# ---- block 1 ----
==> block_1/ff_map.png <==
The bar under the picture is 50 µm long. Other sequential cells in the stronger grey, the rest of the logic in the fainter grey.
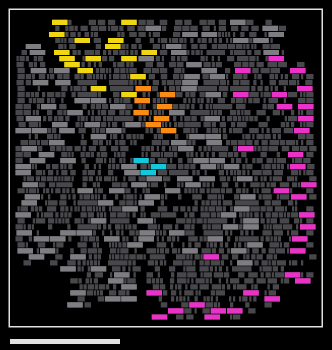

===== src/rtl/pitch_unit_sequencer.sv =====
// rtl/pitch_unit_sequencer.sv - PITCH datagram sequencer: seq gap/dup filtering, message forwarding to bats parser
module pitch_unit_sequencer #(
    parameter int CNT_W = 16
) (
    input  logic             clk,
    input  logic             reset_n,
    input  logic [7:0]       cfg_unit,
    input  logic [7:0]       udp_data,
    input  logic             udp_valid,
    input  logic             udp_last,
    output logic             udp_ready,
    output logic [7:0]       parser_data,
    output logic             parser_data_valid,
    input  logic             parser_ready,
    output logic             parser_reset,
    output logic [31:0]      expected_seq,
    output logic [CNT_W-1:0] gap_count,
    output logic [CNT_W-1:0] dup_count,
    output logic [CNT_W-1:0] err_count
);

    typedef enum logic [2:0] {
        S_IDLE, S_HDR, S_DECIDE, S_SKIP, S_FWD, S_DRAIN
    } state_t;

    localparam logic [CNT_W-1:0] CNT_MAX = '1;
    localparam logic [CNT_W-1:0] CNT_ONE = {{(CNT_W-1){1'b0}}, 1'b1};

    state_t      state, state_n;
    logic [2:0]  hdr_idx, hdr_idx_n;
    logic [7:0]  hdr_count, hdr_count_n;
    logic [7:0]  hdr_unit, hdr_unit_n;
    logic [31:0] hdr_seq, hdr_seq_n;
    logic        hdr_last, hdr_last_n;
    logic [7:0]  msg_rem, msg_rem_n;
    logic [7:0]  skip_rem, skip_rem_n;
    logic [7:0]  byte_rem, byte_rem_n;
    logic [31:0] expected_seq_n;
    logic        rst_pend, rst_pend_n;
    logic        rst_set, rst_fire;
    logic        post_reset;
    logic        inc_gap, inc_dup, inc_err;
    logic        fwd_load;
    logic        accept;

    logic [32:0] seq_end;
    logic [7:0]  skip_msgs;
    logic        msg_start, msg_bad, msg_done, final_msg;
    logic [7:0]  byte_rem_next;

    assign seq_end       = {1'b0, hdr_seq} + {25'd0, hdr_count};
    // skip is always below count (<=255), so the low byte of the difference is exact
    assign skip_msgs     = expected_seq[7:0] - hdr_seq[7:0];
    assign msg_start     = (byte_rem == 8'd0);
    assign msg_bad       = msg_start && (udp_data < 8'd2);
    assign msg_done      = !msg_start && (byte_rem == 8'd1);
    assign final_msg     = (msg_rem == 8'd1);
    assign byte_rem_next = msg_start ? (udp_data - 8'd1) : (byte_rem - 8'd1);

    // A pending parser reset waits until the output register has nothing left for the parser
    assign rst_fire = rst_pend && (!parser_data_valid || parser_ready);

    always_ff @(posedge clk) begin
        if (!reset_n) begin
            state <= S_IDLE;
        end else begin
            state <= state_n;
        end
    end

    always_comb begin
        state_n        = state;
        hdr_idx_n      = hdr_idx;
        hdr_count_n    = hdr_count;
        hdr_unit_n     = hdr_unit;
        hdr_seq_n      = hdr_seq;
        hdr_last_n     = hdr_last;
        msg_rem_n      = msg_rem;
        skip_rem_n     = skip_rem;
        byte_rem_n     = byte_rem;
        expected_seq_n = expected_seq;
        inc_gap        = 1'b0;
        inc_dup        = 1'b0;
        inc_err        = 1'b0;
        fwd_load       = 1'b0;
        rst_set        = 1'b0;

        case (state)
            S_IDLE, S_HDR, S_SKIP, S_DRAIN: udp_ready = reset_n;
            S_FWD:   udp_ready = reset_n && (!parser_data_valid || parser_ready);
            default: udp_ready = 1'b0;
        endcase
        accept = udp_valid && udp_ready;

        case (state)
            S_IDLE: begin
                if (accept) begin
                    if (udp_last) begin
                        inc_err = 1'b1;
                    end else begin
                        state_n   = S_HDR;
                        hdr_idx_n = 3'd1;
                    end
                end
            end
            S_HDR: begin
                if (accept) begin
                    case (hdr_idx)
                        3'd2:    hdr_count_n       = udp_data;
                        3'd3:    hdr_unit_n        = udp_data;
                        3'd4:    hdr_seq_n[7:0]    = udp_data;
                        3'd5:    hdr_seq_n[15:8]   = udp_data;
                        3'd6:    hdr_seq_n[23:16]  = udp_data;
                        3'd7:    hdr_seq_n[31:24]  = udp_data;
                        default: ;
                    endcase
                    if (hdr_idx == 3'd7) begin
                        state_n    = S_DECIDE;
                        hdr_last_n = udp_last;
                    end else if (udp_last) begin
                        inc_err = 1'b1;
                        state_n = S_IDLE;
                    end else begin
                        hdr_idx_n = hdr_idx + 3'd1;
                    end
                end
            end
            S_DECIDE: begin
                msg_rem_n  = hdr_count;
                skip_rem_n = 8'd0;
                byte_rem_n = 8'd0;
                state_n    = hdr_last ? S_IDLE : S_DRAIN;
                if (hdr_unit != cfg_unit) begin
                    state_n = hdr_last ? S_IDLE : S_DRAIN;
                end else if (seq_end <= {1'b0, expected_seq}) begin
                    inc_dup = 1'b1;
                end else begin
                    expected_seq_n = seq_end[31:0];
                    if (hdr_seq > expected_seq) begin
                        inc_gap = 1'b1;
                    end else if (hdr_seq < expected_seq) begin
                        inc_dup    = 1'b1;
                        skip_rem_n = skip_msgs;
                    end
                    if (hdr_count != 8'd0) begin
                        if (hdr_last) begin
                            // header-only datagram that promised messages
                            inc_err = 1'b1;
                            state_n = S_IDLE;
                        end else if (hdr_seq < expected_seq) begin
                            state_n = S_SKIP;
                        end else begin
                            state_n = S_FWD;
                        end
                    end
                end
            end
            S_SKIP: begin
                if (accept) begin
                    if (msg_bad) begin
                        inc_err = 1'b1;
                        state_n = udp_last ? S_IDLE : S_DRAIN;
                    end else begin
                        byte_rem_n = byte_rem_next;
                        if (msg_done) begin
                            msg_rem_n  = msg_rem - 8'd1;
                            skip_rem_n = skip_rem - 8'd1;
                        end
                        if (udp_last) begin
                            inc_err = !(msg_done && final_msg);
                            state_n = S_IDLE;
                        end else if (msg_done && skip_rem == 8'd1) begin
                            state_n = final_msg ? S_DRAIN : S_FWD;
                        end
                    end
                end
            end
            S_FWD: begin
                if (accept) begin
                    if (msg_bad) begin
                        inc_err = 1'b1;
                        rst_set = 1'b1;
                        state_n = udp_last ? S_IDLE : S_DRAIN;
                    end else begin
                        fwd_load   = 1'b1;
                        byte_rem_n = byte_rem_next;
                        if (msg_done) begin
                            msg_rem_n = msg_rem - 8'd1;
                        end
                        if (msg_done && final_msg) begin
                            state_n = udp_last ? S_IDLE : S_DRAIN;
                        end else if (udp_last) begin
                            inc_err = 1'b1;
                            rst_set = !msg_done;
                            state_n = S_IDLE;
                        end
                    end
                end
            end
            S_DRAIN: begin
                if (accept && udp_last) begin
                    state_n = S_IDLE;
                end
            end
            default: state_n = S_IDLE;
        endcase

        rst_pend_n = rst_set || (rst_pend && !rst_fire);
    end

    always_ff @(posedge clk) begin
        if (!reset_n) begin
            hdr_idx           <= 3'd0;
            hdr_count         <= 8'd0;
            hdr_unit          <= 8'd0;
            hdr_seq           <= 32'd0;
            hdr_last          <= 1'b0;
            msg_rem           <= 8'd0;
            skip_rem          <= 8'd0;
            byte_rem          <= 8'd0;
            expected_seq      <= 32'd1;
            parser_data       <= 8'd0;
            parser_data_valid <= 1'b0;
            parser_reset      <= 1'b0;
            post_reset        <= 1'b1;
            rst_pend          <= 1'b0;
            gap_count         <= '0;
            dup_count         <= '0;
            err_count         <= '0;
        end else begin
            hdr_idx      <= hdr_idx_n;
            hdr_count    <= hdr_count_n;
            hdr_unit     <= hdr_unit_n;
            hdr_seq      <= hdr_seq_n;
            hdr_last     <= hdr_last_n;
            msg_rem      <= msg_rem_n;
            skip_rem     <= skip_rem_n;
            byte_rem     <= byte_rem_n;
            expected_seq <= expected_seq_n;
            if (fwd_load) begin
                parser_data       <= udp_data;
                parser_data_valid <= 1'b1;
            end else if (parser_ready) begin
                parser_data_valid <= 1'b0;
            end
            parser_reset <= post_reset || rst_fire;
            post_reset   <= 1'b0;
            rst_pend     <= rst_pend_n;
            if (inc_gap && gap_count != CNT_MAX) gap_count <= gap_count + CNT_ONE;
            if (inc_dup && dup_count != CNT_MAX) dup_count <= dup_count + CNT_ONE;
            if (inc_err && err_count != CNT_MAX) err_count <= err_count + CNT_ONE;
        end
    end

endmodule


===== config.mk =====
export PLATFORM = sky130hd
export DESIGN_NAME = pitch_unit_sequencer
export DESIGN_NICKNAME = d
export VERILOG_FILES = /design/src/rtl/pitch_unit_sequencer.sv
export SDC_FILE = /design/constraint.sdc
export NUM_CORES = 1
export LEC_CHECK = 0
export ABC_AREA = 0
export CAP_MARGIN = 20
export CORE_AREA = 2 2 139 141
export DETAILED_ROUTE_END_ITERATION = 8
export DIE_AREA = 0 0 141 143
export MAX_ROUTING_LAYER = met4
export PLACE_DENSITY = 0.8
export SYNTH_ARGS = -nofsm -noshare
export SYNTH_HDL_FRONTEND = slang
export SYNTH_SLANG_ARGS = --single-unit

===== constraint.sdc =====
create_clock -name clk -period 5 [get_ports clk]
set_input_delay 1 -clock clk [delete_from_list [all_inputs] [get_ports clk]]
set_output_delay 1 -clock clk [all_outputs]
set_load 0.1 [all_outputs]

# ---- block 2 ----
### src/rtl/ap_div_pkg.sv
// Shared widths, FSM encoding and quotient type for the sequential unsigned divider.
package ap_div_pkg;

    localparam int DW_D  = 24;
    localparam int DW_Q  = 12;
    localparam int CNT_W = 4;

    typedef enum logic [1:0] {IDLE, CALC, DONE} div_state_t;

    typedef logic [DW_Q-1:0] q_t;

endpackage

### src/rtl/div_step.sv
// One restoring-division step: shift in the next dividend bit and subtract the divisor if it fits.
module div_step
    import ap_div_pkg::*;
(
    input  logic [DW_Q-1:0] i_r,
    input  logic            i_dvd_bit,
    input  logic [DW_Q-1:0] i_dsr,
    output logic [DW_Q-1:0] o_r_next,
    output logic            o_qbit
);

    logic [DW_Q:0] w_t;

    assign w_t    = {i_r, i_dvd_bit};
    assign o_qbit = (w_t >= {1'b0, i_dsr});
    // Partial remainder stays below the divisor, so the 12b wrap-around difference is exact.
    assign o_r_next = o_qbit ? (w_t[DW_Q-1:0] - i_dsr) : w_t[DW_Q-1:0];

endmodule

### src/rtl/seq_unsi_div_24b_r12.sv
// Multi-cycle 24b/12b unsigned restoring divider with valid/ready handshakes, one quotient bit per cycle.
// Optional feature: define APPROX_DIV_EN to stop after DW_Q-AP_SKIP steps (low quotient bits and remainder forced to 0).
module seq_unsi_div_24b_r12
    import ap_div_pkg::*;
#(
    parameter int AP_SKIP = 4
) (
    input  logic            clk,
    input  logic            rst_n,
    input  logic            in_valid,
    output logic            in_ready,
    input  logic [DW_D-1:0] dividend,
    input  logic [DW_Q-1:0] divisor,
    output logic            out_valid,
    input  logic            out_ready,
    output logic [DW_Q-1:0] quo,
    output logic [DW_Q-1:0] rem,
    output logic            div0,
    output logic            ovf,
    output logic            busy
);

`ifdef APPROX_DIV_EN
    localparam int SKIP_EFF = AP_SKIP;
`else
    localparam int SKIP_EFF = AP_SKIP * 0;
`endif
    localparam logic [CNT_W-1:0] LAST_BIT  = CNT_W'(SKIP_EFF);
    localparam logic [CNT_W-1:0] FIRST_BIT = CNT_W'(DW_Q - 1);

    div_state_t       r_state;
    logic [CNT_W-1:0] r_cnt;
    q_t               r_dvd;
    q_t               r_dsr;
    q_t               r_q;
    q_t               r_r;
    q_t               r_quo;
    q_t               r_rem;
    logic             r_div0;
    logic             r_ovf;

    q_t               w_dvd_hi;
    q_t               w_r_next;
    q_t               w_q_next;
    logic             w_qbit;
    logic             w_dvd_bit;

    assign w_dvd_hi  = dividend[DW_D-1:DW_Q];
    assign w_dvd_bit = r_dvd[r_cnt];
    assign w_q_next  = r_q | (q_t'(w_qbit) << r_cnt);

    div_step u_step (
        .i_r       (r_r),
        .i_dvd_bit (w_dvd_bit),
        .i_dsr     (r_dsr),
        .o_r_next  (w_r_next),
        .o_qbit    (w_qbit)
    );

    always_ff @(posedge clk or negedge rst_n) begin
        if (!rst_n) begin
            r_state <= IDLE;
            r_cnt   <= '0;
            r_dvd   <= '0;
            r_dsr   <= '0;
            r_q     <= '0;
            r_r     <= '0;
            r_quo   <= '0;
            r_rem   <= '0;
            r_div0  <= 1'b0;
            r_ovf   <= 1'b0;
        end else begin
            case (r_state)
                IDLE: begin
                    if (in_valid) begin
                        r_dsr  <= divisor;
                        r_dvd  <= dividend[DW_Q-1:0];
                        r_r    <= w_dvd_hi;
                        r_cnt  <= FIRST_BIT;
                        r_q    <= '0;
                        r_div0 <= 1'b0;
                        r_ovf  <= 1'b0;
                        // Zero divisor wins over overflow so the two flags are mutually exclusive.
                        if (divisor == '0) begin
                            r_div0  <= 1'b1;
                            r_quo   <= '1;
                            r_rem   <= dividend[DW_Q-1:0];
                            r_state <= DONE;
                        end else if (w_dvd_hi >= divisor) begin
                            r_ovf   <= 1'b1;
                            r_quo   <= '1;
                            r_rem   <= '0;
                            r_state <= DONE;
                        end else begin
                            r_state <= CALC;
                        end
                    end
                end
                CALC: begin
                    r_r <= w_r_next;
                    r_q <= w_q_next;
                    if (r_cnt == LAST_BIT) begin
                        r_quo   <= w_q_next;
`ifdef APPROX_DIV_EN
                        r_rem   <= '0;
`else
                        r_rem   <= w_r_next;
`endif
                        r_state <= DONE;
                    end else begin
                        r_cnt <= r_cnt - 1'b1;
                    end
                end
                DONE: begin
                    if (out_ready) begin
                        r_state <= IDLE;
                    end
                end
                default: r_state <= IDLE;
            endcase
        end
    end

    assign in_ready  = (r_state == IDLE);
    assign out_valid = (r_state == DONE);
    assign busy      = (r_state != IDLE);
    assign quo       = r_quo;
    assign rem       = r_rem;
    assign div0      = r_div0;
    assign ovf       = r_ovf;

endmodule
### config.mk
export PLATFORM = sky130hd
export DESIGN_NAME = seq_unsi_div_24b_r12
export DESIGN_NICKNAME = d
export VERILOG_FILES = /design/src/rtl/ap_div_pkg.sv /design/src/rtl/div_step.sv /design/src/rtl/seq_unsi_div_24b_r12.sv
export SDC_FILE = /design/constraint.sdc
export NUM_CORES = 1
export LEC_CHECK = 0
export ABC_CLOCK_PERIOD_IN_PS = 3780
export CAP_MARGIN = 10
export CORE_ASPECT_RATIO = 1.5
export CORE_MARGIN = 1.5
export CORE_UTILIZATION = 25
export CTS_CLUSTER_SIZE = 16
export DETAILED_ROUTE_END_ITERATION = 7
export SYNTH_ARGS = -nofsm -noshare
export SYNTH_HDL_FRONTEND = slang
export SYNTH_SLANG_ARGS = --single-unit
### constraint.sdc
create_clock -name clk -period 3.78 [get_ports clk]
set_clock_uncertainty 0.15 [all_clocks]
set_input_delay 0.567 -clock clk [delete_from_list [all_inputs] [get_ports clk]]
set_output_delay 0.567 -clock clk [all_outputs]
set_load 0.03 [all_outputs]
# ---- block 3 ----
File: src/rtl/chunked_mag_compare_if.sv
// Request/result bundle for the chunked magnitude comparator.
// The requester drives the operands and start; the comparator returns
// its handshake status and the registered compare result.
interface chunked_mag_compare_if #(
  parameter int WIDTH = 16
);

  logic             start;
  logic             signed_mode;
  logic [WIDTH-1:0] a;
  logic [WIDTH-1:0] b;
  logic             busy;
  logic             done;
  logic             agreat;
  logic             bgreat;
  logic             aeb;

  modport master (
    output start,
    output signed_mode,
    output a,
    output b,
    input  busy,
    input  done,
    input  agreat,
    input  bgreat,
    input  aeb
  );

  modport slave (
    input  start,
    input  signed_mode,
    input  a,
    input  b,
    output busy,
    output done,
    output agreat,
    output bgreat,
    output aeb
  );

endinterface

File: src/rtl/chunked_mag_compare.sv
// Multi-cycle magnitude comparator: walks the operands MSB-first, CHUNK
// bits per clock, and stops at the first unequal chunk. Signed requests
// are mapped to offset-binary at load so the datapath is unsigned only.
// Results are registered and held until the next decision.
module chunked_mag_compare #(
  parameter int WIDTH = 16,
  parameter int CHUNK = 4
) (
  input  logic                 clk,
  input  logic                 rst_n,
  chunked_mag_compare_if.slave bus
);

  localparam int N  = WIDTH / CHUNK;
  localparam int CW = (N > 1) ? $clog2(N) : 1;

  typedef enum logic [1:0] {
    ST_IDLE = 2'd0,
    ST_CMP  = 2'd1,
    ST_DONE = 2'd2
  } state_t;

  state_t           r_state;
  state_t           w_state_nxt;
  logic [WIDTH-1:0] r_sa;
  logic [WIDTH-1:0] r_sb;
  logic [CW-1:0]    r_cnt;
  logic             r_agreat;
  logic             r_bgreat;
  logic             r_aeb;

  logic [WIDTH-1:0] w_sa_load;
  logic [WIDTH-1:0] w_sb_load;
  logic [CHUNK-1:0] w_ca;
  logic [CHUNK-1:0] w_cb;
  logic             w_chunk_eq;
  logic             w_chunk_agt;
  logic             w_accept;
  logic             w_decide;
  logic             w_busy;
  logic             w_done;

  // Top-chunk comparison, offset-binary load mapping and accept/decide strobes
  always_comb begin
    w_ca        = r_sa[WIDTH-1 -: CHUNK];
    w_cb        = r_sb[WIDTH-1 -: CHUNK];
    w_chunk_eq  = (w_ca == w_cb);
    w_chunk_agt = (w_ca > w_cb);
    // Flipping the sign bit turns two's complement ordering into unsigned ordering
    w_sa_load              = bus.a;
    w_sa_load[WIDTH-1]     = bus.a[WIDTH-1] ^ bus.signed_mode;
    w_sb_load              = bus.b;
    w_sb_load[WIDTH-1]     = bus.b[WIDTH-1] ^ bus.signed_mode;
    w_accept    = bus.start && ((r_state == ST_IDLE) || (r_state == ST_DONE));
    // A decision is reached on the first unequal chunk or on the last chunk
    w_decide    = (r_state == ST_CMP) && (!w_chunk_eq || (r_cnt == CW'(0)));
  end

  // State register
  always_ff @(posedge clk or negedge rst_n) begin
    if (!rst_n) begin
      r_state <= ST_IDLE;
    end else begin
      r_state <= w_state_nxt;
    end
  end

  // Next-state logic
  always_comb begin
    w_state_nxt = r_state;
    case (r_state)
      ST_IDLE: begin
        if (bus.start) begin
          w_state_nxt = ST_CMP;
        end else begin
          w_state_nxt = ST_IDLE;
        end
      end
      ST_CMP: begin
        if (w_decide) begin
          w_state_nxt = ST_DONE;
        end else begin
          w_state_nxt = ST_CMP;
        end
      end
      ST_DONE: begin
        if (bus.start) begin
          w_state_nxt = ST_CMP;
        end else begin
          w_state_nxt = ST_IDLE;
        end
      end
      default: begin
        w_state_nxt = ST_IDLE;
      end
    endcase
  end

  // Handshake outputs decoded from the state register only
  always_comb begin
    w_busy = 1'b0;
    w_done = 1'b0;
    case (r_state)
      ST_CMP:  w_busy = 1'b1;
      ST_DONE: w_done = 1'b1;
      default: begin
        w_busy = 1'b0;
        w_done = 1'b0;
      end
    endcase
  end

  // Operand shift registers and chunk counter: load on accept, shift while chunks match
  always_ff @(posedge clk or negedge rst_n) begin
    if (!rst_n) begin
      r_sa  <= {WIDTH{1'b0}};
      r_sb  <= {WIDTH{1'b0}};
      r_cnt <= CW'(0);
    end else if (w_accept) begin
      r_sa  <= w_sa_load;
      r_sb  <= w_sb_load;
      r_cnt <= CW'(N - 1);
    end else if ((r_state == ST_CMP) && !w_decide) begin
      r_sa  <= r_sa << CHUNK;
      r_sb  <= r_sb << CHUNK;
      r_cnt <= r_cnt - CW'(1);
    end else begin
      r_sa  <= r_sa;
      r_sb  <= r_sb;
      r_cnt <= r_cnt;
    end
  end

  // Result flags: updated only on the edge entering DONE, held otherwise
  always_ff @(posedge clk or negedge rst_n) begin
    if (!rst_n) begin
      r_agreat <= 1'b0;
      r_bgreat <= 1'b0;
      r_aeb    <= 1'b0;
    end else if (w_decide) begin
      r_agreat <= !w_chunk_eq && w_chunk_agt;
      r_bgreat <= !w_chunk_eq && !w_chunk_agt;
      r_aeb    <= w_chunk_eq;
    end else begin
      r_agreat <= r_agreat;
      r_bgreat <= r_bgreat;
      r_aeb    <= r_aeb;
    end
  end

  assign bus.busy   = w_busy;
  assign bus.done   = w_done;
  assign bus.agreat = r_agreat;
  assign bus.bgreat = r_bgreat;
  assign bus.aeb    = r_aeb;

endmodule

File: src/flat_wrapper.sv
// flat-port wrapper written by rule: the top's interface ports become plain ports
module chunked_mag_compare_flat 
#(
  parameter int WIDTH = 16,
  parameter int CHUNK = 4
)
  (clk, rst_n, bus_start, bus_signed_mode, bus_a, bus_b, bus_busy, bus_done, bus_agreat, bus_bgreat, bus_aeb);
  chunked_mag_compare_if #(.WIDTH(WIDTH)) bus_i ();
  input  logic clk;
  input  logic rst_n;
  input wire logic [$bits(bus_i.start)-1:0] bus_start;
  input wire logic [$bits(bus_i.signed_mode)-1:0] bus_signed_mode;
  input wire logic [$bits(bus_i.a)-1:0] bus_a;
  input wire logic [$bits(bus_i.b)-1:0] bus_b;
  output wire logic [$bits(bus_i.busy)-1:0] bus_busy;
  output wire logic [$bits(bus_i.done)-1:0] bus_done;
  output wire logic [$bits(bus_i.agreat)-1:0] bus_agreat;
  output wire logic [$bits(bus_i.bgreat)-1:0] bus_bgreat;
  output wire logic [$bits(bus_i.aeb)-1:0] bus_aeb;
  assign bus_i.start = bus_start;
  assign bus_i.signed_mode = bus_signed_mode;
  assign bus_i.a = bus_a;
  assign bus_i.b = bus_b;
  assign bus_busy = bus_i.busy;
  assign bus_done = bus_i.done;
  assign bus_agreat = bus_i.agreat;
  assign bus_bgreat = bus_i.bgreat;
  assign bus_aeb = bus_i.aeb;
  chunked_mag_compare #(.WIDTH(WIDTH), .CHUNK(CHUNK)) u_core (.clk(clk), .rst_n(rst_n), .bus(bus_i));
endmodule
File: config.mk
export PLATFORM = sky130hd
export DESIGN_NAME = chunked_mag_compare_flat
export DESIGN_NICKNAME = d
export VERILOG_FILES = /design/src/rtl/chunked_mag_compare_if.sv /design/src/rtl/chunked_mag_compare.sv /design/src/flat_wrapper.sv
export SDC_FILE = /design/constraint.sdc
export NUM_CORES = 1
export LEC_CHECK = 0
export ABC_AREA = 1
export CAP_MARGIN = 20
export CORE_MARGIN = 2
export CORE_UTILIZATION = 40
export CTS_CLUSTER_SIZE = 14
export DETAILED_ROUTE_END_ITERATION = 12
export GPL_TIMING_DRIVEN = 0
export PLACE_DENSITY_LB_ADDON = 0.15
export SYNTH_ARGS = -nofsm -noshare
export SYNTH_HDL_FRONTEND = slang
export SYNTH_SLANG_ARGS = --single-unit
File: constraint.sdc
create_clock -name clk -period 1.9 [get_ports clk]
set_clock_uncertainty 0.1 [all_clocks]
set_input_delay 0.19 -clock clk [delete_from_list [all_inputs] [get_ports clk]]
set_output_delay 0.19 -clock clk [all_outputs]
set_load 0.02 [all_outputs]
# ---- block 4 ----
--- config.mk ---
export PLATFORM = sky130hd
export DESIGN_NAME = dmem_ctrl_flat
export DESIGN_NICKNAME = d
export VERILOG_FILES = /design/src/rtl/dmem_ctrl_pkg.sv /design/src/rtl/dmem_ctrl_if.sv /design/src/rtl/dmem_ctrl_ld_extend.sv /design/src/rtl/dmem_ctrl.sv /design/src/flat_wrapper.sv
export SDC_FILE = /design/constraint.sdc
export NUM_CORES = 1
export LEC_CHECK = 0
export ABC_CLOCK_PERIOD_IN_PS = 4500
export CAP_MARGIN = 20
export CORE_MARGIN = 2
export CORE_UTILIZATION = 32
export DETAILED_ROUTE_END_ITERATION = 8
export SETUP_SLACK_MARGIN = 0.1
export SYNTH_ARGS = -nofsm -noshare
export SYNTH_HDL_FRONTEND = slang
export SYNTH_SLANG_ARGS = --single-unit
--- constraint.sdc ---
create_clock -name clk -period 4.5 [get_ports clk]
set_clock_uncertainty 0.05 [all_clocks]
set_input_delay 0.9 -clock clk [delete_from_list [all_inputs] [get_ports clk]]
set_output_delay 0.9 -clock clk [all_outputs]
set_load 0.05 [all_outputs]
--- src/rtl/dmem_ctrl_pkg.sv ---
// rtl/dmem_ctrl_pkg.sv - shared size/state encodings and helpers for the data-memory controller
package dmem_ctrl_pkg;

    // Access size encodings as driven by memsizesel
    localparam logic [1:0] SZ_W = 2'b00;
    localparam logic [1:0] SZ_B = 2'b01;
    localparam logic [1:0] SZ_H = 2'b10;
    localparam logic [1:0] SZ_X = 2'b11;

    typedef enum logic [1:0] {
        ST_IDLE   = 2'b00,
        ST_ACCESS = 2'b01,
        ST_WAIT   = 2'b10,
        ST_DONE   = 2'b11
    } state_t;

    // Index of the final byte beat for a given size (beats run 0..last)
    function automatic logic [1:0] last_beat(input logic [1:0] size);
        case (size)
            SZ_B:    return 2'd0;
            SZ_H:    return 2'd1;
            default: return 2'd3;
        endcase
    endfunction

    // Size code is illegal or the address is not naturally aligned for it
    function automatic logic size_bad(input logic [1:0] size, input logic [1:0] lsb);
        return (size == SZ_X) ||
               ((size == SZ_H) && lsb[0]) ||
               ((size == SZ_W) && (lsb != 2'b00));
    endfunction

endpackage

--- src/rtl/dmem_ctrl_if.sv ---
// rtl/dmem_ctrl_if.sv - pipeline request/response and byte-wide SRAM signals of the controller
// master: pipeline + SRAM side (drives request fields and mem_rdata)
// slave : controller side (drives stall/done/rdata/err and mem_addr/mem_we/mem_wdata)
interface dmem_ctrl_if #(
    parameter int ADDR_W = 32
);
    logic              req_valid;
    logic              memread;
    logic              memwrite;
    logic [1:0]        memsizesel;
    logic              ld_unsigned;
    logic [ADDR_W-1:0] addr;
    logic [31:0]       wdata;
    logic              stall;
    logic              done;
    logic [31:0]       rdata;
    logic              err;
    logic [ADDR_W-1:0] mem_addr;
    logic              mem_we;
    logic [7:0]        mem_wdata;
    logic [7:0]        mem_rdata;

    modport master (
        output req_valid, memread, memwrite, memsizesel, ld_unsigned, addr, wdata,
        input  stall, done, rdata, err,
        input  mem_addr, mem_we, mem_wdata,
        output mem_rdata
    );

    modport slave (
        input  req_valid, memread, memwrite, memsizesel, ld_unsigned, addr, wdata,
        output stall, done, rdata, err,
        output mem_addr, mem_we, mem_wdata,
        input  mem_rdata
    );

endinterface

--- src/rtl/dmem_ctrl_ld_extend.sv ---
// rtl/dmem_ctrl_ld_extend.sv - sign/zero extension of an assembled load value
// buffer      : assembled little-endian load bytes
// size        : access size code (SZ_B/SZ_H/SZ_W)
// ld_unsigned : 1 = zero-extend, 0 = sign-extend
// ext         : 32-bit extended result
module ld_extend
    import dmem_ctrl_pkg::*;
(
    input  logic [31:0] buffer,
    input  logic [1:0]  size,
    input  logic        ld_unsigned,
    output logic [31:0] ext
);

    always_comb begin
        ext = buffer;
        case (size)
            SZ_B:    ext = {{24{~ld_unsigned & buffer[7]}}, buffer[7:0]};
            SZ_H:    ext = {{16{~ld_unsigned & buffer[15]}}, buffer[15:0]};
            default: ext = buffer;
        endcase
    end

endmodule

--- src/rtl/dmem_ctrl.sv ---
// rtl/dmem_ctrl.sv - MEM-stage load/store controller serialising accesses onto a byte-wide SRAM
// clk   : single clock
// rst_n : synchronous active-low reset
// bus   : slave side of dmem_ctrl_if (pipeline request/response + SRAM port)
module dmem_ctrl
    import dmem_ctrl_pkg::*;
#(
    parameter int ADDR_W = 32
) (
    input  logic       clk,
    input  logic       rst_n,
    dmem_ctrl_if.slave bus
);

    state_t            state;
    state_t            state_next;

    logic [ADDR_W-1:0] addr_q;
    logic [31:0]       wdata_q;
    logic [1:0]        size_q;
    logic              is_store_q;
    logic              unsigned_q;
    logic [1:0]        last_q;
    logic [1:0]        beat;
    logic [1:0]        prev_beat;
    logic [31:0]       rbuf;
    logic [31:0]       rdata_q;
    logic [31:0]       ext;
    logic [31:0]       rdata_fin;

    logic              req_typed;
    logic              req_one;
    logic              req_ok;
    logic              req_bad;

    // A request with neither read nor write is ignored entirely; with both it is illegal.
    assign req_typed = bus.memread | bus.memwrite;
    assign req_one   = bus.memread ^ bus.memwrite;
    assign req_bad   = bus.req_valid & req_typed &
                       (~req_one | size_bad(bus.memsizesel, bus.addr[1:0]));
    assign req_ok    = bus.req_valid & req_one &
                       ~size_bad(bus.memsizesel, bus.addr[1:0]);

    assign prev_beat = beat - 2'd1;

    // Beat address wraps naturally at ADDR_W bits
    assign bus.mem_addr  = addr_q + {{(ADDR_W-2){1'b0}}, beat};
    assign bus.mem_wdata = wdata_q[{beat, 3'b000} +: 8];

    ld_extend u_ld_extend (
        .buffer      (rbuf),
        .size        (size_q),
        .ld_unsigned (unsigned_q),
        .ext         (ext)
    );

    assign rdata_fin = is_store_q ? 32'd0 : ext;

    always_ff @(posedge clk) begin
        if (!rst_n) begin
            state <= ST_IDLE;
        end else begin
            state <= state_next;
        end
    end

    always_comb begin
        state_next = state;
        bus.stall  = 1'b0;
        bus.done   = 1'b0;
        bus.err    = 1'b0;
        bus.mem_we = 1'b0;
        bus.rdata  = rdata_q;
        case (state)
            ST_IDLE: begin
                bus.err   = req_bad;
                bus.stall = req_ok;
                if (req_ok) begin
                    state_next = ST_ACCESS;
                end
            end
            ST_ACCESS: begin
                bus.stall  = bus.req_valid;
                // Gated by rst_n so a reset landing mid-store drops the beat on that same edge
                bus.mem_we = is_store_q & rst_n;
                if (beat == last_q) begin
                    state_next = is_store_q ? ST_DONE : ST_WAIT;
                end
            end
            ST_WAIT: begin
                bus.stall  = bus.req_valid;
                state_next = ST_DONE;
            end
            ST_DONE: begin
                bus.done   = 1'b1;
                bus.rdata  = rdata_fin;
                state_next = ST_IDLE;
            end
            default: begin
                state_next = ST_IDLE;
            end
        endcase
    end

    always_ff @(posedge clk) begin
        if (!rst_n) begin
            addr_q     <= '0;
            wdata_q    <= 32'd0;
            size_q     <= SZ_W;
            is_store_q <= 1'b0;
            unsigned_q <= 1'b0;
            last_q     <= 2'd0;
            beat       <= 2'd0;
            rbuf       <= 32'd0;
            rdata_q    <= 32'd0;
        end else begin
            case (state)
                ST_IDLE: begin
                    if (req_ok) begin
                        addr_q     <= bus.addr;
                        wdata_q    <= bus.wdata;
                        size_q     <= bus.memsizesel;
                        is_store_q <= bus.memwrite;
                        unsigned_q <= bus.ld_unsigned;
                        last_q     <= last_beat(bus.memsizesel);
                        beat       <= 2'd0;
                        rbuf       <= 32'd0;
                    end
                end
                ST_ACCESS: begin
                    // SRAM returns data one cycle late, so beat k carries byte k-1
                    if (!is_store_q && (beat != 2'd0)) begin
                        rbuf[{prev_beat, 3'b000} +: 8] <= bus.mem_rdata;
                    end
                    // Counter parks on the last beat so WAIT knows which byte lands
                    if (beat != last_q) begin
                        beat <= beat + 2'd1;
                    end
                end
                ST_WAIT: begin
                    rbuf[{beat, 3'b000} +: 8] <= bus.mem_rdata;
                end
                ST_DONE: begin
                    rdata_q <= rdata_fin;
                end
                default: begin
                end
            endcase
        end
    end

endmodule
--- src/flat_wrapper.sv ---
// flat-port wrapper written by rule: the top's interface ports become plain ports
module dmem_ctrl_flat import dmem_ctrl_pkg::*;
#(
    parameter int ADDR_W = 32
)
  (clk, rst_n, bus_req_valid, bus_memread, bus_memwrite, bus_memsizesel, bus_ld_unsigned, bus_addr, bus_wdata, bus_stall, bus_done, bus_rdata, bus_err, bus_mem_addr, bus_mem_we, bus_mem_wdata, bus_mem_rdata);
  dmem_ctrl_if #(.ADDR_W(ADDR_W)) bus_i ();
  input  logic clk;
  input  logic rst_n;
  input wire logic [$bits(bus_i.req_valid)-1:0] bus_req_valid;
  input wire logic [$bits(bus_i.memread)-1:0] bus_memread;
  input wire logic [$bits(bus_i.memwrite)-1:0] bus_memwrite;
  input wire logic [$bits(bus_i.memsizesel)-1:0] bus_memsizesel;
  input wire logic [$bits(bus_i.ld_unsigned)-1:0] bus_ld_unsigned;
  input wire logic [$bits(bus_i.addr)-1:0] bus_addr;
  input wire logic [$bits(bus_i.wdata)-1:0] bus_wdata;
  output wire logic [$bits(bus_i.stall)-1:0] bus_stall;
  output wire logic [$bits(bus_i.done)-1:0] bus_done;
  output wire logic [$bits(bus_i.rdata)-1:0] bus_rdata;
  output wire logic [$bits(bus_i.err)-1:0] bus_err;
  output wire logic [$bits(bus_i.mem_addr)-1:0] bus_mem_addr;
  output wire logic [$bits(bus_i.mem_we)-1:0] bus_mem_we;
  output wire logic [$bits(bus_i.mem_wdata)-1:0] bus_mem_wdata;
  input wire logic [$bits(bus_i.mem_rdata)-1:0] bus_mem_rdata;
  assign bus_i.req_valid = bus_req_valid;
  assign bus_i.memread = bus_memread;
  assign bus_i.memwrite = bus_memwrite;
  assign bus_i.memsizesel = bus_memsizesel;
  assign bus_i.ld_unsigned = bus_ld_unsigned;
  assign bus_i.addr = bus_addr;
  assign bus_i.wdata = bus_wdata;
  assign bus_stall = bus_i.stall;
  assign bus_done = bus_i.done;
  assign bus_rdata = bus_i.rdata;
  assign bus_err = bus_i.err;
  assign bus_mem_addr = bus_i.mem_addr;
  assign bus_mem_we = bus_i.mem_we;
  assign bus_mem_wdata = bus_i.mem_wdata;
  assign bus_i.mem_rdata = bus_mem_rdata;
  dmem_ctrl #(.ADDR_W(ADDR_W)) u_core (.clk(clk), .rst_n(rst_n), .bus(bus_i));
endmodule
==> block_4/closeup.png <==
The bar under the picture is 20 µm long. Window x 50 to 100, y 79 to 129 µm. Cells in grey, sequential cells in the stronger grey; small squares are vias.
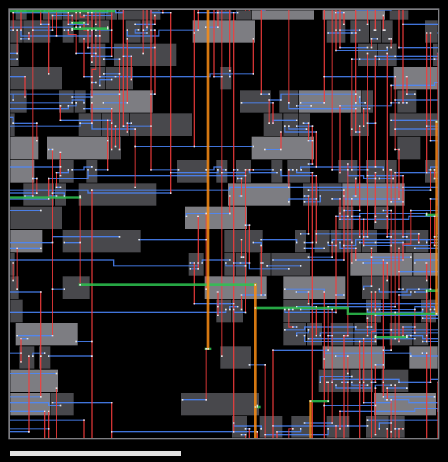
Key: M2 = red; M3 = green; M1 = blue; M4 = orange
Sequential cells in the window: 18. 118 logic cells have their middle in the window. Netlist names of flops here include `u_core.addr_q` (4), `u_core.rbuf` (4), `u_core.rdata_q` (4). Most frequent: dfxtp_1 (18), a21oi_1 (17), nand2_1 (14).

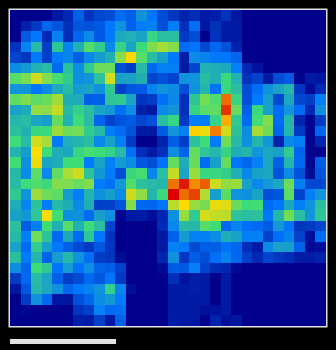
(block_4/route_heat.png)
The bar under the picture is 50 µm long. The die is cut into 30 by 30 equal tiles; dark blue is low, red is high, scaled to the fullest tile. Values are wire area over tile area, all layers added.
The fullest tile reaches 0.53. 19% of the tiles are nearly empty. The mean over all tiles is 0.13. 13% of the tiles are over half the peak.

==> metrics.cfg, block 4 <==
[synthesis]
syn_inst = 830
ys_top_cells_by_count = nand2_1, dfxtp_1, a21oi_1

[cells_and_area]
syn_to_final_growth_pct = 38.79
mostFrequentLayoutCells = nand2_1, dfxtp_1, clkdlybuf4s50_1
layout_top_cell = nand2_1

[clocking]
clkLatencyLatePin_ns = 0.42

[power_and_ir_drop]
power_leader = registers
swShare = 0.3363
power_density_nw_per_um2 = 396.0
clockPowerShare = 0.362

[run_status]
status = complete, no violations

[setup_path]
cp.depth = 7
crit_slowest_cell = clkdlybuf4s50_1
cpPeakStageDelay_ns = 0.71
cp_cell_sequence = clkdlybuf4s50_1 > inv_1 > ha_1 > and2_1 > nor4b_2 > nor3_1 > clkdlybuf4s50_1

[placement]
place_congestion = 0.8297

[global_route]
antenna_found_initial = 0

[die]
fp-utilization = 0.3236

-- block 4: area by class of cell --
class / instances / area (µm²)
clock buffer: 19 / 442.9
tap: 275 / 344.1
inverter: 56 / 210.2
fill: 2112 / 11470
multi-input combinational: 586 / 3567
sequential: 138 / 2763
timing repair buffer: 168 / 1909
clock inverter: 12 / 116.4
-- block 4: routing by layer --
layer	GRT usage	routed length, µm	vias to the layer above
li1	-	-	3100
met2	0.2638	8558	172
met1	0.2250	8497	2829
met3	0.06055	1374	15
met4	0.03905	145	0
met5	0	0	-
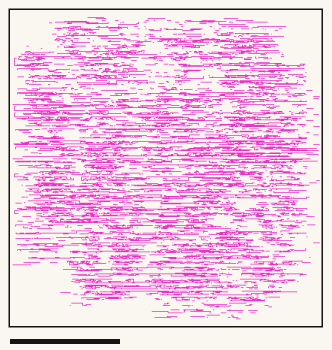
(block_1/m1.png)
The bar under the picture is 50 µm long.
The wires run mostly horizontal. The layer holds 44% of the routed length.
met1 usage: 0.3823
Routed WL: 29.43 mm

About block_1/ff_map.png:
Key: `dup_count` = yellow [flops 16, where north-west]; `expected_seq` = magenta [flops 32]; `hdr_unit` = orange [flops 8]; `hdr_idx` = cyan [flops 3]

==> metrics.cfg, block 1 <==
[cells_and_area]
antenna_cells = 0
layout_top_cell = dfxtp_1
fin_util = 0.6795
mostFrequentLayoutCells = dfxtp_1, a21oi_1, nand2_1
instances_no_fill = 1670
seq_area_um2 = 3423
drive_above_1_share = 0.06964

[power_and_ir_drop]
power_leader = registers
clk-power_mw = 1.36
power_frac_comb = 0.042
swShare = 0.2438
pwr-share-seq = 0.480

[clocking]
post-cts-setup-buffer-count = 0
cts_buffer_depth = 2
clkSinkCount = 171
clk_pin_slew_worst_paths_ns = 0.07

[run_status]
status = complete, no violations

[setup_path]
crit_slowest_cell = or3b_1
cpPeakStageDelay_ns = 0.54
crit_start = hdr_count[0]
start_kind = flip-flop
r2r_setup_slack_ns = 0.22
crit_required_ns = 5.37
end_kind = flip-flop
critPathKind = flip-flop to flip-flop

[sta]
finalWorstSetupSlack_ns = 0.2245
hold_violations = 0
fmax_mhz = 209.4
fin_skew_ns = 0.01067
tightest_slew_ns = 1.040
period_used_share = 0.9551
period_needed_ns = 4.776

[placement]
pre_cts_slack_ns = 0.1165
place_congestion = 0.9403
dp_cells = 1635

[synthesis]
avgSynthCellArea_um2 = 8.025
dominantRegCellSynth = dfxtp_1
yosysTopAreaCell = dfxtp_1
syn_inst = 1322
edf_count = 0
ys_top_cells_by_count = dfxtp_1, a21oi_1, nand2_1
yosysTopAreaCellShare = 0.3227
ys.flops = 171

[routing]
ant_nets = 0
routed.top_layer = met4
drt-met1-wl_mm = 13.00
wl_per_cell_um = 17.62

[global_route]
grt_util_met2 = 0.4763

[die]
num_io_pins = 112
dieHeight_um = 143

[flow_run]
maxCapViolCount = 0
warnings = 42

[min_path]
min_from = post_reset

==> block 1: logic make-up after synthesis <==
group / after synthesis / share of synthesized area
flip-flops: 171 / 0.3227
XOR/XNOR: 67 / 0.05531
buffers and inverters: 137 / 0.05119
AND-OR/OR-AND: 315 / 0.1891
adder cells (fa/ha/maj): 98 / 0.1170
AND/OR/NAND/NOR: 508 / 0.2402
multiplexers: 26 / 0.02453
==> block 1: cell type report <==
type	instances	area share
multi-input combinational	1014	0.5297
clock inverter	13	0.01239
sequential	171	0.2711
tap	234	0.02319
clock buffer	19	0.03429
timing repair buffer	140	0.1056
inverter	79	0.02368
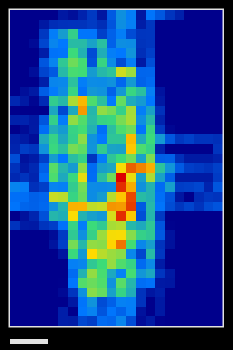
(block_2/route_heat.png)
The bar under the picture is 20 µm long. The die is cut into 22 by 33 equal tiles; dark blue is low, red is high, scaled to the fullest tile. Values are wire area over tile area, all layers added.
12% of the tiles are over half the peak. The densest ninth of the die: centre. The fullest tile reaches 0.53. The emptiest ninth of the die: north-east. The mean over all tiles is 0.11. 34% of the tiles are nearly empty.

==> metrics.cfg, block 2 <==
[cells_and_area]
antenna_cells = 0
seq_share = 0.3517
fin_nets = 639
instances_no_fill = 791
n_all_buffers = 82
comb_share = 0.3781
inverters = 37
drive_above_1_share = 0.06574

[synthesis]
yosysTopAreaCellShare = 0.4544
async_flop_share = 1.000
yosysTopAreaCell = dfrtp_1
top_cell = nand2_1

[setup_path]
start_kind = flip-flop
cp.depth = 13
r2r_setup_slack_ns = 0.31

[sta]
drv_slew = 0
tightest_slew_ns = 1.047
finalWorstSetupSlack_ns = 0.3054

[die]
num_rows = 59
dieWidth_um = 111.4
n_tap_cell = 213

[clocking]
cts_max_level = 3

[global_route]
met1_usage = 0.1618

[routing]
wl_met3_um = 301
drt-met1-wl_mm = 5.419
routed.top_layer = met4
vias_per_cell = 4.851
vias = 3837

[placement]
io_buffers = 68
dp_cells = 775

[power_and_ir_drop]
pwr-share-seq = 0.269
clk-power_mw = 0.978
seq_power_mw = 1.50

[flow_run]
warnings = 26

[run_status]
status = complete, no violations

==> block 2: timing repair <==
action,4_1_cts,5_1_grt
setup endpoints to repair,0,19
resized,0,2
hold endpoints to repair,0,0
==> block 2: logic make-up after synthesis <==
logic type               after synthesis  share of synthesized area
multiplexers                           5                    0.01988
adder cells (fa/ha/maj)               26                    0.07555
flip-flops                            80                     0.4544
AND-OR/OR-AND                        116                     0.1698
AND/OR/NAND/NOR                      207                     0.2045
buffers and inverters                 63                    0.05794
XOR/XNOR                               9                    0.01789
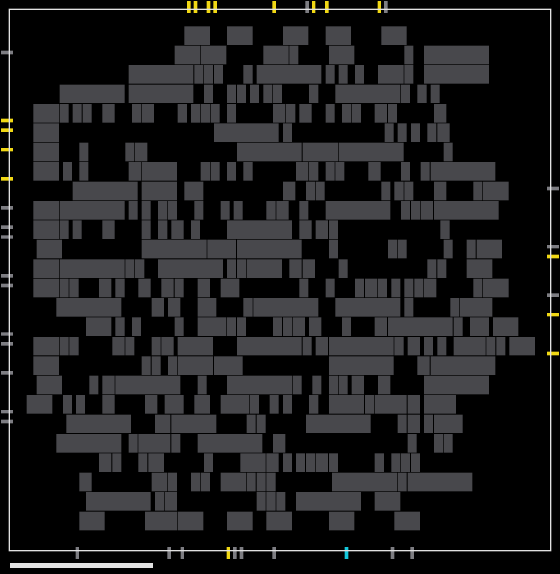
(block_3/pinout.png)
The bar under the picture is 20 µm long. Pins as bars across the die edge, other pins in grey.
Key: `bus_a` = yellow [pins 16, direction input, edge 8 north, 4 west, 3 east, 1 south]; `bus_aeb` = cyan [pins 1, direction output, edge south]
All pins by edge: 15 west, 10 north, 10 south, 6 east.
overall die height: 75.67 µm
port bufs: 40
Chip Width: 75.67 µm

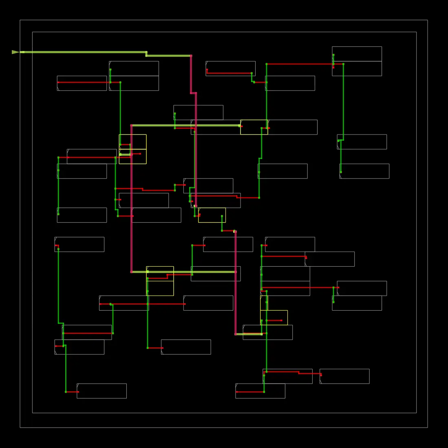
(block_3/clock_nets.png)
Clk Latency, worst-skew pair: 0.30 ns
clk pwr: 0.622 mW
clock buf count: 8

==> metrics.cfg, block 3 <==
[run_status]
status = complete, no violations

[routing]
drt_iter0_markers = 136
vias = 1790

[synthesis]
top_cell = nand2_1
adder_share = 0.03045
simple_gate_area_frac = 0.3995
mux_share = 0
ys.flops = 39
syn_area_um2 = 2054
xor_area_frac = 0
ys_top_cells_by_count = nand2_1, dfrtp_1, nand3_1
area_leaders = dfrtp_1, nand2_1, nand3_1, inv_1, ha_1

[global_route]
grt_pass1_vias = 1551
grtUsageTotal = 0.1763

[setup_path]
end_kind = flip-flop
critPathMaxFanout = 10

[die]
num_rows = 26

[cells_and_area]
nonClkBufAreaFrac = 0.1879
final_area_um2 = 2650
seq_cell_count = 39

[clocking]
cts_buffer_depth = 2

[power_and_ir_drop]
intPower_mw = 2.217
p_sw_mw = 1.488
ir_worst_vdd_v = 0.0005895

[placement]
placed_cell_area_um2 = 2537
dp_hpwl_mm = 3.286

## block 3: through the flow
stage	instances	setup WS, ns	hold WS (ns)	setup TNS (ns)	utilization
floorplan	277	0.3537	-0.2056	0	-
global placement	387	-0.4531	0.3661	-17.58	0.5042
detailed placement	387	0.1182	0.2568	0	0.5032
CTS	396	0.01835	0.3239	0	0.5251
global route	396	0.01177	0.3447	0	0.5256
finish	396	0.1336	0.3280	0	0.5256
## block 3: timing repair
item / in CTS / in global routing
endpoints found under the setup margin: 0 / 2
hold endpoints to repair: 39 / 0
hold buffers: 1 / 0
gates resized: 0 / 1

# ---- block 5 ----
==> block_5/closeup.png <==
The bar under the picture is 20 µm long. Window x 67 to 117, y 104 to 154 µm. Cells in grey, sequential cells in the stronger grey; small squares are vias.
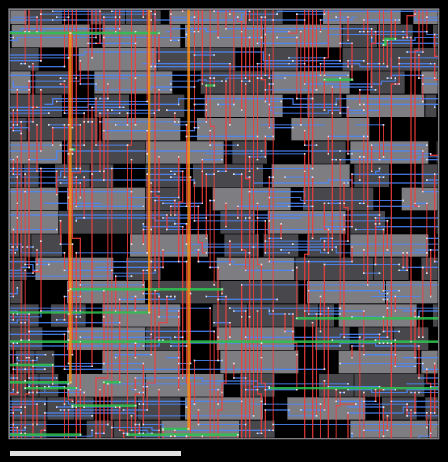

### src/rtl/sift_keypoint_collector_if.sv
`default_nettype none
// ============================================================================
// Module   : sift_keypoint_collector_if
// Purpose  : Keypoint record stream (valid/ready) from the collector FIFO to
//            the descriptor stage.
// Revision : 1.0  initial release
// ============================================================================
interface sift_keypoint_collector_if #(
  parameter int DW = 21
);
  logic          kp_valid;
  logic          kp_ready;
  logic [DW-1:0] kp_data;

  modport master (output kp_valid, output kp_data, input kp_ready);
  modport slave  (input kp_valid, input kp_data, output kp_ready);
endinterface
`default_nettype wire

### src/rtl/sift_keypoint_collector.sv
`default_nettype none
// ============================================================================
// Module   : sift_keypoint_collector
// Purpose  : Consumes the extrema detector's per-pixel type stream, skips the
//            window warm-up samples, rebuilds the (x, y) of each window
//            centre, rejects border hits and queues accepted minima/maxima as
//            {type, y, x} records in a small FIFO drained by valid/ready.
// Revision : 1.0  initial release
// ============================================================================
module sift_keypoint_collector #(
  parameter int FRAME_WIDTH  = 640,
  parameter int FRAME_HEIGHT = 480,
  parameter int XW           = 10,
  parameter int YW           = 9,
  parameter int LAT          = 642,
  parameter int BORDER       = 1,
  parameter int FIFO_DEPTH   = 16,
  parameter int CNT_W        = 12
) (
  input  logic                      clk,
  input  logic                      rst_n,
  input  logic                      en,
  input  logic                      frame_start,
  input  logic [2:0]                ext_type,
  sift_keypoint_collector_if.master kp,
  output logic                      kp_overflow,
  output logic [CNT_W-1:0]          kp_count,
  output logic                      frame_done,
  output logic                      busy
);

  localparam int c_DW  = 2 + YW + XW;
  localparam int c_AW  = $clog2(FIFO_DEPTH);
  localparam int c_SKW = (LAT < 2) ? 1 : $clog2(LAT + 1);

  localparam logic [c_SKW-1:0] c_SKIP_LAST = c_SKW'((LAT > 0) ? LAT - 1 : 0);
  localparam logic [XW-1:0]    c_X_LAST    = XW'(FRAME_WIDTH - 1);
  localparam logic [YW-1:0]    c_Y_LAST    = YW'(FRAME_HEIGHT - 1);
  localparam logic [XW-1:0]    c_X_LO      = XW'(BORDER);
  localparam logic [XW-1:0]    c_X_HI      = XW'(FRAME_WIDTH - BORDER);
  localparam logic [YW-1:0]    c_Y_LO      = YW'(BORDER);
  localparam logic [YW-1:0]    c_Y_HI      = YW'(FRAME_HEIGHT - BORDER);

  typedef enum logic [1:0] {
    S_IDLE   = 2'd0,
    S_WARMUP = 2'd1,
    S_SCAN   = 2'd2,
    S_DONE   = 2'd3
  } state_t;

  state_t             r_state;
  logic [c_SKW-1:0]   r_skip;
  logic [XW-1:0]      r_x;
  logic [YW-1:0]      r_y;

  logic [c_DW-1:0]    r_mem [FIFO_DEPTH];
  logic [c_AW:0]      r_wptr;
  logic [c_AW:0]      r_rptr;

  logic               w_is_ext;
  logic               w_in_border;
  logic               w_accept;
  logic               w_empty;
  logic               w_full;
  logic               w_pop;
  logic               w_push;
  logic [c_DW-1:0]    w_rec;

  // Only min (1) and max (2) are keypoints; every other code means "none".
  assign w_is_ext    = (ext_type == 3'd1) || (ext_type == 3'd2);
  assign w_in_border = (r_x >= c_X_LO) && (r_x < c_X_HI) &&
                       (r_y >= c_Y_LO) && (r_y < c_Y_HI);
  // A restart cycle ignores en, so it can never accept a sample.
  assign w_accept    = (r_state == S_SCAN) && en && !frame_start &&
                       w_is_ext && w_in_border;
  assign w_rec       = {ext_type[1:0], r_y, r_x};

  // Extra pointer MSB distinguishes full from empty.
  assign w_empty = (r_wptr == r_rptr);
  assign w_full  = (r_wptr[c_AW] != r_rptr[c_AW]) &&
                   (r_wptr[c_AW-1:0] == r_rptr[c_AW-1:0]);
  assign w_pop   = !w_empty && kp.kp_ready;
  // A pop in the same cycle frees the slot the push needs.
  assign w_push  = w_accept && (!w_full || w_pop);

  assign kp.kp_valid = !w_empty;
  assign kp.kp_data  = r_mem[r_rptr[c_AW-1:0]];

  // Frame sequencer: warm-up skip, raster position, done pulse and busy flag.
  always_ff @(posedge clk or negedge rst_n) begin
    if (!rst_n) begin
      r_state    <= S_IDLE;
      r_skip     <= '0;
      r_x        <= '0;
      r_y        <= '0;
      frame_done <= 1'b0;
      busy       <= 1'b0;
    end else begin
      frame_done <= 1'b0;
      if (frame_start) begin
        r_skip  <= '0;
        r_x     <= '0;
        r_y     <= '0;
        busy    <= 1'b1;
        r_state <= (LAT == 0) ? S_SCAN : S_WARMUP;
      end else begin
        case (r_state)
          S_IDLE: begin
            r_state <= S_IDLE;
          end
          S_WARMUP: begin
            if (en) begin
              if (r_skip == c_SKIP_LAST) begin
                r_state <= S_SCAN;
                r_x     <= '0;
                r_y     <= '0;
              end else begin
                r_skip <= r_skip + c_SKW'(1);
              end
            end
          end
          S_SCAN: begin
            if (en) begin
              if (r_x == c_X_LAST) begin
                r_x <= '0;
                if (r_y == c_Y_LAST) begin
                  r_state    <= S_DONE;
                  busy       <= 1'b0;
                  frame_done <= 1'b1;
                end else begin
                  r_y <= r_y + YW'(1);
                end
              end else begin
                r_x <= r_x + XW'(1);
              end
            end
          end
          S_DONE: begin
            r_state <= S_IDLE;
          end
          default: begin
            r_state <= S_IDLE;
            busy    <= 1'b0;
          end
        endcase
      end
    end
  end

  // Per-frame statistics: saturating push count and sticky drop flag.
  always_ff @(posedge clk or negedge rst_n) begin
    if (!rst_n) begin
      kp_count    <= '0;
      kp_overflow <= 1'b0;
    end else if (frame_start) begin
      kp_count    <= '0;
      kp_overflow <= 1'b0;
    end else begin
      if (w_push && (kp_count != {CNT_W{1'b1}})) begin
        kp_count <= kp_count + CNT_W'(1);
      end
      if (w_accept && !w_push) begin
        kp_overflow <= 1'b1;
      end
    end
  end

  // Keypoint FIFO; storage is cleared on reset so the head reads zero.
  always_ff @(posedge clk or negedge rst_n) begin
    if (!rst_n) begin
      r_wptr <= '0;
      r_rptr <= '0;
      for (int i = 0; i < FIFO_DEPTH; i++) begin
        r_mem[i] <= '0;
      end
    end else begin
      if (w_push) begin
        r_mem[r_wptr[c_AW-1:0]] <= w_rec;
        r_wptr                  <= r_wptr + (c_AW+1)'(1);
      end
      if (w_pop) begin
        r_rptr <= r_rptr + (c_AW+1)'(1);
      end
    end
  end

endmodule
`default_nettype wire

### src/flat_wrapper.sv
// flat-port wrapper written by rule: the top's interface ports become plain ports
module sift_keypoint_collector_flat 
#(
  parameter int FRAME_WIDTH  = 640,
  parameter int FRAME_HEIGHT = 480,
  parameter int XW           = 10,
  parameter int YW           = 9,
  parameter int LAT          = 642,
  parameter int BORDER       = 1,
  parameter int FIFO_DEPTH   = 16,
  parameter int CNT_W        = 12
)
  (clk, rst_n, en, frame_start, ext_type, kp_overflow, kp_count, frame_done, busy, kp_kp_valid, kp_kp_data, kp_kp_ready);
  sift_keypoint_collector_if #(.DW((2 + YW + XW))) kp_i ();
  input  logic clk;
  input  logic rst_n;
  input  logic en;
  input  logic frame_start;
  input  logic [2:0] ext_type;
  output logic kp_overflow;
  output logic [CNT_W-1:0] kp_count;
  output logic frame_done;
  output logic busy;
  output wire logic [$bits(kp_i.kp_valid)-1:0] kp_kp_valid;
  output wire logic [$bits(kp_i.kp_data)-1:0] kp_kp_data;
  input wire logic [$bits(kp_i.kp_ready)-1:0] kp_kp_ready;
  assign kp_kp_valid = kp_i.kp_valid;
  assign kp_kp_data = kp_i.kp_data;
  assign kp_i.kp_ready = kp_kp_ready;
  sift_keypoint_collector #(.FRAME_WIDTH(FRAME_WIDTH), .FRAME_HEIGHT(FRAME_HEIGHT), .XW(XW), .YW(YW), .LAT(LAT), .BORDER(BORDER), .FIFO_DEPTH(FIFO_DEPTH), .CNT_W(CNT_W)) u_core (.clk(clk), .rst_n(rst_n), .en(en), .frame_start(frame_start), .ext_type(ext_type), .kp(kp_i), .kp_overflow(kp_overflow), .kp_count(kp_count), .frame_done(frame_done), .busy(busy));
endmodule
### config.mk
export PLATFORM = sky130hd
export DESIGN_NAME = sift_keypoint_collector_flat
export DESIGN_NICKNAME = d
export VERILOG_FILES = /design/src/rtl/sift_keypoint_collector_if.sv /design/src/rtl/sift_keypoint_collector.sv /design/src/flat_wrapper.sv
export SDC_FILE = /design/constraint.sdc
export NUM_CORES = 1
export LEC_CHECK = 0
export ABC_CLOCK_PERIOD_IN_PS = 9000
export CAP_MARGIN = 20
export CORE_MARGIN = 4
export CORE_UTILIZATION = 60
export DETAILED_ROUTE_END_ITERATION = 6
export PLACE_DENSITY_LB_ADDON = 0.3
export SYNTH_ARGS = -nofsm -noshare
export SYNTH_HDL_FRONTEND = slang
export SYNTH_SLANG_ARGS = --single-unit
### constraint.sdc
create_clock -name clk -period 9 [get_ports clk]
set_input_delay 1.8 -clock clk [delete_from_list [all_inputs] [get_ports clk]]
set_output_delay 1.8 -clock clk [all_outputs]
set_load 0.05 [all_outputs]
# ---- block 6 ----
### config.mk
export PLATFORM = sky130hd
export DESIGN_NAME = grant_finish_tracker
export DESIGN_NICKNAME = d
export VERILOG_FILES = /design/src/rtl/tl_grant_pkg.sv /design/src/rtl/grant_finish_tracker.sv
export SDC_FILE = /design/constraint.sdc
export NUM_CORES = 1
export LEC_CHECK = 0
export CORE_MARGIN = 3
export CORE_UTILIZATION = 25
export DETAILED_ROUTE_END_ITERATION = 6
export GPL_TIMING_DRIVEN = 0
export PLACE_DENSITY = 0.85
export REMOVE_ABC_BUFFERS = 1
export SLEW_MARGIN = 20
export SYNTH_ARGS = -nofsm -noshare
export SYNTH_HDL_FRONTEND = slang
export SYNTH_SLANG_ARGS = --single-unit
### constraint.sdc
create_clock -name clk -period 2.15 [get_ports clk]
set_input_delay 0.215 -clock clk [delete_from_list [all_inputs] [get_ports clk]]
set_output_delay 0.215 -clock clk [all_outputs]
set_load 0.1 [all_outputs]
### src/rtl/tl_grant_pkg.sv
// -----------------------------------------------------------------------------
// Package: tl_grant_pkg
// Purpose: TileLink Grant-channel type encodings, the grant tracker state
//          encoding, and decode helpers shared by the Grant consumer logic.
// Contents:
//   G_* localparams   builtin and non-builtin g_type encodings
//   state_t           S_IDLE / S_BEATS
//   grant_has_data()      grant carries data beats
//   grant_is_multibeat()  grant carries a full block of beats
//   grant_needs_finish()  grant must be acknowledged with a Finish
// -----------------------------------------------------------------------------
package tl_grant_pkg;

  // Builtin (uncached) grant types
  localparam logic [3:0] G_VOLUNTARY_ACK  = 4'd0;
  localparam logic [3:0] G_PREFETCH_ACK   = 4'd1;
  localparam logic [3:0] G_PUT_ACK        = 4'd3;
  localparam logic [3:0] G_GET_DATA_BEAT  = 4'd4;
  localparam logic [3:0] G_GET_DATA_BLOCK = 4'd5;

  // Non-builtin (cached) grant types
  localparam logic [3:0] G_SHARED         = 4'd0;
  localparam logic [3:0] G_EXCLUSIVE      = 4'd1;
  localparam logic [3:0] G_EXCLUSIVE_ACK  = 4'd2;

  typedef enum logic [0:0] {
    S_IDLE  = 1'b0,
    S_BEATS = 1'b1
  } state_t;

  function automatic logic grant_has_data(input logic is_builtin, input logic [3:0] g_type);
    logic r;
    if (is_builtin) begin
      r = (g_type == G_GET_DATA_BEAT) || (g_type == G_GET_DATA_BLOCK);
    end else begin
      r = (g_type == G_SHARED) || (g_type == G_EXCLUSIVE);
    end
    return r;
  endfunction

  function automatic logic grant_is_multibeat(input logic is_builtin, input logic [3:0] g_type);
    return grant_has_data(is_builtin, g_type) &&
           !(is_builtin && (g_type == G_GET_DATA_BEAT));
  endfunction

  function automatic logic grant_needs_finish(input logic is_builtin, input logic [3:0] g_type);
    return !(is_builtin && (g_type == G_VOLUNTARY_ACK));
  endfunction

endpackage

### src/rtl/grant_finish_tracker.sv
// -----------------------------------------------------------------------------
// Module: grant_finish_tracker
// Purpose: Consumes TileLink Grant beats from the single-entry Grant queue,
//          writes data beats straight into the refill array, counts the beats
//          of multi-beat blocks, pulses a completion report towards the
//          MSHR/uncached tracker and holds a Finish message for every grant
//          that needs acknowledgement.
// Configuration macro: GRANT_BEAT_CHECK_EN
//   defined   -> io_beat_err flags out-of-order addr_beat or a client id change
//                inside a block (sticky until reset)
//   undefined -> io_beat_err is tied low
// Ports:
//   clk, reset                 clock, asynchronous active-low reset
//   io_grant_*                 Grant beat input (valid/ready handshake)
//   io_refill_*                refill-array write port, zero latency, no stall
//   io_done_*                  one-cycle completion pulse with client id
//   io_finish_*                Finish output (valid/ready handshake)
//   io_beat_err                sticky protocol-error flag
// -----------------------------------------------------------------------------
module grant_finish_tracker #(
  parameter int BEATS  = 8,
  parameter int BEAT_W = 3,
  parameter int DATA_W = 64,
  parameter int CXID_W = 2,
  parameter int MXID_W = 1
) (
  input  logic              clk,
  input  logic              reset,
  output logic              io_grant_ready,
  input  logic              io_grant_valid,
  input  logic [BEAT_W-1:0] io_grant_bits_addr_beat,
  input  logic [CXID_W-1:0] io_grant_bits_client_xact_id,
  input  logic [MXID_W-1:0] io_grant_bits_manager_xact_id,
  input  logic              io_grant_bits_is_builtin_type,
  input  logic [3:0]        io_grant_bits_g_type,
  input  logic [DATA_W-1:0] io_grant_bits_data,
  output logic              io_refill_valid,
  output logic [BEAT_W-1:0] io_refill_addr_beat,
  output logic [DATA_W-1:0] io_refill_data,
  output logic              io_done_valid,
  output logic [CXID_W-1:0] io_done_client_xact_id,
  input  logic              io_finish_ready,
  output logic              io_finish_valid,
  output logic [MXID_W-1:0] io_finish_bits_manager_xact_id,
  output logic              io_beat_err
);
  import tl_grant_pkg::*;

  localparam logic [BEAT_W-1:0] LAST_BEAT = BEAT_W'(BEATS - 1);

  state_t            state_r, state_nxt_s;
  logic [BEAT_W-1:0] beat_cnt_r, beat_cnt_nxt_s;
  logic [CXID_W-1:0] cxid_lat_r, cxid_lat_nxt_s;
  logic [MXID_W-1:0] mxid_lat_r, mxid_lat_nxt_s;
  logic              fin_pending_r, fin_pending_nxt_s;
  logic [MXID_W-1:0] fin_mxid_r, fin_mxid_nxt_s;
  logic              done_valid_r;
  logic [CXID_W-1:0] done_cxid_r, done_cxid_nxt_s;

  logic              accept_s;
  logic              has_data_s;
  logic              multibeat_s;
  logic              needs_fin_s;
  logic              complete_s;
  logic [CXID_W-1:0] cmpl_cxid_s;
  logic [MXID_W-1:0] cmpl_mxid_s;

  assign has_data_s  = grant_has_data(io_grant_bits_is_builtin_type, io_grant_bits_g_type);
  assign multibeat_s = grant_is_multibeat(io_grant_bits_is_builtin_type, io_grant_bits_g_type);
  assign needs_fin_s = grant_needs_finish(io_grant_bits_is_builtin_type, io_grant_bits_g_type);

  // Gating with reset keeps every valid/ready low while reset is held, and the
  // finish_ready term lets a new grant enter in the same cycle the Finish leaves.
  assign io_grant_ready = reset & (!fin_pending_r | io_finish_ready);
  assign accept_s       = io_grant_valid & io_grant_ready;

  // Refill writes go out in the accept cycle; the array never stalls.
  assign io_refill_valid     = accept_s & has_data_s;
  assign io_refill_addr_beat = io_grant_bits_addr_beat;
  assign io_refill_data      = io_grant_bits_data;

  // Next-state, beat counter and completion detection
  always_comb begin
    state_nxt_s    = state_r;
    beat_cnt_nxt_s = beat_cnt_r;
    cxid_lat_nxt_s = cxid_lat_r;
    mxid_lat_nxt_s = mxid_lat_r;
    complete_s     = 1'b0;
    cmpl_cxid_s    = io_grant_bits_client_xact_id;
    cmpl_mxid_s    = io_grant_bits_manager_xact_id;
    case (state_r)
      S_IDLE: begin
        if (accept_s && multibeat_s) begin
          state_nxt_s    = S_BEATS;
          beat_cnt_nxt_s = BEAT_W'(1);
          cxid_lat_nxt_s = io_grant_bits_client_xact_id;
          mxid_lat_nxt_s = io_grant_bits_manager_xact_id;
        end else if (accept_s) begin
          complete_s = 1'b1;
        end else begin
          state_nxt_s = S_IDLE;
        end
      end
      S_BEATS: begin
        // The block completes with the ids latched at its first beat.
        if (accept_s && (beat_cnt_r == LAST_BEAT)) begin
          state_nxt_s    = S_IDLE;
          beat_cnt_nxt_s = '0;
          complete_s     = 1'b1;
          cmpl_cxid_s    = cxid_lat_r;
          cmpl_mxid_s    = mxid_lat_r;
        end else if (accept_s) begin
          beat_cnt_nxt_s = beat_cnt_r + BEAT_W'(1);
        end else begin
          state_nxt_s = S_BEATS;
        end
      end
      default: begin
        state_nxt_s    = S_IDLE;
        beat_cnt_nxt_s = '0;
      end
    endcase
  end

  // Finish bookkeeping: a new completion wins over a same-cycle handshake so
  // the outgoing Finish is consumed and the new one takes its place.
  always_comb begin
    fin_pending_nxt_s = fin_pending_r;
    fin_mxid_nxt_s    = fin_mxid_r;
    done_cxid_nxt_s   = done_cxid_r;
    if (complete_s && needs_fin_s) begin
      fin_pending_nxt_s = 1'b1;
      fin_mxid_nxt_s    = cmpl_mxid_s;
    end else if (fin_pending_r && io_finish_ready) begin
      fin_pending_nxt_s = 1'b0;
    end else begin
      fin_pending_nxt_s = fin_pending_r;
    end
    if (complete_s) begin
      done_cxid_nxt_s = cmpl_cxid_s;
    end else begin
      done_cxid_nxt_s = done_cxid_r;
    end
  end

  // State, counter, latched ids, completion pulse and Finish registers
  always_ff @(posedge clk or negedge reset) begin
    if (!reset) begin
      state_r       <= S_IDLE;
      beat_cnt_r    <= '0;
      cxid_lat_r    <= '0;
      mxid_lat_r    <= '0;
      fin_pending_r <= 1'b0;
      fin_mxid_r    <= '0;
      done_valid_r  <= 1'b0;
      done_cxid_r   <= '0;
    end else begin
      state_r       <= state_nxt_s;
      beat_cnt_r    <= beat_cnt_nxt_s;
      cxid_lat_r    <= cxid_lat_nxt_s;
      mxid_lat_r    <= mxid_lat_nxt_s;
      fin_pending_r <= fin_pending_nxt_s;
      fin_mxid_r    <= fin_mxid_nxt_s;
      done_valid_r  <= complete_s;
      done_cxid_r   <= done_cxid_nxt_s;
    end
  end

  assign io_done_valid                  = done_valid_r;
  assign io_done_client_xact_id         = done_cxid_r;
  assign io_finish_valid                = fin_pending_r;
  assign io_finish_bits_manager_xact_id = fin_mxid_r;

`ifdef GRANT_BEAT_CHECK_EN
  logic beat_err_r;
  logic chk_beat_s;
  logic bad_beat_s;

  // Only beats belonging to a block are order-checked; a lone GET_DATA_BEAT
  // legitimately carries any addr_beat.
  assign chk_beat_s = accept_s && ((state_r == S_BEATS) || multibeat_s);
  assign bad_beat_s = (io_grant_bits_addr_beat != beat_cnt_r) ||
                      ((state_r == S_BEATS) && (io_grant_bits_client_xact_id != cxid_lat_r));

  // Sticky protocol-error flag
  always_ff @(posedge clk or negedge reset) begin
    if (!reset) begin
      beat_err_r <= 1'b0;
    end else if (chk_beat_s && bad_beat_s) begin
      beat_err_r <= 1'b1;
    end else begin
      beat_err_r <= beat_err_r;
    end
  end

  assign io_beat_err = beat_err_r;
`else
  assign io_beat_err = 1'b0;
`endif

endmodule
# ---- block 7 ----
**src/rtl/stump_pkg.sv**
```systemverilog
// Shared encodings for the STUMP control unit: FSM states, opcodes and
// branch condition numbers.
package stump_pkg;

    typedef enum logic [1:0] {
        ST_FETCH   = 2'b00,
        ST_EXECUTE = 2'b01,
        ST_MEMORY  = 2'b10,
        ST_INVALID = 2'b11
    } state_e;

    localparam logic [2:0] OP_ADD  = 3'b000;
    localparam logic [2:0] OP_ADC  = 3'b001;
    localparam logic [2:0] OP_SUB  = 3'b010;
    localparam logic [2:0] OP_SBC  = 3'b011;
    localparam logic [2:0] OP_AND  = 3'b100;
    localparam logic [2:0] OP_OR   = 3'b101;
    localparam logic [2:0] OP_LDST = 3'b110;
    localparam logic [2:0] OP_BCC  = 3'b111;

    localparam logic [3:0] CC_AL = 4'd0;
    localparam logic [3:0] CC_NV = 4'd1;
    localparam logic [3:0] CC_HI = 4'd2;
    localparam logic [3:0] CC_LS = 4'd3;
    localparam logic [3:0] CC_CC = 4'd4;
    localparam logic [3:0] CC_CS = 4'd5;
    localparam logic [3:0] CC_NE = 4'd6;
    localparam logic [3:0] CC_EQ = 4'd7;
    localparam logic [3:0] CC_VC = 4'd8;
    localparam logic [3:0] CC_VS = 4'd9;
    localparam logic [3:0] CC_PL = 4'd10;
    localparam logic [3:0] CC_MI = 4'd11;
    localparam logic [3:0] CC_GE = 4'd12;
    localparam logic [3:0] CC_LT = 4'd13;
    localparam logic [3:0] CC_GT = 4'd14;
    localparam logic [3:0] CC_LE = 4'd15;

endpackage

```
**src/rtl/stump_cond_eval.sv**
```systemverilog
// Branch condition evaluator: decides whether a Bcc is taken given the
// registered condition codes {N,Z,V,C}.
module stump_cond_eval
    import stump_pkg::*;
(
    input  logic [3:0] cond,
    input  logic [3:0] cc,
    output logic       taken
);

    logic n, z, v, c;
    assign {n, z, v, c} = cc;

    always_comb begin
        taken = 1'b0;
        case (cond)
            CC_AL: taken = 1'b1;
            CC_NV: taken = 1'b0;
            CC_HI: taken = !c && !z;
            CC_LS: taken = c || z;
            CC_CC: taken = !c;
            CC_CS: taken = c;
            CC_NE: taken = !z;
            CC_EQ: taken = z;
            CC_VC: taken = !v;
            CC_VS: taken = v;
            CC_PL: taken = !n;
            CC_MI: taken = n;
            CC_GE: taken = (n == v);
            CC_LT: taken = (n != v);
            CC_GT: taken = !z && (n == v);
            CC_LE: taken = z || (n != v);
            default: taken = 1'b0;
        endcase
    end

endmodule

```
**src/rtl/stump_control.sv**
```systemverilog
// STUMP control unit: three-state FETCH/EXECUTE/MEMORY sequencer plus the
// condition-code register; every datapath enable is decoded combinationally.
module stump_control
    import stump_pkg::*;
(
    input  logic        clk,
    input  logic        rst,
    input  logic [15:0] ir,
    input  logic [3:0]  flags_in,
    input  logic        mem_ready,
    output logic [1:0]  state,
    output logic [2:0]  alu_func,
    output logic        c_out,
    output logic [3:0]  cc,
    output logic        ir_en,
    output logic        pc_en,
    output logic        reg_wen,
    output logic        mem_ren,
    output logic        mem_wen,
    output logic        addr_sel
);

    state_e     state_q, state_d;
    logic [3:0] cc_q, cc_d;
    logic [2:0] opcode;
    logic       s_bit;
    logic       taken;
    logic       unused_ir;

    assign opcode    = ir[15:13];
    assign s_bit     = ir[11];
    // The type bit and operand fields only matter to the datapath.
    assign unused_ir = ^{ir[12], ir[7:0]};

    stump_cond_eval u_cond (
        .cond  (ir[11:8]),
        .cc    (cc_q),
        .taken (taken)
    );

    always_ff @(posedge clk) begin
        if (rst) begin
            state_q <= ST_FETCH;
            cc_q    <= 4'b0000;
        end else begin
            state_q <= state_d;
            cc_q    <= cc_d;
        end
    end

    always_comb begin
        state_d  = state_q;
        cc_d     = cc_q;
        alu_func = OP_ADD;
        ir_en    = 1'b0;
        pc_en    = 1'b0;
        reg_wen  = 1'b0;
        mem_ren  = 1'b0;
        mem_wen  = 1'b0;
        addr_sel = 1'b0;
        case (state_q)
            ST_FETCH: begin
                mem_ren = 1'b1;
                ir_en   = mem_ready;
                pc_en   = mem_ready;
                if (mem_ready) state_d = ST_EXECUTE;
            end
            ST_EXECUTE: begin
                case (opcode)
                    OP_LDST: state_d = ST_MEMORY;
                    OP_BCC: begin
                        pc_en   = taken;
                        state_d = ST_FETCH;
                    end
                    default: begin
                        alu_func = opcode;
                        reg_wen  = 1'b1;
                        if (s_bit) cc_d = flags_in;
                        state_d  = ST_FETCH;
                    end
                endcase
            end
            ST_MEMORY: begin
                addr_sel = 1'b1;
                // ir[11] is the load/store select in a transfer instruction.
                if (s_bit) begin
                    mem_wen = 1'b1;
                end else begin
                    mem_ren = 1'b1;
                    reg_wen = mem_ready;
                end
                if (mem_ready) state_d = ST_FETCH;
            end
            default: state_d = ST_FETCH;
        endcase
    end

    assign state = state_q;
    assign cc    = cc_q;
    assign c_out = cc_q[0];

endmodule

```
**config.mk**
```make
export PLATFORM = sky130hd
export DESIGN_NAME = stump_control
export DESIGN_NICKNAME = d
export VERILOG_FILES = /design/src/rtl/stump_pkg.sv /design/src/rtl/stump_cond_eval.sv /design/src/rtl/stump_control.sv
export SDC_FILE = /design/constraint.sdc
export NUM_CORES = 1
export LEC_CHECK = 0
export CAP_MARGIN = 25
export CELL_PAD_IN_SITES_DETAIL_PLACEMENT = 1
export CELL_PAD_IN_SITES_GLOBAL_PLACEMENT = 1
export CORE_MARGIN = 3
export CORE_UTILIZATION = 24
export DETAILED_ROUTE_END_ITERATION = 10
export PLACE_DENSITY = 0.76
export SLEW_MARGIN = 10
export SYNTH_ARGS = -nofsm -noshare
export SYNTH_HDL_FRONTEND = slang
export SYNTH_HIERARCHICAL = 1
export SYNTH_SLANG_ARGS = --single-unit
```
**constraint.sdc**
```tcl
create_clock -name clk -period 2.6 [get_ports clk]
set_input_delay 0.52 -clock clk [delete_from_list [all_inputs] [get_ports clk]]
set_output_delay 0.52 -clock clk [all_outputs]
set_load 0.02 [all_outputs]
```
# ---- block 8 ----
[src/rtl/redun_to_bin_axis.sv]
// Collapses a frame of redundant (WRD_BITS+1)-bit coefficients into plain binary by word-serial
// carry propagation, then re-emits {result, seed, t_count} as an AXI stream.
module redun_to_bin_axis #(
   parameter int AXI_LEN   = 32,
   parameter int T_LEN     = 64,
   parameter int SEED_BITS = 16,
   parameter int NUM_WRDS  = 65,
   parameter int WRD_BITS  = 16
) (
   input  logic                 clk,
   input  logic                 rst,
   input  logic                 s_axis_tvalid,
   output logic                 s_axis_tready,
   input  logic [AXI_LEN-1:0]   s_axis_tdata,
   input  logic [AXI_LEN/8-1:0] s_axis_tkeep,
   input  logic                 s_axis_tlast,
   output logic                 m_axis_tvalid,
   input  logic                 m_axis_tready,
   output logic [AXI_LEN-1:0]   m_axis_tdata,
   output logic [AXI_LEN/8-1:0] m_axis_tkeep,
   output logic                 m_axis_tlast,
   output logic                 busy,
   output logic                 frame_err
);
   localparam int HDR_BITS  = T_LEN + SEED_BITS;
   localparam int CW        = WRD_BITS + 1;
   localparam int SW        = WRD_BITS + 2;
   localparam int IN_BITS   = HDR_BITS + NUM_WRDS * CW;
   localparam int RES_WBITS = NUM_WRDS * WRD_BITS;
   localparam int RES_BITS  = RES_WBITS + 2;
   localparam int OUT_BITS  = HDR_BITS + RES_BITS;
   localparam int IN_BEATS  = (IN_BITS + AXI_LEN - 1) / AXI_LEN;
   localparam int OUT_BEATS = (OUT_BITS + AXI_LEN - 1) / AXI_LEN;
   localparam int OUT_PAD   = OUT_BEATS * AXI_LEN;
   localparam int BW        = $clog2(IN_BEATS + 1);
   localparam int WW        = $clog2(NUM_WRDS + 1);
   localparam int TW        = $clog2(OUT_BEATS + 1);

   typedef enum logic [1:0] {RX, DRAIN, CONV, TX} state_t;
   state_t state_q, state_d;

   logic [IN_BITS-1:0]   in_buf_q;
   logic [IN_BITS-1:0]   in_wr;
   logic [RES_WBITS-1:0] res_q, res_d;
   logic [1:0]           res_top_q;
   logic [1:0]           carry_q;
   logic [BW-1:0]        beat_cnt_q;
   logic [WW-1:0]        wrd_cnt_q;
   logic [TW-1:0]        tx_cnt_q;
   logic                 frame_err_q;
   logic                 rx_ready, rx_acc, rx_last_beat, wrd_last, tx_acc, tx_last;
   logic [SW-1:0]        sum;
   logic [OUT_PAD-1:0]   out_pad;
   logic [AXI_LEN-1:0]   tx_mux [OUT_BEATS+1];
   logic                 unused_tkeep;

   assign rx_ready     = (state_q == RX) || (state_q == DRAIN);
   assign rx_acc       = s_axis_tvalid && rx_ready;
   assign rx_last_beat = (beat_cnt_q == BW'(IN_BEATS - 1));
   assign wrd_last     = (wrd_cnt_q == WW'(NUM_WRDS - 1));
   assign tx_last      = (tx_cnt_q == TW'(OUT_BEATS - 1));
   assign tx_acc       = (state_q == TX) && m_axis_tready;

   // Each beat slot is written only while RX holds that beat index; the last slot keeps only
   // the bits that fit inside the frame.
   genvar gi;
   generate
      for (gi = 0; gi < IN_BEATS; gi++) begin : g_in_slot
         localparam int LO = gi * AXI_LEN;
         localparam int W  = (IN_BITS - LO < AXI_LEN) ? (IN_BITS - LO) : AXI_LEN;
         assign in_wr[LO +: W] = (state_q == RX && beat_cnt_q == BW'(gi)) ?
                                 s_axis_tdata[W-1:0] : in_buf_q[LO +: W];
      end
   endgenerate

   // The coefficient field shifts down one coefficient per CONV cycle, so the current one is
   // always at the bottom; result words enter at the top and end up in order after NUM_WRDS steps.
   assign sum = SW'(in_buf_q[HDR_BITS +: CW]) + SW'(carry_q);

   always_comb begin
      res_d = res_q >> WRD_BITS;
      res_d[RES_WBITS-1 -: WRD_BITS] = sum[WRD_BITS-1:0];
   end

   always_comb begin
      state_d = state_q;
      case (state_q)
         RX: begin
            if (rx_acc) begin
               if (s_axis_tlast)      state_d = CONV;
               else if (rx_last_beat) state_d = DRAIN;
            end
         end
         DRAIN:   if (rx_acc && s_axis_tlast) state_d = CONV;
         CONV:    if (wrd_last) state_d = TX;
         TX:      if (tx_acc && tx_last) state_d = RX;
         default: state_d = RX;
      endcase
   end

   always_ff @(posedge clk) begin
      if (rst) state_q <= RX;
      else     state_q <= state_d;
   end

   always_ff @(posedge clk) begin
      if (rst) begin
         in_buf_q    <= '0;
         res_q       <= '0;
         res_top_q   <= '0;
         carry_q     <= '0;
         beat_cnt_q  <= '0;
         wrd_cnt_q   <= '0;
         tx_cnt_q    <= '0;
         frame_err_q <= 1'b0;
      end else begin
         case (state_q)
            RX: begin
               if (rx_acc) begin
                  in_buf_q <= in_wr;
                  if (s_axis_tlast || rx_last_beat) beat_cnt_q <= '0;
                  else                              beat_cnt_q <= beat_cnt_q + 1'b1;
                  if (s_axis_tlast != rx_last_beat) frame_err_q <= 1'b1;
                  carry_q   <= '0;
                  wrd_cnt_q <= '0;
               end
            end
            CONV: begin
               in_buf_q[IN_BITS-1:HDR_BITS] <= in_buf_q[IN_BITS-1:HDR_BITS] >> CW;
               res_q <= res_d;
               if (wrd_last) begin
                  res_top_q <= sum[WRD_BITS+1:WRD_BITS];
                  carry_q   <= '0;
                  wrd_cnt_q <= '0;
               end else begin
                  carry_q   <= sum[WRD_BITS+1:WRD_BITS];
                  wrd_cnt_q <= wrd_cnt_q + 1'b1;
               end
            end
            TX: begin
               if (tx_acc) begin
                  if (tx_last) begin
                     tx_cnt_q <= '0;
                     in_buf_q <= '0;
                  end else begin
                     tx_cnt_q <= tx_cnt_q + 1'b1;
                  end
               end
            end
            default: ;
         endcase
      end
   end

   // The header stays in the input buffer until the frame has been sent, so it is read in place.
   always_comb begin
      out_pad = '0;
      out_pad[OUT_BITS-1:0] = {res_top_q, res_q, in_buf_q[HDR_BITS-1:0]};
   end

   assign tx_mux[0] = '0;
   generate
      for (gi = 0; gi < OUT_BEATS; gi++) begin : g_tx_beat
         assign tx_mux[gi+1] = tx_mux[gi] |
                               ((tx_cnt_q == TW'(gi)) ? out_pad[gi*AXI_LEN +: AXI_LEN] : '0);
      end
   endgenerate

   assign m_axis_tdata  = tx_mux[OUT_BEATS];
   assign m_axis_tvalid = (state_q == TX);
   assign m_axis_tlast  = m_axis_tvalid && tx_last;
   assign m_axis_tkeep  = {(AXI_LEN/8){m_axis_tvalid}};
   assign s_axis_tready = rx_ready && !rst;
   assign busy          = !(state_q == RX && beat_cnt_q == '0);
   assign frame_err     = frame_err_q;
   assign unused_tkeep  = ^s_axis_tkeep;

endmodule

[config.mk]
export PLATFORM = sky130hd
export DESIGN_NAME = redun_to_bin_axis
export DESIGN_NICKNAME = d
export VERILOG_FILES = /design/src/rtl/redun_to_bin_axis.sv
export SDC_FILE = /design/constraint.sdc
export NUM_CORES = 2
export LEC_CHECK = 0
export CORE_MARGIN = 3
export CORE_UTILIZATION = 45
export CTS_CLUSTER_SIZE = 14
export DETAILED_ROUTE_END_ITERATION = 16
export PLACE_DENSITY = 0.66
export SETUP_SLACK_MARGIN = 0.02
export SYNTH_ARGS = -nofsm -noshare
export SYNTH_HDL_FRONTEND = slang
export SYNTH_SLANG_ARGS = --single-unit
[constraint.sdc]
create_clock -name clk -period 4.35 [get_ports clk]
set_input_delay 0.435 -clock clk [delete_from_list [all_inputs] [get_ports clk]]
set_output_delay 0.435 -clock clk [all_outputs]
set_load 0.05 [all_outputs]
==> block_5/ff_map.png <==
The bar under the picture is 50 µm long. Other sequential cells in the stronger grey, the rest of the logic in the fainter grey.
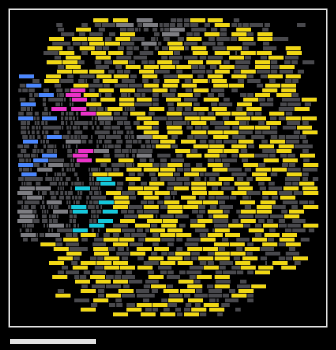
Key: `u_core.r_x` = cyan [flops 10]; `u_core.r_mem` = yellow [flops 336]; `u_core.kp_count` = blue [flops 12]; `u_core.r_y` = magenta [flops 9]
Another 25 sequential cells are not coloured.

About block_5/closeup.png:
Key: M1 = blue; M3 = green; M4 = orange; M2 = red
Sequential cells in the window: 43. Netlist names of flops here include `u_core.r_mem` (42), `u_core.r_wptr` (1). 119 logic cells have their middle in the window. Most frequent: dfrtp_1 (43), mux2_2 (37), mux4_2 (9).

==> metrics.cfg, block 5 <==
[cells_and_area]
fin_util = 0.6686
instances_no_fill = 1655
syn_to_final_growth_pct = 9.837
antenna_cells = 0
layout_top_cell = dfrtp_1
drive_above_1_share = 0.4114

[power_and_ir_drop]
clk-power_mw = 1.78
intPower_mw = 3.166
power_density_nw_per_um2 = 210.4

[die]
num_io_pins = 45
num_rows = 64

[synthesis]
ys_top_cells_by_count = dfrtp_1, mux2_2, mux4_2
syn-num-nets = 1262
avgSynthCellArea_um2 = 15.03

[global_route]
grt_util_met2 = 0.3948
top_usage_layer = met2
grt_pass1_wl_mm = 64.69
grt_use_met3 = 0.03789

[setup_path]
regToRegStartpoint = u_core.r_rptr[0]
worst-r2r-cell-count = 8
cp_cell_sequence = buf_4 > mux4_2 > mux4_2 > clkdlybuf4s50_1
cp.depth = 4

[clocking]
cts_buffer_depth = 3
cts_max_level = 2
post-cts-setup-buffer-count = 0

[run_status]
status = complete, no violations

[routing]
drt_iter0_markers = 694
drc = 0

[min_path]
min_to = u_core.r_mem[271]

[placement]
dp_hpwl_mm = 23.41

[sta]
drv_slew = 0

[block 5: layout make-up]
type / count / area, µm²
sequential: 392 / 9818
tap: 396 / 495.5
multi-input combinational: 716 / 8051
inverter: 20 / 75.07
timing repair buffer: 58 / 590.6
clock inverter: 13 / 244.0
clock buffer: 60 / 1177
fill: 2130 / 10140
[block 5: layer usage]
metal / vias to the layer above / part of all wire / routed length (µm)
met5: - / 0 / 0
met4: 0 / 0.025 / 986
met3: 70 / 0.043 / 1711
met2: 215 / 0.49 / 19530
met1: 5641 / 0.45 / 17850
li1: 4519 / - / -
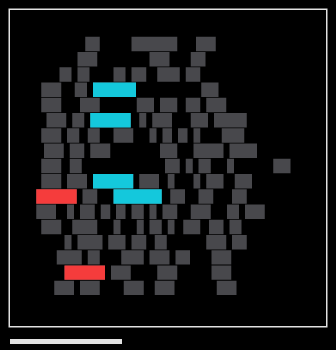
(block_7/ff_map.png)
The bar under the picture is 20 µm long. Other cells in grey.
Key: `state` = red [flops 2]; `cc` = cyan [flops 4]

==> metrics.cfg, block 7 <==
[run_status]
status = complete, no violations

[placement]
dp_hpwl_mm = 1.492
placed_cell_area_um2 = 930.9

[cells_and_area]
nonClkBufAreaFrac = 0.3388

[sta]
hold_violations = 0
finalWorstSetupSlack_ns = 0.08758
period_needed_ns = 2.512
setup_violations = 0

[synthesis]
ys_chip_area_um2 = 609.3
edf_count = 0
yosysTopAreaCell = dfxtp_1

[power_and_ir_drop]
p_sw_mw = 0.09981

[clocking]
clkLatencyLatePin_ns = 0.24
hold_buffers = 0

[routing]
drc = 0

[block 7: cell families (layout without fill, tap and decap cells)]
logic type               Yosys count  in the layout
buffers and inverters             12             46
AND-OR/OR-AND                     16             16
flip-flops                         6              6
adder cells (fa/ha/maj)            3              3
multiplexers                       6              6
AND/OR/NAND/NOR                   24             24
XOR/XNOR                           6              6
[block 7: worst paths after layout]
kind / from / to / slack, ns / cells past startpoint
setup / recovery: ir[11] / reg_wen / 0.09 / 6
setup reg to reg: state[0] / state[1] / 1.30 / 5
hold / removal: state[0] / state[0] / 0.55 / 2
hold reg to reg: state[0] / state[0] / 0.55 / 2
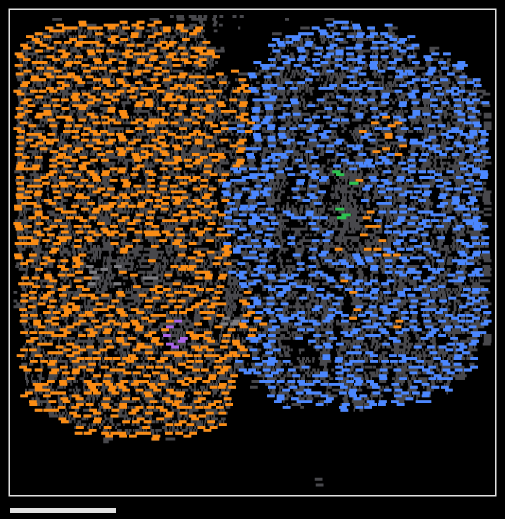
(block_8/ff_map.png)
The bar under the picture is 100 µm long. Other sequential cells in the stronger grey, the rest of the logic in the fainter grey.
Key: `wrd_cnt_q` = purple [flops 7]; `res_q` = blue [flops 1,040]; `tx_cnt_q` = green [flops 6]; `in_buf_q` = orange [flops 1,185]
Another 13 sequential cells are not coloured.

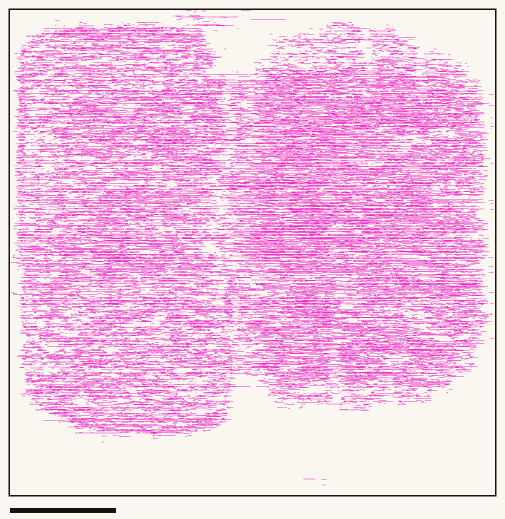
(block_8/m1.png)
The bar under the picture is 100 µm long.
The layer carries 128 mm of wire. The longest straight run is 142 µm.
Routed WL: 304.8 mm
Vias: 77,300

==> metrics.cfg, block 8 <==
[sta]
fin_skew_ns = 0.03419
fin_tns_setup_ns = 0
hold_violations = 0
period_needed_ns = 4.329
tightest_slew_ns = 1.305

[setup_path]
start_kind = flip-flop
critical_path.endpoint = m_axis_tdata[20]
crit_slowest_cell = nor2_2
cp_cell_sequence = nand3b_2 > nor2_2 > buf_4 > a22oi_1 > nand4_1 > or4_1 > buf_12
crit_buf_inv = 2
cpPeakStageDelay_ns = 0.68
worst-endpoint-arrival_ns = 3.89
worst-r2r-cell-count = 9
cp.depth = 7

[cells_and_area]
logic_area_um2 = 43020
clkbuf_count = 336
seq_cell_count = 2251
fin_util = 0.5072
num-multi-input-gates = 6982
mostFrequentLayoutCells = dfxtp_1, nor2_1, a21oi_1
inverters = 25
largestRegisters = in_buf_q x1185, res_q x1040, wrd_cnt_q x7
seq_share = 0.4375

[die]
n_tap_cell = 2672
fp-utilization = 0.4547
dieHeight_um = 459.1
core_um2 = 203100

[clocking]
post-cts-setup-buffer-count = 8
clkLatencyLatePin_ns = 0.86
cts_max_level = 4

[synthesis]
syn_inst = 10310
area_leaders = dfxtp_1, mux2i_1, nor2_1, a211oi_1, a21oi_1
syn_area_um2 = 92370
syn-num-nets = 10370
yosysTopAreaCellShare = 0.4878
synthAoiAreaFrac = 0.2000
yosysTopAreaCell = dfxtp_1
simple_gate_area_frac = 0.1415
yosysCellCount = 10310

[power_and_ir_drop]
comb_power_mw = 20.6
ir_worst_vdd_v = 0.0005052
intPower_mw = 42.36
power_density_nw_per_um2 = 640.9
power_leader = registers
seq_power_mw = 25.9
swShare = 0.3585

[global_route]
grt_overflow = 0
grtUsageTotal = 0.2770

[routing]
drc = 0
vias_per_cell = 6.087

[run_status]
status = complete, no violations

[placement]
placed_cell_area_um2 = 95320

[flow_run]
warnings = 106

## block 8: stage by stage
stage               power (mW)  setup WS, ns
floorplan                41.11         1.259
global placement         46.15        0.6453
detailed placement       46.60        0.5525
CTS                      66.05       0.01918
global route             69.24       0.02554
finish                   66.03       0.02130
## block 8: routing by layer
| metal | vias to the layer above | global-route usage | routed length (µm) |
|---|---|---|---|
| li1 | 35920 | - | - |
| met5 | - | 0 | 8 |
| met2 | 3255 | 0.4248 | 133900 |
| met4 | 2 | 0.1414 | 17400 |
| met3 | 791 | 0.05496 | 25810 |
| met1 | 37330 | 0.3701 | 127700 |
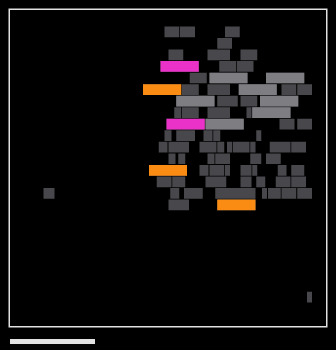
(block_6/ff_map.png)
The bar under the picture is 20 µm long. Other sequential cells in the stronger grey, the rest of the logic in the fainter grey.
Key: `cxid_lat_r` = magenta [flops 2]; `beat_cnt_r` = orange [flops 3]
end-of-flow core utilization: 0.2185
Sequential cell area: 300.3 µm²

==> metrics.cfg, block 6 <==
[cells_and_area]
num-multi-input-gates = 41
layout_top_cell = clkdlybuf4s50_1
seq_cell_count = 12
logic_area_um2 = 355.3
syn_to_final_growth_pct = -17.27
clk_share = 0.05670
nonClkBufAreaFrac = 0.1933
dominant-cell-class = multi-input combinational cells
instances_no_fill = 130

[setup_path]
critPathKind = flip-flop to output port
crit_slowest_cell = clkdlybuf4s50_1
critPathMaxFanout = 2
end_kind = output port

[run_status]
status = complete, no violations

[placement]
io_buffers = 18

[global_route]
antenna_found_initial = 0
grt_use_met3 = 0.3932
grt_util_met2 = 0.3893
top_usage_layer = met3

[synthesis]
simple_gate_area_frac = 0.1098
yosysTopAreaCell = buf_4
yosysWarnings = 0
avgSynthCellArea_um2 = 9.542
area_leaders = buf_4, dfrtp_1, mux2_2, mux2_4, o2111ai_4
ys_types = 27
yosysCellCount = 123
top_logic_kind = buffers and inverters
yosys.stat.seqShare = 0.2559
ys_top_cells_by_count = buf_4, dfrtp_1, mux2_2
yosysTopAreaCellShare = 0.4350
ys_chip_area_um2 = 1174

[routing]
drtPass1Iterations = 4
vias_per_cell = 5.400
routed.top_layer = met5
wl_met2_mm = 3.243
vias = 702

[clocking]
root_buffer = clkbuf_8
ctsResizeCount = 11
clkLatencyLatePin_ns = 0.24
cts_tree = done
clk_pin_slew_worst_paths_ns = 0.05

[die]
num_rows = 24
dieWidth_um = 74.52
core_um2 = 4444
num_io_pins = 154
n_tap_cell = 52

[power_and_ir_drop]
power_frac_comb = 0.480
clk-power_mw = 0.248
pwr-share-seq = 0.306
swShare = 0.4543
power_mw = 1.156
intPower_mw = 0.6307

[min_path]
hp-class = input pin to output port

[sta]
rsz0062_at_grt = no

==> block 6: path summary, 6_finish.rpt <==
path | start | to | slack (ns) | cells past startpoint
hold / removal | io_grant_bits_data[38] | io_refill_data[38] | 0.43 | 0
setup reg to reg | beat_cnt_r[0] | io_done_client_xact_id[1] | 0.35 | 5
max in group asynchronous | reset | io_finish_bits_manager_xact_id | 1.09 | 2
setup / recovery | io_finish_valid | io_finish_valid | 0.12 | 1
hold reg to reg | mxid_lat_r | mxid_lat_r | 0.51 | 1
min in group asynchronous | reset | mxid_lat_r | 0.68 | 2

# ---- block 9 ----
==> block_9/m1.png <==
The bar under the picture is 20 µm long.
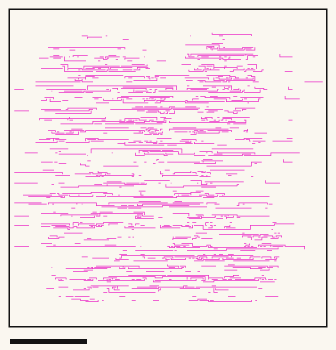

File: config.mk
export PLATFORM = sky130hd
export DESIGN_NAME = sevenseg_scan_flat
export DESIGN_NICKNAME = d
export VERILOG_FILES = /design/src/rtl/sevenseg_pkg.sv /design/src/rtl/sevenseg_scan_if.sv /design/src/rtl/sevenseg_scan_seg_decode.sv /design/src/rtl/sevenseg_scan.sv /design/src/flat_wrapper.sv
export SDC_FILE = /design/constraint.sdc
export NUM_CORES = 1
export LEC_CHECK = 0
export ABC_AREA = 1
export ABC_CLOCK_PERIOD_IN_PS = 1900
export CORE_MARGIN = 3
export CORE_UTILIZATION = 45
export CTS_BUF_LIST = sky130_fd_sc_hd__clkbuf_16
export CTS_CLUSTER_SIZE = 20
export DETAILED_ROUTE_END_ITERATION = 8
export PLACE_DENSITY = 0.68
export SLEW_MARGIN = 25
export SYNTH_ARGS = -nofsm -noshare
export SYNTH_HDL_FRONTEND = slang
export SYNTH_SLANG_ARGS = --single-unit
File: constraint.sdc
create_clock -name clk -period 1.9 [get_ports clk]
set_input_delay 0.38 -clock clk [delete_from_list [all_inputs] [get_ports clk]]
set_output_delay 0.38 -clock clk [all_outputs]
set_load 0.02 [all_outputs]
File: src/rtl/sevenseg_pkg.sv
// Shared constants for the seven-segment scan driver: glyph table,
// segment bit positions and the scan phase type.
package sevenseg_pkg;

  localparam int SEG_A = 0;
  localparam int SEG_B = 1;
  localparam int SEG_C = 2;
  localparam int SEG_D = 3;
  localparam int SEG_E = 4;
  localparam int SEG_F = 5;
  localparam int SEG_G = 6;

  localparam logic [6:0] SEG_OFF = 7'h00;

  // Hex glyphs, bit0=a ... bit6=g, lowercase b and d to keep them distinct.
  localparam logic [6:0] GLYPHS [16] = '{
    7'h3F, 7'h06, 7'h5B, 7'h4F, 7'h66, 7'h6D, 7'h7D, 7'h07,
    7'h7F, 7'h6F, 7'h77, 7'h7C, 7'h39, 7'h5E, 7'h79, 7'h71
  };

  typedef enum logic {
    PH_BLANK = 1'b0,
    PH_DRIVE = 1'b1
  } phase_e;

endpackage

File: src/rtl/sevenseg_scan_if.sv
// Datapath-side and pin-side signals of the scan driver, grouped so the
// datapath (master) and the driver (slave) share one bundle.
interface sevenseg_scan_if #(
  parameter int NUM_DIGITS = 4
);
  logic                      load;
  logic [4*NUM_DIGITS-1:0]   value;
  logic [NUM_DIGITS-1:0]     dp_in;
  logic                      lz_en;
  logic [6:0]                seg;
  logic                      dp;
  logic [NUM_DIGITS-1:0]     an;
  logic                      frame_done;

  modport master (
    output load, value, dp_in, lz_en,
    input  seg, dp, an, frame_done
  );

  modport slave (
    input  load, value, dp_in, lz_en,
    output seg, dp, an, frame_done
  );
endinterface

File: src/rtl/sevenseg_scan_seg_decode.sv
// Combinational hex digit to seven-segment glyph lookup.
module seg_decode
  import sevenseg_pkg::*;
(
  input  logic [3:0] digit_i,
  output logic [6:0] seg_o
);

  assign seg_o = GLYPHS[digit_i];

endmodule

File: src/rtl/sevenseg_scan.sv
// Time-multiplexed hex seven-segment driver: shadow-loaded value, one digit
// per slot, blank interval at slot start, optional leading-zero suppression.
module sevenseg_scan
  import sevenseg_pkg::*;
#(
  parameter int NUM_DIGITS     = 4,
  parameter int REFRESH_DIV    = 50000,
  parameter int BLANK_CYCLES   = 16,
  parameter bit SEG_ACTIVE_LOW = 1'b0
) (
  input  logic          clk,
  input  logic          reset,
  sevenseg_scan_if.slave bus
);

  localparam int IDX_W = (NUM_DIGITS > 1) ? $clog2(NUM_DIGITS) : 1;
  localparam int CNT_W = (REFRESH_DIV > 1) ? $clog2(REFRESH_DIV) : 1;

  localparam logic [IDX_W-1:0]      IDX_LAST  = IDX_W'(NUM_DIGITS - 1);
  localparam logic [CNT_W-1:0]      CNT_LAST  = CNT_W'(REFRESH_DIV - 1);
  localparam logic [CNT_W-1:0]      BLANK_END = CNT_W'(BLANK_CYCLES);
  localparam logic [NUM_DIGITS-1:0] AN_ONE    = NUM_DIGITS'(1);
  localparam logic [6:0]            SEG_POL   = SEG_ACTIVE_LOW ? 7'h7F : 7'h00;
  localparam logic                  DP_POL    = SEG_ACTIVE_LOW;

  if (NUM_DIGITS < 1 || NUM_DIGITS > 16) begin : g_bad_num_digits
    $error("sevenseg_scan: NUM_DIGITS must be in 1..16");
  end
  if (BLANK_CYCLES < 0 || REFRESH_DIV < BLANK_CYCLES + 1) begin : g_bad_timing
    $error("sevenseg_scan: need 0 <= BLANK_CYCLES < REFRESH_DIV");
  end

  logic [4*NUM_DIGITS-1:0] val_q;
  logic [NUM_DIGITS-1:0]   sh_dp_q;
  logic                    lz_q;
  logic [IDX_W-1:0]        idx_q, idx_d;
  logic [CNT_W-1:0]        cnt_q, cnt_d;

  logic [6:0]              seg_q, seg_d;
  logic                    dp_o_q, dp_d;
  logic [NUM_DIGITS-1:0]   an_q, an_d;
  logic                    frame_q, frame_d;

  logic [NUM_DIGITS-1:0]   lz_mask;
  logic                    upper_zero;
  logic [3:0]              cur_digit;
  logic [6:0]              cur_glyph;
  phase_e                  phase;

  // NOTE: every always_comb output gets a default before any branch so no
  // path leaves it unassigned, which would otherwise infer a latch.
  always_comb begin
    cnt_d = cnt_q + 1'b1;
    idx_d = idx_q;
    if (cnt_q == CNT_LAST) begin
      cnt_d = '0;
      idx_d = (idx_q == IDX_LAST) ? '0 : idx_q + 1'b1;
    end
  end

  // A digit is suppressed when it and every digit above it are zero;
  // digit 0 always shows so an all-zero value still reads "0".
  always_comb begin
    lz_mask    = '0;
    upper_zero = 1'b1;
    for (int i = NUM_DIGITS - 1; i >= 1; i--) begin
      upper_zero = upper_zero && (val_q[4*i +: 4] == 4'h0);
      lz_mask[i] = lz_q && upper_zero;
    end
  end

  assign cur_digit = val_q[4*idx_q +: 4];
  assign phase     = (cnt_q < BLANK_END) ? PH_BLANK : PH_DRIVE;
  assign frame_d   = (cnt_q == CNT_LAST) && (idx_q == IDX_LAST);

  seg_decode u_seg_decode (
    .digit_i (cur_digit),
    .seg_o   (cur_glyph)
  );

  always_comb begin
    seg_d = SEG_OFF;
    dp_d  = 1'b0;
    an_d  = '0;
    if (phase == PH_DRIVE) begin
      seg_d = lz_mask[idx_q] ? SEG_OFF : cur_glyph;
      dp_d  = sh_dp_q[idx_q];
      an_d  = AN_ONE << idx_q;
    end
  end

  // NOTE: sequential state uses non-blocking assignments so every register
  // samples the pre-edge values regardless of statement order.
  always_ff @(posedge clk) begin
    if (reset) begin
      val_q   <= '0;
      sh_dp_q <= '0;
      lz_q    <= 1'b0;
      idx_q   <= '0;
      cnt_q   <= '0;
      seg_q   <= SEG_POL;
      dp_o_q  <= DP_POL;
      an_q    <= '0;
      frame_q <= 1'b0;
    end else begin
      // Loading never touches idx/cnt, so the scan keeps its rhythm.
      if (bus.load) begin
        val_q   <= bus.value;
        sh_dp_q <= bus.dp_in;
        lz_q    <= bus.lz_en;
      end
      idx_q   <= idx_d;
      cnt_q   <= cnt_d;
      seg_q   <= seg_d ^ SEG_POL;
      dp_o_q  <= dp_d ^ DP_POL;
      an_q    <= an_d;
      frame_q <= frame_d;
    end
  end

  assign bus.seg        = seg_q;
  assign bus.dp         = dp_o_q;
  assign bus.an         = an_q;
  assign bus.frame_done = frame_q;

endmodule

File: src/flat_wrapper.sv
// flat-port wrapper written by rule: the top's interface ports become plain ports
module sevenseg_scan_flat import sevenseg_pkg::*;
#(
  parameter int NUM_DIGITS     = 4,
  parameter int REFRESH_DIV    = 50000,
  parameter int BLANK_CYCLES   = 16,
  parameter bit SEG_ACTIVE_LOW = 1'b0
)
  (clk, reset, bus_load, bus_value, bus_dp_in, bus_lz_en, bus_seg, bus_dp, bus_an, bus_frame_done);
  sevenseg_scan_if #(.NUM_DIGITS(NUM_DIGITS)) bus_i ();
  input  logic clk;
  input  logic reset;
  input wire logic [$bits(bus_i.load)-1:0] bus_load;
  input wire logic [$bits(bus_i.value)-1:0] bus_value;
  input wire logic [$bits(bus_i.dp_in)-1:0] bus_dp_in;
  input wire logic [$bits(bus_i.lz_en)-1:0] bus_lz_en;
  output wire logic [$bits(bus_i.seg)-1:0] bus_seg;
  output wire logic [$bits(bus_i.dp)-1:0] bus_dp;
  output wire logic [$bits(bus_i.an)-1:0] bus_an;
  output wire logic [$bits(bus_i.frame_done)-1:0] bus_frame_done;
  assign bus_i.load = bus_load;
  assign bus_i.value = bus_value;
  assign bus_i.dp_in = bus_dp_in;
  assign bus_i.lz_en = bus_lz_en;
  assign bus_seg = bus_i.seg;
  assign bus_dp = bus_i.dp;
  assign bus_an = bus_i.an;
  assign bus_frame_done = bus_i.frame_done;
  sevenseg_scan #(.NUM_DIGITS(NUM_DIGITS), .REFRESH_DIV(REFRESH_DIV), .BLANK_CYCLES(BLANK_CYCLES), .SEG_ACTIVE_LOW(SEG_ACTIVE_LOW)) u_core (.clk(clk), .reset(reset), .bus(bus_i));
endmodule
# ---- block 10 ----
**config.mk**
```make
export PLATFORM = sky130hd
export DESIGN_NAME = mem_arb
export DESIGN_NICKNAME = d
export VERILOG_FILES = /design/src/rtl/mem_arb.sv
export SDC_FILE = /design/constraint.sdc
export NUM_CORES = 1
export LEC_CHECK = 0
export ABC_AREA = 1
export CORE_AREA = 2 2 166 168
export CTS_CLUSTER_SIZE = 16
export DETAILED_ROUTE_END_ITERATION = 8
export DIE_AREA = 0 0 168 170
export PLACE_DENSITY = 0.43
export RECOVER_POWER = 50
export SETUP_SLACK_MARGIN = 0.15
export SLEW_MARGIN = 20
export SYNTH_ARGS = -nofsm -noshare
export SYNTH_HDL_FRONTEND = slang
export SYNTH_SLANG_ARGS = --single-unit
```
**constraint.sdc**
```tcl
create_clock -name clk -period 1.6 [get_ports clk]
set_clock_uncertainty 0.1 [all_clocks]
set_input_delay 0.24 -clock clk [delete_from_list [all_inputs] [get_ports clk]]
set_output_delay 0.24 -clock clk [all_outputs]
set_load 0.02 [all_outputs]
```
**src/rtl/mem_arb.sv**
```systemverilog
// Round-robin arbiter sharing one table-memory port among NUM_REQ requesters.
// Every grant change passes through one idle cycle; long owners are preempted after HOLD_MAX cycles.
module mem_arb #(
    parameter int NUM_REQ  = 4,
    parameter int HOLD_MAX = 16,
    parameter int ADDR_BUS = 32,
    parameter int DATA_BUS = 32
) (
    input  logic                               clk,
    input  logic                               rst,
    input  logic [NUM_REQ-1:0]                 req_ce_i,
    input  logic [NUM_REQ-1:0]                 req_we_i,
    input  logic [NUM_REQ-1:0][ADDR_BUS-1:0]   req_addr_i,
    input  logic [NUM_REQ-1:0][3:0]            req_width_i,
    input  logic [NUM_REQ-1:0][DATA_BUS-1:0]   req_data_i,
    output logic [NUM_REQ-1:0]                 gnt_o,
    output logic [NUM_REQ-1:0]                 rvalid_o,
    output logic [DATA_BUS-1:0]                rdata_o,
    output logic                               mem_ce_o,
    output logic                               mem_we_o,
    output logic [ADDR_BUS-1:0]                mem_addr_o,
    output logic [3:0]                         mem_width_o,
    output logic [DATA_BUS-1:0]                mem_data_o,
    input  logic [DATA_BUS-1:0]                mem_data_i
);

    // state    | meaning
    // ARB_IDLE | no owner; arbitrate among pending requests
    // ARB_BUSY | owner drives the memory port
    localparam logic [0:0] ARB_IDLE = 1'b0;
    localparam logic [0:0] ARB_BUSY = 1'b1;

    localparam int OW = (NUM_REQ > 1) ? $clog2(NUM_REQ) : 1;
    localparam int HW = (HOLD_MAX > 1) ? $clog2(HOLD_MAX) : 1;
    localparam logic [HW-1:0] HOLD_LAST = HW'(HOLD_MAX - 1);

    logic [0:0]         state_q, state_d;
    logic [OW-1:0]      owner_q, owner_d;
    logic [OW-1:0]      last_owner_q, last_owner_d;
    logic [HW-1:0]      hold_cnt_q, hold_cnt_d;
    logic [NUM_REQ-1:0] gnt_q, gnt_d;
    logic [NUM_REQ-1:0] rvalid_q, rvalid_d;

    logic               busy;
    logic               pick_valid;
    logic [OW-1:0]      pick_idx;
    logic [OW-1:0]      cand;
    logic               others_req;

    // First requester strictly after last_owner, wrapping around.
    always_comb begin
        pick_valid = 1'b0;
        pick_idx   = '0;
        cand       = '0;
        for (int i = 1; i <= NUM_REQ; i++) begin
            cand = OW'((int'(last_owner_q) + i) % NUM_REQ);
            if (!pick_valid && req_ce_i[cand]) begin
                pick_valid = 1'b1;
                pick_idx   = cand;
            end
        end
    end

    assign busy       = (state_q == ARB_BUSY);
    assign others_req = |(req_ce_i & ~gnt_q);

    always_comb begin
        state_d      = state_q;
        owner_d      = owner_q;
        last_owner_d = last_owner_q;
        hold_cnt_d   = hold_cnt_q;
        gnt_d        = gnt_q;
        if (state_q == ARB_IDLE) begin
            gnt_d = '0;
            if (pick_valid) begin
                state_d    = ARB_BUSY;
                owner_d    = pick_idx;
                gnt_d      = NUM_REQ'(1) << pick_idx;
                hold_cnt_d = '0;
            end
        end else begin
            if (!req_ce_i[owner_q] || (hold_cnt_q == HOLD_LAST && others_req)) begin
                state_d      = ARB_IDLE;
                gnt_d        = '0;
                last_owner_d = owner_q;
            end
            if (hold_cnt_q != HOLD_LAST) begin
                hold_cnt_d = hold_cnt_q + 1'b1;
            end
        end
    end

    assign mem_ce_o    = busy & req_ce_i[owner_q];
    assign mem_we_o    = busy & req_we_i[owner_q];
    assign mem_addr_o  = busy ? req_addr_i[owner_q]  : '0;
    assign mem_width_o = busy ? req_width_i[owner_q] : '0;
    assign mem_data_o  = busy ? req_data_i[owner_q]  : '0;

    // Read valid follows the access itself, not the grant, so a read in a released cycle still returns.
    always_comb begin
        rvalid_d = '0;
        if (mem_ce_o && !mem_we_o) begin
            rvalid_d = NUM_REQ'(1) << owner_q;
        end
    end

    always_ff @(posedge clk) begin
        if (rst) begin
            state_q      <= ARB_IDLE;
            owner_q      <= '0;
            last_owner_q <= OW'(NUM_REQ - 1);
            hold_cnt_q   <= '0;
            gnt_q        <= '0;
            rvalid_q     <= '0;
        end else begin
            state_q      <= state_d;
            owner_q      <= owner_d;
            last_owner_q <= last_owner_d;
            hold_cnt_q   <= hold_cnt_d;
            gnt_q        <= gnt_d;
            rvalid_q     <= rvalid_d;
        end
    end

    assign gnt_o    = gnt_q;
    assign rvalid_o = rvalid_q;
    assign rdata_o  = mem_data_i;

endmodule

```
# ---- block 11 ----
<file path="src/rtl/bcdu_pkg.sv">
// Shared BCDU definitions: instruction/digit widths and the packed issue entry.
package bcdu_pkg;

    localparam int BCDU_INSTR_WIDTH       = 16;
    localparam int BCDU_DIGIT_WIDTH       = 4;
    localparam int BCDU_ISSUE_ENTRY_WIDTH = BCDU_INSTR_WIDTH + BCDU_DIGIT_WIDTH;

    // One queued instruction with its companion digit, packed {instr, digit}.
    typedef struct packed {
        logic [BCDU_INSTR_WIDTH-1:0] instr;
        logic [BCDU_DIGIT_WIDTH-1:0] digit;
    } bcdu_issue_entry_t;

    // Builds an issue entry from its two fields.
    function automatic bcdu_issue_entry_t bcdu_pack_entry(
        input logic [BCDU_INSTR_WIDTH-1:0] instr,
        input logic [BCDU_DIGIT_WIDTH-1:0] digit
    );
        bcdu_issue_entry_t e;
        e.instr = instr;
        e.digit = digit;
        return e;
    endfunction

endpackage

</file>
<file path="src/rtl/bcdu_sync_fifo.sv">
// Synchronous FIFO for BCDU issue entries. Pointers carry one extra wrap bit so
// full and empty are told apart by the MSB compare; storage is never reset.
module bcdu_sync_fifo
    import bcdu_pkg::*;
#(
    parameter int DEPTH     = 8,
    parameter int PTR_WIDTH = 3
) (
    input  logic              i_clk,
    input  logic              i_rst_n,
    input  logic              i_flush,
    input  logic              i_wr_en,
    input  bcdu_issue_entry_t i_wr_data,
    input  logic              i_rd_en,
    output bcdu_issue_entry_t o_rd_data,
    output logic              o_full,
    output logic              o_empty
);

    logic [PTR_WIDTH:0] r_wr_ptr;
    logic [PTR_WIDTH:0] r_rd_ptr;
    bcdu_issue_entry_t  r_mem [DEPTH];

    logic               w_ptr_lsbs_eq;
    logic               w_ptr_msb_eq;

    // NOTE: the array has no reset on purpose; an entry is only ever read after
    // it was written, and the pointers alone define which slots are live.
    // Storage write at the tail slot.
    always_ff @(posedge i_clk) begin
        if (i_wr_en) begin
            r_mem[r_wr_ptr[PTR_WIDTH-1:0]] <= i_wr_data;
        end
    end

    // NOTE: state is updated with non-blocking assignments so every flop sees
    // the pre-edge value of every other flop, independent of statement order.
    // Pointer update: flush empties the FIFO, otherwise advance on write/pop.
    always_ff @(posedge i_clk or negedge i_rst_n) begin
        if (!i_rst_n) begin
            r_wr_ptr <= '0;
            r_rd_ptr <= '0;
        end else if (i_flush) begin
            r_wr_ptr <= '0;
            r_rd_ptr <= '0;
        end else begin
            if (i_wr_en) begin
                r_wr_ptr <= r_wr_ptr + 1'b1;
            end
            if (i_rd_en) begin
                r_rd_ptr <= r_rd_ptr + 1'b1;
            end
        end
    end

    assign w_ptr_lsbs_eq = (r_wr_ptr[PTR_WIDTH-1:0] == r_rd_ptr[PTR_WIDTH-1:0]);
    assign w_ptr_msb_eq  = (r_wr_ptr[PTR_WIDTH] == r_rd_ptr[PTR_WIDTH]);

    assign o_empty   = w_ptr_lsbs_eq && w_ptr_msb_eq;
    assign o_full    = w_ptr_lsbs_eq && !w_ptr_msb_eq;
    assign o_rd_data = r_mem[r_rd_ptr[PTR_WIDTH-1:0]];

endmodule

</file>
<file path="src/rtl/bcdu_issue_queue.sv">
// BCDU instruction issue queue: FIFO plus a registered output stage that
// offers entries to the controller and holds the last digit after issue.
module bcdu_issue_queue
    import bcdu_pkg::*;
#(
    parameter int DEPTH     = 8,
    parameter int PTR_WIDTH = 3
) (
    input  logic                        i_clk,
    input  logic                        i_rst_n,
    input  logic                        i_flush,
    input  logic                        i_valid,
    input  logic [BCDU_INSTR_WIDTH-1:0] i_instr,
    input  logic [BCDU_DIGIT_WIDTH-1:0] i_digit,
    output logic                        o_ready,
    output logic                        o_bcdu_valid,
    output logic [BCDU_INSTR_WIDTH-1:0] o_bcdu_instr,
    output logic [BCDU_DIGIT_WIDTH-1:0] o_bcdu_digit,
    input  logic                        i_bcdu_ready,
    output logic [PTR_WIDTH:0]          o_count,
    output logic                        o_full,
    output logic                        o_idle
);

    // Output stage registers.
    logic                        r_out_valid;
    logic [BCDU_INSTR_WIDTH-1:0] r_out_instr;
    logic [BCDU_DIGIT_WIDTH-1:0] r_out_digit;
    logic [PTR_WIDTH:0]          r_count;

    // Handshake and steering.
    logic                        w_push;
    logic                        w_issue;
    logic                        w_load;
    logic                        w_pop;
    logic                        w_bypass;
    logic                        w_fifo_wr;
    logic                        w_fifo_full;
    logic                        w_fifo_empty;
    bcdu_issue_entry_t           w_in_entry;
    bcdu_issue_entry_t           w_head_entry;
    bcdu_issue_entry_t           w_load_entry;
    logic                        w_load_valid;

    assign w_in_entry = bcdu_pack_entry(i_instr, i_digit);

    // Acceptance depends on registered FIFO state only, never on i_bcdu_ready.
    assign o_ready = !w_fifo_full && i_rst_n && !i_flush;
    assign w_push  = i_valid && o_ready;
    assign w_issue = r_out_valid && i_bcdu_ready;

    // The output stage may take a new entry when empty or being issued.
    assign w_load = !r_out_valid || w_issue;

    // NOTE: every signal assigned here gets a default first, so no path can
    // leave one unassigned and infer a latch.
    // Output-stage source select: FIFO head first, else bypass, else go empty.
    always_comb begin
        w_pop        = 1'b0;
        w_bypass     = 1'b0;
        w_load_valid = 1'b0;
        w_load_entry = w_head_entry;
        if (w_load) begin
            if (!w_fifo_empty) begin
                w_pop        = 1'b1;
                w_load_valid = 1'b1;
                w_load_entry = w_head_entry;
            end else if (w_push) begin
                w_bypass     = 1'b1;
                w_load_valid = 1'b1;
                w_load_entry = w_in_entry;
            end
        end
    end

    // Anything pushed that did not go straight to the output stage queues up.
    assign w_fifo_wr = w_push && !w_bypass;

    bcdu_sync_fifo #(
        .DEPTH     (DEPTH),
        .PTR_WIDTH (PTR_WIDTH)
    ) u_fifo (
        .i_clk     (i_clk),
        .i_rst_n   (i_rst_n),
        .i_flush   (i_flush),
        .i_wr_en   (w_fifo_wr),
        .i_wr_data (w_in_entry),
        .i_rd_en   (w_pop),
        .o_rd_data (w_head_entry),
        .o_full    (w_fifo_full),
        .o_empty   (w_fifo_empty)
    );

    // Output stage: load on free/issue; instr and digit hold when nothing loads.
    always_ff @(posedge i_clk or negedge i_rst_n) begin
        if (!i_rst_n) begin
            r_out_valid <= 1'b0;
            r_out_instr <= '0;
            r_out_digit <= '0;
        end else if (i_flush) begin
            r_out_valid <= 1'b0;
        end else if (w_load) begin
            r_out_valid <= w_load_valid;
            if (w_load_valid) begin
                r_out_instr <= w_load_entry.instr;
                r_out_digit <= w_load_entry.digit;
            end
        end
    end

    // Occupancy counter covering FIFO plus output stage; flush forces zero.
    always_ff @(posedge i_clk or negedge i_rst_n) begin
        if (!i_rst_n) begin
            r_count <= '0;
        end else if (i_flush) begin
            r_count <= '0;
        end else begin
            case ({w_push, w_issue})
                2'b10:   r_count <= r_count + 1'b1;
                2'b01:   r_count <= r_count - 1'b1;
                default: r_count <= r_count;
            endcase
        end
    end

    assign o_bcdu_valid = r_out_valid;
    assign o_bcdu_instr = r_out_instr;
    assign o_bcdu_digit = r_out_digit;
    assign o_count      = r_count;
    assign o_full       = w_fifo_full;
    assign o_idle       = (r_count == '0) && i_bcdu_ready;

endmodule
</file>
<file path="config.mk">
export PLATFORM = sky130hd
export DESIGN_NAME = bcdu_issue_queue
export DESIGN_NICKNAME = d
export VERILOG_FILES = /design/src/rtl/bcdu_pkg.sv /design/src/rtl/bcdu_sync_fifo.sv /design/src/rtl/bcdu_issue_queue.sv
export SDC_FILE = /design/constraint.sdc
export NUM_CORES = 1
export LEC_CHECK = 0
export ABC_AREA = 1
export CAP_MARGIN = 20
export CORE_MARGIN = 2
export CORE_UTILIZATION = 46
export CTS_BUF_LIST = sky130_fd_sc_hd__clkbuf_2 sky130_fd_sc_hd__clkbuf_4 sky130_fd_sc_hd__clkbuf_8
export CTS_CLUSTER_DIAMETER = 200
export DETAILED_ROUTE_END_ITERATION = 16
export PLACE_DENSITY_LB_ADDON = 0.12
export SLEW_MARGIN = 5
export SYNTH_ARGS = -nofsm -noshare
export SYNTH_HDL_FRONTEND = slang
export SYNTH_HIERARCHICAL = 1
export SYNTH_SLANG_ARGS = --single-unit
</file>
<file path="constraint.sdc">
create_clock -name i_clk -period 4.4 [get_ports i_clk]
set_input_delay 0.88 -clock i_clk [delete_from_list [all_inputs] [get_ports i_clk]]
set_output_delay 0.88 -clock i_clk [all_outputs]
set_load 0.005 [all_outputs]
</file>
# ---- block 12 ----
<file path="src/rtl/pg_pkg.sv">
// pg_pkg: state encodings, default timings and output decode for the power-gating sequencer.
package pg_pkg;
    typedef logic [3:0] pg_state_t;

    localparam pg_state_t S_ON      = 4'd0;
    localparam pg_state_t S_CLK_OFF = 4'd1;
    localparam pg_state_t S_ISO     = 4'd2;
    localparam pg_state_t S_SAVE    = 4'd3;
    localparam pg_state_t S_SW_OFF  = 4'd4;
    localparam pg_state_t S_OFF     = 4'd5;
    localparam pg_state_t S_SW_ON   = 4'd6;
    localparam pg_state_t S_RESTORE = 4'd7;
    localparam pg_state_t S_ISO_OFF = 4'd8;
    localparam pg_state_t S_CLK_ON  = 4'd9;

    localparam int ISO_SETUP_DEF      = 2;
    localparam int SAVE_CYCLES_DEF    = 3;
    localparam int RESTORE_CYCLES_DEF = 3;
    localparam int ACK_TIMEOUT_DEF    = 16;

    typedef struct packed {
        logic clk_en;
        logic iso_en;
        logic ret_save;
        logic ret_restore;
        logic pwr_sw_en_n;
    } pg_out_t;

    function automatic pg_out_t pg_decode(pg_state_t s);
        pg_out_t o;
        o.clk_en      = s == S_ON || s == S_CLK_ON;
        o.iso_en      = s inside {S_ISO, S_SAVE, S_SW_OFF, S_OFF, S_SW_ON, S_RESTORE};
        o.ret_save    = s == S_SAVE;
        o.ret_restore = s == S_RESTORE;
        o.pwr_sw_en_n = s == S_SW_OFF || s == S_OFF;
        return o;
    endfunction
endpackage

</file>
<file path="src/rtl/pg_timer.sv">
// pg_timer: loadable down-counter that saturates at zero; done is high while the count is zero.
module pg_timer #(
    parameter int W = 5
) (
    input  logic         clk,
    input  logic         rst_n,
    input  logic         load,
    input  logic [W-1:0] value,
    output logic         done
);
    logic [W-1:0] cnt;

    always_ff @(posedge clk or negedge rst_n) begin
        if (!rst_n) cnt <= '0;
        else        cnt <= load ? value : (cnt != '0 ? cnt - 1'b1 : cnt);
    end

    assign done = cnt == '0;
endmodule

</file>
<file path="src/rtl/pg_sequencer.sv">
// pg_sequencer: orders clock gate, isolation, retention and header switch for a power-gated domain.
module pg_sequencer
    import pg_pkg::*;
#(
    parameter int ISO_SETUP      = ISO_SETUP_DEF,
    parameter int SAVE_CYCLES    = SAVE_CYCLES_DEF,
    parameter int RESTORE_CYCLES = RESTORE_CYCLES_DEF,
    parameter int ACK_TIMEOUT    = ACK_TIMEOUT_DEF
) (
    input  logic clk,
    input  logic rst_n,
    input  logic sleep_req,
    input  logic pwr_ack,
    output logic clk_en,
    output logic iso_en,
    output logic ret_save,
    output logic ret_restore,
    output logic pwr_sw_en_n,
    output logic domain_on,
    output logic busy,
    output logic err
);
    localparam int M1   = ISO_SETUP > SAVE_CYCLES ? ISO_SETUP : SAVE_CYCLES;
    localparam int M2   = RESTORE_CYCLES > ACK_TIMEOUT ? RESTORE_CYCLES : ACK_TIMEOUT;
    localparam int MAXP = M1 > M2 ? M1 : M2;
    localparam int W    = $clog2(MAXP) + 1;

    pg_state_t    state, nxt;
    logic         load, done, ack_late;
    logic [W-1:0] load_val;

    always_comb begin
        nxt = state;
        case (state)
            S_ON:      nxt = sleep_req ? S_CLK_OFF : S_ON;
            S_CLK_OFF: nxt = S_ISO;
            S_ISO:     nxt = done ? S_SAVE : S_ISO;
            S_SAVE:    nxt = done ? S_SW_OFF : S_SAVE;
            S_SW_OFF:  nxt = pwr_ack ? S_SW_OFF : S_OFF;
            S_OFF:     nxt = sleep_req ? S_OFF : S_SW_ON;
            S_SW_ON:   nxt = pwr_ack ? S_RESTORE : S_SW_ON;
            S_RESTORE: nxt = done ? S_ISO_OFF : S_RESTORE;
            S_ISO_OFF: nxt = S_CLK_ON;
            S_CLK_ON:  nxt = S_ON;
            default:   nxt = S_ON;
        endcase
    end

    // Timer is loaded with duration-1 on entry so done marks the last cycle of the state.
    assign load     = nxt != state;
    assign load_val = nxt == S_ISO     ? W'(ISO_SETUP - 1) :
                      nxt == S_SAVE    ? W'(SAVE_CYCLES - 1) :
                      nxt == S_RESTORE ? W'(RESTORE_CYCLES - 1) :
                      (nxt == S_SW_OFF || nxt == S_SW_ON) ? W'(ACK_TIMEOUT - 1) : '0;
    assign ack_late = done && ((state == S_SW_OFF && pwr_ack) || (state == S_SW_ON && !pwr_ack));

    pg_timer #(.W(W)) u_timer (
        .clk   (clk),
        .rst_n (rst_n),
        .load  (load),
        .value (load_val),
        .done  (done)
    );

    // Outputs are registered from the next state so they switch glitch-free with the state.
    always_ff @(posedge clk or negedge rst_n) begin
        if (!rst_n) begin
            state                                             <= S_ON;
            {clk_en, iso_en, ret_save, ret_restore, pwr_sw_en_n} <= pg_decode(S_ON);
            domain_on                                         <= 1'b1;
            busy                                              <= 1'b0;
            err                                               <= 1'b0;
        end else begin
            state                                             <= nxt;
            {clk_en, iso_en, ret_save, ret_restore, pwr_sw_en_n} <= pg_decode(nxt);
            domain_on                                         <= nxt == S_ON;
            busy                                              <= nxt != S_ON && nxt != S_OFF;
            err                                               <= err | ack_late;
        end
    end
endmodule
</file>
<file path="config.mk">
export PLATFORM = sky130hd
export DESIGN_NAME = pg_sequencer
export DESIGN_NICKNAME = d
export VERILOG_FILES = /design/src/rtl/pg_pkg.sv /design/src/rtl/pg_timer.sv /design/src/rtl/pg_sequencer.sv
export SDC_FILE = /design/constraint.sdc
export NUM_CORES = 1
export LEC_CHECK = 0
export CAP_MARGIN = 10
export CORE_MARGIN = 4
export CORE_UTILIZATION = 33
export DETAILED_ROUTE_END_ITERATION = 8
export SYNTH_ARGS = -nofsm -noshare
export SYNTH_HDL_FRONTEND = slang
export SYNTH_SLANG_ARGS = --single-unit
</file>
<file path="constraint.sdc">
create_clock -name clk -period 4.4 [get_ports clk]
set_input_delay 0.88 -clock clk [delete_from_list [all_inputs] [get_ports clk]]
set_output_delay 0.88 -clock clk [all_outputs]
set_load 0.005 [all_outputs]
</file>
==> block_11/m1.png <==
The bar under the picture is 50 µm long.
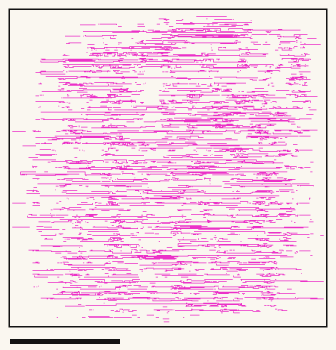
The layer holds 48% of the routed length. The layer carries 9,640 µm of wire. The longest straight run is 60.7 µm.

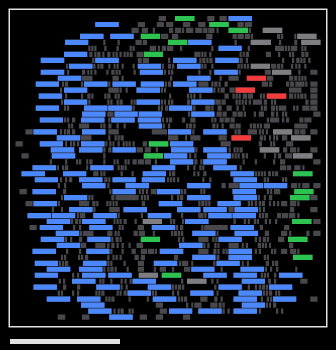
(block_11/ff_map.png)
The bar under the picture is 50 µm long. Other sequential cells in the stronger grey, the rest of the logic in the fainter grey.
Key: `u_fifo/r_mem` = blue [flops 160, where widely spread]; `o_bcdu_instr` = green [flops 16]; `u_fifo/r_wr_ptr` = red [flops 4, where north-east]
Another 13 sequential cells are not coloured.
end-of-flow core utilization: 0.5262
register share of the cell area: 0.5536
Sequential cell area: 5632 µm²
seq pwr: 2.20 mW

==> metrics.cfg, block 11 <==
[run_status]
status = complete, no violations

[placement]
dp_cells = 1227
placed_cell_area_um2 = 9773
dp_hpwl_mm = 11.84
pre_cts_slack_ns = 0.9289
io_buffers = 52

[power_and_ir_drop]
ir_worst_vdd_v = 0.0002209
swShare = 0.3326
clk-power_mw = 1.16
power_leader = registers
intPower_mw = 3.226

[die]
dieHeight_um = 144.0
die_area_um2 = 20720
n_tap_cell = 265
fp-utilization = 0.4661
core_um2 = 19330
num_io_pins = 53

[clocking]
post-cts-setup-buffer-count = 0
root_buffer = clkbuf_8
cts_buffers = 17
hold_buffers = 0
clk_pin_slew_worst_paths_ns = 0.09
clkLatencyLatePin_ns = 0.45
clkSinkCount = 193
ctsResizeCount = 0

[synthesis]
syn_inst = 932
ys_chip_area_um2 = 9011
avgSynthCellArea_um2 = 9.669
adder_share = 0.005554
syn-num-nets = 961
mux_share = 0
xor_area_frac = 0.004860
ys_types = 30

[sta]
hold_violations = 0
setup_violations = 0
drv_slew = 0
fmax_mhz = 286.4
rsz0062_at_grt = no
fin_tns_setup_ns = 0

[global_route]
antenna_found_initial = 0
grt_overflow = 0
grtUsageTotal = 0.2093
grt_pass1_wl_mm = 32.08
grt_util_met2 = 0.3409
grt_max_degree = 84

[setup_path]
worst-endpoint-arrival_ns = 2.61
critPathMaxFanout = 9
r2r-end = u_fifo/r_mem[7][2]
cp.depth = 3
worst-r2r-cell-count = 10
crit_slowest_cell = clkdlybuf4s50_1
regToRegStartpoint = u_fifo/r_rd_ptr[2]

[cells_and_area]
antenna_cells = 0
logic_area_um2 = 2445
dominant-cell-class = flip-flops and latches
largest_reg_flops = 160
clk_share = 0.03936
n_all_buffers = 72
syn_to_final_growth_pct = 12.90
inverters = 183
fin_nets = 1010
comb_share = 0.2403
num-multi-input-gates = 514

[routing]
drt-met1-wl_mm = 9.642
wl_per_cell_um = 16.03
wl_met2_mm = 9.393
vias = 6066
drt-total-wl_mm = 20.18

[min_path]
hp-class = input pin to async pin

[flow_run]
warnings = 26

[block 11: synthesized netlist by cell type, drive strengths merged]
cell    number  area share
nand2      291        0.12
inv        183       0.076
edfxtp     160        0.53
nand3       90       0.052
nor2        46       0.020
a21oi       44       0.041
buf         35       0.027
dfrtp       33       0.092
nand4       21       0.015
clkbuf       7      0.0029
o21ai        7      0.0039
ha           4      0.0056
xnor2        4      0.0039
nor3         2      0.0024
nor3b        2      0.0022
a211oi       1     0.00083
or2          1     0.00069
xor2         1     0.00097
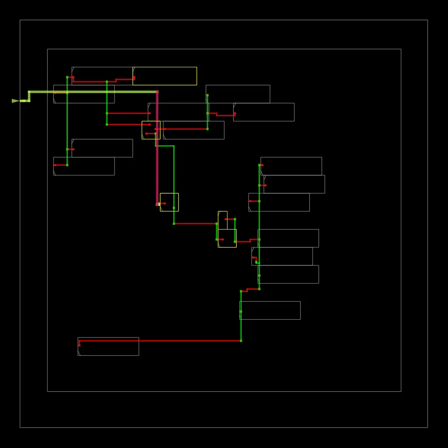
(block_12/clock_nets.png)
Worst Clk Skew: 0.002026 ns
clk pwr: 0.0809 mW
clock buf count: 4

==> metrics.cfg, block 12 <==
[run_status]
status = complete, no violations

[synthesis]
syn-num-nets = 101
syn_inst = 95
area_leaders = dfrtp_1, dfstp_2, inv_1, nor2_1, xnor2_1
ys_types = 36
top_cell = dfrtp_1
xor_area_frac = 0.03709
yosysTopAreaCellShare = 0.3974
simple_gate_area_frac = 0.1947
yosys.stat.seqShare = 0.4530

[sta]
period_needed_ns = 2.372
timing.slew.headroom = 0.4951
hold_violations = 0

[die]
core_um2 = 2758
dieHeight_um = 61.51

[cells_and_area]
dominant-cell-class = multi-input combinational cells
drive_above_1_share = 0.09524
logic_area_um2 = 462.9
largestRegisters = u_timer.cnt x5, state x4
n_all_buffers = 11

[setup_path]
critPathMaxFanout = 8
critPathKind = flip-flop to flip-flop

[flow_run]
warnings = 27

[power_and_ir_drop]
power_mw = 0.8321
ir_worst_vdd_v = 0.0003685

[clocking]
hold_buffers = 0
post-cts-setup-buffer-count = 0
clkLatencyLatePin_ns = 0.28
cts_buffers = 3
root_buffer = clkbuf_4
ctsResizeCount = 0
clkSinkCount = 17

[placement]
pre_cts_slack_ns = 1.805

[min_path]
whs_path_depth = 1
min_from = err

[routing]
vias = 738
drt_iter0_markers = 8

## block 12: power by group
part           switching (mW)  internal [mW]
clock network          0.0458         0.0352
logic                   0.242          0.210
registers              0.0720          0.228
## block 12: per-layer routing
metal,share of wire,vias to the layer above,track usage
met2,0.47,10,0.1689
met1,0.49,361,0.1473
li1,-,365,-
met5,0,-,0
met3,0.027,2,0.03145
met4,0.0093,0,0.04545
## block 12: through the flow
step	hold slack (ns)	util
3_5_place_dp	0.4628	0.3866
3_3_place_gp	0.4731	0.3866
2_1_floorplan	0.4663	-
5_1_grt	0.4953	0.3961
4_1_cts	0.4849	0.3961
6_report	0.4841	0.3961
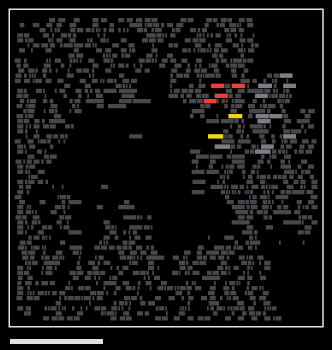
(block_10/ff_map.png)
The bar under the picture is 50 µm long. Other sequential cells in the stronger grey, the rest of the logic in the fainter grey.
Key: `owner_q` = yellow [flops 2]; `rvalid_o` = red [flops 4]
Another 11 sequential cells are not coloured.

==> metrics.cfg, block 10 <==
[run_status]
status = finished, violations left
violations = setup timing

[sta]
finalWorstSetupSlack_ns = -0.4296
setup_violations = 81
fmax_mhz = 492.7
whs_ns = 0.3557

[die]
dieHeight_um = 170
num_rows = 60

[setup_path]
cpPeakStageDelay_ns = 0.40
cp.depth = 7
worst-endpoint-arrival_ns = 1.69
cp_top_family = buffers and inverters
r2r-end = rvalid_o[3]
critical_path.endpoint = mem_addr_o[5]

[clocking]
cts_tree = done
cts_max_level = 1
cts_buffers = 3
clkSinkCount = 17
ctsResizeCount = 636

[cells_and_area]
drive_above_1_share = 0.3752
n_fill_cell = 2838
seq_area_um2 = 354.1

[synthesis]
avgSynthCellArea_um2 = 4.981
syn-num-nets = 1043
edf_count = 0
area_leaders = nor2_1, o21ai_0, a21oi_1, dfxtp_1, buf_4
yosysTopAreaCell = nor2_1

[min_path]
min_to = hold_cnt_q[0]
min_from = hold_cnt_q[0]

[global_route]
grt_util_met2 = 0.3245
grt_overflow = 0
antenna_found_initial = 0
top_usage_layer = met2
grt_pass1_wl_mm = 37.68
grt_max_degree = 41

[power_and_ir_drop]
clockPowerShare = 0.035
leakage_nw = 3.824

[routing]
vias = 6139
wl_per_cell_um = 17.83
drtPass1Iterations = 4

[flow_run]
warnings = 29

[placement]
io_buffers = 359
place_congestion = 0.8432

## block 10: cell type report
type	count	share of cell area
Clock buffer	4	0.008132
Inverter	20	0.01110
Multi-Input combinational cell	601	0.3684
Sequential cell	17	0.03653
Tap cell	341	0.04402
Timing Repair Buffer	472	0.5318
## block 10: kinds of logic (layout without fill, tap and decap cells)
kind of cell	count (synthesis)	in the layout	share of synthesized area
AND-OR/OR-AND	232	232	0.3237
adder cells (fa/ha/maj)	1	1	0.003450
buffers and inverters	110	496	0.1587
flip-flops	17	17	0.09386
AND/OR/NAND/NOR	368	368	0.4203
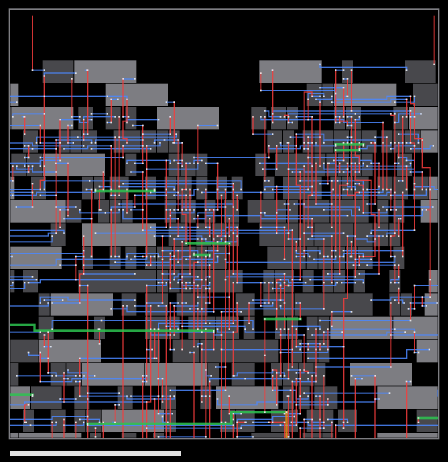
(block_9/closeup.png)
The bar under the picture is 20 µm long. Window x 16 to 66, y 32 to 82 µm. Cells in grey, sequential cells in the stronger grey; small squares are vias.
Key: M1 = blue; M4 = orange; M2 = red; M3 = green
Netlist names of flops here include `u_core.val_q` (12), `u_core.bus.an` (2), `u_core.bus.seg` (2). Most frequent: nand2_1 (47), inv_1 (24), nand3_1 (20). Sequential cells in the window: 20. 195 logic cells have their middle in the window.

Notes on block_9/m1.png above:
The longest straight run is 23.5 µm. The layer holds 53% of the routed length. The wires run mostly horizontal. 390 nets have wire on it. The layer carries 2,840 µm of wire.

==> metrics.cfg, block 9 <==
[run_status]
status = complete, no violations

[sta]
finalWorstSetupSlack_ns = 0.2615
tightest_slew_ns = 0.3659
rsz0062_at_grt = no
fmax_mhz = 610.3
drv_slew = 0
fin_tns_setup_ns = 0
hold_violations = 0

[cells_and_area]
instances_no_fill = 479
nonClkBufAreaFrac = 0.1329
drive_above_1_share = 0.07579
logic_area_um2 = 1269
n_all_buffers = 42
mostFrequentLayoutCells = nand2_1, nor2_1, dfxtp_1
comb_share = 0.4035
fin_nets = 441

[global_route]
grt_max_degree = 35
grt_overflow = 0
antenna_found_initial = 0
grt_util_met2 = 0.2826
grt_pass1_vias = 2195

[die]
core_um2 = 5303
dieWidth_um = 81.63
die_area_um2 = 6663
num_io_pins = 37

[setup_path]
critical_path.endpoint = u_core.bus.seg[6]
worst-endpoint-arrival_ns = 1.82
critPathMaxFanout = 13
cp.depth = 11
r2r-end = u_core.bus.seg[6]
crit_start = u_core.idx_q[0]

[clocking]
clkLatencyLatePin_ns = 0.29
ctsResizeCount = 0
cts_tree = done
cts_max_level = 2
root_buffer = clkbuf_16
clkSinkCount = 52
clk_pin_slew_worst_paths_ns = 0.07

[routing]
drtPass1Iterations = 4
drc = 0
wl_met2_mm = 2.225
wl_met3_um = 259

[min_path]
min_from = u_core.sh_dp_q[2]
min_to = u_core.sh_dp_q[2]

[synthesis]
avgSynthCellArea_um2 = 6.937
yosysTopAreaCell = dfxtp_1
adder_share = 0.04375
ys_types = 27
xor_area_frac = 0.01021
edf_count = 0
yosysTopAreaCellShare = 0.4045
yosys.stat.seqShare = 0.4045

[power_and_ir_drop]
power_mw = 2.292
power_density_nw_per_um2 = 728.9

[flow_run]
maxCapViolCount = 0

[placement]
place_congestion = 0.8781
placed_cell_area_um2 = 2989

block 9: power by group:
| group | total, mW | switching [mW] | internal [mW] | leakage [nW] |
|---|---|---|---|---|
| sequential | 1.14 | 0.0204 | 1.12 | 0.426 |
| clock | 0.920 | 0.419 | 0.500 | 0.0748 |
| combinational | 0.228 | 0.123 | 0.105 | 0.794 |
block 9: metrics by stage:
stage / util / hold WS [ns]
finish: 0.5930 / 0.4519
global route: 0.5930 / 0.4866
CTS: 0.5923 / 0.4568
detailed placement: 0.5637 / 0.4469
global placement: 0.5637 / 0.4393
floorplan: - / 0.4288

==> layout pictures side by side <==
Pin map.
image #1
The bar under the picture is 50 µm long. Pins as bars across the die edge, other pins in grey.
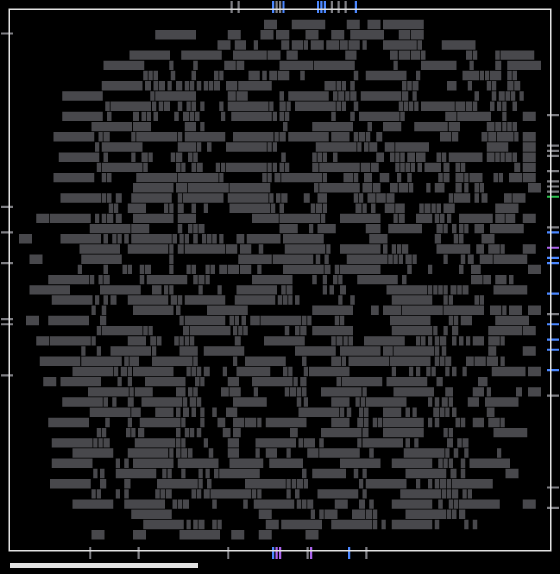
image #2
The bar under the picture is 50 µm long. Pins as bars across the die edge, other pins in grey.
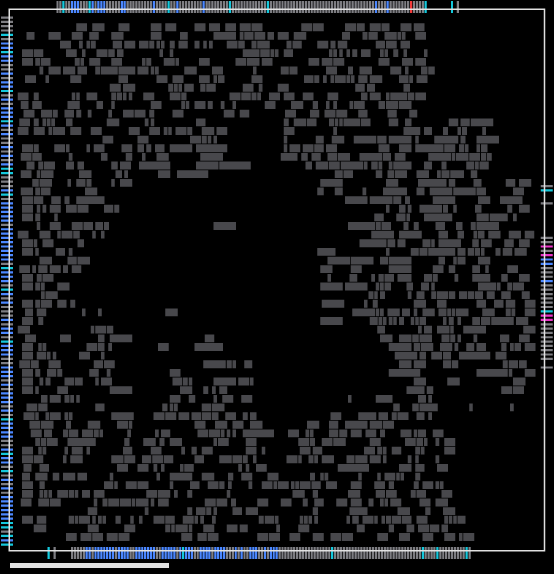
image #3
The bar under the picture is 20 µm long. Pins as bars across the die edge, other pins in grey.
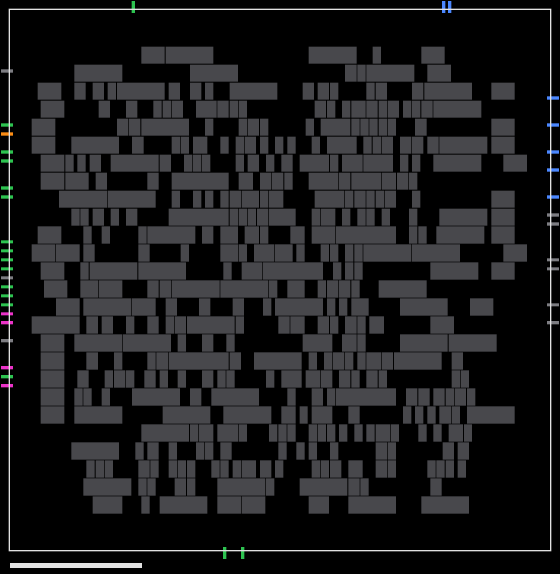
- smallest die: image #3
- fewest pins: image #3
- image #1 = block 11
- image #2 = block 10
- image #3 = block 9



==> notes/layouts.md <==
Pictures saved along the way, in no particular order.

A small window of the routed layout.
shot_01.png
The bar under the picture is 20 µm long. Window x 47 to 97, y 76 to 126 µm. Cells in grey, sequential cells in the stronger grey; small squares are vias.
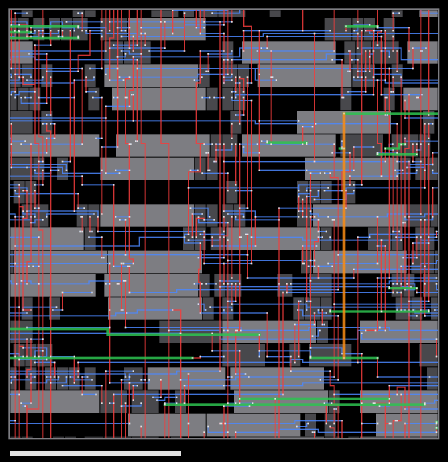
shot_02.png
The bar under the picture is 20 µm long. Window x 13 to 63, y 26 to 76 µm. Cells in grey, sequential cells in the stronger grey; small squares are vias.
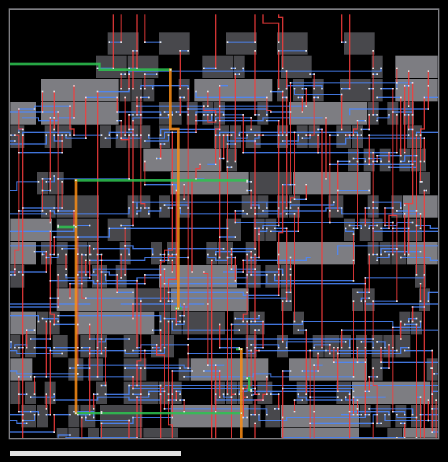
shot_03.png
The bar under the picture is 20 µm long. Window x 205 to 255, y 296 to 346 µm. Cells in grey, sequential cells in the stronger grey; small squares are vias.
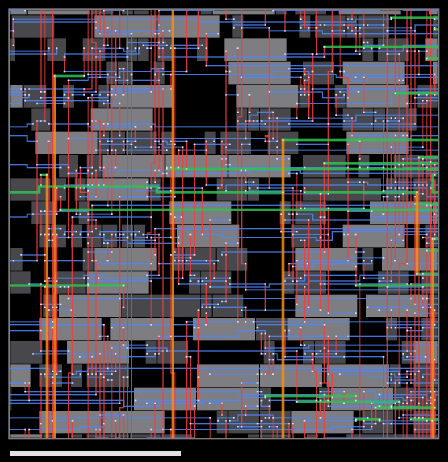
shot_04.png
The bar under the picture is 20 µm long. Window x 59 to 109, y 94 to 144 µm. Cells in grey, sequential cells in the stronger grey; small squares are vias.
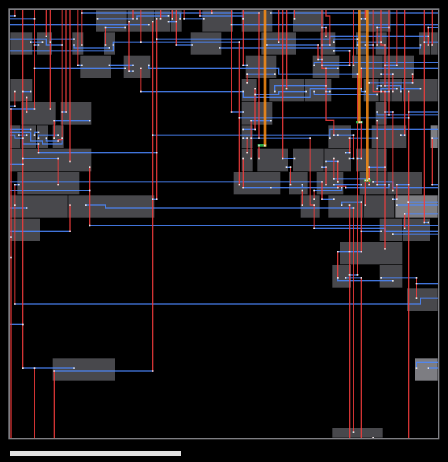
shot_05.png
The bar under the picture is 20 µm long. Window x 46 to 96, y 75 to 125 µm. Cells in grey, sequential cells in the stronger grey; small squares are vias.
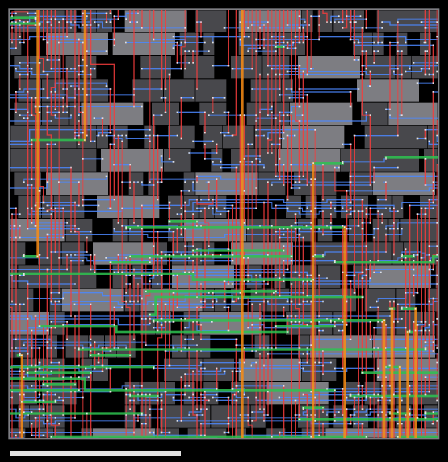
shot_06.png
The bar under the picture is 20 µm long. Window x 31 to 81, y 91 to 141 µm. Cells in grey, sequential cells in the stronger grey; small squares are vias.
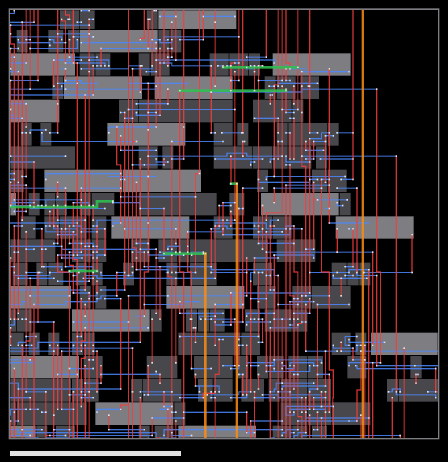
block 11 -> shot_01.png
block 1 -> shot_05.png
block 3 -> shot_02.png
block 10 -> shot_04.png
block 2 -> shot_06.png
block 8 -> shot_03.png


==> gallery <==
The clock network.
picture 1
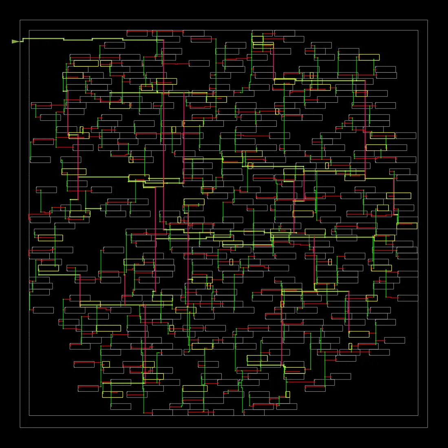
picture 2
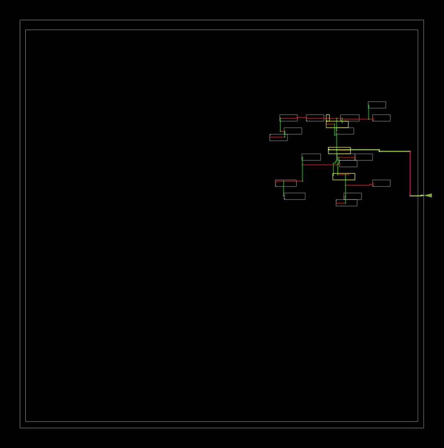
picture 3
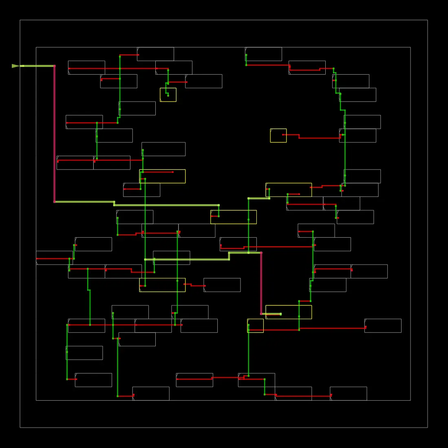
picture 4
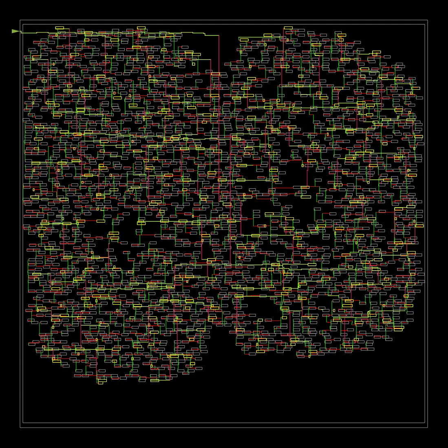
picture 5
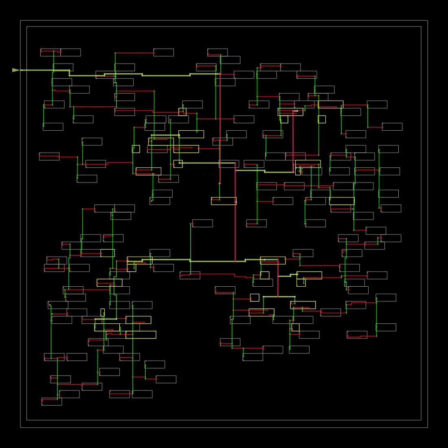
picture 6
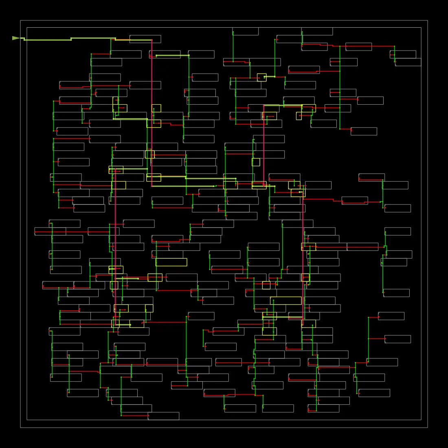
- block 4 = picture 5
- block 10 = picture 2
- block 8 = picture 4
- block 11 = picture 6
- block 9 = picture 3
- block 5 = picture 1
The one with the most clock buffers is picture 4.
The one with the most sequential cells is picture 4.

Power is estimated from default activity; no workload was simulated.
